######## reg_readout_flat ########
reg_readout_flat, routing congestion:
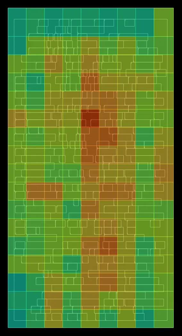

==> src/rtl/reg_readout_if.sv <==
// Bus bundle for the register readout block: live CPU registers and request in,
// byte stream with valid/ready handshake and status flags out.
interface reg_readout_if #(
    parameter int WIDTH = 8
);
    logic                 CE;
    logic                 REQ;
    logic [WIDTH-1:0]     A_IN;
    logic [WIDTH-1:0]     X_IN;
    logic [WIDTH-1:0]     Y_IN;
    logic [WIDTH-1:0]     SP_IN;
    logic [WIDTH-1:0]     P_IN;
    logic [2*WIDTH-1:0]   PC_IN;
    logic                 READY;
    logic [WIDTH-1:0]     DOUT;
    logic                 DVALID;
    logic                 BUSY;
    logic                 DONE;

    modport master (
        output CE, REQ, A_IN, X_IN, Y_IN, SP_IN, P_IN, PC_IN, READY,
        input  DOUT, DVALID, BUSY, DONE
    );

    modport slave (
        input  CE, REQ, A_IN, X_IN, Y_IN, SP_IN, P_IN, PC_IN, READY,
        output DOUT, DVALID, BUSY, DONE
    );
endinterface

==> src/rtl/reg_readout.sv <==
// Snapshots the CPU registers on request and streams them out one byte per
// accepted handshake: A, X, Y, SP, P, PC low, PC high, then a one-cycle DONE.
module reg_readout #(
    parameter int WIDTH = 8
) (
    input logic          CLK,
    input logic          RST,
    reg_readout_if.slave bus
);
    localparam int         NUM_BYTES  = 7;
    localparam logic [2:0] LAST_INDEX = 3'd6;

    typedef enum logic [1:0] {IDLE, SEND, DONE} state_t;

    state_t           state_reg, state_next;
    logic [2:0]       index_reg, index_next;
    logic [WIDTH-1:0] dout_reg, dout_next;
    logic             dvalid_reg, dvalid_next;
    logic             busy_reg, busy_next;
    logic             done_reg, done_next;
    logic             capture;

    logic [WIDTH-1:0] live [NUM_BYTES];
    logic [WIDTH-1:0] snap_reg [NUM_BYTES];

    assign live[0] = bus.A_IN;
    assign live[1] = bus.X_IN;
    assign live[2] = bus.Y_IN;
    assign live[3] = bus.SP_IN;
    assign live[4] = bus.P_IN;
    assign live[5] = bus.PC_IN[WIDTH-1:0];
    assign live[6] = bus.PC_IN[2*WIDTH-1:WIDTH];

    // Snapshot needs no reset: it is only ever read after a capture.
    always_ff @(posedge CLK) begin
        if (!RST && bus.CE && capture) begin
            snap_reg <= live;
        end
    end

    always_ff @(posedge CLK) begin
        if (RST) begin
            state_reg  <= IDLE;
            index_reg  <= '0;
            dout_reg   <= '0;
            dvalid_reg <= 1'b0;
            busy_reg   <= 1'b0;
            done_reg   <= 1'b0;
        end else if (bus.CE) begin
            state_reg  <= state_next;
            index_reg  <= index_next;
            dout_reg   <= dout_next;
            dvalid_reg <= dvalid_next;
            busy_reg   <= busy_next;
            done_reg   <= done_next;
        end
    end

    always_comb begin
        state_next  = state_reg;
        index_next  = index_reg;
        dout_next   = dout_reg;
        dvalid_next = dvalid_reg;
        done_next   = 1'b0;
        capture     = 1'b0;
        case (state_reg)
            IDLE: begin
                // First byte comes straight from the live inputs so it appears
                // on the capture edge itself.
                if (bus.REQ) begin
                    capture     = 1'b1;
                    state_next  = SEND;
                    index_next  = '0;
                    dout_next   = live[0];
                    dvalid_next = 1'b1;
                end
            end
            SEND: begin
                if (bus.READY) begin
                    if (index_reg == LAST_INDEX) begin
                        state_next  = DONE;
                        dout_next   = '0;
                        dvalid_next = 1'b0;
                        done_next   = 1'b1;
                    end else begin
                        index_next = index_reg + 3'd1;
                        dout_next  = snap_reg[index_reg + 3'd1];
                    end
                end
            end
            DONE: begin
                state_next = IDLE;
            end
            default: begin
                state_next = IDLE;
            end
        endcase
        busy_next = (state_next != IDLE);
    end

    assign bus.DOUT   = dout_reg;
    assign bus.DVALID = dvalid_reg;
    assign bus.BUSY   = busy_reg;
    assign bus.DONE   = done_reg;
endmodule

==> src/flat_wrapper.sv <==
// flat-port wrapper written by rule: the top's interface ports become plain ports
module reg_readout_flat 
#(
    parameter int WIDTH = 8
)
  (CLK, RST, bus_CE, bus_REQ, bus_A_IN, bus_X_IN, bus_Y_IN, bus_SP_IN, bus_P_IN, bus_PC_IN, bus_READY, bus_DOUT, bus_DVALID, bus_BUSY, bus_DONE);
  reg_readout_if #(.WIDTH(WIDTH)) bus_i ();
  input logic CLK;
  input logic RST;
  input wire logic [$bits(bus_i.CE)-1:0] bus_CE;
  input wire logic [$bits(bus_i.REQ)-1:0] bus_REQ;
  input wire logic [$bits(bus_i.A_IN)-1:0] bus_A_IN;
  input wire logic [$bits(bus_i.X_IN)-1:0] bus_X_IN;
  input wire logic [$bits(bus_i.Y_IN)-1:0] bus_Y_IN;
  input wire logic [$bits(bus_i.SP_IN)-1:0] bus_SP_IN;
  input wire logic [$bits(bus_i.P_IN)-1:0] bus_P_IN;
  input wire logic [$bits(bus_i.PC_IN)-1:0] bus_PC_IN;
  input wire logic [$bits(bus_i.READY)-1:0] bus_READY;
  output wire logic [$bits(bus_i.DOUT)-1:0] bus_DOUT;
  output wire logic [$bits(bus_i.DVALID)-1:0] bus_DVALID;
  output wire logic [$bits(bus_i.BUSY)-1:0] bus_BUSY;
  output wire logic [$bits(bus_i.DONE)-1:0] bus_DONE;
  assign bus_i.CE = bus_CE;
  assign bus_i.REQ = bus_REQ;
  assign bus_i.A_IN = bus_A_IN;
  assign bus_i.X_IN = bus_X_IN;
  assign bus_i.Y_IN = bus_Y_IN;
  assign bus_i.SP_IN = bus_SP_IN;
  assign bus_i.P_IN = bus_P_IN;
  assign bus_i.PC_IN = bus_PC_IN;
  assign bus_i.READY = bus_READY;
  assign bus_DOUT = bus_i.DOUT;
  assign bus_DVALID = bus_i.DVALID;
  assign bus_BUSY = bus_i.BUSY;
  assign bus_DONE = bus_i.DONE;
  reg_readout #(.WIDTH(WIDTH)) u_core (.CLK(CLK), .RST(RST), .bus(bus_i));
endmodule
==> config.mk <==
export PLATFORM = sky130hd
export DESIGN_NAME = reg_readout_flat
export DESIGN_NICKNAME = d
export VERILOG_FILES = /design/src/rtl/reg_readout_if.sv /design/src/rtl/reg_readout.sv /design/src/flat_wrapper.sv
export SDC_FILE = /design/constraint.sdc
export NUM_CORES = 1
export LEC_CHECK = 0
export CAP_MARGIN = 40
export CORE_ASPECT_RATIO = 2
export CORE_MARGIN = 2
export CORE_UTILIZATION = 45
export CTS_CLUSTER_SIZE = 14
export DETAILED_ROUTE_END_ITERATION = 12
export GPL_TIMING_DRIVEN = 1
export PLACE_DENSITY_LB_ADDON = 0.1
export SETUP_SLACK_MARGIN = 0.3
export SLEW_MARGIN = 10
export SYNTH_ARGS = -nofsm -noshare
export SYNTH_HDL_FRONTEND = slang
export SYNTH_SLANG_ARGS = --single-unit
==> constraint.sdc <==
create_clock -name CLK -period 7.5 [get_ports CLK]
set_input_delay 1.125 -clock CLK [delete_from_list [all_inputs] [get_ports CLK]]
set_output_delay 1.125 -clock CLK [all_outputs]
set_load 0.05 [all_outputs]
######## inst_mem_loader ########
$ cat src/rtl/inst_mem_loader_pkg.sv
// Shared constants and FSM encoding for the instruction-memory loader.
package inst_mem_loader_pkg;

  localparam int DEF_S_DATA_W = 512;
  localparam int DEF_INST_LEN = 32;
  localparam int DEF_LEN_W    = 17;

  typedef enum logic [2:0] {
    ST_IDLE  = 3'd0,
    ST_CLR   = 3'd1,
    ST_FILL  = 3'd2,
    ST_DRAIN = 3'd3,
    ST_DONE  = 3'd4
  } state_e;

  // Number of instruction lanes carried by one stream beat.
  function automatic int lanes_of(input int data_w, input int inst_w);
    return data_w / inst_w;
  endfunction

endpackage

$ cat src/rtl/inst_beat_slicer.sv
// Holds one stream beat and walks its instruction lanes in order.
// On load the incoming beat is captured and lane 0 is presented straight
// from the bus so the first strobe needs no extra cycle; lane_idx then
// points at the next lane to emit.
module inst_beat_slicer
  import inst_mem_loader_pkg::*;
#(
  parameter int S_DATA_W = DEF_S_DATA_W,
  parameter int INST_LEN = DEF_INST_LEN
) (
  input  logic                clk,
  input  logic                rst_n,
  input  logic                load,
  input  logic                advance,
  input  logic [S_DATA_W-1:0] tdata,
  output logic [INST_LEN-1:0] word,
  output logic                lanes_done
);

  localparam int LANES = lanes_of(S_DATA_W, INST_LEN);
  localparam int IDX_W = $clog2(LANES + 1);

  logic [S_DATA_W-1:0] beat_q, beat_d;
  logic [IDX_W-1:0]    idx_q, idx_d;

  // Next beat register and lane index.
  always_comb begin
    beat_d = beat_q;
    idx_d  = idx_q;
    if (load) begin
      beat_d = tdata;
      idx_d  = IDX_W'(1);
    end else if (advance) begin
      idx_d = idx_q + IDX_W'(1);
    end
  end

  // Beat storage and lane index flops.
  always_ff @(posedge clk or negedge rst_n) begin
    if (!rst_n) begin
      beat_q <= '0;
      idx_q  <= '0;
    end else begin
      beat_q <= beat_d;
      idx_q  <= idx_d;
    end
  end

  // LANES:1 word mux; lane 0 bypasses the register on load.
  always_comb begin
    word = '0;
    if (load) begin
      word = tdata[INST_LEN-1:0];
    end else begin
      for (int i = 0; i < LANES; i++) begin
        if (idx_q == IDX_W'(i)) word = beat_q[i*INST_LEN +: INST_LEN];
      end
    end
  end

  // All lanes of the held beat have been emitted.
  always_comb lanes_done = (idx_q == IDX_W'(LANES));

endmodule

$ cat src/rtl/inst_mem_loader.sv
// Streams a program into the instruction memory: pulses the memory's
// write-address reset, then slices wide host beats into one write strobe
// per 32-bit instruction, and reports busy/done/error status.
//
// Stream handshake: a beat transfers on a rising clock edge where
// i_s_tvalid and o_s_tready are both 1. o_s_tready is a registered output
// that is high only while waiting for a beat (FILL), so at most one beat is
// ever held and the upstream must keep tdata/tlast stable while tvalid is
// high and no transfer has occurred.
//
// Every output is registered from the next-state decode, so each output
// reflects the state the FSM is in during that cycle.
module inst_mem_loader
  import inst_mem_loader_pkg::*;
#(
  parameter int S_DATA_W = DEF_S_DATA_W,
  parameter int INST_LEN = DEF_INST_LEN,
  parameter int LEN_W    = DEF_LEN_W
) (
  input  logic                i_sys_clk,
  input  logic                i_sys_rst_n,
  input  logic                i_load_start,
  input  logic [LEN_W-1:0]    i_load_len,
  input  logic [S_DATA_W-1:0] i_s_tdata,
  input  logic                i_s_tvalid,
  input  logic                i_s_tlast,
  output logic                o_s_tready,
  output logic [INST_LEN-1:0] o_inst_mem_data,
  output logic                o_inst_mem_wr_en,
  output logic                o_inst_mem_rst,
  output logic                o_load_busy,
  output logic                o_load_done,
  output logic                o_load_err,
  output logic [LEN_W-1:0]    o_word_count,
  output state_e              o_dbg_state
);

  state_e              state_q, state_d;
  logic [LEN_W-1:0]    len_q, len_d;
  logic [LEN_W-1:0]    count_q, count_d;
  logic                err_q, err_d;
  logic                tlast_q, tlast_d;
  logic [INST_LEN-1:0] data_q, data_d;
  logic                wr_en_q, wr_en_d;
  logic                mem_rst_q, mem_rst_d;
  logic                tready_q, tready_d;
  logic                busy_q, busy_d;
  logic                done_q, done_d;

  logic                slice_load;
  logic                slice_advance;
  logic [INST_LEN-1:0] slice_word;
  logic                slice_lanes_done;

  inst_beat_slicer #(
    .S_DATA_W(S_DATA_W),
    .INST_LEN(INST_LEN)
  ) u_slicer (
    .clk       (i_sys_clk),
    .rst_n     (i_sys_rst_n),
    .load      (slice_load),
    .advance   (slice_advance),
    .tdata     (i_s_tdata),
    .word      (slice_word),
    .lanes_done(slice_lanes_done)
  );

  // Next-state, counter and registered-output decode.
  always_comb begin
    state_d       = state_q;
    len_d         = len_q;
    count_d       = count_q;
    err_d         = err_q;
    tlast_d       = tlast_q;
    data_d        = data_q;
    wr_en_d       = 1'b0;
    slice_load    = 1'b0;
    slice_advance = 1'b0;

    unique case (state_q)
      ST_IDLE: begin
        if (i_load_start) begin
          len_d   = i_load_len;
          count_d = '0;
          err_d   = 1'b0;
          state_d = ST_CLR;
        end
      end
      ST_CLR: begin
        state_d = (len_q == '0) ? ST_DONE : ST_FILL;
      end
      ST_FILL: begin
        if (i_s_tvalid && tready_q) begin
          slice_load = 1'b1;
          tlast_d    = i_s_tlast;
          wr_en_d    = 1'b1;
          data_d     = slice_word;
          count_d    = count_q + LEN_W'(1);
          state_d    = ST_DRAIN;
        end
      end
      ST_DRAIN: begin
        if (count_q == len_q) begin
          // Program complete; leftover lanes are dropped.
          if (!tlast_q) err_d = 1'b1;
          state_d = ST_DONE;
        end else if (slice_lanes_done) begin
          if (tlast_q) begin
            // Stream ended before the requested length.
            err_d   = 1'b1;
            state_d = ST_DONE;
          end else begin
            state_d = ST_FILL;
          end
        end else begin
          slice_advance = 1'b1;
          wr_en_d       = 1'b1;
          data_d        = slice_word;
          count_d       = count_q + LEN_W'(1);
        end
      end
      ST_DONE: begin
        state_d = ST_IDLE;
      end
      default: begin
        state_d = ST_IDLE;
      end
    endcase

    mem_rst_d = (state_d == ST_CLR);
    tready_d  = (state_d == ST_FILL);
    busy_d    = (state_d == ST_CLR) || (state_d == ST_FILL) || (state_d == ST_DRAIN);
    done_d    = (state_d == ST_DONE);
  end

  // FSM, counters and registered outputs.
  always_ff @(posedge i_sys_clk or negedge i_sys_rst_n) begin
    if (!i_sys_rst_n) begin
      state_q   <= ST_IDLE;
      len_q     <= '0;
      count_q   <= '0;
      err_q     <= 1'b0;
      tlast_q   <= 1'b0;
      data_q    <= '0;
      wr_en_q   <= 1'b0;
      mem_rst_q <= 1'b0;
      tready_q  <= 1'b0;
      busy_q    <= 1'b0;
      done_q    <= 1'b0;
    end else begin
      state_q   <= state_d;
      len_q     <= len_d;
      count_q   <= count_d;
      err_q     <= err_d;
      tlast_q   <= tlast_d;
      data_q    <= data_d;
      wr_en_q   <= wr_en_d;
      mem_rst_q <= mem_rst_d;
      tready_q  <= tready_d;
      busy_q    <= busy_d;
      done_q    <= done_d;
    end
  end

  assign o_s_tready       = tready_q;
  assign o_inst_mem_data  = data_q;
  assign o_inst_mem_wr_en = wr_en_q;
  assign o_inst_mem_rst   = mem_rst_q;
  assign o_load_busy      = busy_q;
  assign o_load_done      = done_q;
  assign o_load_err       = err_q;
  assign o_word_count     = count_q;
  assign o_dbg_state      = state_q;

endmodule

$ cat config.mk
export PLATFORM = sky130hd
export DESIGN_NAME = inst_mem_loader
export DESIGN_NICKNAME = d
export VERILOG_FILES = /design/src/rtl/inst_mem_loader_pkg.sv /design/src/rtl/inst_beat_slicer.sv /design/src/rtl/inst_mem_loader.sv
export SDC_FILE = /design/constraint.sdc
export NUM_CORES = 1
export LEC_CHECK = 0
export CAP_MARGIN = 20
export CORE_MARGIN = 2
export CORE_UTILIZATION = 47
export DETAILED_ROUTE_END_ITERATION = 8
export PLACE_DENSITY = 0.77
export SLEW_MARGIN = 20
export SYNTH_ARGS = -nofsm -noshare
export SYNTH_HDL_FRONTEND = slang
export SYNTH_HIERARCHICAL = 1
export SYNTH_SLANG_ARGS = --single-unit
$ cat constraint.sdc
create_clock -name i_sys_clk -period 3.4 [get_ports i_sys_clk]
set_clock_uncertainty 0.1 [all_clocks]
set_input_delay 0.68 -clock i_sys_clk [delete_from_list [all_inputs] [get_ports i_sys_clk]]
set_output_delay 0.68 -clock i_sys_clk [all_outputs]
set_load 0.03 [all_outputs]
######## run_length_monitor ########
[src/rtl/run_length_monitor.sv]
// -----------------------------------------------------------------------------
// run_length_monitor
//
// Measures the length, in enabled clock cycles, of every run of consecutive 1s
// on a monitored bit. The bit is normally the output of the upstream sequence
// FSM. Each completed length is placed in a one-deep registered output slot
// that uses a valid/ready handshake.
//
// Lengths that reach the counter ceiling (2^W-1) are reported as that ceiling,
// with len_sat set. A completed run that finds the slot occupied is dropped,
// and the sticky overrun flag is raised.
//
// Parameters
//   W           counter / len width; the largest reportable length is 2^W-1
//
// Ports
//   clk         system clock, rising edge active
//   rst         asynchronous active-low reset (release synchronous to clk)
//   din         monitored bit, sampled when en=1
//   en          sample enable; when low, run state and counter hold
//   len         length of the last completed run
//   len_valid   len/len_sat hold an unconsumed result
//   len_ready   consumer accepts the result on an edge where len_valid=1
//   len_sat     reported run reached 2^W-1 (true length >= 2^W-1)
//   run_active  a run is currently being counted
//   overrun     sticky: a completed run was dropped because the slot was full
// -----------------------------------------------------------------------------
module run_length_monitor #(
  parameter int W = 8
) (
  input  logic         clk,
  input  logic         rst,
  input  logic         din,
  input  logic         en,
  output logic [W-1:0] len,
  output logic         len_valid,
  input  logic         len_ready,
  output logic         len_sat,
  output logic         run_active,
  output logic         overrun
);

  typedef enum logic {
    S_IDLE = 1'b0,
    S_RUN  = 1'b1
  } state_t;

  localparam logic [W-1:0] CNT_MAX = '1;

  // Run tracking
  state_t         r_state;
  state_t         w_state_nxt;
  logic [W-1:0]   r_cnt;
  logic [W-1:0]   w_cnt_nxt;
  logic           w_emit;

  // Output slot
  logic [W-1:0]   r_len;
  logic           r_len_valid;
  logic           r_len_sat;
  logic           r_overrun;
  logic           w_slot_free;
  logic           w_accept;

  // ---------------------------------------------------------------------------
  // Next-state / counter logic
  // ---------------------------------------------------------------------------
  // NOTE: every signal driven here gets a default first, so no path through
  // the case statement leaves one unassigned. A missing default would infer a
  // latch.
  always_comb begin
    w_state_nxt = r_state;
    w_cnt_nxt   = r_cnt;
    w_emit      = 1'b0;

    case (r_state)
      S_IDLE: begin
        if (en && din) begin
          w_state_nxt = S_RUN;
          w_cnt_nxt   = W'(1);
        end
      end

      S_RUN: begin
        if (en) begin
          if (din) begin
            // Saturate at the ceiling. Wrapping would report a short run.
            if (r_cnt != CNT_MAX) begin
              w_cnt_nxt = r_cnt + W'(1);
            end
          end else begin
            w_state_nxt = S_IDLE;
            w_emit      = 1'b1;
          end
        end
      end

      default: begin
        w_state_nxt = S_IDLE;
      end
    endcase
  end

  // NOTE: sequential state uses non-blocking assignments only. All flops then
  // update from pre-edge values, whatever order the statements are written in.
  always_ff @(posedge clk or negedge rst) begin
    if (!rst) begin
      r_state <= S_IDLE;
      r_cnt   <= '0;
    end else begin
      r_state <= w_state_nxt;
      r_cnt   <= w_cnt_nxt;
    end
  end

  // ---------------------------------------------------------------------------
  // One-deep output slot
  // ---------------------------------------------------------------------------
  // The slot counts as free when it is empty, or when its current content is
  // consumed on this same edge. An emit that coincides with a handshake
  // therefore replaces the result and does not count as an overrun.
  assign w_accept    = r_len_valid && len_ready;
  assign w_slot_free = !r_len_valid || len_ready;

  always_ff @(posedge clk or negedge rst) begin
    if (!rst) begin
      r_len       <= '0;
      r_len_valid <= 1'b0;
      r_len_sat   <= 1'b0;
      r_overrun   <= 1'b0;
    end else begin
      if (w_emit) begin
        if (w_slot_free) begin
          r_len       <= r_cnt;
          r_len_sat   <= (r_cnt == CNT_MAX);
          r_len_valid <= 1'b1;
        end else begin
          r_overrun   <= 1'b1;
        end
      end else if (w_accept) begin
        // len/len_sat keep their last values after consumption.
        r_len_valid <= 1'b0;
      end
    end
  end

  // ---------------------------------------------------------------------------
  // Outputs: all taken directly from flops
  // ---------------------------------------------------------------------------
  assign len        = r_len;
  assign len_valid  = r_len_valid;
  assign len_sat    = r_len_sat;
  assign overrun    = r_overrun;
  assign run_active = (r_state == S_RUN);

endmodule

[config.mk]
export PLATFORM = sky130hd
export DESIGN_NAME = run_length_monitor
export DESIGN_NICKNAME = d
export VERILOG_FILES = /design/src/rtl/run_length_monitor.sv
export SDC_FILE = /design/constraint.sdc
export NUM_CORES = 1
export LEC_CHECK = 0
export CAP_MARGIN = 30
export CORE_UTILIZATION = 54
export DETAILED_ROUTE_END_ITERATION = 10
export PLACE_DENSITY_LB_ADDON = 0.08
export SYNTH_ARGS = -nofsm -noshare
export SYNTH_HDL_FRONTEND = slang
export SYNTH_SLANG_ARGS = --single-unit
[constraint.sdc]
create_clock -name clk -period 3.9 [get_ports clk]
set_input_delay 0.585 -clock clk [delete_from_list [all_inputs] [get_ports clk]]
set_output_delay 0.585 -clock clk [all_outputs]
set_load 0.05 [all_outputs]

## Gallery

Placement by cell class.
picture 1
Scale bar: 20 µm.
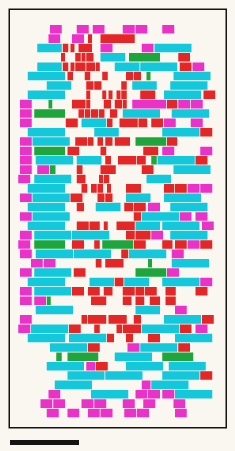
picture 2
Scale bar: 50 µm.
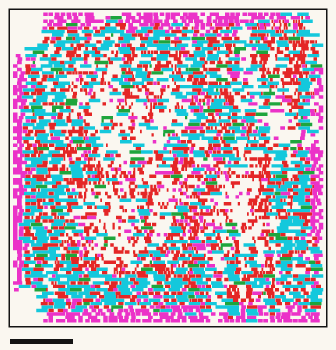
picture 3
Scale bar: 10 µm.
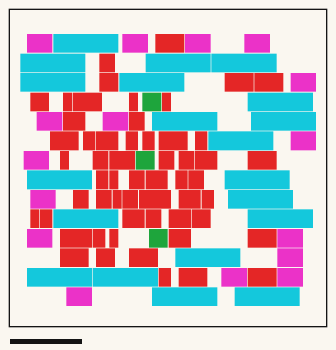
reg_readout_flat -> picture 1
inst_mem_loader -> picture 2
run_length_monitor -> picture 3
- fewest cells: picture 3

Key to picture 1:
legend:
  other buffers and delay cells:
    colour: magenta
    cells: 74
  clock drivers and dummy loads:
    colour: green
    cells: 16
  all other logic:
    colour: red
    cells: 128
  flops:
    colour: cyan
    cells: 72

reg_readout_flat, signal metal coverage by tile:
Scale bar: 20 µm. The die is cut into 13 by 24 equal tiles; dark purple is low, yellow is high, scaled to the fullest tile. Values are wire area over tile area, all layers added.
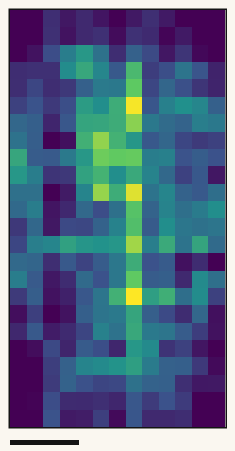
emptiest ninth of the die: south-west
densest ninth of the die: centre
fullest tile: 0.45
nearly empty tiles: 9.9%

Notes on 'routing congestion' of reg_readout_flat above:
DR WL/cell: 16.27 µm
met3 usage: 4.917%
post-layout util: 62.59%
met2 usage: 32.53%

==> flow_summary.json, reg_readout_flat <==
{
  "worstHoldPathType": "register to register",
  "path_class": "primary input to register",
  "crit_path_start_kind": "primary input",
  "holdCritStartpoint": "u_core.bus.DONE",
  "clkPwrFrac_pct": 39.5,
  "cts_setup_buffers": 0,
  "synth_warnings": 0,
  "switchingPower_uw": 202.9,
  "synthTopCellsByArea": "edfxtp_1, dfxtp_1, mux2i_1, a2111oi_2, o22a_1",
  "p_comb_share_pct": 11.1,
  "largest_register_ff_count": 56,
  "drv_slew": 0,
  "cts.sink_count": 72,
  "grt_setup_unrepaired": "false",
  "row_count": 42,
  "tightest_slew_ns": 0.6918,
  "rr_worst_depth": 5,
  "num_vias": 1951,
  "synth_area_per_cell_um2": 14.51,
  "grt_use_total_pct": 18.42,
  "r2r-end": "u_core.bus.DOUT[1]",
  "outcome": "complete, no violations",
  "cp.arrival_ns": 3.15,
  "ys_cells": 213,
  "cts_resized": 0,
  "p_clk_uw": 363,
  "critPathBufInv": 2,
  "fin_cells": 378,
  "cts_max_path_buffers": 2,
  "viasPerCell": 5.161
}
reg_readout_flat: cells by family after synthesis:
| kind of cell | count (synthesis) | share of synthesized area (%) |
|---|---|---|
| flip-flops | 72 | 64.78 |
| AND/OR/NAND/NOR | 44 | 7.288 |
| AND-OR/OR-AND | 46 | 13.12 |
| adder cells (fa/ha/maj) | 2 | 0.8096 |
| multiplexers | 32 | 10.40 |
| buffers and inverters | 16 | 2.713 |
| XOR/XNOR | 1 | 0.8908 |
reg_readout_flat: area by class of cell:
| type | instances | area (µm²) |
|---|---|---|
| sequential | 72 | 2002 |
| inverter | 3 | 11.26 |
| timing repair buffer | 74 | 753.2 |
| clock inverter | 6 | 26.28 |
| tap | 88 | 110.1 |
| clock buffer | 10 | 229.0 |
| fill | 557 | 2477 |
| multi-input combinational | 125 | 1012 |
reg_readout_flat: through the flow:
step	power [µW]	setup slack, ns	utilization (%)
after floorplan	514.1	3.105	-
after global placement	563.5	4.036	58.31
after detailed placement	564.8	3.980	58.73
after CTS	925.8	4.326	62.59
after global routing	954.1	4.170	62.59
final	919.0	4.345	62.59
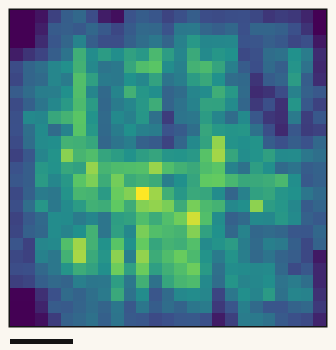
inst_mem_loader: signal metal coverage by tile
Scale bar: 50 µm. The die is cut into 25 by 25 equal tiles; dark purple is low, yellow is high, scaled to the fullest tile. Values are wire area over tile area, all layers added.
tiles over half the peak: 32%
mean over tiles: 0.32
densest ninth of the die: centre
emptiest ninth of the die: north-east
fullest tile: 0.76
nearly empty tiles: 2.2%
final WL: 117.3 mm
gr usage total: 37.35%
DR WL/cell: 29.50 µm
vias after detailed routing: 24525

inst_mem_loader, routing congestion:
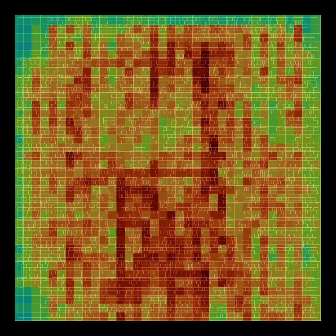
post-layout util: 64.12%
met3 usage: 7.155%
met2 usage: 58.84%
GR peak layer: met2

==> flow_summary.json, inst_mem_loader <==
{
  "met1_length_mm": 45.44,
  "fin_setup_tns_ns": 0,
  "die_h_um": 249.6,
  "area_growth_pct": 35.77,
  "max_freq_mhz": 297.4,
  "antenna_found_initial": 8,
  "finish.net_count": 3679,
  "num_io_pins": 592,
  "path_class": "register to register",
  "crit_top_cell": "buf_4",
  "drtIter0Drc": 2921,
  "first_pass_iters": 7,
  "cp.arrival_ns": 3.80,
  "synth-async-reset-ratio_pct": 100.0,
  "stdcell_area_um2": 38480,
  "finalSetupViolations": 0,
  "rr_startpoint": "u_slicer/idx_q[2]",
  "synth_flops": 593,
  "p_sw_share_pct": 39.03,
  "dp.cells": 3851,
  "ys_area_um2": 28340,
  "holdWs_ns": 0.4024,
  "outcome": "complete, no violations",
  "chipArea_um2": 62290
}
-- inst_mem_loader: logic make-up (layout without fill, tap and decap cells) --
| kind of cell | after synthesis | in the layout | synth area share, % |
|---|---|---|---|
| compound gates | 624 | 624 | 14.41 |
| flops | 593 | 593 | 52.35 |
| mux | 506 | 506 | 20.10 |
| simple gates | 474 | 474 | 8.524 |
| buf+inv | 244 | 962 | 3.668 |
| xor+xnor | 21 | 21 | 0.6754 |
| fa+ha+maj | 6 | 6 | 0.2648 |
| other cells | 0 | 7 | 0 |
-- inst_mem_loader: path summary, 6_finish.rpt --
kind	slack (ns)	to	cells past startpoint
min in group asynchronous	0.57	u_slicer/beat_q[282]	2
worst min-delay path	0.40	u_slicer/beat_q[377]	1
worst max-delay path	0.04	o_inst_mem_data[29]	10
max in group asynchronous	1.62	u_slicer/beat_q[296]	3
worst min register to register	0.40	u_slicer/beat_q[377]	1
worst max register to register	0.04	o_inst_mem_data[29]	10
-- inst_mem_loader: area by class of cell --
class,instances,share of cell area (%)
timing repair buffer,786,20.09
multi-input combinational,1631,32.61
antenna,7,0.04552
clock buffer,96,5.095
tap,782,2.543
sequential,593,38.57
inverter,60,0.5852
clock inverter,20,0.4617
Run_length_monitor, routing congestion:
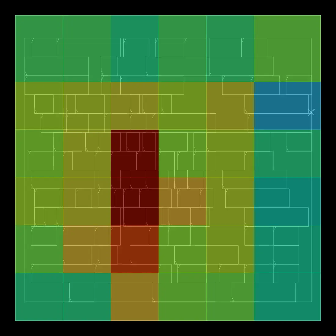
post-layout util: 71.19%
GR peak layer: met1
met3 usage: 2.449%
DR WL/cell: 15.46 µm
gr usage total: 19.93%

==> flow_summary.json, run_length_monitor <==
{
  "outcome": "finished, violations left",
  "violations": "DRC",
  "switchingPower_uw": 179.4,
  "placed_area_um2": 1100,
  "io_buffers": 16,
  "drtIter0Drc": 24,
  "worstHoldPathType": "register to register",
  "skew_ns": 0.001618,
  "initial_core_util_pct": 60.71,
  "drc_errors": 2,
  "cpPeakStageDelay_ns": 0.87,
  "clkPwrFrac_pct": 18.6,
  "r2r_slack_ns": 2.25,
  "aoi_share_pct": 12.81,
  "crit_path_start_kind": "register",
  "synthTopCellsByArea": "dfrtp_1, mux2_1, buf_6, nand2_1, a41oi_1",
  "synth_cell_types": 36,
  "grt_max_degree": 21
}
run_length_monitor: routing by layer:
metal | routed length, µm | share of wire (%)
met1 | 814 | 47
met2 | 781 | 46
met3 | 80 | 4.7
met4 | 40 | 2.3
met5 | 0 | 0
run_length_monitor: per-stage QoR:
stage	setup WS, ns	util [%]	cells	total power (µW)
6_report	1.572	71.19	111	502.8
5_1_grt	1.528	71.19	111	525.2
4_1_cts	1.574	71.19	111	505.6
3_5_place_dp	1.643	69.76	108	413.0
3_3_place_gp	1.676	69.76	108	410.7
2_1_floorplan	2.262	-	80	366.1
run_length_monitor: cell usage in the layout (no fill, tap or decap), drive strengths merged, types with 2 or more instances in the layout:
master	Yosys	layout
nor3	3	3
nand4	3	3
o21ai	2	2
a41oi	2	2
a31oi	2	2
nand2	6	6
mux2	9	9
and3	2	2
dfrtp	20	20
a21oi	3	3
inv	2	2
nand2b	2	2
clkbuf	0	3
nand3	3	3
clkdlybuf4s50	0	16
and4	2	2
run_length_monitor: cell type report:
type                    instances  area (µm²)
inverters                       2       7.507
flip-flops and latches         20       500.5
repair buffers                 16       160.2
well taps                      16       20.02
clock buffers                   3       22.52
fillers                       119       454.2
multi-input cells              54       411.6

######## instr_sequencer ########
instr_sequencer, placement by cell class:
Scale bar: 20 µm.
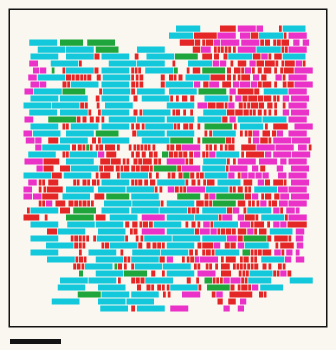

==> src/rtl/cpu_pkg.sv <==
// Shared definitions for the CPU command path.
// Contents: command width, the NOP and HALT encodings, field slice positions
// inside a 7-bit command, and the instruction sequencer state encoding.
package cpu_pkg;

  localparam int CMD_W = 7;

  localparam logic [CMD_W-1:0] NOP_CMD  = 7'b0000000;
  localparam logic [CMD_W-1:0] HALT_CMD = 7'h7F;

  // Command layout: [6:5] mux A select, [4:3] mux B select, [2:0] ALU opcode
  localparam int MUX_A_MSB = 6;
  localparam int MUX_A_LSB = 5;
  localparam int MUX_B_MSB = 4;
  localparam int MUX_B_LSB = 3;
  localparam int OPC_MSB   = 2;
  localparam int OPC_LSB   = 0;

  typedef enum logic [1:0] {
    IDLE = 2'd0,
    ARM  = 2'd1,
    RUN  = 2'd2
  } seq_state_t;

  function automatic logic is_halt(input logic [CMD_W-1:0] cmd);
    return cmd == HALT_CMD;
  endfunction

endpackage

==> src/rtl/instr_store.sv <==
// Instruction store: DEPTH x CMD_W register array.
// Ports:
//   clk              write clock
//   we/waddr/wdata   single write port, takes effect on the clock edge
//   raddr/rdata      single asynchronous read port
// Contents are deliberately not reset so a program survives rst.
module instr_store
  import cpu_pkg::*;
#(
  parameter int DEPTH  = 16,
  parameter int ADDR_W = $clog2(DEPTH)
) (
  input  logic              clk,
  input  logic              we,
  input  logic [ADDR_W-1:0] waddr,
  input  logic [CMD_W-1:0]  wdata,
  input  logic [ADDR_W-1:0] raddr,
  output logic [CMD_W-1:0]  rdata
);

  logic [CMD_W-1:0] mem_q [DEPTH];

  always_ff @(posedge clk) begin
    if (we) mem_q[waddr] <= wdata;
  end

  assign rdata = mem_q[raddr];

endmodule

==> src/rtl/instr_sequencer.sv <==
// Instruction sequencer feeding the CPU control FSM.
// A host loads a program into the instruction store while idle, then pulses
// start. The sequencer aligns to the free-running control FSM on cpu_rdy and
// presents one command per FETCH/LOAD/EXECUTE round, NOP otherwise.
// Ports:
//   clk, rst                 clock, asynchronous active-high reset
//   prog_we/addr/data        host write port (accepted only while idle)
//   prog_len                 program length, sampled on start
//   start, abort             run control (abort wins over everything)
//   cpu_rdy                  EXECUTE pulse from the control FSM
//   cmd_out                  registered command to the control FSM
//   pc                       index of current/next instruction
//   busy, done, prog_err     status; done/prog_err are one-cycle pulses
//   retired_cnt              saturating count of completed instructions
//   state_dbg                current sequencer state
// Build option: define INSTR_HALT_OPCODE_EN to treat a stored 7'h7F as HALT.
//
// Handshake: cpu_rdy is a single-cycle pulse; the cycle after it (fetch_slot)
// is the control FSM's FETCH, and cmd_out changes only on the edge ending that
// cycle, so it is stable through LOAD and EXECUTE.
module instr_sequencer
  import cpu_pkg::*;
#(
  parameter int DEPTH  = 16,
  parameter int ADDR_W = $clog2(DEPTH),
  parameter int CNT_W  = 16
) (
  input  logic              clk,
  input  logic              rst,
  input  logic              prog_we,
  input  logic [ADDR_W-1:0] prog_addr,
  input  logic [CMD_W-1:0]  prog_data,
  input  logic [ADDR_W:0]   prog_len,
  input  logic              start,
  input  logic              abort,
  input  logic              cpu_rdy,
  output logic [CMD_W-1:0]  cmd_out,
  output logic [ADDR_W-1:0] pc,
  output logic              busy,
  output logic              done,
  output logic              prog_err,
  output logic [CNT_W-1:0]  retired_cnt,
  output seq_state_t        state_dbg
);

  localparam logic [ADDR_W:0] DEPTH_L = (ADDR_W+1)'(DEPTH);

  seq_state_t        state_q, state_d;
  logic [ADDR_W-1:0] pc_q, pc_d;
  logic [ADDR_W:0]   len_q, len_d;
  logic [CMD_W-1:0]  cmd_q, cmd_d;
  logic              issued_q, issued_d;
  logic              fetch_slot_q, fetch_slot_d;
  logic              done_q, done_d;
  logic              err_q, err_d;
  logic [CNT_W-1:0]  retired_q, retired_d;
  logic [CMD_W-1:0]  rd_data;
  logic              store_we;

  assign store_we = prog_we && (state_q == IDLE);

  instr_store #(.DEPTH(DEPTH), .ADDR_W(ADDR_W)) u_store (
    .clk   (clk),
    .we    (store_we),
    .waddr (prog_addr),
    .wdata (prog_data),
    .raddr (pc_q),
    .rdata (rd_data)
  );

  // State register
  always_ff @(posedge clk or posedge rst) begin
    if (rst) begin
      state_q      <= IDLE;
      pc_q         <= '0;
      len_q        <= '0;
      cmd_q        <= NOP_CMD;
      issued_q     <= 1'b0;
      fetch_slot_q <= 1'b0;
      done_q       <= 1'b0;
      err_q        <= 1'b0;
      retired_q    <= '0;
    end else begin
      state_q      <= state_d;
      pc_q         <= pc_d;
      len_q        <= len_d;
      cmd_q        <= cmd_d;
      issued_q     <= issued_d;
      fetch_slot_q <= fetch_slot_d;
      done_q       <= done_d;
      err_q        <= err_d;
      retired_q    <= retired_d;
    end
  end

  // Next-state logic
  always_comb begin
    state_d      = state_q;
    pc_d         = pc_q;
    len_d        = len_q;
    cmd_d        = cmd_q;
    issued_d     = issued_q;
    retired_d    = retired_q;
    fetch_slot_d = cpu_rdy;
    done_d       = 1'b0;
    err_d        = prog_we && (state_q != IDLE);

    if (abort) begin
      state_d  = IDLE;
      pc_d     = '0;
      cmd_d    = NOP_CMD;
      issued_d = 1'b0;
    end else begin
      unique case (state_q)
        IDLE: begin
          if (start) begin
            if (prog_len == '0) begin
              done_d = 1'b1;
            end else if (prog_len > DEPTH_L) begin
              err_d = 1'b1;
            end else begin
              pc_d    = '0;
              len_d   = prog_len;
              state_d = ARM;
            end
          end
        end
        ARM: begin
          if (cpu_rdy) state_d = RUN;
        end
        RUN: begin
          // Only a cpu_rdy that closes an issued instruction is a retirement;
          // the alignment pulse that ended ARM never reaches here with issued set.
          if (cpu_rdy && issued_q) begin
            issued_d = 1'b0;
            if (retired_q != {CNT_W{1'b1}}) retired_d = retired_q + 1'b1;
            if ({1'b0, pc_q} == len_q - 1'b1) begin
              state_d = IDLE;
              pc_d    = '0;
              done_d  = 1'b1;
            end else begin
              pc_d = pc_q + 1'b1;
            end
          end
        end
        default: state_d = IDLE;
      endcase

      if (fetch_slot_q) begin
        if (state_q == RUN) begin
`ifdef INSTR_HALT_OPCODE_EN
          if (is_halt(rd_data)) begin
            cmd_d    = NOP_CMD;
            state_d  = IDLE;
            pc_d     = '0;
            done_d   = 1'b1;
            issued_d = 1'b0;
          end else begin
            cmd_d    = rd_data;
            issued_d = 1'b1;
          end
`else
          cmd_d    = rd_data;
          issued_d = 1'b1;
`endif
        end else begin
          cmd_d = NOP_CMD;
        end
      end
    end
  end

  // Outputs
  always_comb begin
    cmd_out     = cmd_q;
    pc          = pc_q;
    busy        = (state_q != IDLE);
    done        = done_q;
    prog_err    = err_q;
    retired_cnt = retired_q;
    state_dbg   = state_q;
  end

endmodule

==> config.mk <==
export PLATFORM = sky130hd
export DESIGN_NAME = instr_sequencer
export DESIGN_NICKNAME = d
export VERILOG_FILES = /design/src/rtl/cpu_pkg.sv /design/src/rtl/instr_store.sv /design/src/rtl/instr_sequencer.sv
export SDC_FILE = /design/constraint.sdc
export NUM_CORES = 1
export LEC_CHECK = 0
export ABC_AREA = 1
export CAP_MARGIN = 0
export CORE_MARGIN = 5
export CORE_UTILIZATION = 52
export DETAILED_ROUTE_END_ITERATION = 16
export MAX_ROUTING_LAYER = met4
export PLACE_DENSITY = 0.75
export SLEW_MARGIN = 40
export SYNTH_ARGS = -nofsm -noshare
export SYNTH_HDL_FRONTEND = slang
export SYNTH_SLANG_ARGS = --single-unit
==> constraint.sdc <==
create_clock -name clk -period 1.5 [get_ports clk]
set_input_delay 0.3 -clock clk [delete_from_list [all_inputs] [get_ports clk]]
set_output_delay 0.3 -clock clk [all_outputs]
set_load 0.05 [all_outputs]
######## io_sequencer ########
**src/rtl/io_sequencer.sv**
```systemverilog
// Operand/opcode entry sequencer: debounced Enter/Clear buttons step through
// GET_A -> GET_B -> GET_OP -> RUN -> SHOW. Optional RUN timeout via IO_SEQ_TIMEOUT_EN.
module io_sequencer #(
   parameter int unsigned DEBOUNCE_TICKS = 20,
   parameter int unsigned TIMEOUT_CYCLES = 1000
) (
   input  logic       CLK,
   input  logic       Reset,
   input  logic       Tick,
   input  logic [3:0] Slide_Switch,
   input  logic [3:0] Button,
   input  logic [7:0] Result,
   input  logic       Done,
   output logic [3:0] User_Input0,
   output logic [3:0] User_Input1,
   output logic [1:0] Opcode,
   output logic       Start,
   output logic [7:0] Display,
   output logic [3:0] LED,
   output logic       Error
);

   typedef enum logic [2:0] {GET_A, GET_B, GET_OP, RUN, SHOW} state_t;

   state_t          state;
   logic [1:0]      sync1, sync2, deb, deb_d;
   logic [1:0][7:0] cnt;
   logic            enter_evt, clear_evt;
   logic            unused_ok;

`ifdef IO_SEQ_TIMEOUT_EN
   logic [31:0] tcnt;
   assign unused_ok = ^Button[3:2];
`else
   assign Error     = 1'b0;
   assign unused_ok = ^{Button[3:2], 1'(TIMEOUT_CYCLES)};
`endif

   function automatic logic [3:0] led_code(input state_t s);
      case (s)
         GET_A:   led_code = 4'b0001;
         GET_B:   led_code = 4'b0010;
         GET_OP:  led_code = 4'b0100;
         RUN:     led_code = 4'b1000;
         SHOW:    led_code = 4'b1001;
         default: led_code = 4'b0001;
      endcase
   endfunction

   always_ff @(posedge CLK or negedge Reset) begin
      if (!Reset) begin
         sync1 <= '0;
         sync2 <= '0;
      end else begin
         sync1 <= Button[1:0];
         sync2 <= sync1;
      end
   end

   // Counter counts consecutive mismatching Tick samples; any matching sample restarts it.
   always_ff @(posedge CLK or negedge Reset) begin
      if (!Reset) begin
         deb   <= '0;
         deb_d <= '0;
         cnt   <= '0;
      end else begin
         deb_d <= deb;
         if (Tick) begin
            for (int unsigned i = 0; i < 2; i++) begin
               if (sync2[i] != deb[i]) begin
                  if (cnt[i] == 8'(DEBOUNCE_TICKS - 1)) begin
                     deb[i] <= sync2[i];
                     cnt[i] <= '0;
                  end else begin
                     cnt[i] <= cnt[i] + 8'd1;
                  end
               end else begin
                  cnt[i] <= '0;
               end
            end
         end
      end
   end

   assign enter_evt = deb[0] & ~deb_d[0];
   assign clear_evt = deb[1] & ~deb_d[1];

   always_ff @(posedge CLK or negedge Reset) begin
      if (!Reset) begin
         state       <= GET_A;
         LED         <= 4'b0001;
         User_Input0 <= '0;
         User_Input1 <= '0;
         Opcode      <= '0;
         Start       <= 1'b0;
         Display     <= '0;
`ifdef IO_SEQ_TIMEOUT_EN
         Error       <= 1'b0;
         tcnt        <= '0;
`endif
      end else begin
         Start <= 1'b0;
         if (clear_evt) begin
            state       <= GET_A;
            LED         <= led_code(GET_A);
            User_Input0 <= '0;
            User_Input1 <= '0;
            Opcode      <= '0;
            Display     <= '0;
`ifdef IO_SEQ_TIMEOUT_EN
            Error       <= 1'b0;
`endif
         end else begin
            case (state)
               GET_A: begin
                  Display <= {4'h0, Slide_Switch};
                  if (enter_evt) begin
                     User_Input0 <= Slide_Switch;
                     state       <= GET_B;
                     LED         <= led_code(GET_B);
                  end
               end
               GET_B: begin
                  Display <= {4'h0, Slide_Switch};
                  if (enter_evt) begin
                     User_Input1 <= Slide_Switch;
                     state       <= GET_OP;
                     LED         <= led_code(GET_OP);
                  end
               end
               GET_OP: begin
                  Display <= {4'h0, Slide_Switch};
                  if (enter_evt) begin
                     Opcode <= Slide_Switch[1:0];
                     Start  <= 1'b1;
                     state  <= RUN;
                     LED    <= led_code(RUN);
`ifdef IO_SEQ_TIMEOUT_EN
                     tcnt   <= '0;
`endif
                  end
               end
               RUN: begin
`ifdef IO_SEQ_TIMEOUT_EN
                  tcnt <= tcnt + 32'd1;
`endif
                  // Start is high only in the first RUN cycle, so it masks Done there.
                  if (!Start && Done) begin
                     Display <= Result;
                     state   <= SHOW;
                     LED     <= led_code(SHOW);
                  end
`ifdef IO_SEQ_TIMEOUT_EN
                  else if (tcnt == 32'(TIMEOUT_CYCLES - 1)) begin
                     Display <= 8'hEE;
                     Error   <= 1'b1;
                     state   <= SHOW;
                     LED     <= led_code(SHOW);
                  end
`endif
               end
               SHOW: begin
                  if (enter_evt) begin
                     state <= GET_A;
                     LED   <= led_code(GET_A);
`ifdef IO_SEQ_TIMEOUT_EN
                     Error <= 1'b0;
`endif
                  end
               end
               default: begin
                  state <= GET_A;
                  LED   <= led_code(GET_A);
               end
            endcase
         end
      end
   end

endmodule

```
**config.mk**
```make
export PLATFORM = sky130hd
export DESIGN_NAME = io_sequencer
export DESIGN_NICKNAME = d
export VERILOG_FILES = /design/src/rtl/io_sequencer.sv
export SDC_FILE = /design/constraint.sdc
export NUM_CORES = 1
export LEC_CHECK = 0
export CORE_ASPECT_RATIO = 1.25
export CORE_UTILIZATION = 46
export DETAILED_ROUTE_END_ITERATION = 16
export PLACE_DENSITY = 0.83
export SLEW_MARGIN = 20
export SYNTH_ARGS = -nofsm -noshare
export SYNTH_HDL_FRONTEND = slang
export SYNTH_SLANG_ARGS = --single-unit
```
**constraint.sdc**
```tcl
create_clock -name CLK -period 1.7 [get_ports CLK]
set_clock_uncertainty 0.1 [all_clocks]
set_input_delay 0.51 -clock CLK [delete_from_list [all_inputs] [get_ports CLK]]
set_output_delay 0.51 -clock CLK [all_outputs]
set_load 0.01 [all_outputs]
```
######## instr_fetch_unit_flat ########
File: src/rtl/cpu_pkg.sv
// cpu_pkg
//   Shared definitions for the fetch stage: default bus widths, the HLT
//   opcode, and the fetch FSM state encoding.
//   Items:
//     ADDR_W_DEF / DATA_W_DEF - default address and instruction widths
//     OPC_HLT                 - opcode in instr[15:12] that stops fetching
//     fetch_state_e           - ISSUE / WAIT / HALTED (2-bit)
//     is_hlt_opcode()         - true when a 4-bit opcode is HLT
package cpu_pkg;

  localparam int ADDR_W_DEF = 16;
  localparam int DATA_W_DEF = 16;

  localparam logic [3:0] OPC_HLT = 4'hF;

  typedef enum logic [1:0] {
    FETCH_ISSUE  = 2'd0,
    FETCH_WAIT   = 2'd1,
    FETCH_HALTED = 2'd2
  } fetch_state_e;

  function automatic logic is_hlt_opcode(input logic [3:0] opcode);
    return (opcode == OPC_HLT);
  endfunction

endpackage

File: src/rtl/instr_fetch_unit_if.sv
// instr_fetch_unit_if
//   Instruction-memory read bus between the fetch unit and memory.
//   Only one request is ever outstanding; the response may come any number
//   of cycles (at least one) after the request.
//   Signals:
//     mem_req    - one-cycle read request pulse (fetch -> memory)
//     mem_addr   - read address, valid while mem_req=1 (fetch -> memory)
//     mem_rvalid - read data valid (memory -> fetch)
//     mem_rdata  - read data word (memory -> fetch)
//   Modports: master = fetch unit side, slave = memory side.
interface instr_fetch_unit_if
  import cpu_pkg::*;
#(
  parameter int ADDR_W = ADDR_W_DEF,
  parameter int DATA_W = DATA_W_DEF
) ();

  logic              mem_req;
  logic [ADDR_W-1:0] mem_addr;
  logic              mem_rvalid;
  logic [DATA_W-1:0] mem_rdata;

  modport master (
    output mem_req,
    output mem_addr,
    input  mem_rvalid,
    input  mem_rdata
  );

  modport slave (
    input  mem_req,
    input  mem_addr,
    output mem_rvalid,
    output mem_rdata
  );

endinterface

File: src/rtl/fetch_watchdog.sv
// fetch_watchdog
//   Cycle counter guarding one outstanding memory read. It is cleared when
//   the request is issued and counts every cycle spent waiting. expired is
//   raised in the waiting cycle whose increment brings the count to
//   TIMEOUT-1, so the owner leaves the wait state TIMEOUT cycles after the
//   request cycle.
//   Ports:
//     clk, rst_n - clock, asynchronous active-low reset
//     clear      - zero the counter (request cycle)
//     enable     - count this cycle (waiting cycle)
//     expired    - combinational: wait budget used up this cycle
module fetch_watchdog #(
  parameter int TIMEOUT = 64
) (
  input  logic clk,
  input  logic rst_n,
  input  logic clear,
  input  logic enable,
  output logic expired
);

  localparam int CNT_W = $clog2(TIMEOUT);
  localparam logic [CNT_W-1:0] LAST_WAIT = CNT_W'(TIMEOUT - 2);

  logic [CNT_W-1:0] count_q;
  logic [CNT_W-1:0] count_d;

  always_comb begin
    count_d = count_q;
    if (clear) begin
      count_d = '0;
    end else if (enable) begin
      count_d = count_q + CNT_W'(1);
    end
  end

  always_ff @(posedge clk or negedge rst_n) begin
    if (!rst_n) begin
      count_q <= '0;
    end else begin
      count_q <= count_d;
    end
  end

  // Compared against TIMEOUT-2 so the flag fires while the counter is about
  // to step onto TIMEOUT-1; the counter itself never wraps because the owner
  // stops enabling it once it has expired.
  assign expired = enable && (count_q == LAST_WAIT);

endmodule

File: src/rtl/instr_fetch_unit.sv
// instr_fetch_unit
//   Fetch stage directly downstream of the PC updater. Issues one read per
//   instruction to a variable-latency instruction memory, captures the word
//   for decode, and holds the PC (pc_stall) until each fetch completes.
//   Handles branch flush, HLT detection, misaligned PC and memory timeout.
//   Ports:
//     clk, rst_n  - clock, asynchronous active-low reset
//     pc_in       - current PC from the PC updater
//     flush       - taken-branch redirect; discards the in-flight fetch
//     pc_stall    - to PC updater: hold PC when high (combinational)
//     mem         - memory read bus (master modport)
//     instr       - captured instruction
//     instr_pc    - address instr was fetched from
//     instr_valid - one-cycle pulse when instr/instr_pc are new
//     halted      - sticky: HLT fetched or fetch error
//     fetch_err   - sticky: misaligned PC or memory timeout
module instr_fetch_unit
  import cpu_pkg::*;
#(
  parameter int ADDR_W  = ADDR_W_DEF,
  parameter int DATA_W  = DATA_W_DEF,
  parameter int TIMEOUT = 64
) (
  input  logic                 clk,
  input  logic                 rst_n,
  input  logic [ADDR_W-1:0]    pc_in,
  input  logic                 flush,
  output logic                 pc_stall,
  instr_fetch_unit_if.master   mem,
  output logic [DATA_W-1:0]    instr,
  output logic [ADDR_W-1:0]    instr_pc,
  output logic                 instr_valid,
  output logic                 halted,
  output logic                 fetch_err
);

  fetch_state_e      state_q, state_d;
  logic [ADDR_W-1:0] req_addr_q, req_addr_d;
  logic [DATA_W-1:0] instr_q, instr_d;
  logic [ADDR_W-1:0] instr_pc_q, instr_pc_d;
  logic              instr_valid_q, instr_valid_d;
  logic              halted_q, halted_d;
  logic              fetch_err_q, fetch_err_d;
  logic              drop_q, drop_d;

  logic              wd_clear;
  logic              wd_enable;
  logic              wd_expired;
  logic              rdata_is_hlt;

  fetch_watchdog #(
    .TIMEOUT (TIMEOUT)
  ) u_watchdog (
    .clk     (clk),
    .rst_n   (rst_n),
    .clear   (wd_clear),
    .enable  (wd_enable),
    .expired (wd_expired)
  );

  assign rdata_is_hlt = is_hlt_opcode(mem.mem_rdata[DATA_W-1 -: 4]);

  // Next-state and outputs. pc_stall releases the PC exactly once per
  // accepted non-HLT word, and also on any flush outside HALTED so the PC
  // updater can load the branch target.
  always_comb begin
    state_d       = state_q;
    req_addr_d    = req_addr_q;
    instr_d       = instr_q;
    instr_pc_d    = instr_pc_q;
    instr_valid_d = 1'b0;
    halted_d      = halted_q;
    fetch_err_d   = fetch_err_q;
    drop_d        = drop_q;
    mem.mem_req   = 1'b0;
    mem.mem_addr  = pc_in;
    pc_stall      = 1'b1;
    wd_clear      = 1'b0;
    wd_enable     = 1'b0;

    unique case (state_q)
      FETCH_ISSUE: begin
        if (flush) begin
          drop_d   = 1'b1;
          pc_stall = 1'b0;
        end
        if (pc_in[0]) begin
          fetch_err_d = 1'b1;
          halted_d    = 1'b1;
          state_d     = FETCH_HALTED;
        end else begin
          mem.mem_req = 1'b1;
          req_addr_d  = pc_in;
          wd_clear    = 1'b1;
          state_d     = FETCH_WAIT;
        end
      end

      FETCH_WAIT: begin
        wd_enable = 1'b1;
        if (flush) begin
          pc_stall = 1'b0;
        end
        if (mem.mem_rvalid) begin
          // A response already marked stale, or one that collides with a
          // flush, belongs to the old path and is thrown away.
          if (drop_q || flush) begin
            drop_d  = 1'b0;
            state_d = FETCH_ISSUE;
          end else begin
            instr_d       = mem.mem_rdata;
            instr_pc_d    = req_addr_q;
            instr_valid_d = 1'b1;
            if (rdata_is_hlt) begin
              halted_d = 1'b1;
              state_d  = FETCH_HALTED;
            end else begin
              pc_stall = 1'b0;
              state_d  = FETCH_ISSUE;
            end
          end
        end else if (wd_expired) begin
          fetch_err_d = 1'b1;
          halted_d    = 1'b1;
          state_d     = FETCH_HALTED;
        end else if (flush) begin
          drop_d = 1'b1;
        end
      end

      FETCH_HALTED: begin
        state_d = FETCH_HALTED;
      end

      default: begin
        state_d = FETCH_ISSUE;
      end
    endcase
  end

  // State and captured-instruction registers.
  always_ff @(posedge clk or negedge rst_n) begin
    if (!rst_n) begin
      state_q       <= FETCH_ISSUE;
      req_addr_q    <= '0;
      instr_q       <= '0;
      instr_pc_q    <= '0;
      instr_valid_q <= 1'b0;
      halted_q      <= 1'b0;
      fetch_err_q   <= 1'b0;
      drop_q        <= 1'b0;
    end else begin
      state_q       <= state_d;
      req_addr_q    <= req_addr_d;
      instr_q       <= instr_d;
      instr_pc_q    <= instr_pc_d;
      instr_valid_q <= instr_valid_d;
      halted_q      <= halted_d;
      fetch_err_q   <= fetch_err_d;
      drop_q        <= drop_d;
    end
  end

  assign instr       = instr_q;
  assign instr_pc    = instr_pc_q;
  assign instr_valid = instr_valid_q;
  assign halted      = halted_q;
  assign fetch_err   = fetch_err_q;

endmodule

File: src/flat_wrapper.sv
// flat-port wrapper written by rule: the top's interface ports become plain ports
module instr_fetch_unit_flat import cpu_pkg::*;
#(
  parameter int ADDR_W  = ADDR_W_DEF,
  parameter int DATA_W  = DATA_W_DEF,
  parameter int TIMEOUT = 64
)
  (clk, rst_n, pc_in, flush, pc_stall, instr, instr_pc, instr_valid, halted, fetch_err, mem_mem_req, mem_mem_addr, mem_mem_rvalid, mem_mem_rdata);
  instr_fetch_unit_if #(.ADDR_W(ADDR_W), .DATA_W(DATA_W)) mem_i ();
  input  logic clk;
  input  logic rst_n;
  input  logic [ADDR_W-1:0] pc_in;
  input  logic flush;
  output logic pc_stall;
  output logic [DATA_W-1:0] instr;
  output logic [ADDR_W-1:0] instr_pc;
  output logic instr_valid;
  output logic halted;
  output logic fetch_err;
  output wire logic [$bits(mem_i.mem_req)-1:0] mem_mem_req;
  output wire logic [$bits(mem_i.mem_addr)-1:0] mem_mem_addr;
  input wire logic [$bits(mem_i.mem_rvalid)-1:0] mem_mem_rvalid;
  input wire logic [$bits(mem_i.mem_rdata)-1:0] mem_mem_rdata;
  assign mem_mem_req = mem_i.mem_req;
  assign mem_mem_addr = mem_i.mem_addr;
  assign mem_i.mem_rvalid = mem_mem_rvalid;
  assign mem_i.mem_rdata = mem_mem_rdata;
  instr_fetch_unit #(.ADDR_W(ADDR_W), .DATA_W(DATA_W), .TIMEOUT(TIMEOUT)) u_core (.clk(clk), .rst_n(rst_n), .pc_in(pc_in), .flush(flush), .pc_stall(pc_stall), .mem(mem_i), .instr(instr), .instr_pc(instr_pc), .instr_valid(instr_valid), .halted(halted), .fetch_err(fetch_err));
endmodule
File: config.mk
export PLATFORM = sky130hd
export DESIGN_NAME = instr_fetch_unit_flat
export DESIGN_NICKNAME = d
export VERILOG_FILES = /design/src/rtl/cpu_pkg.sv /design/src/rtl/instr_fetch_unit_if.sv /design/src/rtl/fetch_watchdog.sv /design/src/rtl/instr_fetch_unit.sv /design/src/flat_wrapper.sv
export SDC_FILE = /design/constraint.sdc
export NUM_CORES = 1
export LEC_CHECK = 0
export CAP_MARGIN = 0
export CORE_ASPECT_RATIO = 1.1
export CORE_MARGIN = 2
export CORE_UTILIZATION = 30
export DETAILED_ROUTE_END_ITERATION = 12
export PLACE_DENSITY_LB_ADDON = 0.08
export SKIP_CTS_REPAIR_TIMING = 1
export SLEW_MARGIN = 5
export SYNTH_ARGS = -nofsm -noshare
export SYNTH_HDL_FRONTEND = slang
export SYNTH_SLANG_ARGS = --single-unit
File: constraint.sdc
create_clock -name clk -period 3.94 [get_ports clk]
set_input_delay 0.788 -clock clk [delete_from_list [all_inputs] [get_ports clk]]
set_output_delay 0.788 -clock clk [all_outputs]
set_load 0.05 [all_outputs]
######## run_controller ########
### src/rtl/run_controller.sv
// Host-side launcher for the core req/ack run handshake: pulses req, waits for an armed ack, times runs out.
// Optional macro ACK_SYNC_EN passes ack through a 2-flop synchronizer before it is used.
module run_controller #(
  parameter int REQ_CYCLES = 2,
  parameter int TIMEOUT    = 1024,
  parameter int CNT_BITS   = 16
) (
  input  logic                clock,
  input  logic                reset_n,
  input  logic                go,
  input  logic                ack,
  output logic                req,
  output logic                busy,
  output logic                done,
  output logic                timeout_err,
  output logic [CNT_BITS-1:0] cycle_count,
  output logic [7:0]          run_count
);

  localparam int RL_W = (REQ_CYCLES > 1) ? $clog2(REQ_CYCLES) : 1;
  localparam logic [RL_W-1:0]     RL_LOAD  = RL_W'(REQ_CYCLES - 1);
  localparam logic [CNT_BITS-1:0] CNT_LAST = CNT_BITS'(TIMEOUT - 1);
  localparam logic [CNT_BITS-1:0] CNT_MAX  = CNT_BITS'(TIMEOUT);

  typedef enum logic [2:0] {
    S_IDLE  = 3'd0,
    S_START = 3'd1,
    S_WAIT  = 3'd2,
    S_DONE  = 3'd3,
    S_FAULT = 3'd4
  } state_t;

  state_t              state_r, state_s;
  logic [CNT_BITS-1:0] cycle_r, cycle_s;
  logic [7:0]          runs_r, runs_s;
  logic                armed_r, armed_s;
  logic [RL_W-1:0]     rlen_r, rlen_s;
  logic                ack_s;

`ifdef ACK_SYNC_EN
  logic ack_meta_r, ack_sync_r;

  // Two-stage synchronizer for an ack coming from an unrelated clock domain
  always_ff @(posedge clock) begin
    if (!reset_n) begin
      ack_meta_r <= 1'b0;
      ack_sync_r <= 1'b0;
    end else begin
      ack_meta_r <= ack;
      ack_sync_r <= ack_meta_r;
    end
  end

  assign ack_s = ack_sync_r;
`else
  assign ack_s = ack;
`endif

  // Next-state and datapath update; ack counts only after it has been seen low this run
  always_comb begin
    state_s = state_r;
    cycle_s = cycle_r;
    runs_s  = runs_r;
    armed_s = armed_r;
    rlen_s  = rlen_r;
    case (state_r)
      S_IDLE, S_DONE, S_FAULT: begin
        if (go) begin
          state_s = S_START;
          cycle_s = {CNT_BITS{1'b0}};
          armed_s = 1'b0;
          rlen_s  = RL_LOAD;
        end else begin
          state_s = state_r;
        end
      end
      S_START: begin
        if (rlen_r == {RL_W{1'b0}}) begin
          state_s = S_WAIT;
        end else begin
          rlen_s = rlen_r - RL_W'(1);
        end
      end
      S_WAIT: begin
        if (!ack_s) begin
          armed_s = 1'b1;
        end else begin
          armed_s = armed_r;
        end
        if (armed_r && ack_s) begin
          state_s = S_DONE;
          runs_s  = runs_r + 8'd1;
        end else if (cycle_r == CNT_LAST) begin
          state_s = S_FAULT;
          cycle_s = CNT_MAX;
        end else begin
          cycle_s = cycle_r + CNT_BITS'(1);
        end
      end
      default: begin
        state_s = S_IDLE;
      end
    endcase
  end

  // State and datapath registers
  always_ff @(posedge clock) begin
    if (!reset_n) begin
      state_r <= S_IDLE;
      cycle_r <= {CNT_BITS{1'b0}};
      runs_r  <= 8'd0;
      armed_r <= 1'b0;
      rlen_r  <= {RL_W{1'b0}};
    end else begin
      state_r <= state_s;
      cycle_r <= cycle_s;
      runs_r  <= runs_s;
      armed_r <= armed_s;
      rlen_r  <= rlen_s;
    end
  end

  // Status outputs registered from the next state so they line up with the state register
  always_ff @(posedge clock) begin
    if (!reset_n) begin
      req         <= 1'b0;
      busy        <= 1'b0;
      done        <= 1'b0;
      timeout_err <= 1'b0;
    end else begin
      req         <= (state_s == S_START);
      busy        <= (state_s == S_START) || (state_s == S_WAIT);
      done        <= (state_s == S_DONE);
      timeout_err <= (state_s == S_FAULT);
    end
  end

  assign cycle_count = cycle_r;
  assign run_count   = runs_r;

endmodule

### config.mk
export PLATFORM = sky130hd
export DESIGN_NAME = run_controller
export DESIGN_NICKNAME = d
export VERILOG_FILES = /design/src/rtl/run_controller.sv
export SDC_FILE = /design/constraint.sdc
export NUM_CORES = 1
export LEC_CHECK = 0
export CAP_MARGIN = 5
export CORE_UTILIZATION = 42
export CTS_CLUSTER_DIAMETER = 150
export DETAILED_ROUTE_END_ITERATION = 10
export HOLD_SLACK_MARGIN = 0.06
export PLACE_DENSITY = 0.72
export SYNTH_ARGS = -nofsm -noshare
export SYNTH_HDL_FRONTEND = slang
export SYNTH_SLANG_ARGS = --single-unit
### constraint.sdc
create_clock -name clock -period 3.46 [get_ports clock]
set_input_delay 0.346 -clock clock [delete_from_list [all_inputs] [get_ports clock]]
set_output_delay 0.346 -clock clock [all_outputs]
set_load 0.02 [all_outputs]

==> notes/layouts.md <==
Pictures saved along the way, in no particular order.

Routing congestion.
image #1
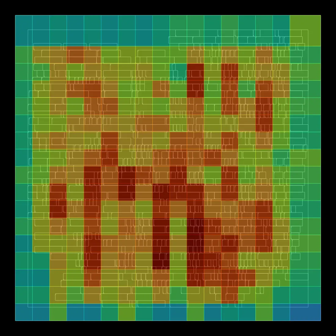
image #2
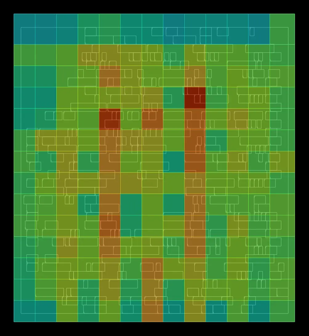
image #3
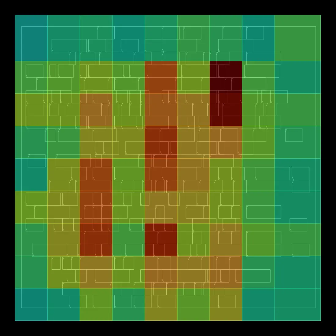
image #4
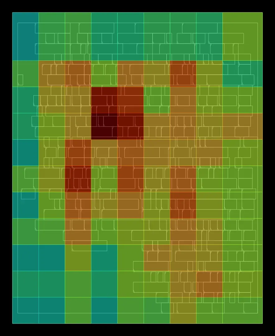
image #3: run_controller
image #2: instr_fetch_unit_flat
image #4: io_sequencer
image #1: instr_sequencer

Run_controller, placement by cell class:
Scale bar: 20 µm.
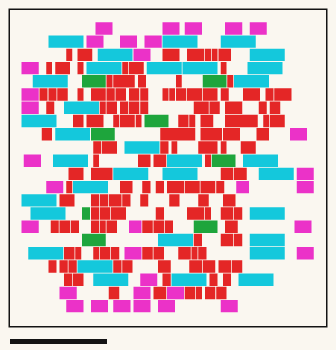
legend:
  other buffers and delay cells:
    colour: magenta
    cells: 33
  all other logic:
    colour: red
    cells: 147
  flops:
    colour: cyan
    cells: 33
  clock drivers and dummy loads:
    colour: green
    cells: 8

==> flow_summary.json, run_controller <==
{
  "fin_setup_tns_ns": 0,
  "grt.overflow.total": 0,
  "cp.depth": 5,
  "cpMaxStageDelayCell": "dfxtp_1",
  "area_growth_pct": 25.60,
  "drv_slew": 0,
  "r2r_slack_ns": 1.35,
  "p_comb_share_pct": 13.0,
  "outcome": "complete, no violations",
  "path_class": "register to register",
  "comb_area_um2": 927.1,
  "grt_pass1_vias": 1374,
  "final_layout_top_logic_cells": "dfxtp_1, clkdlybuf4s50_1, a21oi_1, nor2_1",
  "clkPwrFrac_pct": 38.4,
  "worstPathCellList": "nor3b_4, a211oi_4, buf_4, or3_1, a21oi_1",
  "detailed_place_hpwl_mm": 2.516,
  "cpPeakStageDelay_ns": 0.57,
  "synthTopLogicFamily": "simple AND/OR/NAND/NOR gates",
  "synth_area_per_cell_um2": 8.772,
  "synth-async-reset-ratio_pct": 0
}
## run_controller: power by group through the flow
stage          clock network (µW)  logic (µW)  registers [µW]
2_1_floorplan                   0        78.9             415
3_3_place_gp                    0         107             414
3_5_place_dp                    0         108             414
4_1_cts                       326         109             405
5_1_grt                       342         121             407
6_report                      320         108             405
## run_controller: routing by layer
| layer | routed length, µm | GRT usage, % |
|---|---|---|
| met5 | 0 | 0 |
| met4 | 45 | 7.778 |
| met3 | 185 | 4.577 |
| met2 | 1580 | 28.78 |
| met1 | 1835 | 26.72 |
## run_controller: through the flow
step / instance area (µm²) / hold slack [ns] / utilization (%) / std cells / power [µW]
6_report: 2093 / 0.4919 / 55.92 / 269 / 833.2
5_1_grt: 2093 / 0.5285 / 55.92 / 269 / 869.5
4_1_cts: 2093 / 0.5008 / 55.92 / 269 / 840.4
3_5_place_dp: 1992 / 0.4919 / 53.21 / 261 / 521.5
3_3_place_gp: 1992 / 0.4820 / 53.21 / 261 / 520.2
2_1_floorplan: 1667 / 0.4636 / - / 190 / 493.5
## run_controller: flip-flops by register name, indices dropped and copies added, names as in the netlist
signal and flops:
run_count 8, cycle_count 16, rlen_r 1, req 1, state_r 3, armed_r 1, done 1, timeout_err 1
busy 1
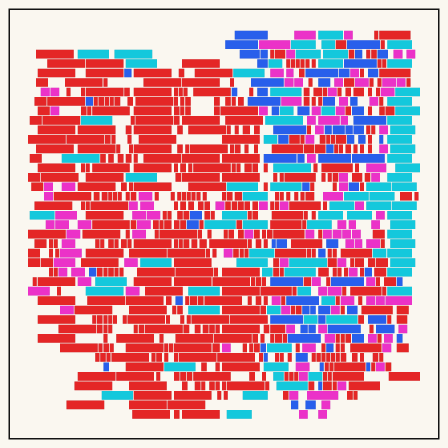
instr_sequencer: cells by drive strength
legend:
  drive 1 or less:
    colour: red
    cells: 535
    share: 66%
  drive 6 and up:
    colour: cyan
    cells: 82
    share: 10%
  drive 2:
    colour: blue
    cells: 78
    share: 9.6%
  drive 3 to 4:
    colour: magenta
    cells: 114
    share: 14%
Buffers excl. clock: 148
area grow syn2layout: 45.69%
Non-Filler Cell Area, Final: 9639 µm²
Setup WS post-layout: -0.1134 ns

Notes on 'placement by cell class' of instr_sequencer above:
legend:
  flops:
    colour: cyan
    cells: 150
  all other logic:
    colour: red
    cells: 479
  other buffers and delay cells:
    colour: magenta
    cells: 148
  clock drivers and dummy loads:
    colour: green
    cells: 32
Core Rows: 41
flop share of the area: 44.99%
Core Region: 12570 µm²

==> flow_summary.json, instr_sequencer <==
{
  "diodes": 0,
  "cts_made_buffers": 17,
  "max_cap_viol_count": 0,
  "finalSetupViolations": 134,
  "clkTransAtPathRegs_ns": 0.06,
  "setup_slack_ns": -0.1134,
  "chipArea_um2": 15080,
  "cts_max_path_buffers": 2,
  "outcome": "finished, violations left",
  "slew-limit-headroom_pct": 59.68,
  "crit_required_ns": 1.81,
  "dr.max_layer_used": "met4",
  "violations": "setup timing",
  "ys_sh_mux_pct": 0,
  "drv_slew": 0
}
instr_sequencer: repair_timing:
| item | 4_1_cts | 5_1_grt |
|---|---|---|
| gates cloned | 1 | 3 |
| buffers inserted | 9 | 6 |
| setup endpoints to repair | 149 | 148 |
| pin swaps | 24 | 14 |
| resized | 42 | 48 |
instr_sequencer: where the power goes:
group / leakage [µW] / switching (µW) / internal [µW]
combinational: 0.00198 / 3090 / 2450
clock: 0.000315 / 1640 / 3110
sequential: 0.00145 / 297 / 4840
instr_sequencer: metrics by stage:
step	hold slack (ns)	setup TNS, ns	std cells	instance area [µm²]	total power (µW)
CTS	0.2319	-4.763	972	9395	15010
global route	0.2241	-15.22	981	9639	15990
floorplan	0.3314	-20.11	652	6909	7640
finish	0.2006	-5.126	981	9639	15410
detailed placement	0.5287	-45.50	931	8546	9985
global placement	0.5058	-42.05	931	8546	9852
instr_sequencer: Yosys cell counts, drive strengths merged:
cell type,count
inv,40
nor2,127
nand3,40
nand2,132
o31ai,1
nor3,10
o311ai,1
nand4,1
dfrtp,38
edfxtp,112
o21bai,1
ha,5
nor4,1
clkbuf,9
clkinv,1
nand3b,4
o22ai,9
a21oi,8
buf,15
xor2,7
o21ai,87
xnor2,3
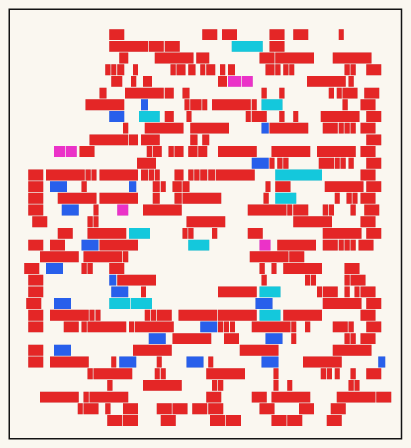
instr_fetch_unit_flat: cells by drive strength
legend:
  drive 3 to 4:
    colour: magenta
    cells: 6
    share: 1.8%
  drive 2:
    colour: blue
    cells: 21
    share: 6.4%
  drive 6 and up:
    colour: cyan
    cells: 11
    share: 3.4%
  drive 1 or less:
    colour: red
    cells: 289
    share: 88%

instr_fetch_unit_flat, placement by cell class:
Scale bar: 20 µm.
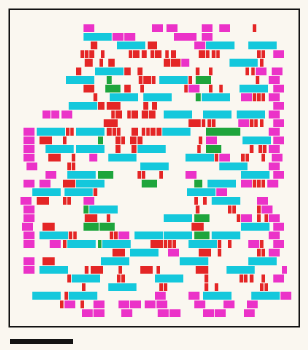
legend:
  all other logic:
    colour: red
    cells: 163
  other buffers and delay cells:
    colour: magenta
    cells: 90
  flops:
    colour: cyan
    cells: 58
  clock drivers and dummy loads:
    colour: green
    cells: 16

==> flow_summary.json, instr_fetch_unit_flat <==
{
  "outcome": "complete, no violations",
  "r2r_slack_ns": 2.23,
  "clkTransAtPathRegs_ns": 0.06,
  "netlist_area_um2": 2491,
  "finalPower_uw": 1886,
  "skew_ns": 0.005315,
  "clkPwrFrac_pct": 27.5,
  "finalSetupViolations": 0,
  "p_comb_share_pct": 28.8,
  "p_seq_share_pct": 43.7,
  "cts_tree": "built",
  "met2_length_mm": 2.230,
  "dp_slack_ns": 0.6327,
  "setup_slack_ns": 0.6532,
  "fin_crit_sh_pct": 83.42,
  "initial_core_util_pct": 31.15,
  "cts_max_path_buffers": 2,
  "row_count": 34,
  "diodes": 0,
  "met1_length_mm": 2.651,
  "hold_viol": 0
}
==> instr_fetch_unit_flat: cell type report <==
cell class	instances	area, µm²
Fill cell	829	4509
Sequential cell	58	1451
Timing Repair Buffer	90	895.9
Multi-Input combinational cell	158	797.0
Tap cell	108	135.1
Clock buffer	10	127.6
Clock inverter	6	57.56
Inverter	5	23.77
==> instr_fetch_unit_flat: power groups by stage <==
stage               combinational, µW  sequential, µW  clock, µW
floorplan                         249             941          0
global placement                  545             833          0
detailed placement                549             835          0
CTS                               552             825        538
global route                      587             845        561
finish                            543             824        519
==> instr_fetch_unit_flat: critical path, cell delays in order <==
cell	delay (ns)
clkdlybuf4s50_1	0.52
or3b_1	0.38
or2_1	0.26
clkinv_4	0.22
a21oi_1	0.15
buf_12	0.17
==> instr_fetch_unit_flat: cell usage in the layout, fill, tap and decap left out, drive strengths merged, types with 2 or more instances in the layout <==
master,count
nand2,98
clkdlybuf4s50,84
dfrtp,58
mux2,15
o21ai,11
clkbuf,10
nor2,9
buf,6
clkinv,5
inv,4
nand4,4
a31oi,3
nand2b,2
nor2b,2
a21oi,2
ha,2
nor3,2
io_sequencer, nets reached from selected ports:
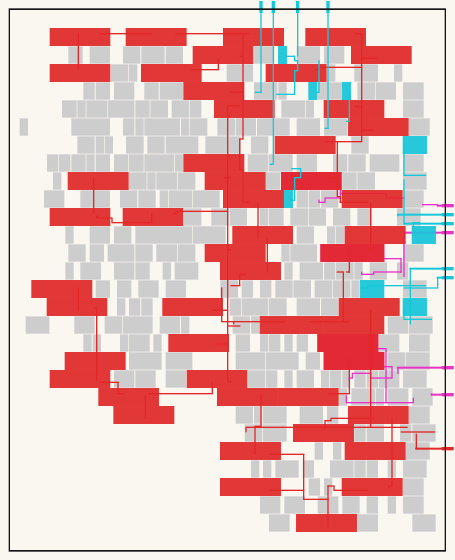
legend:
  LED:
    colour: magenta
    direction: output
    end_cells: 4
    buffers: 4
    wire: 85.5 µm
  Result:
    colour: cyan
    direction: input
    end_cells: 8
    buffers: 8
    wire: 156 µm
  Reset:
    colour: red
    direction: input
    end_cells: 50
    buffers: 6
    wire: 404 µm
num ports: 44
Port-buffer cells: 40

==> flow_summary.json, io_sequencer <==
{
  "violations": "setup timing",
  "cts.sink_count": 50,
  "final_util_pct": 65.93,
  "viasPerCell": 5.483,
  "synthTopLogicFamily": "simple AND/OR/NAND/NOR gates",
  "grt_use_total_pct": 20.63,
  "htreeDepth": 2,
  "cts_made_buffers": 5,
  "outcome": "finished, violations left",
  "synth-edff-count": 0,
  "finalSetupViolations": 2,
  "setup_slack_ns": -0.03292,
  "p_comb_uw": 334,
  "ant_nets": 0,
  "cp-startpoint": "cnt[9]",
  "cts_root_buffer": "clkbuf_8"
}
[io_sequencer: placed cells by master, fill, tap and decap left out, drive strengths merged, types with 5 or more instances in the layout]
| master | count |
|---|---|
| nor2 | 21 |
| clkbuf | 6 |
| inv | 7 |
| a31oi | 5 |
| xor2 | 5 |
| nor4 | 5 |
| clkdlybuf4s50 | 15 |
| nand2 | 23 |
| nand3 | 10 |
| mux2i | 14 |
| dlygate4sd2 | 23 |
| buf | 43 |
| dfrtp | 49 |
| a21oi | 10 |
[io_sequencer: area by class of cell]
type                    count  area (µm²)  area share (%)
repair buffers             83       690.7           21.83
multi-input cells         150        1028           32.50
clock inverters             3       21.27          0.6722
flip-flops and latches     50        1254           39.62
clock buffers               5       68.82           2.175
inverters                   7       26.28          0.8304
well taps                  60       75.07           2.372
[io_sequencer: registers in the layout, summed over array words and instances (netlist names)]
name / cells
state: 3
deb: 2
cnt: 16
User_Input0: 4
User_Input1: 4
LED: 4
Start: 1
Opcode: 2
deb_d: 2
sync1: 2
sync2: 2
Display: 8
[io_sequencer: routing by layer]
metal | global-route usage, % | wire, µm
met5 | 0 | 0
met4 | 6.522 | 71
met3 | 3.889 | 206
met2 | 38.57 | 2839
met1 | 23.28 | 2210

######## uart_rx ########
uart_rx, nets reached from selected ports:
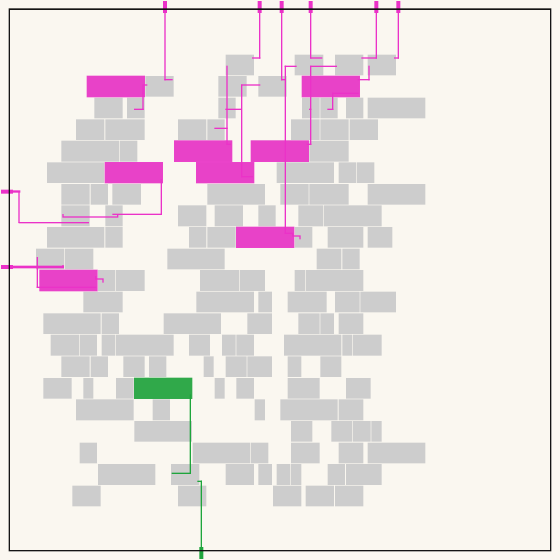

File: src/rtl/uart_rx.sv
// 16x-oversampled UART receiver (start + 8 data LSB-first + stop) with a ready/ack output register.
// Define UART_RX_PARITY_EN to insert an even-parity bit before the stop bit and add the parity_err output.
module uart_rx (
  input  logic       clk,
  input  logic       rst,
  input  logic       rx,
  input  logic       rx_enb,
  input  logic       rd_enb,
  output logic [7:0] data_out,
  output logic       ready,
  output logic       busy,
  output logic       frame_err,
`ifdef UART_RX_PARITY_EN
  output logic       parity_err,
`endif
  output logic       overrun
);

  localparam int DATA_W = 8;

  typedef enum logic [2:0] {
    IDLE   = 3'd0,
    START  = 3'd1,
    DATA   = 3'd2,
    STOP   = 3'd3
`ifdef UART_RX_PARITY_EN
    , PARITY = 3'd4
`endif
  } state_t;

  state_t              state;
  state_t              state_nxt;
  logic                rx_p0;
  logic                rx_s;
  logic [3:0]          tick_cnt;
  logic [2:0]          bit_cnt;
  logic [DATA_W-1:0]   shift_reg;
  logic                tick_end;
  logic                samp_data;
  logic                samp_stop;
  logic                done_ok;
  logic                done_ferr;
`ifdef UART_RX_PARITY_EN
  logic                samp_par;
  logic                par_bad;

  // Even parity: the data bits plus the parity bit must XOR to zero.
  function automatic logic par_mismatch(input logic [DATA_W-1:0] d, input logic p);
    return (^d) ^ p;
  endfunction
`endif

  // Stage p0/s: two-flop synchronizer, preset to the idle level.
  always_ff @(posedge clk) begin
    if (rst) begin
      rx_p0 <= 1'b1;
      rx_s  <= 1'b1;
    end else begin
      rx_p0 <= rx;
      rx_s  <= rx_p0;
    end
  end

  always_ff @(posedge clk) begin
    if (rst) state <= IDLE;
    else     state <= state_nxt;
  end

  always_comb begin
    state_nxt = state;
    if (rx_enb) begin
      case (state)
        IDLE:   if (!rx_s) state_nxt = START;
        START:  if (tick_cnt == 4'd7) state_nxt = rx_s ? IDLE : DATA;
`ifdef UART_RX_PARITY_EN
        DATA:   if (tick_cnt == 4'd15 && bit_cnt == 3'd7) state_nxt = PARITY;
        PARITY: if (tick_cnt == 4'd15) state_nxt = STOP;
`else
        DATA:   if (tick_cnt == 4'd15 && bit_cnt == 3'd7) state_nxt = STOP;
`endif
        STOP:   if (tick_cnt == 4'd15) state_nxt = IDLE;
        default: state_nxt = IDLE;
      endcase
    end
  end

  always_comb begin
    busy      = (state != IDLE);
    tick_end  = rx_enb && (tick_cnt == 4'd15);
    samp_data = tick_end && (state == DATA);
    samp_stop = tick_end && (state == STOP);
    done_ferr = samp_stop && !rx_s;
`ifdef UART_RX_PARITY_EN
    samp_par  = tick_end && (state == PARITY);
    done_ok   = samp_stop && rx_s && !par_bad;
`else
    done_ok   = samp_stop && rx_s;
`endif
  end

  // START counts only to mid-bit so every later 16-tick interval lands mid-bit.
  always_ff @(posedge clk) begin
    if (rst) begin
      tick_cnt  <= 4'd0;
      bit_cnt   <= 3'd0;
      shift_reg <= '0;
`ifdef UART_RX_PARITY_EN
      par_bad   <= 1'b0;
`endif
    end else if (rx_enb) begin
      case (state)
        IDLE: begin
          tick_cnt <= 4'd0;
          bit_cnt  <= 3'd0;
        end
        START:   tick_cnt <= (tick_cnt == 4'd7) ? 4'd0 : tick_cnt + 4'd1;
        default: tick_cnt <= tick_cnt + 4'd1;
      endcase
      if (samp_data) begin
        shift_reg <= {rx_s, shift_reg[DATA_W-1:1]};
        bit_cnt   <= bit_cnt + 3'd1;
      end
`ifdef UART_RX_PARITY_EN
      if (samp_par) par_bad <= par_mismatch(shift_reg, rx_s);
`endif
    end
  end

  // Output register: a completed byte wins over a same-cycle acknowledge.
  always_ff @(posedge clk) begin
    if (rst) begin
      data_out   <= '0;
      ready      <= 1'b0;
      frame_err  <= 1'b0;
      overrun    <= 1'b0;
`ifdef UART_RX_PARITY_EN
      parity_err <= 1'b0;
`endif
    end else begin
      frame_err  <= done_ferr;
      overrun    <= done_ok && ready && !rd_enb;
`ifdef UART_RX_PARITY_EN
      parity_err <= samp_par && par_mismatch(shift_reg, rx_s);
`endif
      if (done_ok) begin
        data_out <= shift_reg;
        ready    <= 1'b1;
      end else if (rd_enb) begin
        ready    <= 1'b0;
      end
    end
  end

endmodule

File: config.mk
export PLATFORM = sky130hd
export DESIGN_NAME = uart_rx
export DESIGN_NICKNAME = d
export VERILOG_FILES = /design/src/rtl/uart_rx.sv
export SDC_FILE = /design/constraint.sdc
export NUM_CORES = 1
export LEC_CHECK = 0
export CAP_MARGIN = 20
export CORE_MARGIN = 3
export CORE_UTILIZATION = 33
export DETAILED_ROUTE_END_ITERATION = 8
export GPL_ROUTABILITY_DRIVEN = 0
export SYNTH_ARGS = -nofsm -noshare
export SYNTH_HDL_FRONTEND = slang
export SYNTH_SLANG_ARGS = --single-unit
export TNS_END_PERCENT = 20
File: constraint.sdc
create_clock -name clk -period 3.9 [get_ports clk]
set_clock_uncertainty 0.15 [all_clocks]
set_input_delay 0.39 -clock clk [delete_from_list [all_inputs] [get_ports clk]]
set_output_delay 0.39 -clock clk [all_outputs]
set_load 0.005 [all_outputs]
######## reg_mem ########
[config.mk]
export PLATFORM = sky130hd
export DESIGN_NAME = reg_mem
export DESIGN_NICKNAME = d
export VERILOG_FILES = /design/src/rtl/reg_mem.sv
export SDC_FILE = /design/constraint.sdc
export NUM_CORES = 1
export LEC_CHECK = 0
export CAP_MARGIN = 20
export CORE_AREA = 4 4 68 117
export DETAILED_ROUTE_END_ITERATION = 16
export DIE_AREA = 0 0 72 121
export GPL_TIMING_DRIVEN = 0
export PLACE_DENSITY = 0.77
export RECOVER_POWER = 25
export SKIP_LAST_GASP = 1
export SYNTH_ARGS = -nofsm -noshare
export SYNTH_HDL_FRONTEND = slang
export SYNTH_SLANG_ARGS = --single-unit
[constraint.sdc]
create_clock -name clk -period 2.25 [get_ports clk]
set_input_delay 0.675 -clock clk [delete_from_list [all_inputs] [get_ports clk]]
set_output_delay 0.675 -clock clk [all_outputs]
set_load 0.1 [all_outputs]
[src/rtl/reg_mem.sv]
// -----------------------------------------------------------------------------
// reg_mem
//   General-purpose register file for the processor datapath: NUM_REGS
//   registers of DATA_W bits, two combinational read ports feeding the ALU
//   operands and one clocked write port committing the writeback result.
//
// Ports
//   clk        in   1        single clock, all state changes on rising edge
//   reset      in   1        synchronous active-low reset, clears every register
//   write      in   1        write enable for wR/dataIn, active-high
//   opA        in   ADDR_W   read address for operand_a
//   opB        in   ADDR_W   read address for operand_b
//   wR         in   ADDR_W   write address
//   dataIn     in   DATA_W   write data
//   operand_a  out  DATA_W   contents of register opA (0 when out of range)
//   operand_b  out  DATA_W   contents of register opB (0 when out of range)
// -----------------------------------------------------------------------------
module reg_mem #(
  parameter int DATA_W   = 8,
  parameter int ADDR_W   = 3,
  parameter int NUM_REGS = 8
) (
  input  logic              clk,
  input  logic              reset,
  input  logic              write,
  input  logic [ADDR_W-1:0] opA,
  input  logic [ADDR_W-1:0] opB,
  input  logic [ADDR_W-1:0] wR,
  input  logic [DATA_W-1:0] dataIn,
  output logic [DATA_W-1:0] operand_a,
  output logic [DATA_W-1:0] operand_b
);

  logic [DATA_W-1:0] regs [NUM_REGS];

  // Register storage. Reset wins over a write on the same edge. The write
  // decode compares wR against each register index, so an address beyond
  // NUM_REGS simply matches nothing and the write is dropped.
  always_ff @(posedge clk) begin
    if (!reset) begin
      for (int i = 0; i < NUM_REGS; i++) begin
        regs[i] <= '0;
      end
    end else if (write) begin
      for (int i = 0; i < NUM_REGS; i++) begin
        if (wR == ADDR_W'(i)) begin
          regs[i] <= dataIn;
        end
      end
    end
  end

  // Read muxes built as an AND-OR select over all registers: an address that
  // selects no register yields 0, and an unselected register (even one that
  // still holds X before the first reset) never reaches the outputs.
  // There is deliberately no write bypass.
  always_comb begin
    operand_a = '0;
    operand_b = '0;
    for (int i = 0; i < NUM_REGS; i++) begin
      if (opA == ADDR_W'(i)) begin
        operand_a = regs[i];
      end
      if (opB == ADDR_W'(i)) begin
        operand_b = regs[i];
      end
    end
  end

endmodule

######## table_writer ########
`src/rtl/table_writer.sv`:
```
// Aho-Corasick goto/failure table loader: clears both RAMs after START, then
// turns each accepted valid/ready entry into a single-cycle registered RAM write.
module table_writer #(
  parameter logic [7:0]  FAIL_CODE  = 8'hFF,
  parameter int unsigned NUM_STATES = 256
) (
  input  logic        CLK,
  input  logic        RST,
  input  logic        START,
  input  logic        IN_VALID,
  output logic        IN_READY,
  input  logic        IN_TYPE,
  input  logic [7:0]  IN_STATE,
  input  logic [3:0]  IN_CHARA,
  input  logic [7:0]  IN_DATA,
  input  logic        IN_LAST,
  output logic        WE_G,
  output logic [11:0] ADDR_G,
  output logic [7:0]  DATA_G,
  output logic        WE_F,
  output logic [11:0] ADDR_F,
  output logic [7:0]  DATA_F,
  output logic        BUSY,
  output logic        DONE,
  output logic [12:0] ENTRY_CNT,
  output logic        ERR
);

  typedef enum logic [1:0] {S_IDLE, S_CLEAR, S_LOAD, S_DONE} state_e;

  state_e      state_q, state_d;
  logic [11:0] clr_cnt_q, clr_cnt_d;
  logic        we_g_q, we_g_d;
  logic [11:0] addr_g_q, addr_g_d;
  logic [7:0]  data_g_q, data_g_d;
  logic        we_f_q, we_f_d;
  logic [11:0] addr_f_q, addr_f_d;
  logic [7:0]  data_f_q, data_f_d;
  logic [12:0] entry_cnt_q, entry_cnt_d;
  logic        err_q, err_d;

  logic        clr_issue;
  logic [11:0] clr_addr;
  logic        accept;
  logic        in_range;

  assign accept   = (state_q == S_LOAD) && IN_VALID;
  assign in_range = ({24'd0, IN_STATE} < NUM_STATES) && ({24'd0, IN_DATA} < NUM_STATES);

  always_comb begin
    state_d     = state_q;
    clr_cnt_d   = clr_cnt_q;
    we_g_d      = 1'b0;
    addr_g_d    = addr_g_q;
    data_g_d    = data_g_q;
    we_f_d      = 1'b0;
    addr_f_d    = addr_f_q;
    data_f_d    = data_f_q;
    entry_cnt_d = entry_cnt_q;
    err_d       = err_q;
    clr_issue   = 1'b0;
    clr_addr    = 12'd0;

    case (state_q)
      S_IDLE, S_DONE: begin
        if (START) begin
          state_d     = S_CLEAR;
          clr_issue   = 1'b1;
          clr_addr    = 12'd0;
          entry_cnt_d = 13'd0;
          err_d       = 1'b0;
        end
      end
      S_CLEAR: begin
        // clr_cnt_q is the address of the write currently on the outputs
        if (clr_cnt_q == 12'hFFF) begin
          state_d = S_LOAD;
        end else begin
          clr_issue = 1'b1;
          clr_addr  = clr_cnt_q + 12'd1;
        end
      end
      S_LOAD: begin
        if (accept) begin
          if (in_range) begin
            if (IN_TYPE) begin
              we_f_d   = 1'b1;
              addr_f_d = {4'b0000, IN_STATE};
              data_f_d = IN_DATA;
            end else begin
              we_g_d   = 1'b1;
              addr_g_d = {IN_STATE, IN_CHARA};
              data_g_d = IN_DATA;
            end
            if (entry_cnt_q != 13'h1FFF) entry_cnt_d = entry_cnt_q + 13'd1;
          end else begin
            err_d = 1'b1;
          end
          if (IN_LAST) state_d = S_DONE;
        end
      end
      default: state_d = S_IDLE;
    endcase

    if (clr_issue) begin
      clr_cnt_d = clr_addr;
      we_g_d    = 1'b1;
      addr_g_d  = clr_addr;
      data_g_d  = (clr_addr[11:4] == 8'd0) ? 8'h00 : FAIL_CODE;
      // The failure table only spans the first 256 addresses
      if (clr_addr[11:8] == 4'd0) begin
        we_f_d   = 1'b1;
        addr_f_d = {4'b0000, clr_addr[7:0]};
        data_f_d = 8'h00;
      end
    end
  end

  always_ff @(posedge CLK or negedge RST) begin
    if (!RST) begin
      state_q     <= S_IDLE;
      clr_cnt_q   <= 12'd0;
      we_g_q      <= 1'b0;
      addr_g_q    <= 12'd0;
      data_g_q    <= 8'd0;
      we_f_q      <= 1'b0;
      addr_f_q    <= 12'd0;
      data_f_q    <= 8'd0;
      entry_cnt_q <= 13'd0;
      err_q       <= 1'b0;
    end else begin
      state_q     <= state_d;
      clr_cnt_q   <= clr_cnt_d;
      we_g_q      <= we_g_d;
      addr_g_q    <= addr_g_d;
      data_g_q    <= data_g_d;
      we_f_q      <= we_f_d;
      addr_f_q    <= addr_f_d;
      data_f_q    <= data_f_d;
      entry_cnt_q <= entry_cnt_d;
      err_q       <= err_d;
    end
  end

  assign IN_READY  = (state_q == S_LOAD);
  assign BUSY      = (state_q == S_CLEAR) || (state_q == S_LOAD);
  assign DONE      = (state_q == S_DONE);
  assign WE_G      = we_g_q;
  assign ADDR_G    = addr_g_q;
  assign DATA_G    = data_g_q;
  assign WE_F      = we_f_q;
  assign ADDR_F    = addr_f_q;
  assign DATA_F    = data_f_q;
  assign ENTRY_CNT = entry_cnt_q;
  assign ERR       = err_q;

endmodule

```
`config.mk`:
```
export PLATFORM = sky130hd
export DESIGN_NAME = table_writer
export DESIGN_NICKNAME = d
export VERILOG_FILES = /design/src/rtl/table_writer.sv
export SDC_FILE = /design/constraint.sdc
export NUM_CORES = 1
export LEC_CHECK = 0
export CORE_ASPECT_RATIO = 1.2
export CORE_MARGIN = 8
export CORE_UTILIZATION = 30
export CTS_CLUSTER_SIZE = 28
export DETAILED_ROUTE_END_ITERATION = 8
export SLEW_MARGIN = 10
export SYNTH_ARGS = -nofsm -noshare
export SYNTH_HDL_FRONTEND = slang
export SYNTH_SLANG_ARGS = --single-unit
```
`constraint.sdc`:
```
create_clock -name CLK -period 2.5 [get_ports CLK]
set_input_delay 0.375 -clock CLK [delete_from_list [all_inputs] [get_ports CLK]]
set_output_delay 0.375 -clock CLK [all_outputs]
set_load 0.01 [all_outputs]
```
######## data_mem_ctrl ########
<file path="src/rtl/data_mem_ctrl.sv">
// ---------------------------------------------------------------------------
// data_mem_ctrl
// Memory stage behind the execute ALU. Performs byte/half/word loads and
// stores on an internal word-addressed data array with a modelled access
// latency of LAT wait cycles. busy_o stalls the core while an access is in
// flight; done_o pulses once per accepted request with the load result.
//
// Parameters
//   DEPTH  number of 32-bit words (power of 2, >= 2)
//   LAT    wait cycles between accept and completion (0..15)
//
// Ports
//   clk_i    clock, all state on rising edge
//   rst_i    synchronous active-high reset
//   req_i    access request, sampled only in IDLE
//   we_i     1 = store, 0 = load
//   size_i   00 byte, 01 half, 10 word, 11 illegal
//   sign_i   load sign-extension select
//   addr_i   byte address
//   wdata_i  store data (lanes from low bits)
//   busy_o   request in flight
//   done_o   one-cycle completion pulse
//   err_o    one-cycle pulse with done_o on misaligned/illegal access
//   rdata_o  load result, held until the next legal load completion
// ---------------------------------------------------------------------------
module data_mem_ctrl #(
    parameter int DEPTH = 32,
    parameter int LAT   = 2
) (
    input  logic        clk_i,
    input  logic        rst_i,
    input  logic        req_i,
    input  logic        we_i,
    input  logic [1:0]  size_i,
    input  logic        sign_i,
    input  logic [31:0] addr_i,
    input  logic [31:0] wdata_i,
    output logic        busy_o,
    output logic        done_o,
    output logic        err_o,
    output logic [31:0] rdata_o
);

    localparam int AW = $clog2(DEPTH);

    typedef enum logic [1:0] {IDLE, WAIT, RESP} state_t;

    state_t          state_reg;
    logic [3:0]      cnt_reg;
    logic            we_reg;
    logic [1:0]      size_reg;
    logic            sign_reg;
    logic [AW+1:0]   addr_reg;
    logic [31:0]     wdata_reg;
    logic            busy_reg;
    logic            done_reg;
    logic            err_reg;
    logic [31:0]     rdata_reg;

    logic [31:0]     mem [DEPTH];

    // Upper address bits are deliberately ignored so addresses wrap.
    logic            unused_addr_hi;
    assign unused_addr_hi = ^addr_i[31:AW+2];

    // The access being worked on: live inputs while IDLE (needed when LAT=0
    // executes on the accept edge), otherwise the captured request.
    logic            acc_we;
    logic [1:0]      acc_size;
    logic            acc_sign;
    logic [AW+1:0]   acc_addr;
    logic [31:0]     acc_wdata;

    assign acc_we    = (state_reg == IDLE) ? we_i              : we_reg;
    assign acc_size  = (state_reg == IDLE) ? size_i            : size_reg;
    assign acc_sign  = (state_reg == IDLE) ? sign_i            : sign_reg;
    assign acc_addr  = (state_reg == IDLE) ? addr_i[AW+1:0]    : addr_reg;
    assign acc_wdata = (state_reg == IDLE) ? wdata_i           : wdata_reg;

    logic [AW-1:0]   word_idx;
    assign word_idx = acc_addr[AW+1:2];

    logic illegal;
    assign illegal = (acc_size == 2'b11) ||
                     (acc_size == 2'b01 && acc_addr[0]) ||
                     (acc_size == 2'b10 && acc_addr[1:0] != 2'b00);

    // Access executes on this edge: last WAIT cycle, or accept edge when LAT=0.
    logic exec_now;
    assign exec_now = (state_reg == WAIT && cnt_reg <= 4'd1) ||
                      (state_reg == IDLE && req_i && !illegal && LAT == 0);

    logic wr_en;
    assign wr_en = exec_now && acc_we && !rst_i;

    // Per-lane write enable and write data.
    logic [3:0]       lane_en;
    logic [3:0][7:0]  lane_data;

    for (genvar gi = 0; gi < 4; gi++) begin : g_lane
        localparam logic [1:0] LANE = 2'(gi);
        assign lane_en[gi] = (acc_size == 2'b10) ||
                             (acc_size == 2'b01 && acc_addr[1] == LANE[1]) ||
                             (acc_size == 2'b00 && acc_addr[1:0] == LANE);
        assign lane_data[gi] = (acc_size == 2'b00) ? acc_wdata[7:0] :
                               (acc_size == 2'b01) ? acc_wdata[8*(gi%2) +: 8] :
                                                     acc_wdata[8*gi +: 8];
    end

    // Load path: right-justify the selected lanes, then extend.
    logic [31:0] rd_word;
    logic [31:0] rd_shift;
    logic [31:0] load_val;

    assign rd_word  = mem[word_idx];
    assign rd_shift = rd_word >> {acc_addr[1:0], 3'b000};

    always_comb begin
        load_val = rd_word;
        case (acc_size)
            2'b00:   load_val = {{24{acc_sign & rd_shift[7]}},  rd_shift[7:0]};
            2'b01:   load_val = {{16{acc_sign & rd_shift[15]}}, rd_shift[15:0]};
            default: load_val = rd_word;
        endcase
    end

    // Data array: not reset, lane-masked writes.
    always_ff @(posedge clk_i) begin
        if (wr_en) begin
            for (int i = 0; i < 4; i++) begin
                if (lane_en[i]) begin
                    mem[word_idx][8*i +: 8] <= lane_data[i];
                end
            end
        end
    end

    always_ff @(posedge clk_i) begin
        if (rst_i) begin
            state_reg <= IDLE;
            cnt_reg   <= 4'd0;
            we_reg    <= 1'b0;
            size_reg  <= 2'b00;
            sign_reg  <= 1'b0;
            addr_reg  <= '0;
            wdata_reg <= 32'd0;
            busy_reg  <= 1'b0;
            done_reg  <= 1'b0;
            err_reg   <= 1'b0;
            rdata_reg <= 32'd0;
        end else begin
            done_reg <= 1'b0;
            err_reg  <= 1'b0;
            case (state_reg)
                IDLE: begin
                    if (req_i) begin
                        we_reg    <= we_i;
                        size_reg  <= size_i;
                        sign_reg  <= sign_i;
                        addr_reg  <= addr_i[AW+1:0];
                        wdata_reg <= wdata_i;
                        if (illegal) begin
                            state_reg <= RESP;
                            done_reg  <= 1'b1;
                            err_reg   <= 1'b1;
                        end else if (LAT == 0) begin
                            state_reg <= RESP;
                            done_reg  <= 1'b1;
                            if (!we_i) begin
                                rdata_reg <= load_val;
                            end
                        end else begin
                            state_reg <= WAIT;
                            cnt_reg   <= 4'(LAT);
                            busy_reg  <= 1'b1;
                        end
                    end
                end
                WAIT: begin
                    if (cnt_reg <= 4'd1) begin
                        state_reg <= RESP;
                        cnt_reg   <= 4'd0;
                        busy_reg  <= 1'b0;
                        done_reg  <= 1'b1;
                        if (!we_reg) begin
                            rdata_reg <= load_val;
                        end
                    end else begin
                        cnt_reg <= cnt_reg - 4'd1;
                    end
                end
                RESP: begin
                    state_reg <= IDLE;
                end
                default: begin
                    state_reg <= IDLE;
                    busy_reg  <= 1'b0;
                end
            endcase
        end
    end

    assign busy_o  = busy_reg;
    assign done_o  = done_reg;
    assign err_o   = err_reg;
    assign rdata_o = rdata_reg;

endmodule
</file>
<file path="config.mk">
export PLATFORM = sky130hd
export DESIGN_NAME = data_mem_ctrl
export DESIGN_NICKNAME = d
export VERILOG_FILES = /design/src/rtl/data_mem_ctrl.sv
export SDC_FILE = /design/constraint.sdc
export NUM_CORES = 1
export LEC_CHECK = 0
export ABC_AREA = 1
export CAP_MARGIN = 5
export CORE_UTILIZATION = 40
export DETAILED_ROUTE_END_ITERATION = 8
export PLACE_DENSITY = 0.56
export SYNTH_ARGS = -nofsm -noshare
export SYNTH_HDL_FRONTEND = slang
export SYNTH_SLANG_ARGS = --single-unit
</file>
<file path="constraint.sdc">
create_clock -name clk_i -period 5.1 [get_ports clk_i]
set_clock_uncertainty 0.1 [all_clocks]
set_input_delay 0.51 -clock clk_i [delete_from_list [all_inputs] [get_ports clk_i]]
set_output_delay 0.51 -clock clk_i [all_outputs]
set_load 0.02 [all_outputs]
</file>
######## rand_word_collector ########
--- src/rtl/rand_word_collector.sv ---
// rtl/rand_word_collector.sv - TRNG byte-stream collector; RDRAND/RDSEED word assembly with inter-byte timeout.
// Optional statistics counters under `ifdef RAND_COLLECT_STATS_EN.
package le_types;
   typedef enum logic [1:0] {
      RDRAND_32 = 2'd0,
      RDRAND_64 = 2'd1,
      RDSEED_32 = 2'd2,
      RDSEED_64 = 2'd3
   } rand_req_t;
endpackage

module rand_word_collector
   import le_types::*;
#(
   parameter int TIMEOUT_CYCLES = 4096
) (
   input  logic        ic_clk,
   input  logic        rst,
   input  logic        cmd_valid,
   output logic        cmd_ready,
   input  logic        cmd_seed,
   input  logic        cmd_64,
   output logic        rand_req,
   output rand_req_t   rand_req_type,
   input  logic [7:0]  rand_byte,
   input  logic        rand_valid,
   output logic        word_valid,
   input  logic        word_ready,
   output logic [63:0] word_data,
   output logic        word_is_seed,
   output logic        timeout_err
`ifdef RAND_COLLECT_STATS_EN
   ,
   output logic [15:0] stat_words,
   output logic [7:0]  stat_timeouts,
   output logic [7:0]  stat_stray
`endif
);

   localparam int TIMEOUT_W = $clog2(TIMEOUT_CYCLES + 1);

   typedef enum logic [1:0] {S_IDLE, S_COLLECT, S_HOLD} state_t;

   state_t                state_q, state_d;
   logic [2:0]            byte_cnt_q, byte_cnt_d;
   logic [TIMEOUT_W-1:0]  tcnt_q, tcnt_d;
   logic [63:0]           word_data_q, word_data_d;
   logic                  seed_q, seed_d;
   logic                  w64_q, w64_d;
   logic                  rand_req_q, rand_req_d;
   rand_req_t             rand_req_type_q, rand_req_type_d;
   logic                  word_valid_q, word_valid_d;
   logic                  cmd_ready_q, cmd_ready_d;
   logic                  timeout_err_q, timeout_err_d;

   always_comb begin
      state_d         = state_q;
      byte_cnt_d      = byte_cnt_q;
      tcnt_d          = tcnt_q;
      word_data_d     = word_data_q;
      seed_d          = seed_q;
      w64_d           = w64_q;
      rand_req_d      = rand_req_q;
      rand_req_type_d = rand_req_type_q;
      word_valid_d    = word_valid_q;
      cmd_ready_d     = cmd_ready_q;
      timeout_err_d   = 1'b0;
      case (state_q)
         S_IDLE: begin
            if (cmd_valid && cmd_ready_q) begin
               state_d         = S_COLLECT;
               seed_d          = cmd_seed;
               w64_d           = cmd_64;
               byte_cnt_d      = 3'd0;
               tcnt_d          = '0;
               word_data_d     = 64'd0;
               rand_req_d      = 1'b1;
               rand_req_type_d = rand_req_t'({cmd_seed, cmd_64});
               cmd_ready_d     = 1'b0;
            end
         end
         S_COLLECT: begin
            // A byte on the limit cycle takes priority over the abort.
            if (rand_valid) begin
               word_data_d[{byte_cnt_q, 3'b000} +: 8] = rand_byte;
               byte_cnt_d = byte_cnt_q + 3'd1;
               tcnt_d     = '0;
               if (byte_cnt_q == (w64_q ? 3'd7 : 3'd3)) begin
                  state_d      = S_HOLD;
                  rand_req_d   = 1'b0;
                  word_valid_d = 1'b1;
               end
            end else if (tcnt_q == TIMEOUT_W'(TIMEOUT_CYCLES)) begin
               state_d       = S_IDLE;
               rand_req_d    = 1'b0;
               timeout_err_d = 1'b1;
               cmd_ready_d   = 1'b1;
            end else begin
               tcnt_d = tcnt_q + 1'b1;
            end
         end
         S_HOLD: begin
            if (word_ready) begin
               state_d      = S_IDLE;
               word_valid_d = 1'b0;
               cmd_ready_d  = 1'b1;
            end
         end
         default: begin
            state_d     = S_IDLE;
            rand_req_d  = 1'b0;
            cmd_ready_d = 1'b1;
         end
      endcase
   end

   always_ff @(posedge ic_clk or posedge rst) begin
      if (rst) begin
         state_q         <= S_IDLE;
         byte_cnt_q      <= 3'd0;
         tcnt_q          <= '0;
         word_data_q     <= 64'd0;
         seed_q          <= 1'b0;
         w64_q           <= 1'b0;
         rand_req_q      <= 1'b0;
         rand_req_type_q <= RDRAND_32;
         word_valid_q    <= 1'b0;
         cmd_ready_q     <= 1'b1;
         timeout_err_q   <= 1'b0;
      end else begin
         state_q         <= state_d;
         byte_cnt_q      <= byte_cnt_d;
         tcnt_q          <= tcnt_d;
         word_data_q     <= word_data_d;
         seed_q          <= seed_d;
         w64_q           <= w64_d;
         rand_req_q      <= rand_req_d;
         rand_req_type_q <= rand_req_type_d;
         word_valid_q    <= word_valid_d;
         cmd_ready_q     <= cmd_ready_d;
         timeout_err_q   <= timeout_err_d;
      end
   end

   assign cmd_ready     = cmd_ready_q;
   assign rand_req      = rand_req_q;
   assign rand_req_type = rand_req_type_q;
   assign word_valid    = word_valid_q;
   assign word_data     = word_data_q;
   assign word_is_seed  = seed_q;
   assign timeout_err   = timeout_err_q;

`ifdef RAND_COLLECT_STATS_EN
   logic [15:0] stat_words_q, stat_words_d;
   logic [7:0]  stat_timeouts_q, stat_timeouts_d;
   logic [7:0]  stat_stray_q, stat_stray_d;

   always_comb begin
      stat_words_d    = stat_words_q;
      stat_timeouts_d = stat_timeouts_q;
      stat_stray_d    = stat_stray_q;
      if (state_q == S_HOLD && word_ready)
         stat_words_d = stat_words_q + 16'd1;
      if (timeout_err_d && stat_timeouts_q != 8'hFF)
         stat_timeouts_d = stat_timeouts_q + 8'd1;
      if (rand_valid && state_q != S_COLLECT && stat_stray_q != 8'hFF)
         stat_stray_d = stat_stray_q + 8'd1;
   end

   always_ff @(posedge ic_clk or posedge rst) begin
      if (rst) begin
         stat_words_q    <= 16'd0;
         stat_timeouts_q <= 8'd0;
         stat_stray_q    <= 8'd0;
      end else begin
         stat_words_q    <= stat_words_d;
         stat_timeouts_q <= stat_timeouts_d;
         stat_stray_q    <= stat_stray_d;
      end
   end

   assign stat_words    = stat_words_q;
   assign stat_timeouts = stat_timeouts_q;
   assign stat_stray    = stat_stray_q;
`endif

endmodule

--- config.mk ---
export PLATFORM = sky130hd
export DESIGN_NAME = rand_word_collector
export DESIGN_NICKNAME = d
export VERILOG_FILES = /design/src/rtl/rand_word_collector.sv
export SDC_FILE = /design/constraint.sdc
export NUM_CORES = 1
export LEC_CHECK = 0
export CAP_MARGIN = 0
export CELL_PAD_IN_SITES_DETAIL_PLACEMENT = 0
export CELL_PAD_IN_SITES_GLOBAL_PLACEMENT = 1
export CORE_ASPECT_RATIO = 2
export CORE_UTILIZATION = 36
export CTS_CLUSTER_DIAMETER = 200
export DETAILED_ROUTE_END_ITERATION = 7
export HOLD_SLACK_MARGIN = 0.02
export PLACE_DENSITY = 0.74
export SETUP_SLACK_MARGIN = 0.2
export SLEW_MARGIN = 20
export SYNTH_ARGS = -nofsm -noshare
export SYNTH_HDL_FRONTEND = slang
export SYNTH_SLANG_ARGS = --single-unit
--- constraint.sdc ---
create_clock -name ic_clk -period 2.8 [get_ports ic_clk]
set_input_delay 0.56 -clock ic_clk [delete_from_list [all_inputs] [get_ports ic_clk]]
set_output_delay 0.56 -clock ic_clk [all_outputs]
set_load 0.03 [all_outputs]
reg_mem, signal metal coverage by tile:
Scale bar: 20 µm. The die is cut into 14 by 24 equal tiles; dark purple is low, yellow is high, scaled to the fullest tile. Values are wire area over tile area, all layers added.
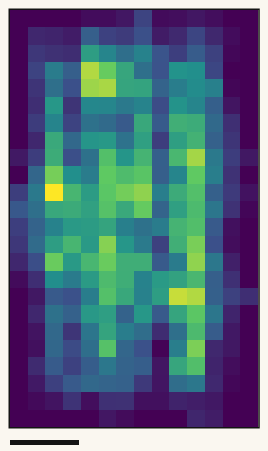
densest ninth of the die: centre
fullest tile: 0.76
emptiest ninth of the die: south-west
tiles over half the peak: 26%
mean over tiles: 0.24

==> flow_summary.json, reg_mem <==
{
  "cp.depth": 5,
  "slew-limit-headroom_pct": 46.74,
  "violations": "setup timing",
  "initial_core_util_pct": 49.28,
  "outcome": "finished, violations left",
  "dr.max_layer_used": "met4",
  "setup_slack_ns": -0.2619,
  "crit_path_start_kind": "primary input",
  "tightest_slew_ns": 0.7990,
  "n_all_inverters": 9,
  "finalSetupViolations": 62,
  "warning_count": 29,
  "cpPeakStageDelay_ns": 0.49,
  "cts_tree": "built",
  "drive_gt1_share_pct": 41.56,
  "cts.sink_count": 64,
  "cts_max_path_buffers": 2,
  "design.seq.count": 64,
  "chipArea_um2": 8712,
  "io_buffers": 30,
  "comb_share_pct": 35.76,
  "viasPerCell": 6.395
}
reg_mem: cell usage after synthesis, drive strengths merged:
cell type,n,share of area (%)
nand4,1,0.18
nand3,5,0.72
a32oi,6,1.5
clkbuf,7,0.75
nor2b,5,0.90
a22oi,6,1.3
nor2,66,7.1
nand2,27,2.9
and2,2,0.36
o22ai,2,0.36
buf,15,2.6
o21a,2,0.43
a221o,2,0.57
mux2i,17,4.9
o311a,2,0.57
nand4b,1,0.25
nand3b,3,0.65
nand2b,10,1.8
inv,9,0.97
o21ai,14,2.0
mux2,11,3.7
a22o,4,1.0
a21oi,17,2.4
edfxtp,64,55
nor3,7,1.0
o221ai,1,0.25
mux4,8,5.5
and3b,1,0.25
reg_mem: where the power goes:
part / internal (µW) / switching (µW) / leakage [µW]
combinational: 488 / 665 / 0.00130
clock: 732 / 476 / 0.000130
sequential: 1410 / 65.6 / 0.000620
reg_mem: cells by family after synthesis:
family	count (synthesis)	share of synthesized area [%]
compound gates	56	10.44
flops	64	55.09
buf+inv	31	4.340
simple gates	128	16.10
mux	36	14.02
reg_mem: what timing repair did:
item                       CTS  global route
resized                    206            23
setup endpoints to repair   56            62
pin swaps                   18            15
setup buffers               12             5
cloned                       5             2
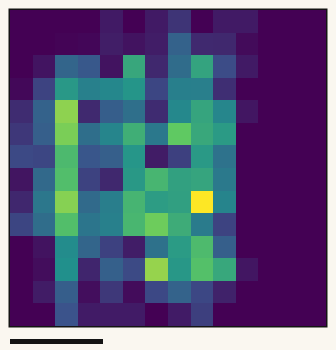
uart_rx: signal metal coverage by tile
Scale bar: 20 µm. The die is cut into 14 by 14 equal tiles; dark purple is low, yellow is high, scaled to the fullest tile. Values are wire area over tile area, all layers added.
mean over tiles: 0.074
tiles over half the peak: 17%
fullest tile: 0.34
nearly empty tiles: 35%
densest ninth of the die: centre

Notes on 'nets reached from selected ports' of uart_rx above:
legend:
  data_out:
    colour: magenta
    direction: output
    end_cells: 8
    buffers: 8
    wire: 177 µm
  overrun:
    colour: green
    direction: output
    end_cells: 1
    buffers: 1
    wire: 20.9 µm
num ports: 17
Port-buffer cells: 16

==> flow_summary.json, uart_rx <==
{
  "taps": 46,
  "initial_core_util_pct": 36.18,
  "grt_use_total_pct": 11.06,
  "chipArea_um2": 4641,
  "outcome": "complete, no violations",
  "ys_area_um2": 1274,
  "cts.sink_count": 30,
  "met3_usage_pct": 2.956,
  "flop_cell": "dfxtp_1",
  "finalWirelength_mm": 2.222,
  "leakage_uw": 0.0006261,
  "simple_gate_share_pct": 23.87,
  "netlist_area_um2": 1274,
  "n_all_inverters": 2,
  "cts_setup_buffers": 0,
  "bufAreaShareNonClock_pct": 10.43,
  "diodes": 0,
  "worstHoldPathType": "register to register",
  "fin_crit_sh_pct": 55.72,
  "ant_nets": 0,
  "dp.cells": 175,
  "slew-limit-headroom_pct": 36.15,
  "antenna_found_initial": 0,
  "comb_cells": 81,
  "crit_path_start_kind": "primary input",
  "r2r_slack_ns": 1.87,
  "hold_end": "rx_s",
  "drv_slew": 0,
  "tightest_slew_ns": 0.9547,
  "ys_sh_mux_pct": 12.57
}
==> uart_rx: cell usage after synthesis, types with 2 or more instances <==
cell type  number  area (µm²)
a21oi_1         3       15.01
a31o_1          2       17.52
buf_2           2       10.01
buf_4           2       15.01
clkbuf_1        3       11.26
dfxtp_1        30       600.6
ha_1            3       37.54
inv_1           2       7.510
mux2i_1        16       160.2
nand2b_1       19       118.9
nand3b_1        3       22.52
nand4_1         3       18.77
nor2_1          4       15.01
nor3b_1         2       15.01
nor4_1          3       18.77
nor4b_1         2       17.52
or2_2           2       12.51
xnor2_1         2       17.52
==> uart_rx: worst max-delay path: stages <==
cell,delay [ns]
clkdlybuf4s50_1,0.67
and4_1,0.29
nand4_1,0.52
mux2i_1,0.33
==> uart_rx: power breakdown <==
part	internal (µW)	switching, µW
Clock	142	107
Sequential	308	1.44
Combinational	10.0	8.63
==> uart_rx: per-layer routing <==
| layer | up-vias | part of all wire (%) |
|---|---|---|
| met5 | - | 0 |
| met3 | 5 | 2.3 |
| met1 | 417 | 48 |
| li1 | 461 | - |
| met2 | 11 | 48 |
| met4 | 0 | 2.0 |
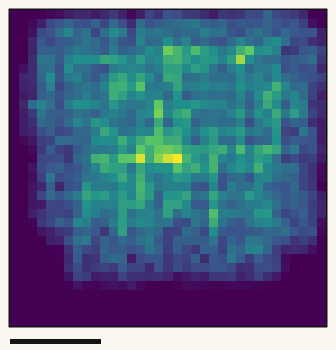
data_mem_ctrl: signal metal coverage by tile
Scale bar: 100 µm. The die is cut into 35 by 35 equal tiles; dark purple is low, yellow is high, scaled to the fullest tile. Values are wire area over tile area, all layers added.
emptiest ninth of the die: south-west
densest ninth of the die: centre
tiles over half the peak: 13%
mean over tiles: 0.18

==> flow_summary.json, data_mem_ctrl <==
{
  "clk_latency_ns": 0.72,
  "clkTransAtPathRegs_ns": 0.06,
  "stdcell_area_um2": 55350,
  "worstPathCellList": "nor2_4, nand2_2, nand2_8, nand2_2, inv_1, nand2_1, nor2_1",
  "drtIter0Drc": 3036,
  "crit_path_start_kind": "register",
  "max_cap_viol_count": 0,
  "synthTopLogicFamily": "simple AND/OR/NAND/NOR gates",
  "post_drt_wl_per_cell_um": 20.77,
  "aoi_share_pct": 5.714,
  "outcome": "complete, no violations",
  "synth_area_leader_cell": "edfxtp_1",
  "num_io_pins": 106,
  "drc_errors": 0,
  "ys_area_um2": 48000,
  "viasPerCell": 4.975,
  "drive_gt1_share_pct": 8.666,
  "r2r-end": "mem[18][29]",
  "fin_crit_sh_pct": 85.31,
  "hold_end": "wdata_reg[11]",
  "cp-end-kind": "register",
  "initial_core_util_pct": 40.49,
  "synth_cell_types": 41
}
==> data_mem_ctrl: cell families (layout without fill, tap and decap cells) <==
group / after synthesis / count (layout)
multiplexers: 1 / 1
AND/OR/NAND/NOR: 2392 / 2392
flip-flops: 1108 / 1108
other: 0 / 2
AND-OR/OR-AND: 494 / 494
XOR/XNOR: 1 / 1
buffers and inverters: 807 / 1033
adder cells (fa/ha/maj): 2 / 2
==> data_mem_ctrl: layout make-up <==
cell class | instances | area, µm² | share of cell area, %
well taps | 1600 | 2002 | 3.617
clock buffers | 143 | 3088 | 5.579
diodes | 2 | 5.005 | 0.009043
multi-input cells | 2890 | 12490 | 22.57
inverters | 571 | 2143 | 3.873
clock inverters | 79 | 969.7 | 1.752
repair buffers | 240 | 2215 | 4.001
flip-flops and latches | 1108 | 32430 | 58.60
==> data_mem_ctrl: power groups by stage <==
stage          sequential [µW]  clock, µW  combinational [µW]
2_1_floorplan            12600          0                8000
3_3_place_gp             12400          0               14500
3_5_place_dp             12400          0               14600
4_1_cts                  12200       9090               14700
5_1_grt                  12200       9410               15900
6_report                 12200       8980               14700
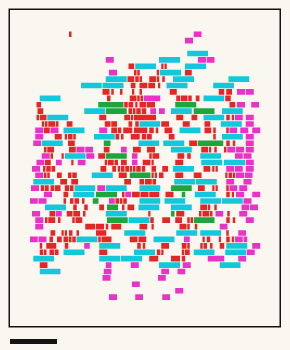
table_writer: placement by cell class
Scale bar: 20 µm.
legend:
  clock drivers and dummy loads:
    colour: green
    cells: 16
  other buffers and delay cells:
    colour: magenta
    cells: 97
  all other logic:
    colour: red
    cells: 268
  flops:
    colour: cyan
    cells: 69
post-layout util: 42.58%
Core Region: 11460 µm²

table_writer, routing congestion:
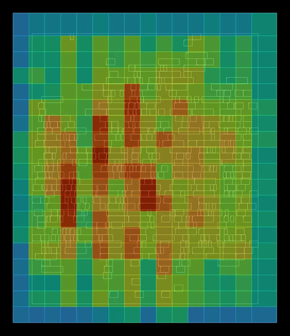
met2 usage: 21.07%
DR WL/cell: 16.66 µm
GR peak layer: met2
gr usage total: 13.55%

==> flow_summary.json, table_writer <==
{
  "outcome": "complete, no violations",
  "grt.overflow.total": 0,
  "worstHoldPathType": "primary input to async pin",
  "row_count": 43,
  "finalWirelength_mm": 10.11,
  "flop_cell": "dfrtp_1",
  "comb_share_pct": 33.79,
  "grt_pass1_vias": 3050,
  "finish.net_count": 477,
  "synth-async-reset-ratio_pct": 100.0,
  "design.seq.count": 69,
  "cp-startpoint": "state_q[0]",
  "synth_flops": 69,
  "warning_count": 29,
  "r2r-end": "ENTRY_CNT[6]",
  "place_congestion": 0.8255,
  "cts.hold.buffers_added": 0,
  "fin_crit_sh_pct": 90.78,
  "ys_cells": 356,
  "synth-edff-count": 0,
  "synthTopCellsByCount": "nand2_1, dfrtp_1, mux2i_1",
  "slew-limit-headroom_pct": 59.26,
  "cts_made_buffers": 9,
  "powerDensity_nw_per_um2": 1205
}
-- table_writer: worst max-delay path, stage by stage, from the launching register on --
cell      delay, ns
dfrtp_1        0.40
inv_1          0.08
ha_1           0.22
buf_4          0.21
inv_1          0.17
o22a_1         0.22
o221ai_1       0.30
or4_1          0.50
nand3_1        0.10
-- table_writer: per-stage QoR --
step	worst slack [ns]	hold slack (ns)	power, µW	cells	utilization (%)
2_1_floorplan	0.2602	0.07941	3350	356	-
3_3_place_gp	0.2369	0.3678	4482	591	39.70
3_5_place_dp	0.1477	0.3731	4549	591	39.70
4_1_cts	0.1385	0.02224	5951	607	42.54
5_1_grt	0.02373	0.04023	6300	607	42.58
6_report	0.2305	0.008236	5882	607	42.58
-- table_writer: worst min-delay path by stage --
stage / from / to / cells past startpoint
floorplan: RST / ADDR_F[0] / 0
global placement: RST / WE_F / 1
detailed placement: RST / WE_F / 1
CTS: RST / WE_F / 1
global route: RST / WE_F / 1
finish: RST / WE_F / 1
-- table_writer: power by group --
part | internal [µW] | switching [µW]
clock | 898 | 483
combinational | 1310 | 1440
sequential | 1470 | 274
total | 3680 | 2200
rand_word_collector, placement by cell class:
Scale bar: 20 µm.
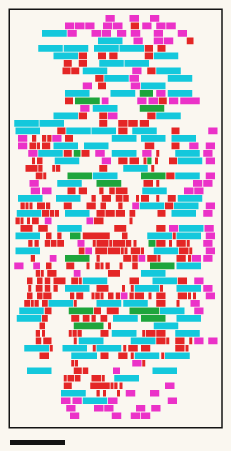
legend:
  flops:
    colour: cyan
    cells: 88
  other buffers and delay cells:
    colour: magenta
    cells: 98
  all other logic:
    colour: red
    cells: 243
  clock drivers and dummy loads:
    colour: green
    cells: 16

==> flow_summary.json, rand_word_collector <==
{
  "max_freq_mhz": 411.5,
  "grt_pass1_vias": 3266,
  "fp_nets": 378,
  "synthTopCellsByArea": "dfrtp_1, a22o_1, mux2i_1, nand2_1, ha_1",
  "n_clock_buffer": 10,
  "htreeDepth": 3,
  "viasPerCell": 5.439,
  "holdWs_ns": 0.4940,
  "switchingPower_uw": 2198,
  "first_pass_iters": 4,
  "p_clk_uw": 1310,
  "slew-limit-headroom_pct": 47.26,
  "detailed_place_hpwl_mm": 8.265,
  "tightest_slew_ns": 0.7911,
  "core_region_area_um2": 10880,
  "final_layout_top_logic_cells": "dfrtp_1, clkdlybuf4s50_1, nand2_1, a22o_1, mux2i_1",
  "worstPathCellList": "inv_1, ha_1, ha_1, a211oi_2, a31oi_1, a22o_1",
  "num_vias": 3182,
  "grt_pass1_wl_mm": 17.66,
  "crit_path_start_kind": "register",
  "outcome": "complete, no violations",
  "critPathBufInv": 1,
  "powerDensity_nw_per_um2": 1029,
  "diodes": 0,
  "fin_cells": 585,
  "worstHoldPathType": "register to register",
  "p_seq_share_pct": 33.1
}
-- rand_word_collector: metal layers --
metal / vias to the layer above / track usage, % / wire (µm)
li1: 1481 / - / -
met1: 1592 / 21.69 / 4093
met2: 86 / 37.30 / 6142
met3: 23 / 3.193 / 311
met4: 0 / 9.808 / 357
met5: - / 0 / 0
-- rand_word_collector: cells by family after synthesis --
kind of cell,synth area share [%]
flops,54.93
buf+inv,3.743
compound gates,18.84
mux,5.240
simple gates,13.79
fa+ha+maj,2.807
xor+xnor,0.6551
-- rand_word_collector: sequential cells by signal (all words and copies together) (netlist names) --
signal         count
byte_cnt_q         3
cmd_ready          1
rand_req           1
rand_req_type      1
state_q            2
tcnt_q            13
timeout_err        1
word_data         64
word_is_seed       1
word_valid         1
-- rand_word_collector: path summary, 6_finish.rpt --
kind	end	from	slack, ns
worst max register to register	word_data[58]	byte_cnt_q[1]	0.37
min in group asynchronous	word_data[57]	rst	0.52
worst max-delay path	word_data[58]	byte_cnt_q[1]	0.37
max in group asynchronous	tcnt_q[9]	rst	1.62
worst min register to register	word_data[17]	word_data[17]	0.49
worst min-delay path	word_data[17]	word_data[17]	0.49

==> layout pictures side by side <==
Nets reached from selected ports.
(a)
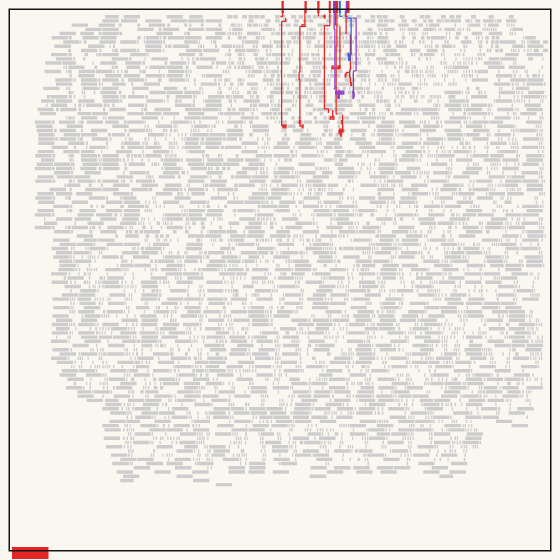
(b)
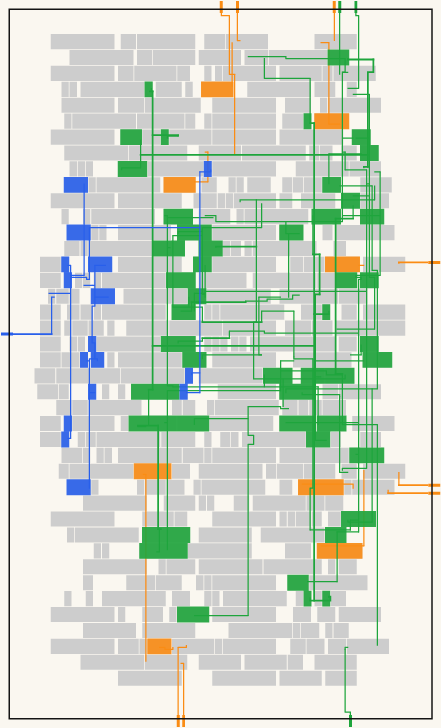
(c)
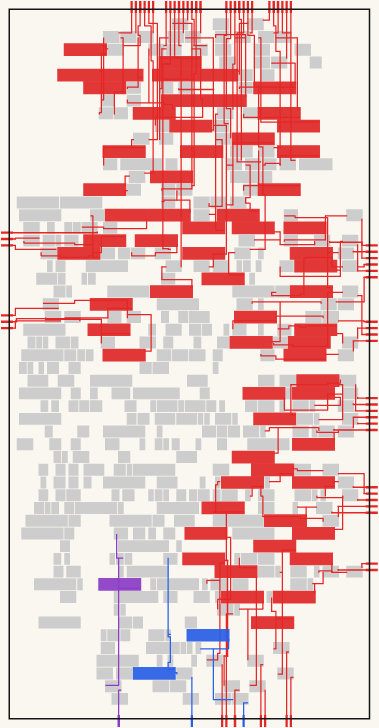
(d)
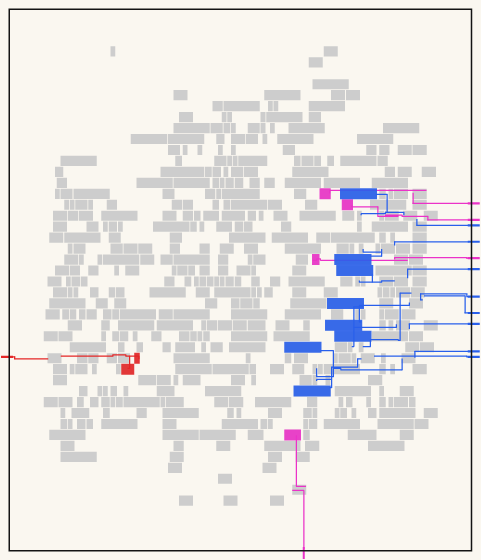
The one with the most cells is (a).
The one with the fewest cells is (b).
rand_word_collector -> (c)
data_mem_ctrl -> (a)
table_writer -> (d)
reg_mem -> (b)


######## multicycle_cu_flat ########
multicycle_cu_flat, placement by cell class:
Scale bar: 20 µm.
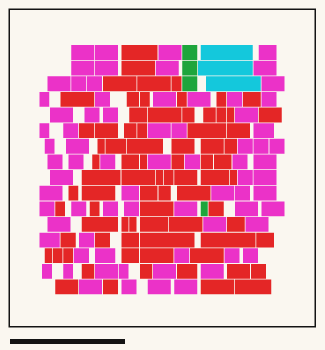

## src/rtl/multicycle_cu_if.sv

```systemverilog
// Instruction-register fields, ALU flags, memory handshake and datapath
// strobes shared between the multi-cycle control unit and the datapath.
interface multicycle_cu_if #(
    parameter int OP_WIDTH   = 7,
    parameter int CTRL_WIDTH = 4,
    parameter int IMM_WIDTH  = 3
);
    logic [OP_WIDTH-1:0]   Op;
    logic [2:0]            funct3;
    logic [6:0]            funct7;
    logic                  EQ;
    logic                  LT;
    logic                  LTU;
    logic                  mem_ready;
    logic                  mem_req;
    logic                  MemWrite;
    logic                  IorD;
    logic                  IRWrite;
    logic                  PCWrite;
    logic [1:0]            PCsrc;
    logic                  RegWrite;
    logic [1:0]            ResultSrc;
    logic                  ALUsrcA;
    logic                  ALUsrc;
    logic [CTRL_WIDTH-1:0] ALUctrl;
    logic [IMM_WIDTH-1:0]  ImmSrc;

    // Control unit side
    modport master (
        input  Op, funct3, funct7, EQ, LT, LTU, mem_ready,
        output mem_req, MemWrite, IorD, IRWrite, PCWrite, PCsrc,
               RegWrite, ResultSrc, ALUsrcA, ALUsrc, ALUctrl, ImmSrc
    );

    // Datapath / memory side
    modport slave (
        output Op, funct3, funct7, EQ, LT, LTU, mem_ready,
        input  mem_req, MemWrite, IorD, IRWrite, PCWrite, PCsrc,
               RegWrite, ResultSrc, ALUsrcA, ALUsrc, ALUctrl, ImmSrc
    );
endinterface

```

## src/rtl/multicycle_cu.sv

```systemverilog
// Multi-cycle RV32I control unit: FETCH/DECODE/EXECUTE/MEM/WB sequencer
// driving datapath strobes and a shared instruction/data memory port.
// Optional feature macro: ILLEGAL_TRAP_EN adds a TRAP state and the
// illegal_instr output for unknown opcodes and bad R-type funct7.
module multicycle_cu #(
    parameter int OP_WIDTH   = 7,
    parameter int CTRL_WIDTH = 4,
    parameter int IMM_WIDTH  = 3
) (
    input  logic             clk,
    input  logic             rst_n,
    multicycle_cu_if.master  bus
`ifdef ILLEGAL_TRAP_EN
    ,
    output logic             illegal_instr
`endif
);

    localparam logic [OP_WIDTH-1:0] OP_LOAD   = OP_WIDTH'(3);
    localparam logic [OP_WIDTH-1:0] OP_IALU   = OP_WIDTH'(19);
    localparam logic [OP_WIDTH-1:0] OP_AUIPC  = OP_WIDTH'(23);
    localparam logic [OP_WIDTH-1:0] OP_STORE  = OP_WIDTH'(35);
    localparam logic [OP_WIDTH-1:0] OP_RALU   = OP_WIDTH'(51);
    localparam logic [OP_WIDTH-1:0] OP_LUI    = OP_WIDTH'(55);
    localparam logic [OP_WIDTH-1:0] OP_BRANCH = OP_WIDTH'(99);
    localparam logic [OP_WIDTH-1:0] OP_JALR   = OP_WIDTH'(103);
    localparam logic [OP_WIDTH-1:0] OP_JAL    = OP_WIDTH'(111);

    localparam logic [CTRL_WIDTH-1:0] ALU_ADD  = CTRL_WIDTH'(0);
    localparam logic [CTRL_WIDTH-1:0] ALU_SUB  = CTRL_WIDTH'(1);
    localparam logic [CTRL_WIDTH-1:0] ALU_SLL  = CTRL_WIDTH'(2);
    localparam logic [CTRL_WIDTH-1:0] ALU_SLT  = CTRL_WIDTH'(3);
    localparam logic [CTRL_WIDTH-1:0] ALU_SLTU = CTRL_WIDTH'(4);
    localparam logic [CTRL_WIDTH-1:0] ALU_XOR  = CTRL_WIDTH'(5);
    localparam logic [CTRL_WIDTH-1:0] ALU_SRL  = CTRL_WIDTH'(6);
    localparam logic [CTRL_WIDTH-1:0] ALU_SRA  = CTRL_WIDTH'(7);
    localparam logic [CTRL_WIDTH-1:0] ALU_OR   = CTRL_WIDTH'(8);
    localparam logic [CTRL_WIDTH-1:0] ALU_AND  = CTRL_WIDTH'(9);

    localparam logic [IMM_WIDTH-1:0] IMM_I = IMM_WIDTH'(0);
    localparam logic [IMM_WIDTH-1:0] IMM_S = IMM_WIDTH'(1);
    localparam logic [IMM_WIDTH-1:0] IMM_B = IMM_WIDTH'(2);
    localparam logic [IMM_WIDTH-1:0] IMM_U = IMM_WIDTH'(3);
    localparam logic [IMM_WIDTH-1:0] IMM_J = IMM_WIDTH'(4);

    typedef enum logic [2:0] {
        S_FETCH,
        S_DECODE,
        S_EXECUTE,
        S_MEM,
        S_WB
`ifdef ILLEGAL_TRAP_EN
        ,
        S_TRAP
`endif
    } state_t;

    state_t                r_state;
    state_t                w_next;
    logic [OP_WIDTH-1:0]   w_op;
    logic [CTRL_WIDTH-1:0] w_alu_r;
    logic [CTRL_WIDTH-1:0] w_alu_i;
    logic [IMM_WIDTH-1:0]  w_imm;
    logic                  w_taken;
    logic                  w_is_store;
`ifdef ILLEGAL_TRAP_EN
    logic                  w_illegal;
`endif

    assign w_op = bus.Op;

    // Instruction-field decode shared by all states
    always_comb begin
        w_alu_r    = ALU_ADD;
        w_taken    = 1'b0;
        w_imm      = IMM_I;
        w_is_store = (w_op == OP_STORE);
        case (bus.funct3)
            3'd0:    w_alu_r = bus.funct7[5] ? ALU_SUB : ALU_ADD;
            3'd1:    w_alu_r = ALU_SLL;
            3'd2:    w_alu_r = ALU_SLT;
            3'd3:    w_alu_r = ALU_SLTU;
            3'd4:    w_alu_r = ALU_XOR;
            3'd5:    w_alu_r = bus.funct7[5] ? ALU_SRA : ALU_SRL;
            3'd6:    w_alu_r = ALU_OR;
            default: w_alu_r = ALU_AND;
        endcase
        // I-type reuses the R-type table; funct3=0 is ADDI, whose imm bit 10 must not select SUB
        w_alu_i = (bus.funct3 == 3'd0) ? ALU_ADD : w_alu_r;
        case (bus.funct3)
            3'd0:    w_taken = bus.EQ;
            3'd1:    w_taken = ~bus.EQ;
            3'd4:    w_taken = bus.LT;
            3'd5:    w_taken = ~bus.LT;
            3'd6:    w_taken = bus.LTU;
            3'd7:    w_taken = ~bus.LTU;
            default: w_taken = 1'b0;
        endcase
        case (w_op)
            OP_STORE:         w_imm = IMM_S;
            OP_BRANCH:        w_imm = IMM_B;
            OP_LUI, OP_AUIPC: w_imm = IMM_U;
            OP_JAL:           w_imm = IMM_J;
            default:          w_imm = IMM_I;
        endcase
`ifdef ILLEGAL_TRAP_EN
        case (w_op)
            OP_LOAD, OP_IALU, OP_AUIPC, OP_STORE, OP_LUI,
            OP_BRANCH, OP_JALR, OP_JAL: w_illegal = 1'b0;
            OP_RALU:  w_illegal = (bus.funct7 != 7'h00) && (bus.funct7 != 7'h20);
            default:  w_illegal = 1'b1;
        endcase
`endif
    end

    // State register
    always_ff @(posedge clk or negedge rst_n) begin
        if (!rst_n) begin
            r_state <= S_FETCH;
        end else begin
            r_state <= w_next;
        end
    end

    // Next state and Moore strobes; everything forced low while reset is asserted
    always_comb begin
        w_next        = r_state;
        bus.mem_req   = 1'b0;
        bus.MemWrite  = 1'b0;
        bus.IorD      = 1'b0;
        bus.IRWrite   = 1'b0;
        bus.PCWrite   = 1'b0;
        bus.PCsrc     = 2'd0;
        bus.RegWrite  = 1'b0;
        bus.ResultSrc = 2'd0;
        bus.ALUsrcA   = 1'b0;
        bus.ALUsrc    = 1'b0;
        bus.ALUctrl   = ALU_ADD;
        bus.ImmSrc    = IMM_I;
`ifdef ILLEGAL_TRAP_EN
        illegal_instr = 1'b0;
`endif
        if (rst_n) begin
            case (r_state)
                S_FETCH: begin
                    bus.mem_req = 1'b1;
                    if (bus.mem_ready) begin
                        bus.IRWrite = 1'b1;
                        bus.PCWrite = 1'b1;
                        w_next      = S_DECODE;
                    end
                end
                S_DECODE: begin
                    bus.ImmSrc = w_imm;
                    w_next     = S_EXECUTE;
                end
                S_EXECUTE: begin
                    bus.ImmSrc = w_imm;
`ifdef ILLEGAL_TRAP_EN
                    if (w_illegal) begin
                        w_next = S_TRAP;
                    end else
`endif
                    begin
                        case (w_op)
                            OP_RALU: begin
                                bus.ALUctrl = w_alu_r;
                                w_next      = S_WB;
                            end
                            OP_IALU: begin
                                bus.ALUsrc  = 1'b1;
                                bus.ALUctrl = w_alu_i;
                                w_next      = S_WB;
                            end
                            OP_LOAD, OP_STORE: begin
                                bus.ALUsrc = 1'b1;
                                w_next     = S_MEM;
                            end
                            OP_BRANCH: begin
                                bus.ALUctrl = ALU_SUB;
                                if (w_taken) begin
                                    bus.PCWrite = 1'b1;
                                    bus.PCsrc   = 2'd1;
                                end
                                w_next = S_FETCH;
                            end
                            OP_JAL: begin
                                bus.PCWrite = 1'b1;
                                bus.PCsrc   = 2'd1;
                                w_next      = S_WB;
                            end
                            OP_JALR: begin
                                bus.ALUsrc  = 1'b1;
                                bus.PCWrite = 1'b1;
                                bus.PCsrc   = 2'd2;
                                w_next      = S_WB;
                            end
                            OP_LUI: begin
                                w_next = S_WB;
                            end
                            OP_AUIPC: begin
                                bus.ALUsrcA = 1'b1;
                                bus.ALUsrc  = 1'b1;
                                w_next      = S_WB;
                            end
                            default: begin
                                w_next = S_FETCH;
                            end
                        endcase
                    end
                end
                S_MEM: begin
                    bus.ImmSrc   = w_imm;
                    bus.mem_req  = 1'b1;
                    bus.IorD     = 1'b1;
                    bus.MemWrite = w_is_store;
                    if (bus.mem_ready) begin
                        w_next = w_is_store ? S_FETCH : S_WB;
                    end
                end
                S_WB: begin
                    bus.ImmSrc   = w_imm;
                    bus.RegWrite = 1'b1;
                    case (w_op)
                        OP_LOAD:         bus.ResultSrc = 2'd1;
                        OP_JAL, OP_JALR: bus.ResultSrc = 2'd2;
                        OP_LUI:          bus.ResultSrc = 2'd3;
                        default:         bus.ResultSrc = 2'd0;
                    endcase
                    w_next = S_FETCH;
                end
`ifdef ILLEGAL_TRAP_EN
                S_TRAP: begin
                    illegal_instr = 1'b1;
                end
`endif
                default: begin
                    w_next = S_FETCH;
                end
            endcase
        end
    end

endmodule
```

## src/flat_wrapper.sv

```systemverilog
// flat-port wrapper written by rule: the top's interface ports become plain ports
module multicycle_cu_flat 
#(
    parameter int OP_WIDTH   = 7,
    parameter int CTRL_WIDTH = 4,
    parameter int IMM_WIDTH  = 3
)
  (clk, rst_n, bus_Op, bus_funct3, bus_funct7, bus_EQ, bus_LT, bus_LTU, bus_mem_ready, bus_mem_req, bus_MemWrite, bus_IorD, bus_IRWrite, bus_PCWrite, bus_PCsrc, bus_RegWrite, bus_ResultSrc, bus_ALUsrcA, bus_ALUsrc, bus_ALUctrl, bus_ImmSrc);
  multicycle_cu_if #(.OP_WIDTH(OP_WIDTH), .CTRL_WIDTH(CTRL_WIDTH), .IMM_WIDTH(IMM_WIDTH)) bus_i ();
  input  logic clk;
  input  logic rst_n;
  input wire logic [$bits(bus_i.Op)-1:0] bus_Op;
  input wire logic [$bits(bus_i.funct3)-1:0] bus_funct3;
  input wire logic [$bits(bus_i.funct7)-1:0] bus_funct7;
  input wire logic [$bits(bus_i.EQ)-1:0] bus_EQ;
  input wire logic [$bits(bus_i.LT)-1:0] bus_LT;
  input wire logic [$bits(bus_i.LTU)-1:0] bus_LTU;
  input wire logic [$bits(bus_i.mem_ready)-1:0] bus_mem_ready;
  output wire logic [$bits(bus_i.mem_req)-1:0] bus_mem_req;
  output wire logic [$bits(bus_i.MemWrite)-1:0] bus_MemWrite;
  output wire logic [$bits(bus_i.IorD)-1:0] bus_IorD;
  output wire logic [$bits(bus_i.IRWrite)-1:0] bus_IRWrite;
  output wire logic [$bits(bus_i.PCWrite)-1:0] bus_PCWrite;
  output wire logic [$bits(bus_i.PCsrc)-1:0] bus_PCsrc;
  output wire logic [$bits(bus_i.RegWrite)-1:0] bus_RegWrite;
  output wire logic [$bits(bus_i.ResultSrc)-1:0] bus_ResultSrc;
  output wire logic [$bits(bus_i.ALUsrcA)-1:0] bus_ALUsrcA;
  output wire logic [$bits(bus_i.ALUsrc)-1:0] bus_ALUsrc;
  output wire logic [$bits(bus_i.ALUctrl)-1:0] bus_ALUctrl;
  output wire logic [$bits(bus_i.ImmSrc)-1:0] bus_ImmSrc;
  assign bus_i.Op = bus_Op;
  assign bus_i.funct3 = bus_funct3;
  assign bus_i.funct7 = bus_funct7;
  assign bus_i.EQ = bus_EQ;
  assign bus_i.LT = bus_LT;
  assign bus_i.LTU = bus_LTU;
  assign bus_i.mem_ready = bus_mem_ready;
  assign bus_mem_req = bus_i.mem_req;
  assign bus_MemWrite = bus_i.MemWrite;
  assign bus_IorD = bus_i.IorD;
  assign bus_IRWrite = bus_i.IRWrite;
  assign bus_PCWrite = bus_i.PCWrite;
  assign bus_PCsrc = bus_i.PCsrc;
  assign bus_RegWrite = bus_i.RegWrite;
  assign bus_ResultSrc = bus_i.ResultSrc;
  assign bus_ALUsrcA = bus_i.ALUsrcA;
  assign bus_ALUsrc = bus_i.ALUsrc;
  assign bus_ALUctrl = bus_i.ALUctrl;
  assign bus_ImmSrc = bus_i.ImmSrc;
  multicycle_cu #(.OP_WIDTH(OP_WIDTH), .CTRL_WIDTH(CTRL_WIDTH), .IMM_WIDTH(IMM_WIDTH)) u_core (.clk(clk), .rst_n(rst_n), .bus(bus_i));
endmodule
```

## config.mk

```make
export PLATFORM = sky130hd
export DESIGN_NAME = multicycle_cu_flat
export DESIGN_NICKNAME = d
export VERILOG_FILES = /design/src/rtl/multicycle_cu_if.sv /design/src/rtl/multicycle_cu.sv /design/src/flat_wrapper.sv
export SDC_FILE = /design/constraint.sdc
export NUM_CORES = 1
export LEC_CHECK = 0
export CAP_MARGIN = 20
export CORE_AREA = 5 5 48 50
export DETAILED_ROUTE_END_ITERATION = 10
export DIE_AREA = 0 0 53 55
export GPL_TIMING_DRIVEN = 1
export PLACE_DENSITY_LB_ADDON = 0.3
export SLEW_MARGIN = 20
export SYNTH_ARGS = -nofsm -noshare
export SYNTH_HDL_FRONTEND = slang
export SYNTH_SLANG_ARGS = --single-unit
```

## constraint.sdc

```tcl
create_clock -name clk -period 1.5 [get_ports clk]
set_input_delay 0.3 -clock clk [delete_from_list [all_inputs] [get_ports clk]]
set_output_delay 0.3 -clock clk [all_outputs]
set_load 0.03 [all_outputs]
```

######## pmem_loader ########
**config.mk**
```make
export PLATFORM = sky130hd
export DESIGN_NAME = pmem_loader
export DESIGN_NICKNAME = d
export VERILOG_FILES = /design/src/rtl/pmem_pkg.sv /design/src/rtl/pmem_array.sv /design/src/rtl/pmem_loader.sv
export SDC_FILE = /design/constraint.sdc
export NUM_CORES = 2
export LEC_CHECK = 0
export CAP_MARGIN = 0
export CORE_MARGIN = 2
export CORE_UTILIZATION = 57
export CTS_CLUSTER_SIZE = 20
export DETAILED_ROUTE_END_ITERATION = 16
export PLACE_DENSITY = 0.83
export SLEW_MARGIN = 20
export SYNTH_ARGS = -nofsm -noshare
export SYNTH_HDL_FRONTEND = slang
export SYNTH_SLANG_ARGS = --single-unit
```
**constraint.sdc**
```tcl
create_clock -name i_clk -period 2.7 [get_ports i_clk]
set_input_delay 0.81 -clock i_clk [delete_from_list [all_inputs] [get_ports i_clk]]
set_output_delay 0.81 -clock i_clk [all_outputs]
set_load 0.02 [all_outputs]
```
**src/rtl/pmem_pkg.sv**
```systemverilog
// Shared types and default widths for the streamed-load program memory.
package pmem_pkg;

  localparam int PMEM_DATA_W = 12;
  localparam int PMEM_ADDR_W = 8;

  typedef enum logic [1:0] {
    IDLE = 2'd0,
    LOAD = 2'd1,
    DONE = 2'd2
  } state_e;

endpackage

```
**src/rtl/pmem_array.sv**
```systemverilog
// Program storage: one synchronous write port and one registered read port.
// A disabled read returns zero data with rvalid low on the following cycle.
module pmem_array #(
  parameter int WIDTH  = 12,
  parameter int ADDR_W = 8,
  parameter int DEPTH  = 2**ADDR_W
) (
  input  logic              clk,
  input  logic              rst,
  input  logic              we,
  input  logic [ADDR_W-1:0] waddr,
  input  logic [WIDTH-1:0]  wdata,
  input  logic              re,
  input  logic [ADDR_W-1:0] raddr,
  output logic [WIDTH-1:0]  rdata,
  output logic              rvalid
);

  logic [WIDTH-1:0] mem [DEPTH];

  logic [WIDTH-1:0] rdata_d, rdata_q;
  logic             rvalid_d, rvalid_q;

  // Storage is deliberately not reset.
  always_ff @(posedge clk) begin
    if (we) begin
      mem[waddr] <= wdata;
    end
  end

  always_comb begin
    rdata_d  = '0;
    rvalid_d = re;
    if (re) begin
      rdata_d = mem[raddr];
    end
  end

  always_ff @(posedge clk) begin
    if (rst) begin
      rdata_q  <= '0;
      rvalid_q <= 1'b0;
    end else begin
      rdata_q  <= rdata_d;
      rvalid_q <= rvalid_d;
    end
  end

  assign rdata  = rdata_q;
  assign rvalid = rvalid_q;

endmodule

```
**src/rtl/pmem_loader.sv**
```systemverilog
// Program memory with an auto-incrementing streamed load port and a
// load-session FSM. Define PMEM_PARITY_EN to store and check a parity bit.
module pmem_loader
  import pmem_pkg::*;
#(
  parameter int DATA_W = PMEM_DATA_W,
  parameter int ADDR_W = PMEM_ADDR_W,
  parameter int DEPTH  = 2**ADDR_W
) (
  input  logic              i_clk,
  input  logic              i_rst,
  input  logic              i_en,
  input  logic [ADDR_W-1:0] i_Addr,
  output logic [DATA_W-1:0] o_ReadInstr,
  output logic              o_rvalid,
  input  logic              i_ld_start,
  input  logic [ADDR_W-1:0] i_ld_base,
  input  logic [ADDR_W:0]   i_ld_count,
  input  logic              i_ld_valid,
  output logic              o_ld_ready,
  input  logic [DATA_W-1:0] i_ld_data,
  output logic              o_busy,
  output logic              o_ld_done,
  output logic              o_ld_wrap
`ifdef PMEM_PARITY_EN
  ,
  input  logic              i_par_inj,
  output logic              o_par_err
`endif
);

`ifdef PMEM_PARITY_EN
  localparam int STORE_W = DATA_W + 1;
`else
  localparam int STORE_W = DATA_W;
`endif

  localparam logic [ADDR_W:0]   DEPTH_CNT = (ADDR_W+1)'(DEPTH);
  localparam logic [ADDR_W-1:0] LAST_ADDR = ADDR_W'(DEPTH - 1);

  // Handshake: a load word transfers on any rising edge where
  // i_ld_valid and o_ld_ready are both high; o_ld_ready never depends on
  // i_ld_valid, and the source may hold i_ld_valid low indefinitely.

  state_e              state_d, state_q;
  logic [ADDR_W-1:0]   ptr_d, ptr_q;
  logic [ADDR_W:0]     rem_d, rem_q;
  logic                wrap_d, wrap_q;
  logic                wr_en;
  logic                rd_en;
  logic [STORE_W-1:0]  wr_word;
  logic [STORE_W-1:0]  rd_word;
  logic                rd_valid;

  always_comb begin
    state_d = state_q;
    ptr_d   = ptr_q;
    rem_d   = rem_q;
    wrap_d  = wrap_q;
    wr_en   = 1'b0;
    case (state_q)
      IDLE: begin
        if (i_ld_start) begin
          if (i_ld_count == '0) begin
            state_d = DONE;
          end else begin
            ptr_d   = i_ld_base;
            rem_d   = (i_ld_count > DEPTH_CNT) ? DEPTH_CNT : i_ld_count;
            wrap_d  = 1'b0;
            state_d = LOAD;
          end
        end
      end
      LOAD: begin
        if (i_ld_valid) begin
          wr_en = 1'b1;
          ptr_d = ptr_q + ADDR_W'(1);
          rem_d = rem_q - (ADDR_W+1)'(1);
          if (ptr_q == LAST_ADDR) begin
            wrap_d = 1'b1;
          end
          if (rem_q == (ADDR_W+1)'(1)) begin
            state_d = DONE;
          end
        end
      end
      DONE: begin
        state_d = IDLE;
      end
      default: begin
        state_d = IDLE;
      end
    endcase
  end

  always_ff @(posedge i_clk) begin
    if (i_rst) begin
      state_q <= IDLE;
      ptr_q   <= '0;
      rem_q   <= '0;
      wrap_q  <= 1'b0;
    end else begin
      state_q <= state_d;
      ptr_q   <= ptr_d;
      rem_q   <= rem_d;
      wrap_q  <= wrap_d;
    end
  end

  assign o_busy     = (state_q != IDLE);
  assign o_ld_ready = (state_q == LOAD);
  assign o_ld_done  = (state_q == DONE);
  assign o_ld_wrap  = wrap_q;

  // Reads are blocked for the whole session, so no read/write collision.
  assign rd_en = i_en & ~o_busy;

`ifdef PMEM_PARITY_EN
  assign wr_word   = {(^i_ld_data) ^ i_par_inj, i_ld_data};
  assign o_par_err = ^rd_word;
`else
  assign wr_word   = i_ld_data;
`endif

  pmem_array #(
    .WIDTH  (STORE_W),
    .ADDR_W (ADDR_W),
    .DEPTH  (DEPTH)
  ) u_array (
    .clk    (i_clk),
    .rst    (i_rst),
    .we     (wr_en),
    .waddr  (ptr_q),
    .wdata  (wr_word),
    .re     (rd_en),
    .raddr  (i_Addr),
    .rdata  (rd_word),
    .rvalid (rd_valid)
  );

  assign o_ReadInstr = rd_word[DATA_W-1:0];
  assign o_rvalid    = rd_valid;

endmodule

```

==> notes/layouts.md <==
Pictures saved along the way, in no particular order.

Nets reached from selected ports.
Plate I
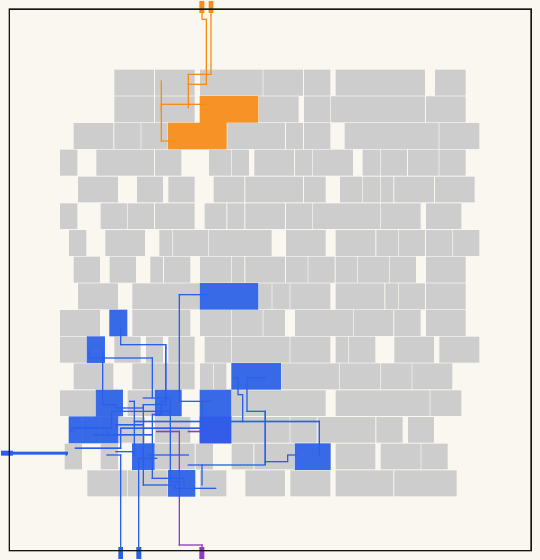
Plate II
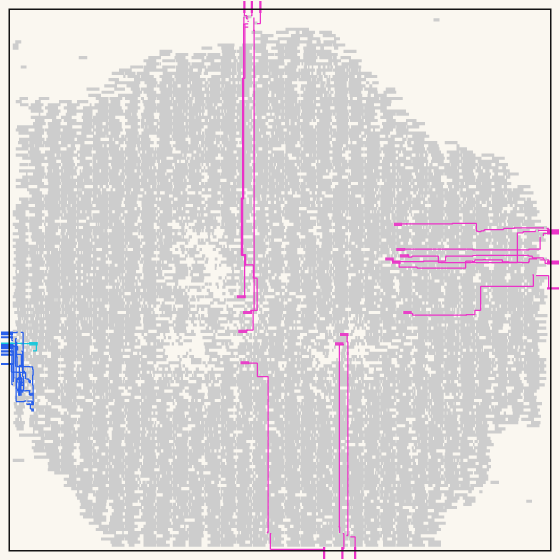
Of these, most cells: Plate II
Plate II is pmem_loader.
Plate I is multicycle_cu_flat.

multicycle_cu_flat, routing congestion:
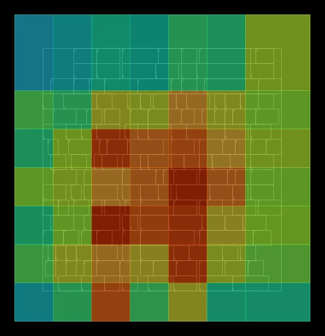
gr usage total: 21.59%
met3 usage: 3.217%
post-layout util: 86.22%

About 'placement by cell class' of multicycle_cu_flat:
legend:
  other buffers and delay cells:
    colour: magenta
    cells: 74
  flops:
    colour: cyan
    cells: 3
  clock drivers and dummy loads:
    colour: green
    cells: 4
  all other logic:
    colour: red
    cells: 79

==> flow_summary.json, multicycle_cu_flat <==
{
  "outcome": "finished, violations left",
  "violations": "setup timing",
  "initial_core_util_pct": 30.78,
  "wl_met3_um": 168,
  "chipArea_um2": 2915,
  "met1_length_mm": 1.131,
  "synth_area_per_cell_um2": 6.822,
  "rr_startpoint": "u_core.r_state[2]",
  "p_comb_uw": 899,
  "powerDensity_nw_per_um2": 748.1,
  "finalSetupViolations": 19,
  "warning_count": 35,
  "top_register": "u_core.r_state",
  "setup_slack_ns": -0.3813,
  "max_cap_viol_count": 0,
  "netlist_area_um2": 573.1,
  "cts_resized": 98,
  "cp.arrival_ns": 1.58,
  "row_count": 16,
  "synth_warnings": 0,
  "p_int_uw": 667.2,
  "place_congestion": 0.8437,
  "final_layout_top_logic_cells": "buf_6, buf_4, a21oi_4, nand2_2, buf_2"
}
==> multicycle_cu_flat: critical path, stage by stage, from the launching register on <==
cell     delay [ns]
dfrtp_1        0.36
and2b_2        0.24
nor3b_4        0.28
nand3_4        0.18
a21oi_4        0.15
buf_6          0.14
==> multicycle_cu_flat: area by class of cell <==
class / count / area, µm² / area share [%]
Multi-Input combinational cell: 75 / 774.5 / 48.25
Inverter: 4 / 15.01 / 0.9353
Tap cell: 27 / 33.78 / 2.104
Clock buffer: 4 / 26.28 / 1.637
Timing Repair Buffer: 74 / 678.2 / 42.24
Sequential cell: 3 / 77.57 / 4.832
==> multicycle_cu_flat: metrics by stage <==
step	cell area, µm²	setup WS [ns]
2_1_floorplan	743.2	-0.1059
3_3_place_gp	1304	-0.6328
3_5_place_dp	1304	-0.6775
4_1_cts	1562	-0.3487
5_1_grt	1605	-0.4429
6_report	1605	-0.3813
==> multicycle_cu_flat: logic make-up after synthesis <==
family | count (synthesis) | synth area share (%)
xor gates and xnor gates | 4 | 6.113
DFF | 3 | 13.10
buffers and inverters | 6 | 5.457
muxes | 1 | 1.965
AOI/OAI and AO/OA | 23 | 23.80
and+or+nand+nor | 47 | 49.56
pmem_loader, placement by cell class:
Scale bar: 100 µm.
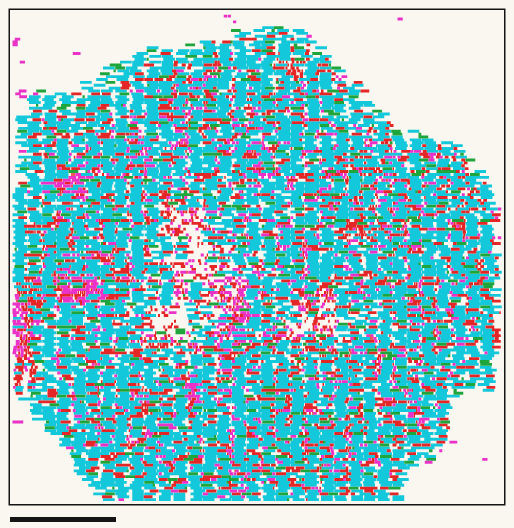
legend:
  clock drivers and dummy loads:
    colour: green
    cells: 534
  other buffers and delay cells:
    colour: magenta
    cells: 1281
  flops:
    colour: cyan
    cells: 3105
  all other logic:
    colour: red
    cells: 2592
Core Region: 212500 µm²
flop share of the area: 64.25%
post-layout util: 68.04%

==> flow_summary.json, pmem_loader <==
{
  "synthCells": 6064,
  "fp_nets": 6112,
  "top_cell": "edfxtp_1",
  "synth-async-reset-ratio_pct": 0,
  "slew-limit-headroom_pct": 33.08,
  "fa_ha_area_share_pct": 0.06148,
  "p_seq_uw": 53100,
  "grt_max_degree": 145,
  "switchingPower_uw": 22220,
  "outcome": "finished, violations left",
  "antenna_found_initial": 23,
  "finalPower_uw": 102300,
  "setup_slack_ns": -0.06390,
  "cts_max_path_buffers": 4,
  "clkTransAtPathRegs_ns": 0.06,
  "violations": "setup timing",
  "drive_gt1_share_pct": 29.51,
  "finish.net_count": 7344,
  "p_sw_share_pct": 21.73,
  "htreeDepth": 5,
  "whs_path_depth": 1,
  "io_buffers": 58,
  "num_vias": 72368,
  "fin_crit_ns": 2.764,
  "finalSetupViolations": 6,
  "cp.arrival_ns": 3.60,
  "post_drt_wl_per_cell_um": 36.15,
  "ys_sh_xor_pct": 0,
  "netlist_area_um2": 122100,
  "final_layout_top_logic_cells": "edfxtp_1, buf_4, mux4_2, nor2_1, mux2i_1"
}
pmem_loader: area by class of cell:
type / count / area (µm²) / area share, %
Sequential cell: 3105 / 92910 / 64.25
Clock inverter: 146 / 1498 / 1.036
Multi-Input combinational cell: 2577 / 26480 / 18.31
Timing Repair Buffer: 1281 / 11740 / 8.115
Tap cell: 2821 / 3530 / 2.441
Inverter: 15 / 62.56 / 0.04326
Clock buffer: 388 / 8347 / 5.772
Antenna cell: 16 / 40.04 / 0.02769
pmem_loader: critical path, stage by stage:
cell and delay (ns):
buf_16 0.27, buf_4 0.26, mux2i_1 0.41, o221ai_1 0.22, buf_4 0.18, nor3_1 0.49, nor3_1 0.10, buf_4 0.15
nand4_1 0.20, or3_1 0.32, o31ai_1 0.12
pmem_loader: sequential cells by signal, summed over array words and instances (netlist names):
register	count
u_array.mem	3072
u_array.rdata	12
rem_q	9
ptr_q	8
state_q	2
o_ld_wrap	1
u_array.rvalid	1
pmem_loader: layer usage:
metal / vias to the layer above / global-route usage (%)
met3: 1388 / 9.058
met5: - / 0
met2: 6749 / 52.96
li1: 27612 / -
met4: 12 / 21.15
met1: 36607 / 43.61

######## mem_stage ########
mem_stage, nets reached from selected ports:
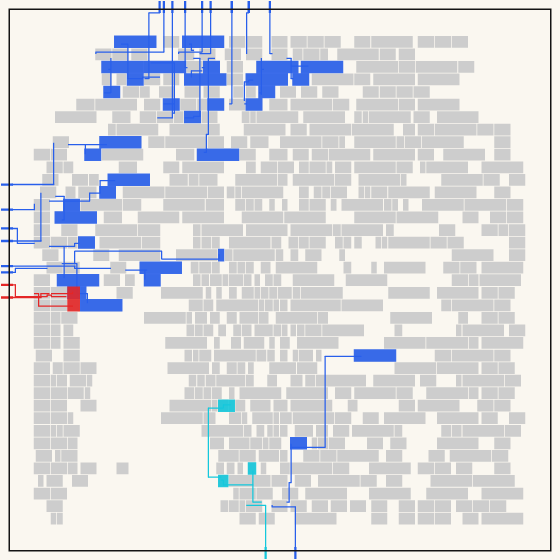

### config.mk
export PLATFORM = sky130hd
export DESIGN_NAME = mem_stage
export DESIGN_NICKNAME = d
export VERILOG_FILES = /design/src/rtl/mem_stage.sv
export SDC_FILE = /design/constraint.sdc
export NUM_CORES = 1
export LEC_CHECK = 0
export CAP_MARGIN = 0
export CORE_MARGIN = 5
export CORE_UTILIZATION = 42
export DETAILED_ROUTE_END_ITERATION = 6
export PLACE_DENSITY = 0.84
export SYNTH_ARGS = -nofsm -noshare
export SYNTH_HDL_FRONTEND = slang
export SYNTH_SLANG_ARGS = --single-unit
### constraint.sdc
create_clock -name clk -period 4.7 [get_ports clk]
set_input_delay 0.94 -clock clk [delete_from_list [all_inputs] [get_ports clk]]
set_output_delay 0.94 -clock clk [all_outputs]
set_load 0.02 [all_outputs]
### src/rtl/mem_stage.sv
// mem_stage: LC-3b MEM stage with data-memory handshake, LDI/STI indirection and MEM/WB register.
//   Inputs : clk, reset (async, active-high), exmem_* instruction fields, mem_rd/mem_wr/mem_byte/mem_ind
//            decode flags, dmem_rdata/dmem_resp from data memory.
//   Outputs: dmem_read/dmem_write/dmem_address/dmem_wdata/dmem_byte_en request, stall_out to upstream,
//            mem_timeout watchdog pulse, wb_* MEM/WB register fields.
//   Param  : MAX_WAIT request cycles per phase before abort (0 disables the watchdog).
//   Macro  : UNALIGNED_TRAP_EN adds a misalign output and traps odd word addresses instead of clearing addr[0].
module mem_stage #(
    parameter int MAX_WAIT = 255
) (
    input  logic        clk,
    input  logic        reset,
    input  logic        exmem_valid,
    input  logic [15:0] exmem_addr,
    input  logic [15:0] exmem_sdata,
    input  logic [15:0] exmem_pc,
    input  logic [15:0] exmem_ir,
    input  logic [7:0]  exmem_ctrl,
    input  logic        mem_rd,
    input  logic        mem_wr,
    input  logic        mem_byte,
    input  logic        mem_ind,
    input  logic [15:0] dmem_rdata,
    input  logic        dmem_resp,
    output logic        dmem_read,
    output logic        dmem_write,
    output logic [15:0] dmem_address,
    output logic [15:0] dmem_wdata,
    output logic [1:0]  dmem_byte_en,
    output logic        stall_out,
    output logic        mem_timeout,
    output logic        wb_valid,
    output logic [15:0] wb_alu_out,
    output logic [15:0] wb_mem_data,
    output logic [15:0] wb_pc,
    output logic [15:0] wb_ir,
    output logic [7:0]  wb_ctrl
`ifdef UNALIGNED_TRAP_EN
    ,
    output logic        misalign
`endif
);
    typedef enum logic [1:0] {IDLE, ACCESS, IND2, DONE} state_t;
`ifdef UNALIGNED_TRAP_EN
    localparam bit TRAP = 1'b1;
`else
    localparam bit TRAP = 1'b0;
`endif
    localparam logic [15:0] WLIM = 16'(MAX_WAIT - 1);
    state_t      state_q, state_d;
    logic [15:0] wait_q, wait_d;
    logic [14:0] ptr_q, ptr_d;
    logic [15:0] data_q, data_d;
    logic        timeout_q, timeout_d;
    logic        misalign_q, misalign_d;
    logic        wb_valid_q, wb_valid_d;
    logic [15:0] wb_alu_q, wb_data_q, wb_pc_q, wb_ir_q;
    logic [7:0]  wb_ctrl_q, wb_ctrl_d;
    logic        mem_op, req, ph1, abort, odd, byte_st;
    assign mem_op  = exmem_valid & (mem_rd | mem_wr);
    // An aborted instruction is still held upstream for one cycle; this keeps it from restarting.
    assign abort   = timeout_q | misalign_q;
    assign ph1     = state_q == ACCESS;
    assign req     = ph1 | (state_q == IND2);
    assign odd     = TRAP & ~mem_byte & exmem_addr[0];
    // Phase 1 of LDI/STI always reads the pointer; the second phase performs the real access.
    assign dmem_read    = (ph1 & (mem_rd | mem_ind)) | ((state_q == IND2) & mem_rd);
    assign dmem_write   = (ph1 & mem_wr & ~mem_ind) | ((state_q == IND2) & mem_wr);
    assign byte_st      = dmem_write & ph1 & mem_byte;
    assign dmem_address = req ? {(state_q == IND2) ? ptr_q : exmem_addr[15:1], 1'b0} : 16'h0000;
    assign dmem_wdata   = ~dmem_write ? 16'h0000 : byte_st ? {2{exmem_sdata[7:0]}} : exmem_sdata;
    assign dmem_byte_en = ~req ? 2'b00 : byte_st ? (exmem_addr[0] ? 2'b10 : 2'b01) : 2'b11;
    assign stall_out    = mem_op & (state_q != DONE) & ~abort;
    assign mem_timeout  = timeout_q;
`ifdef UNALIGNED_TRAP_EN
    assign misalign     = misalign_q;
`endif
    always_comb begin
        state_d    = state_q;
        wait_d     = wait_q;
        ptr_d      = ptr_q;
        data_d     = data_q;
        timeout_d  = 1'b0;
        misalign_d = 1'b0;
        case (state_q)
            IDLE: if (mem_op && !abort) begin
                wait_d = '0;
                if (odd) misalign_d = 1'b1;
                else state_d = ACCESS;
            end
            ACCESS, IND2: if (dmem_resp) begin
                wait_d = '0;
                if (ph1 && mem_ind) begin
                    ptr_d = dmem_rdata[15:1];
                    misalign_d = TRAP & dmem_rdata[0];
                    state_d = (TRAP && dmem_rdata[0]) ? IDLE : IND2;
                end else begin
                    data_d  = !mem_byte ? dmem_rdata : {8'h00, exmem_addr[0] ? dmem_rdata[15:8] : dmem_rdata[7:0]};
                    state_d = DONE;
                end
            end else if (MAX_WAIT != 0 && wait_q == WLIM) begin
                timeout_d = 1'b1;
                state_d   = IDLE;
            end else begin
                wait_d = wait_q + 16'd1;
            end
            default: state_d = IDLE;
        endcase
    end
    assign wb_valid_d = exmem_valid & ~stall_out & ~abort;
    assign wb_ctrl_d  = wb_valid_d ? exmem_ctrl : 8'h00;
    always_ff @(posedge clk or posedge reset) begin
        if (reset) begin
            state_q    <= IDLE;
            wait_q     <= '0;
            ptr_q      <= '0;
            data_q     <= '0;
            timeout_q  <= 1'b0;
            misalign_q <= 1'b0;
            wb_valid_q <= 1'b0;
            wb_alu_q   <= '0;
            wb_data_q  <= '0;
            wb_pc_q    <= '0;
            wb_ir_q    <= '0;
            wb_ctrl_q  <= '0;
        end else begin
            state_q    <= state_d;
            wait_q     <= wait_d;
            ptr_q      <= ptr_d;
            data_q     <= data_d;
            timeout_q  <= timeout_d;
            misalign_q <= misalign_d;
            wb_valid_q <= wb_valid_d;
            wb_alu_q   <= exmem_addr;
            wb_data_q  <= data_q;
            wb_pc_q    <= exmem_pc;
            wb_ir_q    <= exmem_ir;
            wb_ctrl_q  <= wb_ctrl_d;
        end
    end
    assign wb_valid    = wb_valid_q;
    assign wb_alu_out  = wb_alu_q;
    assign wb_mem_data = wb_data_q;
    assign wb_pc       = wb_pc_q;
    assign wb_ir       = wb_ir_q;
    assign wb_ctrl     = wb_ctrl_q;
endmodule

######## rob_commit_flat ########
`src/rtl/rob_commit_pkg.sv`:
```
// Shared types and sizing for the ROB commit slice.
// Optional feature macro: ZERO_REG_EN (areg 0 hardwired to zero).
package rob_commit_pkg;

    localparam int unsigned ROB_ENTRIES = 16;
    localparam int unsigned NUM_PREGS   = 64;
    localparam int unsigned NUM_AREGS   = 32;

    localparam int unsigned ROB_IDX_W = $clog2(ROB_ENTRIES);
    localparam int unsigned PREG_W    = $clog2(NUM_PREGS);
    localparam int unsigned AREG_W    = $clog2(NUM_AREGS);

    typedef enum logic [1:0] {
        RUN     = 2'd0,
        FLUSH   = 2'd1,
        RECOVER = 2'd2
    } commit_state_t;

    typedef enum logic {
        CAUSE_EXC = 1'b0,
        CAUSE_IRQ = 1'b1
    } flush_cause_t;

    // Reset value of a CRAT entry: every areg maps onto the preg of the same number.
    function automatic logic [PREG_W-1:0] identity_preg(input logic [AREG_W-1:0] areg);
        return PREG_W'(areg);
    endfunction

endpackage

```
`src/rtl/rob_commit_if.sv`:
```
// Commit-side bundle: ROB head, free-list return, interrupt, flush and CRAT recovery.
// The slave modport is the commit block, the master modport its environment.
interface rob_commit_if;
    import rob_commit_pkg::*;

    logic                 head_valid;
    logic                 head_busy;
    logic                 head_exception;
    logic                 head_macroop_begin;
    logic                 head_macroop_end;
    logic [AREG_W-1:0]    head_areg;
    logic [PREG_W-1:0]    head_preg;
    logic [ROB_IDX_W-1:0] head_idx;
    logic                 rob_pop;

    logic                 free_stall;
    logic                 free_valid;
    logic [PREG_W-1:0]    free_preg;

    logic                 irq_req;
    logic                 irq_ack;

    logic                 flush;
    logic [ROB_IDX_W-1:0] flush_idx;
    logic                 flush_cause;

    logic                 recover_valid;
    logic [AREG_W-1:0]    recover_areg;
    logic [PREG_W-1:0]    recover_preg;

    logic                 idle;

    modport master (
        output head_valid, head_busy, head_exception, head_macroop_begin,
               head_macroop_end, head_areg, head_preg, head_idx,
               free_stall, irq_req,
        input  rob_pop, free_valid, free_preg, irq_ack, flush, flush_idx,
               flush_cause, recover_valid, recover_areg, recover_preg, idle
    );

    modport slave (
        input  head_valid, head_busy, head_exception, head_macroop_begin,
               head_macroop_end, head_areg, head_preg, head_idx,
               free_stall, irq_req,
        output rob_pop, free_valid, free_preg, irq_ack, flush, flush_idx,
               flush_cause, recover_valid, recover_areg, recover_preg, idle
    );

endinterface

```
`src/rtl/rob_commit_crat_regfile.sv`:
```
// Committed register alias table: NUM_AREGS x PREG_W, two async read ports
// (commit-time free lookup, recovery stream), one sync write port, identity reset.
module crat_regfile
    import rob_commit_pkg::*;
(
    input  logic              clk,
    input  logic              reset,
    input  logic [AREG_W-1:0] commit_addr,
    output logic [PREG_W-1:0] commit_data,
    input  logic [AREG_W-1:0] recover_addr,
    output logic [PREG_W-1:0] recover_data,
    input  logic              wr_en,
    input  logic [AREG_W-1:0] wr_addr,
    input  logic [PREG_W-1:0] wr_data
);

    logic [PREG_W-1:0] mem [NUM_AREGS];

    // Identity mapping on reset, otherwise one committed mapping per cycle.
    always_ff @(posedge clk) begin
        if (!reset) begin
            for (int unsigned i = 0; i < NUM_AREGS; i++) begin
                mem[i] <= identity_preg(AREG_W'(i));
            end
        end else if (wr_en) begin
            mem[wr_addr] <= wr_data;
        end
    end

    // Reads see the pre-edge contents; a same-cycle write is not bypassed.
    always_comb begin
        commit_data  = mem[commit_addr];
        recover_data = mem[recover_addr];
    end

endmodule

```
`src/rtl/rob_commit.sv`:
```
// In-order retirement of the ROB head with committed-RAT ownership,
// preg freeing, exception/interrupt flush and CRAT replay to rename.
// Optional feature macro: ZERO_REG_EN (areg 0 hardwired zero, never recovered).
module rob_commit
    import rob_commit_pkg::*;
(
    input  logic         clk,
    input  logic         reset,
    rob_commit_if.slave  bus
);

    localparam logic [1:0] S_RUN     = RUN;
    localparam logic [1:0] S_FLUSH   = FLUSH;
    localparam logic [1:0] S_RECOVER = RECOVER;

    localparam logic [AREG_W:0] LAST_AREG = (AREG_W+1)'(NUM_AREGS - 1);
`ifdef ZERO_REG_EN
    localparam logic [AREG_W:0] FIRST_AREG = (AREG_W+1)'(1);
`else
    localparam logic [AREG_W:0] FIRST_AREG = '0;
`endif

    logic [1:0]           state;
    logic [1:0]           state_nxt;
    logic                 in_macroop;
    logic [AREG_W:0]      rec_cnt;
    logic [ROB_IDX_W-1:0] flush_idx_q;
    logic                 flush_cause_q;

    logic                 in_run;
    logic                 head_ready;
    logic                 exc;
    logic                 irq_take;
    logic                 commit;
    logic                 zero_dest;
    logic                 crat_we;
    logic [PREG_W-1:0]    crat_old;
    logic [PREG_W-1:0]    crat_rec;

    crat_regfile u_crat (
        .clk          (clk),
        .reset        (reset),
        .commit_addr  (bus.head_areg),
        .commit_data  (crat_old),
        .recover_addr (rec_cnt[AREG_W-1:0]),
        .recover_data (crat_rec),
        .wr_en        (crat_we),
        .wr_addr      (bus.head_areg),
        .wr_data      (bus.head_preg)
    );

    // Retirement decision: exception beats interrupt beats commit.
    always_comb begin
        in_run     = (state == S_RUN);
        head_ready = in_run & bus.head_valid & ~bus.head_busy;
        exc        = head_ready & bus.head_exception;
        irq_take   = in_run & bus.irq_req & ~in_macroop & ~exc;
        commit     = head_ready & ~bus.head_exception & ~bus.free_stall & ~irq_take;
`ifdef ZERO_REG_EN
        zero_dest  = (bus.head_areg == '0);
`else
        zero_dest  = 1'b0;
`endif
        crat_we    = commit & ~zero_dest;
    end

    // Commit-side outputs are combinational; flush/recover come from registered state.
    always_comb begin
        bus.rob_pop       = commit;
        bus.free_valid    = commit;
        bus.free_preg     = '0;
        if (commit) begin
            // A write to the zero register is discarded, so its preg goes straight back.
            bus.free_preg = zero_dest ? bus.head_preg : crat_old;
        end
        bus.irq_ack       = irq_take;
        bus.flush         = (state == S_FLUSH);
        bus.flush_idx     = flush_idx_q;
        bus.flush_cause   = flush_cause_q;
        bus.recover_valid = (state == S_RECOVER);
        bus.recover_areg  = bus.recover_valid ? rec_cnt[AREG_W-1:0] : '0;
        bus.recover_preg  = bus.recover_valid ? crat_rec : '0;
        bus.idle          = in_run;
    end

    // Next-state: FLUSH is a single beat, RECOVER ends on the last areg.
    always_comb begin
        state_nxt = state;
        unique case (state)
            S_RUN:     if (exc | irq_take) state_nxt = S_FLUSH;
            S_FLUSH:   state_nxt = S_RECOVER;
            S_RECOVER: if (rec_cnt == LAST_AREG) state_nxt = S_RUN;
            default:   state_nxt = S_RUN;
        endcase
    end

    // State, macro-op tracking, recovery counter and latched flush info.
    always_ff @(posedge clk) begin
        if (!reset) begin
            state         <= S_RUN;
            in_macroop    <= 1'b0;
            rec_cnt       <= '0;
            flush_idx_q   <= '0;
            flush_cause_q <= CAUSE_EXC;
        end else begin
            state <= state_nxt;
            unique case (state)
                S_RUN: begin
                    if (exc) begin
                        flush_idx_q   <= bus.head_idx;
                        flush_cause_q <= CAUSE_EXC;
                    end else if (irq_take) begin
                        flush_idx_q   <= bus.head_idx;
                        flush_cause_q <= CAUSE_IRQ;
                    end
                    if (commit) begin
                        in_macroop <= (bus.head_macroop_begin | in_macroop) & ~bus.head_macroop_end;
                    end
                end
                S_FLUSH: begin
                    in_macroop <= 1'b0;
                    rec_cnt    <= FIRST_AREG;
                end
                S_RECOVER: begin
                    rec_cnt <= rec_cnt + 1'b1;
                end
                default: begin
                    rec_cnt <= '0;
                end
            endcase
        end
    end

endmodule

```
`src/flat_wrapper.sv`:
```
// flat-port wrapper written by rule: the top's interface ports become plain ports
module rob_commit_flat import rob_commit_pkg::*;
  (clk, reset, bus_head_valid, bus_head_busy, bus_head_exception, bus_head_macroop_begin, bus_head_macroop_end, bus_head_areg, bus_head_preg, bus_head_idx, bus_free_stall, bus_irq_req, bus_rob_pop, bus_free_valid, bus_free_preg, bus_irq_ack, bus_flush, bus_flush_idx, bus_flush_cause, bus_recover_valid, bus_recover_areg, bus_recover_preg, bus_idle);
  rob_commit_if bus_i ();
  input  logic clk;
  input  logic reset;
  input wire logic [$bits(bus_i.head_valid)-1:0] bus_head_valid;
  input wire logic [$bits(bus_i.head_busy)-1:0] bus_head_busy;
  input wire logic [$bits(bus_i.head_exception)-1:0] bus_head_exception;
  input wire logic [$bits(bus_i.head_macroop_begin)-1:0] bus_head_macroop_begin;
  input wire logic [$bits(bus_i.head_macroop_end)-1:0] bus_head_macroop_end;
  input wire logic [$bits(bus_i.head_areg)-1:0] bus_head_areg;
  input wire logic [$bits(bus_i.head_preg)-1:0] bus_head_preg;
  input wire logic [$bits(bus_i.head_idx)-1:0] bus_head_idx;
  input wire logic [$bits(bus_i.free_stall)-1:0] bus_free_stall;
  input wire logic [$bits(bus_i.irq_req)-1:0] bus_irq_req;
  output wire logic [$bits(bus_i.rob_pop)-1:0] bus_rob_pop;
  output wire logic [$bits(bus_i.free_valid)-1:0] bus_free_valid;
  output wire logic [$bits(bus_i.free_preg)-1:0] bus_free_preg;
  output wire logic [$bits(bus_i.irq_ack)-1:0] bus_irq_ack;
  output wire logic [$bits(bus_i.flush)-1:0] bus_flush;
  output wire logic [$bits(bus_i.flush_idx)-1:0] bus_flush_idx;
  output wire logic [$bits(bus_i.flush_cause)-1:0] bus_flush_cause;
  output wire logic [$bits(bus_i.recover_valid)-1:0] bus_recover_valid;
  output wire logic [$bits(bus_i.recover_areg)-1:0] bus_recover_areg;
  output wire logic [$bits(bus_i.recover_preg)-1:0] bus_recover_preg;
  output wire logic [$bits(bus_i.idle)-1:0] bus_idle;
  assign bus_i.head_valid = bus_head_valid;
  assign bus_i.head_busy = bus_head_busy;
  assign bus_i.head_exception = bus_head_exception;
  assign bus_i.head_macroop_begin = bus_head_macroop_begin;
  assign bus_i.head_macroop_end = bus_head_macroop_end;
  assign bus_i.head_areg = bus_head_areg;
  assign bus_i.head_preg = bus_head_preg;
  assign bus_i.head_idx = bus_head_idx;
  assign bus_i.free_stall = bus_free_stall;
  assign bus_i.irq_req = bus_irq_req;
  assign bus_rob_pop = bus_i.rob_pop;
  assign bus_free_valid = bus_i.free_valid;
  assign bus_free_preg = bus_i.free_preg;
  assign bus_irq_ack = bus_i.irq_ack;
  assign bus_flush = bus_i.flush;
  assign bus_flush_idx = bus_i.flush_idx;
  assign bus_flush_cause = bus_i.flush_cause;
  assign bus_recover_valid = bus_i.recover_valid;
  assign bus_recover_areg = bus_i.recover_areg;
  assign bus_recover_preg = bus_i.recover_preg;
  assign bus_idle = bus_i.idle;
  rob_commit u_core (.clk(clk), .reset(reset), .bus(bus_i));
endmodule
```
`config.mk`:
```
export PLATFORM = sky130hd
export DESIGN_NAME = rob_commit_flat
export DESIGN_NICKNAME = d
export VERILOG_FILES = /design/src/rtl/rob_commit_pkg.sv /design/src/rtl/rob_commit_if.sv /design/src/rtl/rob_commit_crat_regfile.sv /design/src/rtl/rob_commit.sv /design/src/flat_wrapper.sv
export SDC_FILE = /design/constraint.sdc
export NUM_CORES = 1
export LEC_CHECK = 0
export CORE_MARGIN = 2
export CORE_UTILIZATION = 50
export DETAILED_ROUTE_END_ITERATION = 6
export PLACE_DENSITY_LB_ADDON = 0.05
export RECOVER_POWER = 100
export SETUP_SLACK_MARGIN = 0.1
export SYNTH_ARGS = -nofsm -noshare
export SYNTH_HDL_FRONTEND = slang
export SYNTH_SLANG_ARGS = --single-unit
```
`constraint.sdc`:
```
create_clock -name clk -period 5.34 [get_ports clk]
set_input_delay 1.068 -clock clk [delete_from_list [all_inputs] [get_ports clk]]
set_output_delay 1.068 -clock clk [all_outputs]
set_load 0.1 [all_outputs]
```
######## fir_stereo_merge ########
**src/rtl/fir_stereo_pkg.sv**
```systemverilog
// rtl/fir_stereo_pkg.sv - shared types and default widths for the stereo merge block
package fir_stereo_pkg;

    localparam int DEF_DATA_W   = 16;
    localparam int DEF_OUT_W    = 24;
    localparam int DEF_DEPTH    = 4;
    localparam int DEF_SKEW_MAX = 64;

    typedef struct packed {
        logic [DEF_DATA_W-1:0] l;
        logic [DEF_DATA_W-1:0] r;
    } stereo_pair_t;

    typedef enum logic [1:0] {
        IDLE,
        HAVE_L,
        HAVE_R
    } pair_state_t;

endpackage

```
**src/rtl/sample_fifo.sv**
```systemverilog
// rtl/sample_fifo.sv - synchronous show-ahead FIFO with registered storage and occupancy
module sample_fifo #(
    parameter int WIDTH = 32,
    parameter int DEPTH = 4
) (
    input  logic                     ck,
    input  logic                     rst,
    input  logic                     push,
    input  logic [WIDTH-1:0]         push_data,
    input  logic                     pop,
    output logic [WIDTH-1:0]         head,
    output logic                     full,
    output logic                     empty,
    output logic [$clog2(DEPTH):0]   level
);
    localparam int PTR_W = $clog2(DEPTH);
    localparam int LVL_W = PTR_W + 1;

    logic [WIDTH-1:0] mem_q [DEPTH];
    logic [WIDTH-1:0] mem_d [DEPTH];
    logic [PTR_W-1:0] wr_ptr_q, wr_ptr_d;
    logic [PTR_W-1:0] rd_ptr_q, rd_ptr_d;
    logic [LVL_W-1:0] level_q, level_d;
    logic             do_push, do_pop;

    assign empty = (level_q == '0);
    assign full  = (level_q == LVL_W'(DEPTH));
    assign head  = mem_q[rd_ptr_q];
    assign level = level_q;

    // A full FIFO still accepts a push when the same cycle pops a slot free.
    always_comb begin
        do_pop   = pop & ~empty;
        do_push  = push & (~full | do_pop);
        mem_d    = mem_q;
        if (do_push) begin
            mem_d[wr_ptr_q] = push_data;
        end
        wr_ptr_d = wr_ptr_q + PTR_W'(do_push);
        rd_ptr_d = rd_ptr_q + PTR_W'(do_pop);
        level_d  = level_q + LVL_W'(do_push) - LVL_W'(do_pop);
    end

    always_ff @(posedge ck) begin
        if (rst) begin
            for (int i = 0; i < DEPTH; i++) begin
                mem_q[i] <= '0;
            end
            wr_ptr_q <= '0;
            rd_ptr_q <= '0;
            level_q  <= '0;
        end else begin
            mem_q    <= mem_d;
            wr_ptr_q <= wr_ptr_d;
            rd_ptr_q <= rd_ptr_d;
            level_q  <= level_d;
        end
    end

endmodule

```
**src/rtl/fir_stereo_merge.sv**
```systemverilog
// rtl/fir_stereo_merge.sv - pairs skewed left/right filter strobes into buffered codec writes
module fir_stereo_merge
    import fir_stereo_pkg::*;
#(
    parameter int DATA_W   = DEF_DATA_W,
    parameter int OUT_W    = DEF_OUT_W,
    parameter int DEPTH    = DEF_DEPTH,
    parameter int SKEW_MAX = DEF_SKEW_MAX
) (
    input  logic                    ck,
    input  logic                    rst,
    input  logic [DATA_W-1:0]       left_in,
    input  logic                    left_ready,
    input  logic [DATA_W-1:0]       right_in,
    input  logic                    right_ready,
    input  logic                    write_ready,
    output logic                    write,
    output logic [OUT_W-1:0]        writedata_left,
    output logic [OUT_W-1:0]        writedata_right,
    output logic [$clog2(DEPTH):0]  level,
    output logic                    overflow,
    output logic                    pair_err
);
    localparam int SKEW_W = $clog2(SKEW_MAX);
    localparam logic [SKEW_W-1:0] SKEW_LAST = SKEW_W'(SKEW_MAX - 1);

    pair_state_t       state_q, state_d;
    logic [DATA_W-1:0] held_l_q, held_l_d;
    logic [DATA_W-1:0] held_r_q, held_r_d;
    logic [SKEW_W-1:0] skew_q, skew_d;
    logic              pair_err_q, pair_err_d;
    logic              overflow_q, overflow_d;

    logic                push;
    logic [DATA_W-1:0]   push_l, push_r;
    logic [2*DATA_W-1:0] head;
    logic                full, empty;

    sample_fifo #(
        .WIDTH (2 * DATA_W),
        .DEPTH (DEPTH)
    ) u_fifo (
        .ck        (ck),
        .rst       (rst),
        .push      (push),
        .push_data ({push_l, push_r}),
        .pop       (write),
        .head      (head),
        .full      (full),
        .empty     (empty),
        .level     (level)
    );

    assign write           = write_ready & ~empty;
    assign writedata_left  = {head[2*DATA_W-1:DATA_W], {(OUT_W-DATA_W){1'b0}}};
    assign writedata_right = {head[DATA_W-1:0], {(OUT_W-DATA_W){1'b0}}};
    assign overflow        = overflow_q;
    assign pair_err        = pair_err_q;

    always_comb begin
        state_d    = state_q;
        held_l_d   = held_l_q;
        held_r_d   = held_r_q;
        skew_d     = '0;
        pair_err_d = pair_err_q;
        push       = 1'b0;
        push_l     = left_in;
        push_r     = right_in;
        case (state_q)
            IDLE: begin
                if (left_ready && right_ready) begin
                    push = 1'b1;
                end else if (left_ready) begin
                    held_l_d = left_in;
                    state_d  = HAVE_L;
                end else if (right_ready) begin
                    held_r_d = right_in;
                    state_d  = HAVE_R;
                end
            end
            HAVE_L: begin
                skew_d = skew_q + 1'b1;
                if (right_ready) begin
                    push   = 1'b1;
                    push_l = held_l_q;
                    if (left_ready) begin
                        held_l_d = left_in;
                        skew_d   = '0;
                    end else begin
                        state_d = IDLE;
                    end
                end else if (left_ready) begin
                    held_l_d   = left_in;
                    pair_err_d = 1'b1;
                    skew_d     = '0;
                end else if (skew_q == SKEW_LAST) begin
                    pair_err_d = 1'b1;
                    state_d    = IDLE;
                end
            end
            HAVE_R: begin
                skew_d = skew_q + 1'b1;
                if (left_ready) begin
                    push   = 1'b1;
                    push_r = held_r_q;
                    if (right_ready) begin
                        held_r_d = right_in;
                        skew_d   = '0;
                    end else begin
                        state_d = IDLE;
                    end
                end else if (right_ready) begin
                    held_r_d   = right_in;
                    pair_err_d = 1'b1;
                    skew_d     = '0;
                end else if (skew_q == SKEW_LAST) begin
                    pair_err_d = 1'b1;
                    state_d    = IDLE;
                end
            end
            default: state_d = IDLE;
        endcase
        // A pop frees a slot, so only a push without a same-cycle write can be lost.
        overflow_d = overflow_q | (push & full & ~write);
    end

    always_ff @(posedge ck) begin
        if (rst) begin
            state_q    <= IDLE;
            held_l_q   <= '0;
            held_r_q   <= '0;
            skew_q     <= '0;
            pair_err_q <= 1'b0;
            overflow_q <= 1'b0;
        end else begin
            state_q    <= state_d;
            held_l_q   <= held_l_d;
            held_r_q   <= held_r_d;
            skew_q     <= skew_d;
            pair_err_q <= pair_err_d;
            overflow_q <= overflow_d;
        end
    end

endmodule

```
**config.mk**
```make
export PLATFORM = sky130hd
export DESIGN_NAME = fir_stereo_merge
export DESIGN_NICKNAME = d
export VERILOG_FILES = /design/src/rtl/fir_stereo_pkg.sv /design/src/rtl/sample_fifo.sv /design/src/rtl/fir_stereo_merge.sv
export SDC_FILE = /design/constraint.sdc
export NUM_CORES = 1
export LEC_CHECK = 0
export ABC_AREA = 1
export CORE_ASPECT_RATIO = 0.75
export CORE_UTILIZATION = 25
export DETAILED_ROUTE_END_ITERATION = 6
export PLACE_DENSITY_LB_ADDON = 0.2
export SYNTH_ARGS = -nofsm -noshare
export SYNTH_HDL_FRONTEND = slang
export SYNTH_SLANG_ARGS = --single-unit
```
**constraint.sdc**
```tcl
create_clock -name ck -period 2.9 [get_ports ck]
set_input_delay 0.87 -clock ck [delete_from_list [all_inputs] [get_ports ck]]
set_output_delay 0.87 -clock ck [all_outputs]
set_load 0.05 [all_outputs]
```
######## fetch_unit ########
`config.mk`:
```
export PLATFORM = sky130hd
export DESIGN_NAME = fetch_unit
export DESIGN_NICKNAME = d
export VERILOG_FILES = /design/src/rtl/fetch_unit.sv
export SDC_FILE = /design/constraint.sdc
export NUM_CORES = 1
export LEC_CHECK = 0
export CORE_MARGIN = 2
export CORE_UTILIZATION = 30
export CTS_BUF_LIST = sky130_fd_sc_hd__clkbuf_8
export DETAILED_ROUTE_END_ITERATION = 7
export SLEW_MARGIN = 30
export SYNTH_ARGS = -nofsm -noshare
export SYNTH_HDL_FRONTEND = slang
export SYNTH_SLANG_ARGS = --single-unit
```
`constraint.sdc`:
```
create_clock -name clk -period 4.9 [get_ports clk]
set_input_delay 1.47 -clock clk [delete_from_list [all_inputs] [get_ports clk]]
set_output_delay 1.47 -clock clk [all_outputs]
set_load 0.01 [all_outputs]
```
`src/rtl/fetch_unit.sv`:
```
// rv32i instruction fetch: single-outstanding imem requests, small {pc, inst} FIFO toward decode,
// and redirect/squash on taken jumps signalled back by decode.
module fetch_unit #(
   parameter logic [31:0] RESET_PC = 32'h0000_0000,
   parameter int          DEPTH    = 2,
   parameter logic [31:0] NOP      = 32'h0000_0013
) (
   input  logic        clk,
   input  logic        rst_n,
   output logic        imem_req,
   output logic [31:0] imem_addr,
   input  logic        imem_ack,
   input  logic [31:0] imem_rdata,
   input  logic        jump,
   input  logic [31:0] jump_addr,
   input  logic        stall,
   output logic [31:0] pc,
   output logic [31:0] inst,
   output logic        inst_valid
);
   localparam int AW = (DEPTH > 1) ? $clog2(DEPTH) : 1;
   localparam int CW = $clog2(DEPTH + 1);
   localparam logic [CW-1:0] FULL = CW'(DEPTH);

   typedef enum logic [1:0] {IDLE, FETCH, DISCARD} state_t;
   typedef struct packed {
      logic [31:0] pc;
      logic [31:0] inst;
   } entry_t;

   state_t        state, state_nx;
   logic          held;
   logic [31:0]   req_addr, fpc;
   entry_t        fifo [DEPTH];
   entry_t        head;
   logic [AW-1:0] wr_ptr, rd_ptr;
   logic [CW-1:0] count;
   logic          start, done, push, pop;
   logic          unused_jaddr_lsb;

   assign unused_jaddr_lsb = ^jump_addr[1:0];

   // A new request is never started in a jump cycle, so the target goes out on the next cycle.
   always_comb begin
      state_nx = state;
      start    = 1'b0;
      case (state)
         IDLE:    state_nx = FETCH;
         FETCH: begin
            start = !held && (count < FULL) && !jump;
            if (jump && held && !imem_ack) state_nx = DISCARD;
         end
         DISCARD: if (imem_ack) state_nx = FETCH;
         default: state_nx = IDLE;
      endcase
   end

   assign imem_req   = held || start;
   assign imem_addr  = held ? req_addr : fpc;
   assign done       = imem_req && imem_ack;
   assign push       = done && (state == FETCH) && !jump;
   assign inst_valid = (count != '0) && !jump;
   assign pop        = inst_valid && !stall;
   assign head       = fifo[rd_ptr];
   assign pc         = inst_valid ? head.pc   : fpc;
   assign inst       = inst_valid ? head.inst : NOP;

   always_ff @(posedge clk) begin
      if (!rst_n) begin
         state    <= IDLE;
         held     <= 1'b0;
         req_addr <= RESET_PC;
         fpc      <= RESET_PC;
         count    <= '0;
         wr_ptr   <= '0;
         rd_ptr   <= '0;
      end else begin
         state <= state_nx;
         if (done) begin
            held <= 1'b0;
         end else if (start) begin
            held     <= 1'b1;
            req_addr <= fpc;
         end
         if (jump)      fpc <= {jump_addr[31:2], 2'b00};
         else if (push) fpc <= fpc + 32'd4;
         // Flush wins over any push/pop in the same cycle.
         if (jump) begin
            count  <= '0;
            wr_ptr <= '0;
            rd_ptr <= '0;
         end else begin
            if (push) wr_ptr <= wr_ptr + AW'(1);
            if (pop)  rd_ptr <= rd_ptr + AW'(1);
            case ({push, pop})
               2'b10:   count <= count + CW'(1);
               2'b01:   count <= count - CW'(1);
               default: ;
            endcase
         end
      end
   end

   always_ff @(posedge clk) begin
      if (push) fifo[wr_ptr] <= '{pc: fpc, inst: imem_rdata};
   end
endmodule

```
mem_stage, cells by drive strength:
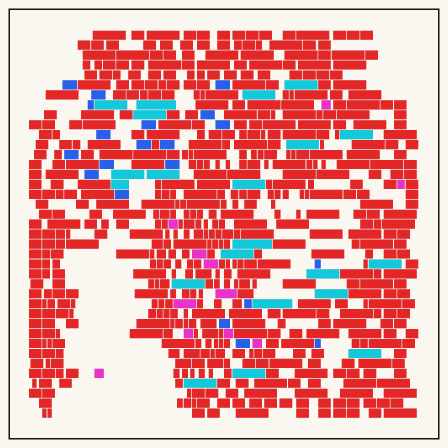
legend:
  drive 1 or less:
    colour: red
    cells: 567
    share: 92%
  drive 3 to 4:
    colour: magenta
    cells: 11
    share: 1.8%
  drive 2:
    colour: blue
    cells: 20
    share: 3.2%
  drive 6 and up:
    colour: cyan
    cells: 21
    share: 3.4%

mem_stage, signal metal coverage by tile:
Scale bar: 20 µm. The die is cut into 23 by 23 equal tiles; dark purple is low, yellow is high, scaled to the fullest tile. Values are wire area over tile area, all layers added.
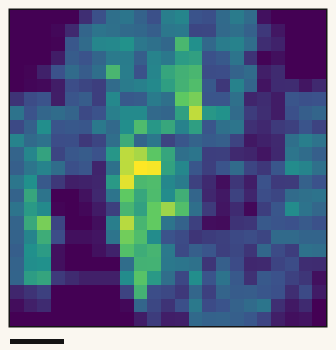
densest ninth of the die: centre
fullest tile: 0.58
mean over tiles: 0.16
nearly empty tiles: 13%
tiles over half the peak: 13%

Notes on 'nets reached from selected ports' of mem_stage above:
legend:
  dmem_byte_en:
    colour: red
    direction: output
    end_cells: 2
    buffers: 2
    wire: 39.8 µm
  dmem_resp:
    colour: cyan
    direction: input
    end_cells: 4
    buffers: 1
    wire: 53.2 µm
  exmem_addr:
    colour: blue
    direction: input
    end_cells: 34
    buffers: 16
    wire: 510 µm

==> flow_summary.json, mem_stage <==
{
  "outcome": "complete, no violations",
  "rr_startpoint": "state_q[1]",
  "clkPwrFrac_pct": 30.9,
  "fin_setup_tns_ns": 0,
  "place_congestion": 0.8789,
  "crit_end": "dmem_wdata[4]",
  "cts_setup_buffers": 0,
  "grt_pass1_wl_mm": 21.06,
  "n_all_inverters": 12,
  "cp.depth": 6,
  "fin_crit_sh_pct": 88.00,
  "grt_max_degree": 67,
  "met3_usage_pct": 6.170,
  "seq_share_pct": 40.51,
  "hold_viol": 0,
  "cp-end-kind": "output pin",
  "clockNetworkAreaShare_pct": 7.558,
  "p_seq_uw": 1400
}
==> mem_stage: through the flow <==
stage	worst slack, ns	util (%)
6_report	0.5640	67.12
3_5_place_dp	0.6141	62.05
2_1_floorplan	0.4891	-
4_1_cts	0.5847	67.12
3_3_place_gp	0.7752	62.05
5_1_grt	0.4803	67.12
==> mem_stage: synth_stat cells (all sizes together) (2+ instances only) <==
cell | number | area (µm²)
mux2i | 32 | 320.3
a22o | 2 | 17.52
nand4 | 5 | 31.28
a31oi | 2 | 12.51
nand2 | 26 | 97.59
o211ai | 2 | 15.01
or3 | 5 | 31.28
clkbuf | 10 | 37.54
nand3 | 12 | 72.57
nor2b | 17 | 106.4
o41ai | 2 | 17.52
inv | 12 | 45.04
a21oi | 11 | 58.81
a21boi | 2 | 15.01
nand2b | 11 | 68.82
buf | 3 | 15.02
nor4 | 3 | 18.77
and2 | 17 | 106.4
o31ai | 3 | 22.52
nor2 | 20 | 82.58
dfrtp | 123 | 3078
o21ai | 35 | 175.2
mux2 | 15 | 168.9
ha | 7 | 87.58
or4 | 2 | 18.77
nor3 | 7 | 46.30
rob_commit_flat, signal metal coverage by tile:
Scale bar: 50 µm. The die is cut into 31 by 31 equal tiles; dark purple is low, yellow is high, scaled to the fullest tile. Values are wire area over tile area, all layers added.
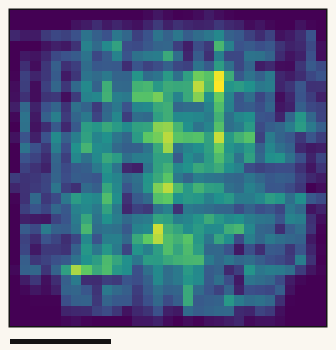
tiles over half the peak: 17%
nearly empty tiles: 10%
mean over tiles: 0.22
emptiest ninth of the die: north-west
densest ninth of the die: centre
fullest tile: 0.75

rob_commit_flat, routing congestion:
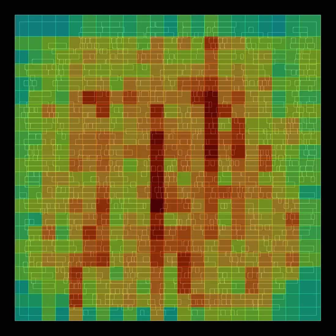
post-layout util: 56.57%
met3 usage: 4.500%
gr usage total: 27.69%
GR peak layer: met2

==> flow_summary.json, rob_commit_flat <==
{
  "cts_max_path_buffers": 3,
  "final_layout_top_logic_cells": "edfxtp_1, nand2b_1, mux4_2, and2_0, and2_1",
  "antenna_found_initial": 0,
  "p_seq_share_pct": 49.3,
  "post_drt_wl_per_cell_um": 28.71,
  "synthTopLogicFamily": "multiplexers",
  "violations": "capacitance limit, slew limit",
  "crit_required_ns": 4.27,
  "max_cap_viol_count": 2,
  "warning_count": 26,
  "largest_register_ff_count": 192,
  "synth_seq_share_pct": 53.33,
  "grt_pass1_wl_mm": 48.62,
  "grt_max_degree": 54,
  "drv_slew": 84,
  "cts_made_buffers": 23,
  "clk_latency_ns": 0.52,
  "p_int_uw": 2839,
  "powerDensity_nw_per_um2": 295.6,
  "rr_startpoint": "u_core.state[1]",
  "ys_area_um2": 11520,
  "maxPowerGroup": "sequential cells",
  "synth_flops": 211,
  "outcome": "finished, violations left",
  "cp_max_fo": 12,
  "synth_warnings": 0,
  "area_growth_pct": 11.15
}
rob_commit_flat: worst max-delay path, cell delays in order:
cell and delay (ns):
dlygate4sd3_1 0.86, clkbuf_1 0.50, nor2_1 0.20, a211o_1 0.34
a21oi_1 0.25, dlymetal6s2s_1 0.79
rob_commit_flat: worst max-delay path by stage:
stage	from	end	slack, ns	cells after the start
final	bus_head_areg[4]	bus_free_preg[4]	0.26	6
after global routing	bus_head_busy	bus_free_preg[4]	0.23	7
after CTS	bus_head_areg[1]	bus_free_preg[5]	0.52	6
after detailed placement	bus_head_areg[1]	bus_free_preg[5]	0.52	6
after global placement	bus_head_areg[1]	bus_free_preg[5]	0.56	6
after floorplan	bus_head_busy	bus_free_preg[0]	0.21	5
rob_commit_flat: per-layer routing:
layer  GRT usage, %  wire length, µm
met1          40.00            13890
met2          44.12            15480
met3          4.500             2788
met4          7.427              976
met5              0                0
rob_commit_flat: final cells by class:
cell class              count  area (µm²)
fillers                  1858        9832
flip-flops and latches    211        6148
multi-input cells         532        4945
repair buffers             81       629.4
clock buffers              31       625.6
well taps                 285       356.6
clock inverters            10       88.84
inverters                   4       15.01
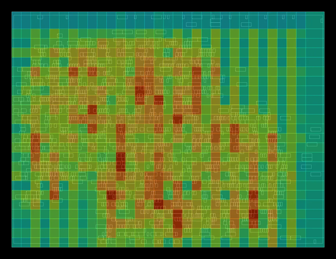
fir_stereo_merge: routing congestion
gr usage total: 15.26%
post-layout util: 32.10%
met2 usage: 22.48%
DR WL/cell: 13.76 µm

fir_stereo_merge, nets reached from selected ports:
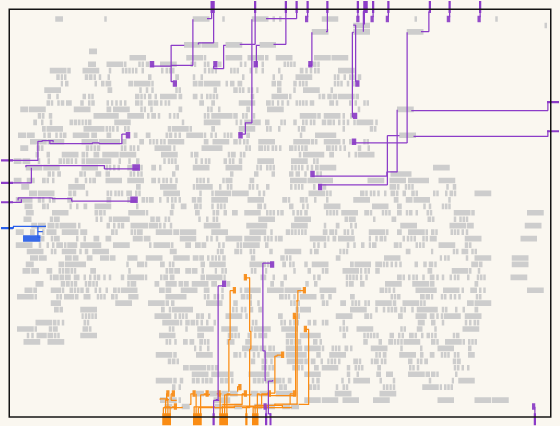
legend:
  writedata_right:
    colour: purple
    direction: output
    end_cells: 24
    buffers: 16
    wire: 986 µm
  overflow:
    colour: blue
    direction: output
    end_cells: 1
    buffers: 1
    wire: 23.0 µm
  left_in:
    colour: orange
    direction: input
    end_cells: 16
    buffers: 16
    wire: 527 µm

==> flow_summary.json, fir_stereo_merge <==
{
  "outcome": "complete, no violations",
  "r2r_slack_ns": 0.60,
  "clk_latency_ns": 0.45,
  "p_sw_share_pct": 41.93,
  "p_comb_uw": 4850,
  "crit_top_cell": "a21oi_1",
  "p_int_uw": 5974,
  "path_class": "register to output pin",
  "first_pass_iters": 5,
  "ys_sh_xor_pct": 0.3676,
  "aoi_share_pct": 12.54,
  "dr.max_layer_used": "met4",
  "stdcell_area_um2": 11980,
  "seq_share_pct": 29.59,
  "cpMaxStageDelayCell": "dfxtp_2",
  "synth_cell_types": 28,
  "leakage_uw": 0.005525,
  "finish.net_count": 1611,
  "cts_tree": "built",
  "fin_crit_sh_pct": 95.82,
  "fin_crit_ns": 2.779,
  "cp.arrival_ns": 1.91,
  "io_buffers": 74,
  "rr_worst_depth": 11,
  "max_cap_viol_count": 0,
  "busiest_layer": "met2",
  "comb_area_um2": 4268,
  "comb_share_pct": 35.62
}
[fir_stereo_merge: worst register-to-register path, stage by stage (launching register included)]
cell,delay [ns]
dfxtp_1,0.36
inv_1,0.10
ha_1,0.26
nand2_1,0.11
nor2_1,0.15
nor2_1,0.09
nor3_1,0.28
ha_1,0.20
inv_1,0.05
fa_1,0.37
o21ai_0,0.18
a21oi_1,0.06
[fir_stereo_merge: sequential cells by signal, indices dropped and copies added (netlist names)]
| register | flops |
|---|---|
| state_q | 2 |
| held_l_q | 16 |
| overflow | 1 |
| u_fifo.level | 3 |
| skew_q | 6 |
| u_fifo.mem_q | 128 |
| u_fifo.rd_ptr_q | 2 |
| held_r_q | 16 |
| pair_err | 1 |
| u_fifo.wr_ptr_q | 2 |
[fir_stereo_merge: synth_stat cells, drive strengths merged]
cell type    n  area [µm²]
nand3        8       45.04
xor2         2       17.52
ha           9       112.6
a21oi      136       680.7
inv        333        1250
buf         54       355.3
o211ai       1       7.510
nand2      344        1296
nor3         1       5.000
fa           1       20.02
clkinv       1       3.750
nand4      134       838.3
xnor2        2       17.52
conb         1       3.750
o21ai      100       500.5
clkbuf      64       240.2
nor3b        2       15.01
dfxtp      177        3543
nor2       150       570.6
o22ai        1       6.260
fetch_unit, routing congestion:
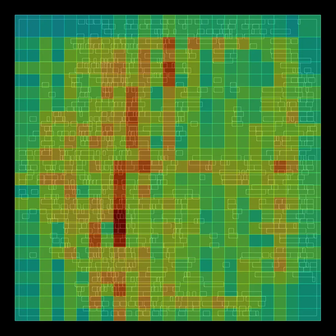
M1 GR Usage: 19.55%
post-layout util: 39.29%
DR WL/cell: 16.08 µm

fetch_unit, nets reached from selected ports:
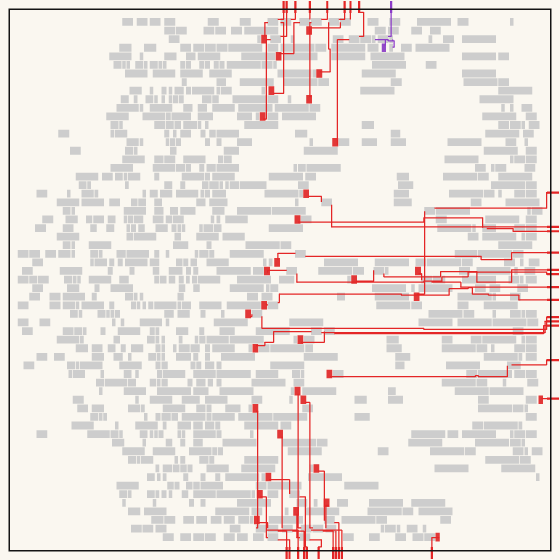
legend:
  inst_valid:
    colour: purple
    direction: output
    end_cells: 1
    buffers: 1
    wire: 20.1 µm
  pc:
    colour: red
    direction: output
    end_cells: 32
    buffers: 30
    wire: 1520 µm
Port-buffer cells: 160
num ports: 167

==> flow_summary.json, fetch_unit <==
{
  "finish.net_count": 945,
  "tightest_slew_ns": 0.9141,
  "busiest_layer": "met2",
  "cts.hold.buffers_added": 0,
  "chipArea_um2": 29270,
  "outcome": "complete, no violations",
  "synth_warnings": 0,
  "antenna_found_initial": 0,
  "fin_crit_ns": 4.774,
  "critPathBufInv": 3,
  "holdWs_ns": 0.4568,
  "dr.max_layer_used": "met4",
  "met3_usage_pct": 3.262,
  "drv_slew": 0,
  "synth_cell_types": 55,
  "viasPerCell": 4.566,
  "grt_pass1_vias": 5492,
  "cp-end-kind": "output pin"
}
==> fetch_unit: state kept, by name, summed over array words and instances, names as in the netlist, named ones only <==
| register | count |
|---|---|
| fpc | 30 |
| rd_ptr | 1 |
| count | 2 |
| held | 1 |
| state | 2 |
| req_addr | 30 |
| wr_ptr | 1 |
| fifo | 124 |
==> fetch_unit: per-stage QoR <==
stage | worst slack [ns] | cell area, µm²
6_report | 0.1256 | 10860
3_5_place_dp | 0.03955 | 10410
3_3_place_gp | 0.05296 | 10410
2_1_floorplan | 0.7359 | 8388
4_1_cts | 0.03821 | 10840
5_1_grt | 0.01430 | 10860
==> fetch_unit: final cells by class <==
| class | instances | area, µm² |
|---|---|---|
| repair buffers | 177 | 1792 |
| clock buffers | 18 | 247.7 |
| well taps | 378 | 473.0 |
| multi-input cells | 474 | 3033 |
| clock inverters | 14 | 176.4 |
| flip-flops and latches | 192 | 5089 |
| inverters | 12 | 45.04 |
| fillers | 2711 | 16770 |
==> fetch_unit: what timing repair did <==
| item | CTS | global route |
|---|---|---|
| buffers inserted | 0 | 1 |
| gates resized | 0 | 4 |
| setup endpoints to repair | 0 | 34 |

==> notes/layouts.md <==
Pictures saved along the way, in no particular order.

Placement by cell class.
panel A
Scale bar: 50 µm.
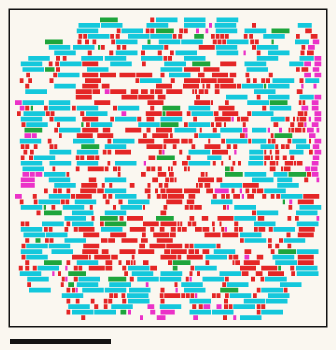
panel B
Scale bar: 50 µm.
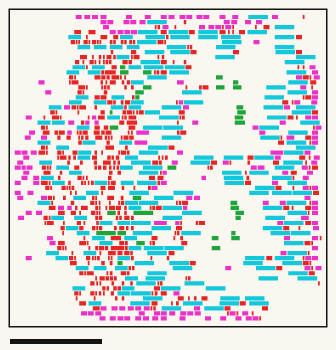
panel C
Scale bar: 20 µm.
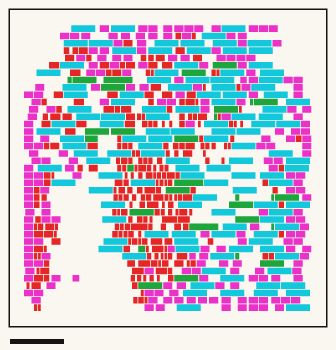
panel D
Scale bar: 50 µm.
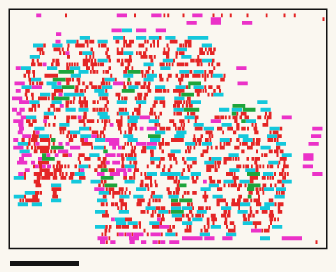
rob_commit_flat -> panel A
mem_stage -> panel C
fir_stereo_merge -> panel D
fetch_unit -> panel B
Of these, most cells: panel D

Key to panel D:
legend:
  clock drivers and dummy loads:
    colour: green
    cells: 32
  other buffers and delay cells:
    colour: magenta
    cells: 127
  all other logic:
    colour: red
    cells: 1241
  flops:
    colour: cyan
    cells: 177



==> screenshots <==
Routing congestion.
shot_01.png
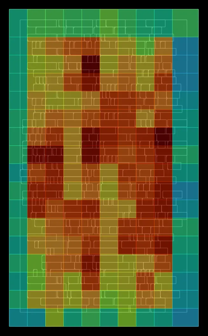
shot_02.png
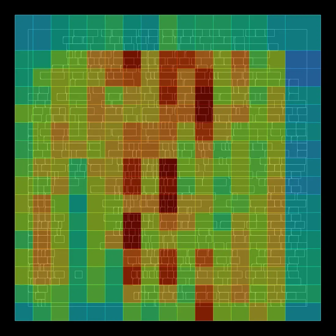
shot_03.png
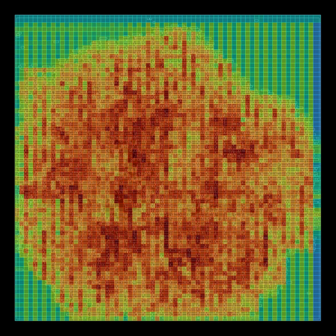
shot_04.png
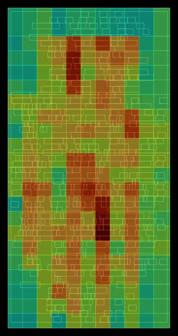
shot_05.png
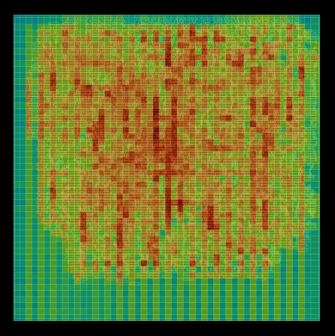
shot_06.png
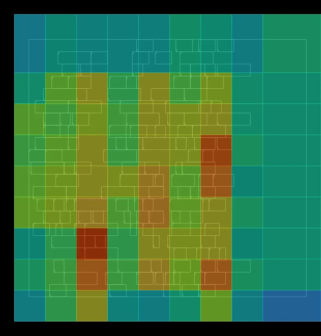
shot_05.png comes from data_mem_ctrl.
shot_06.png comes from uart_rx.
shot_03.png comes from pmem_loader.
shot_04.png comes from rand_word_collector.
shot_01.png comes from reg_mem.
shot_02.png comes from mem_stage.
- highest track usage: shot_03.png


==> screenshots <==
Signal metal coverage by tile.
picture 1
Scale bar: 20 µm. The die is cut into 18 by 20 equal tiles; dark purple is low, yellow is high, scaled to the fullest tile. Values are wire area over tile area, all layers added.
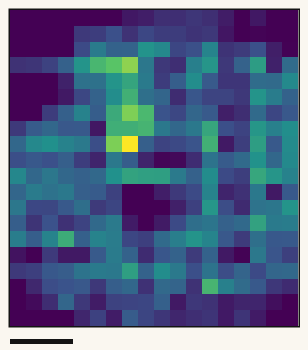
picture 2
Scale bar: 20 µm. The die is cut into 15 by 30 equal tiles; dark purple is low, yellow is high, scaled to the fullest tile. Values are wire area over tile area, all layers added.
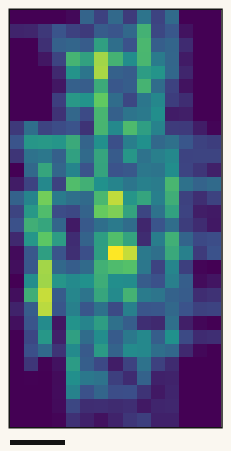
picture 3
Scale bar: 50 µm. The die is cut into 23 by 17 equal tiles; dark purple is low, yellow is high, scaled to the fullest tile. Values are wire area over tile area, all layers added.
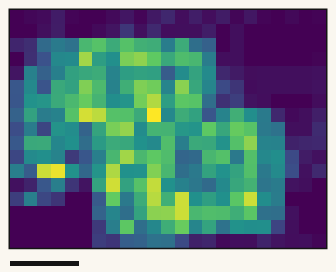
picture 4
Scale bar: 20 µm. The die is cut into 23 by 27 equal tiles; dark purple is low, yellow is high, scaled to the fullest tile. Values are wire area over tile area, all layers added.
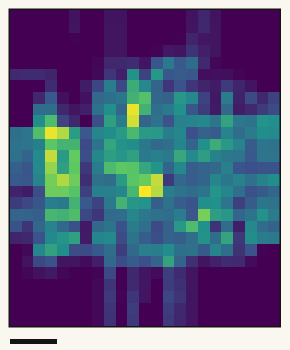
picture 5
Scale bar: 10 µm. The die is cut into 9 by 9 equal tiles; dark purple is low, yellow is high, scaled to the fullest tile. Values are wire area over tile area, all layers added.
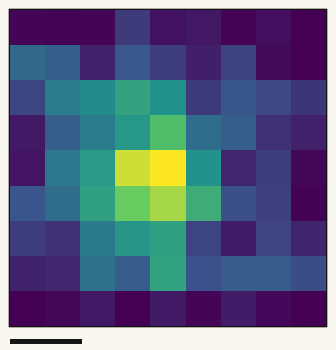
picture 6
Scale bar: 50 µm. The die is cut into 34 by 34 equal tiles; dark purple is low, yellow is high, scaled to the fullest tile. Values are wire area over tile area, all layers added.
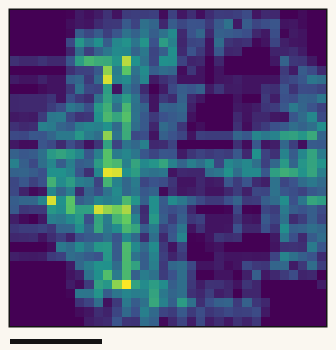
- smallest die: picture 5
picture 6: fetch_unit
picture 1: instr_fetch_unit_flat
picture 5: run_length_monitor
picture 2: rand_word_collector
picture 3: fir_stereo_merge
picture 4: table_writer

Power and IR drop assume default switching activity.
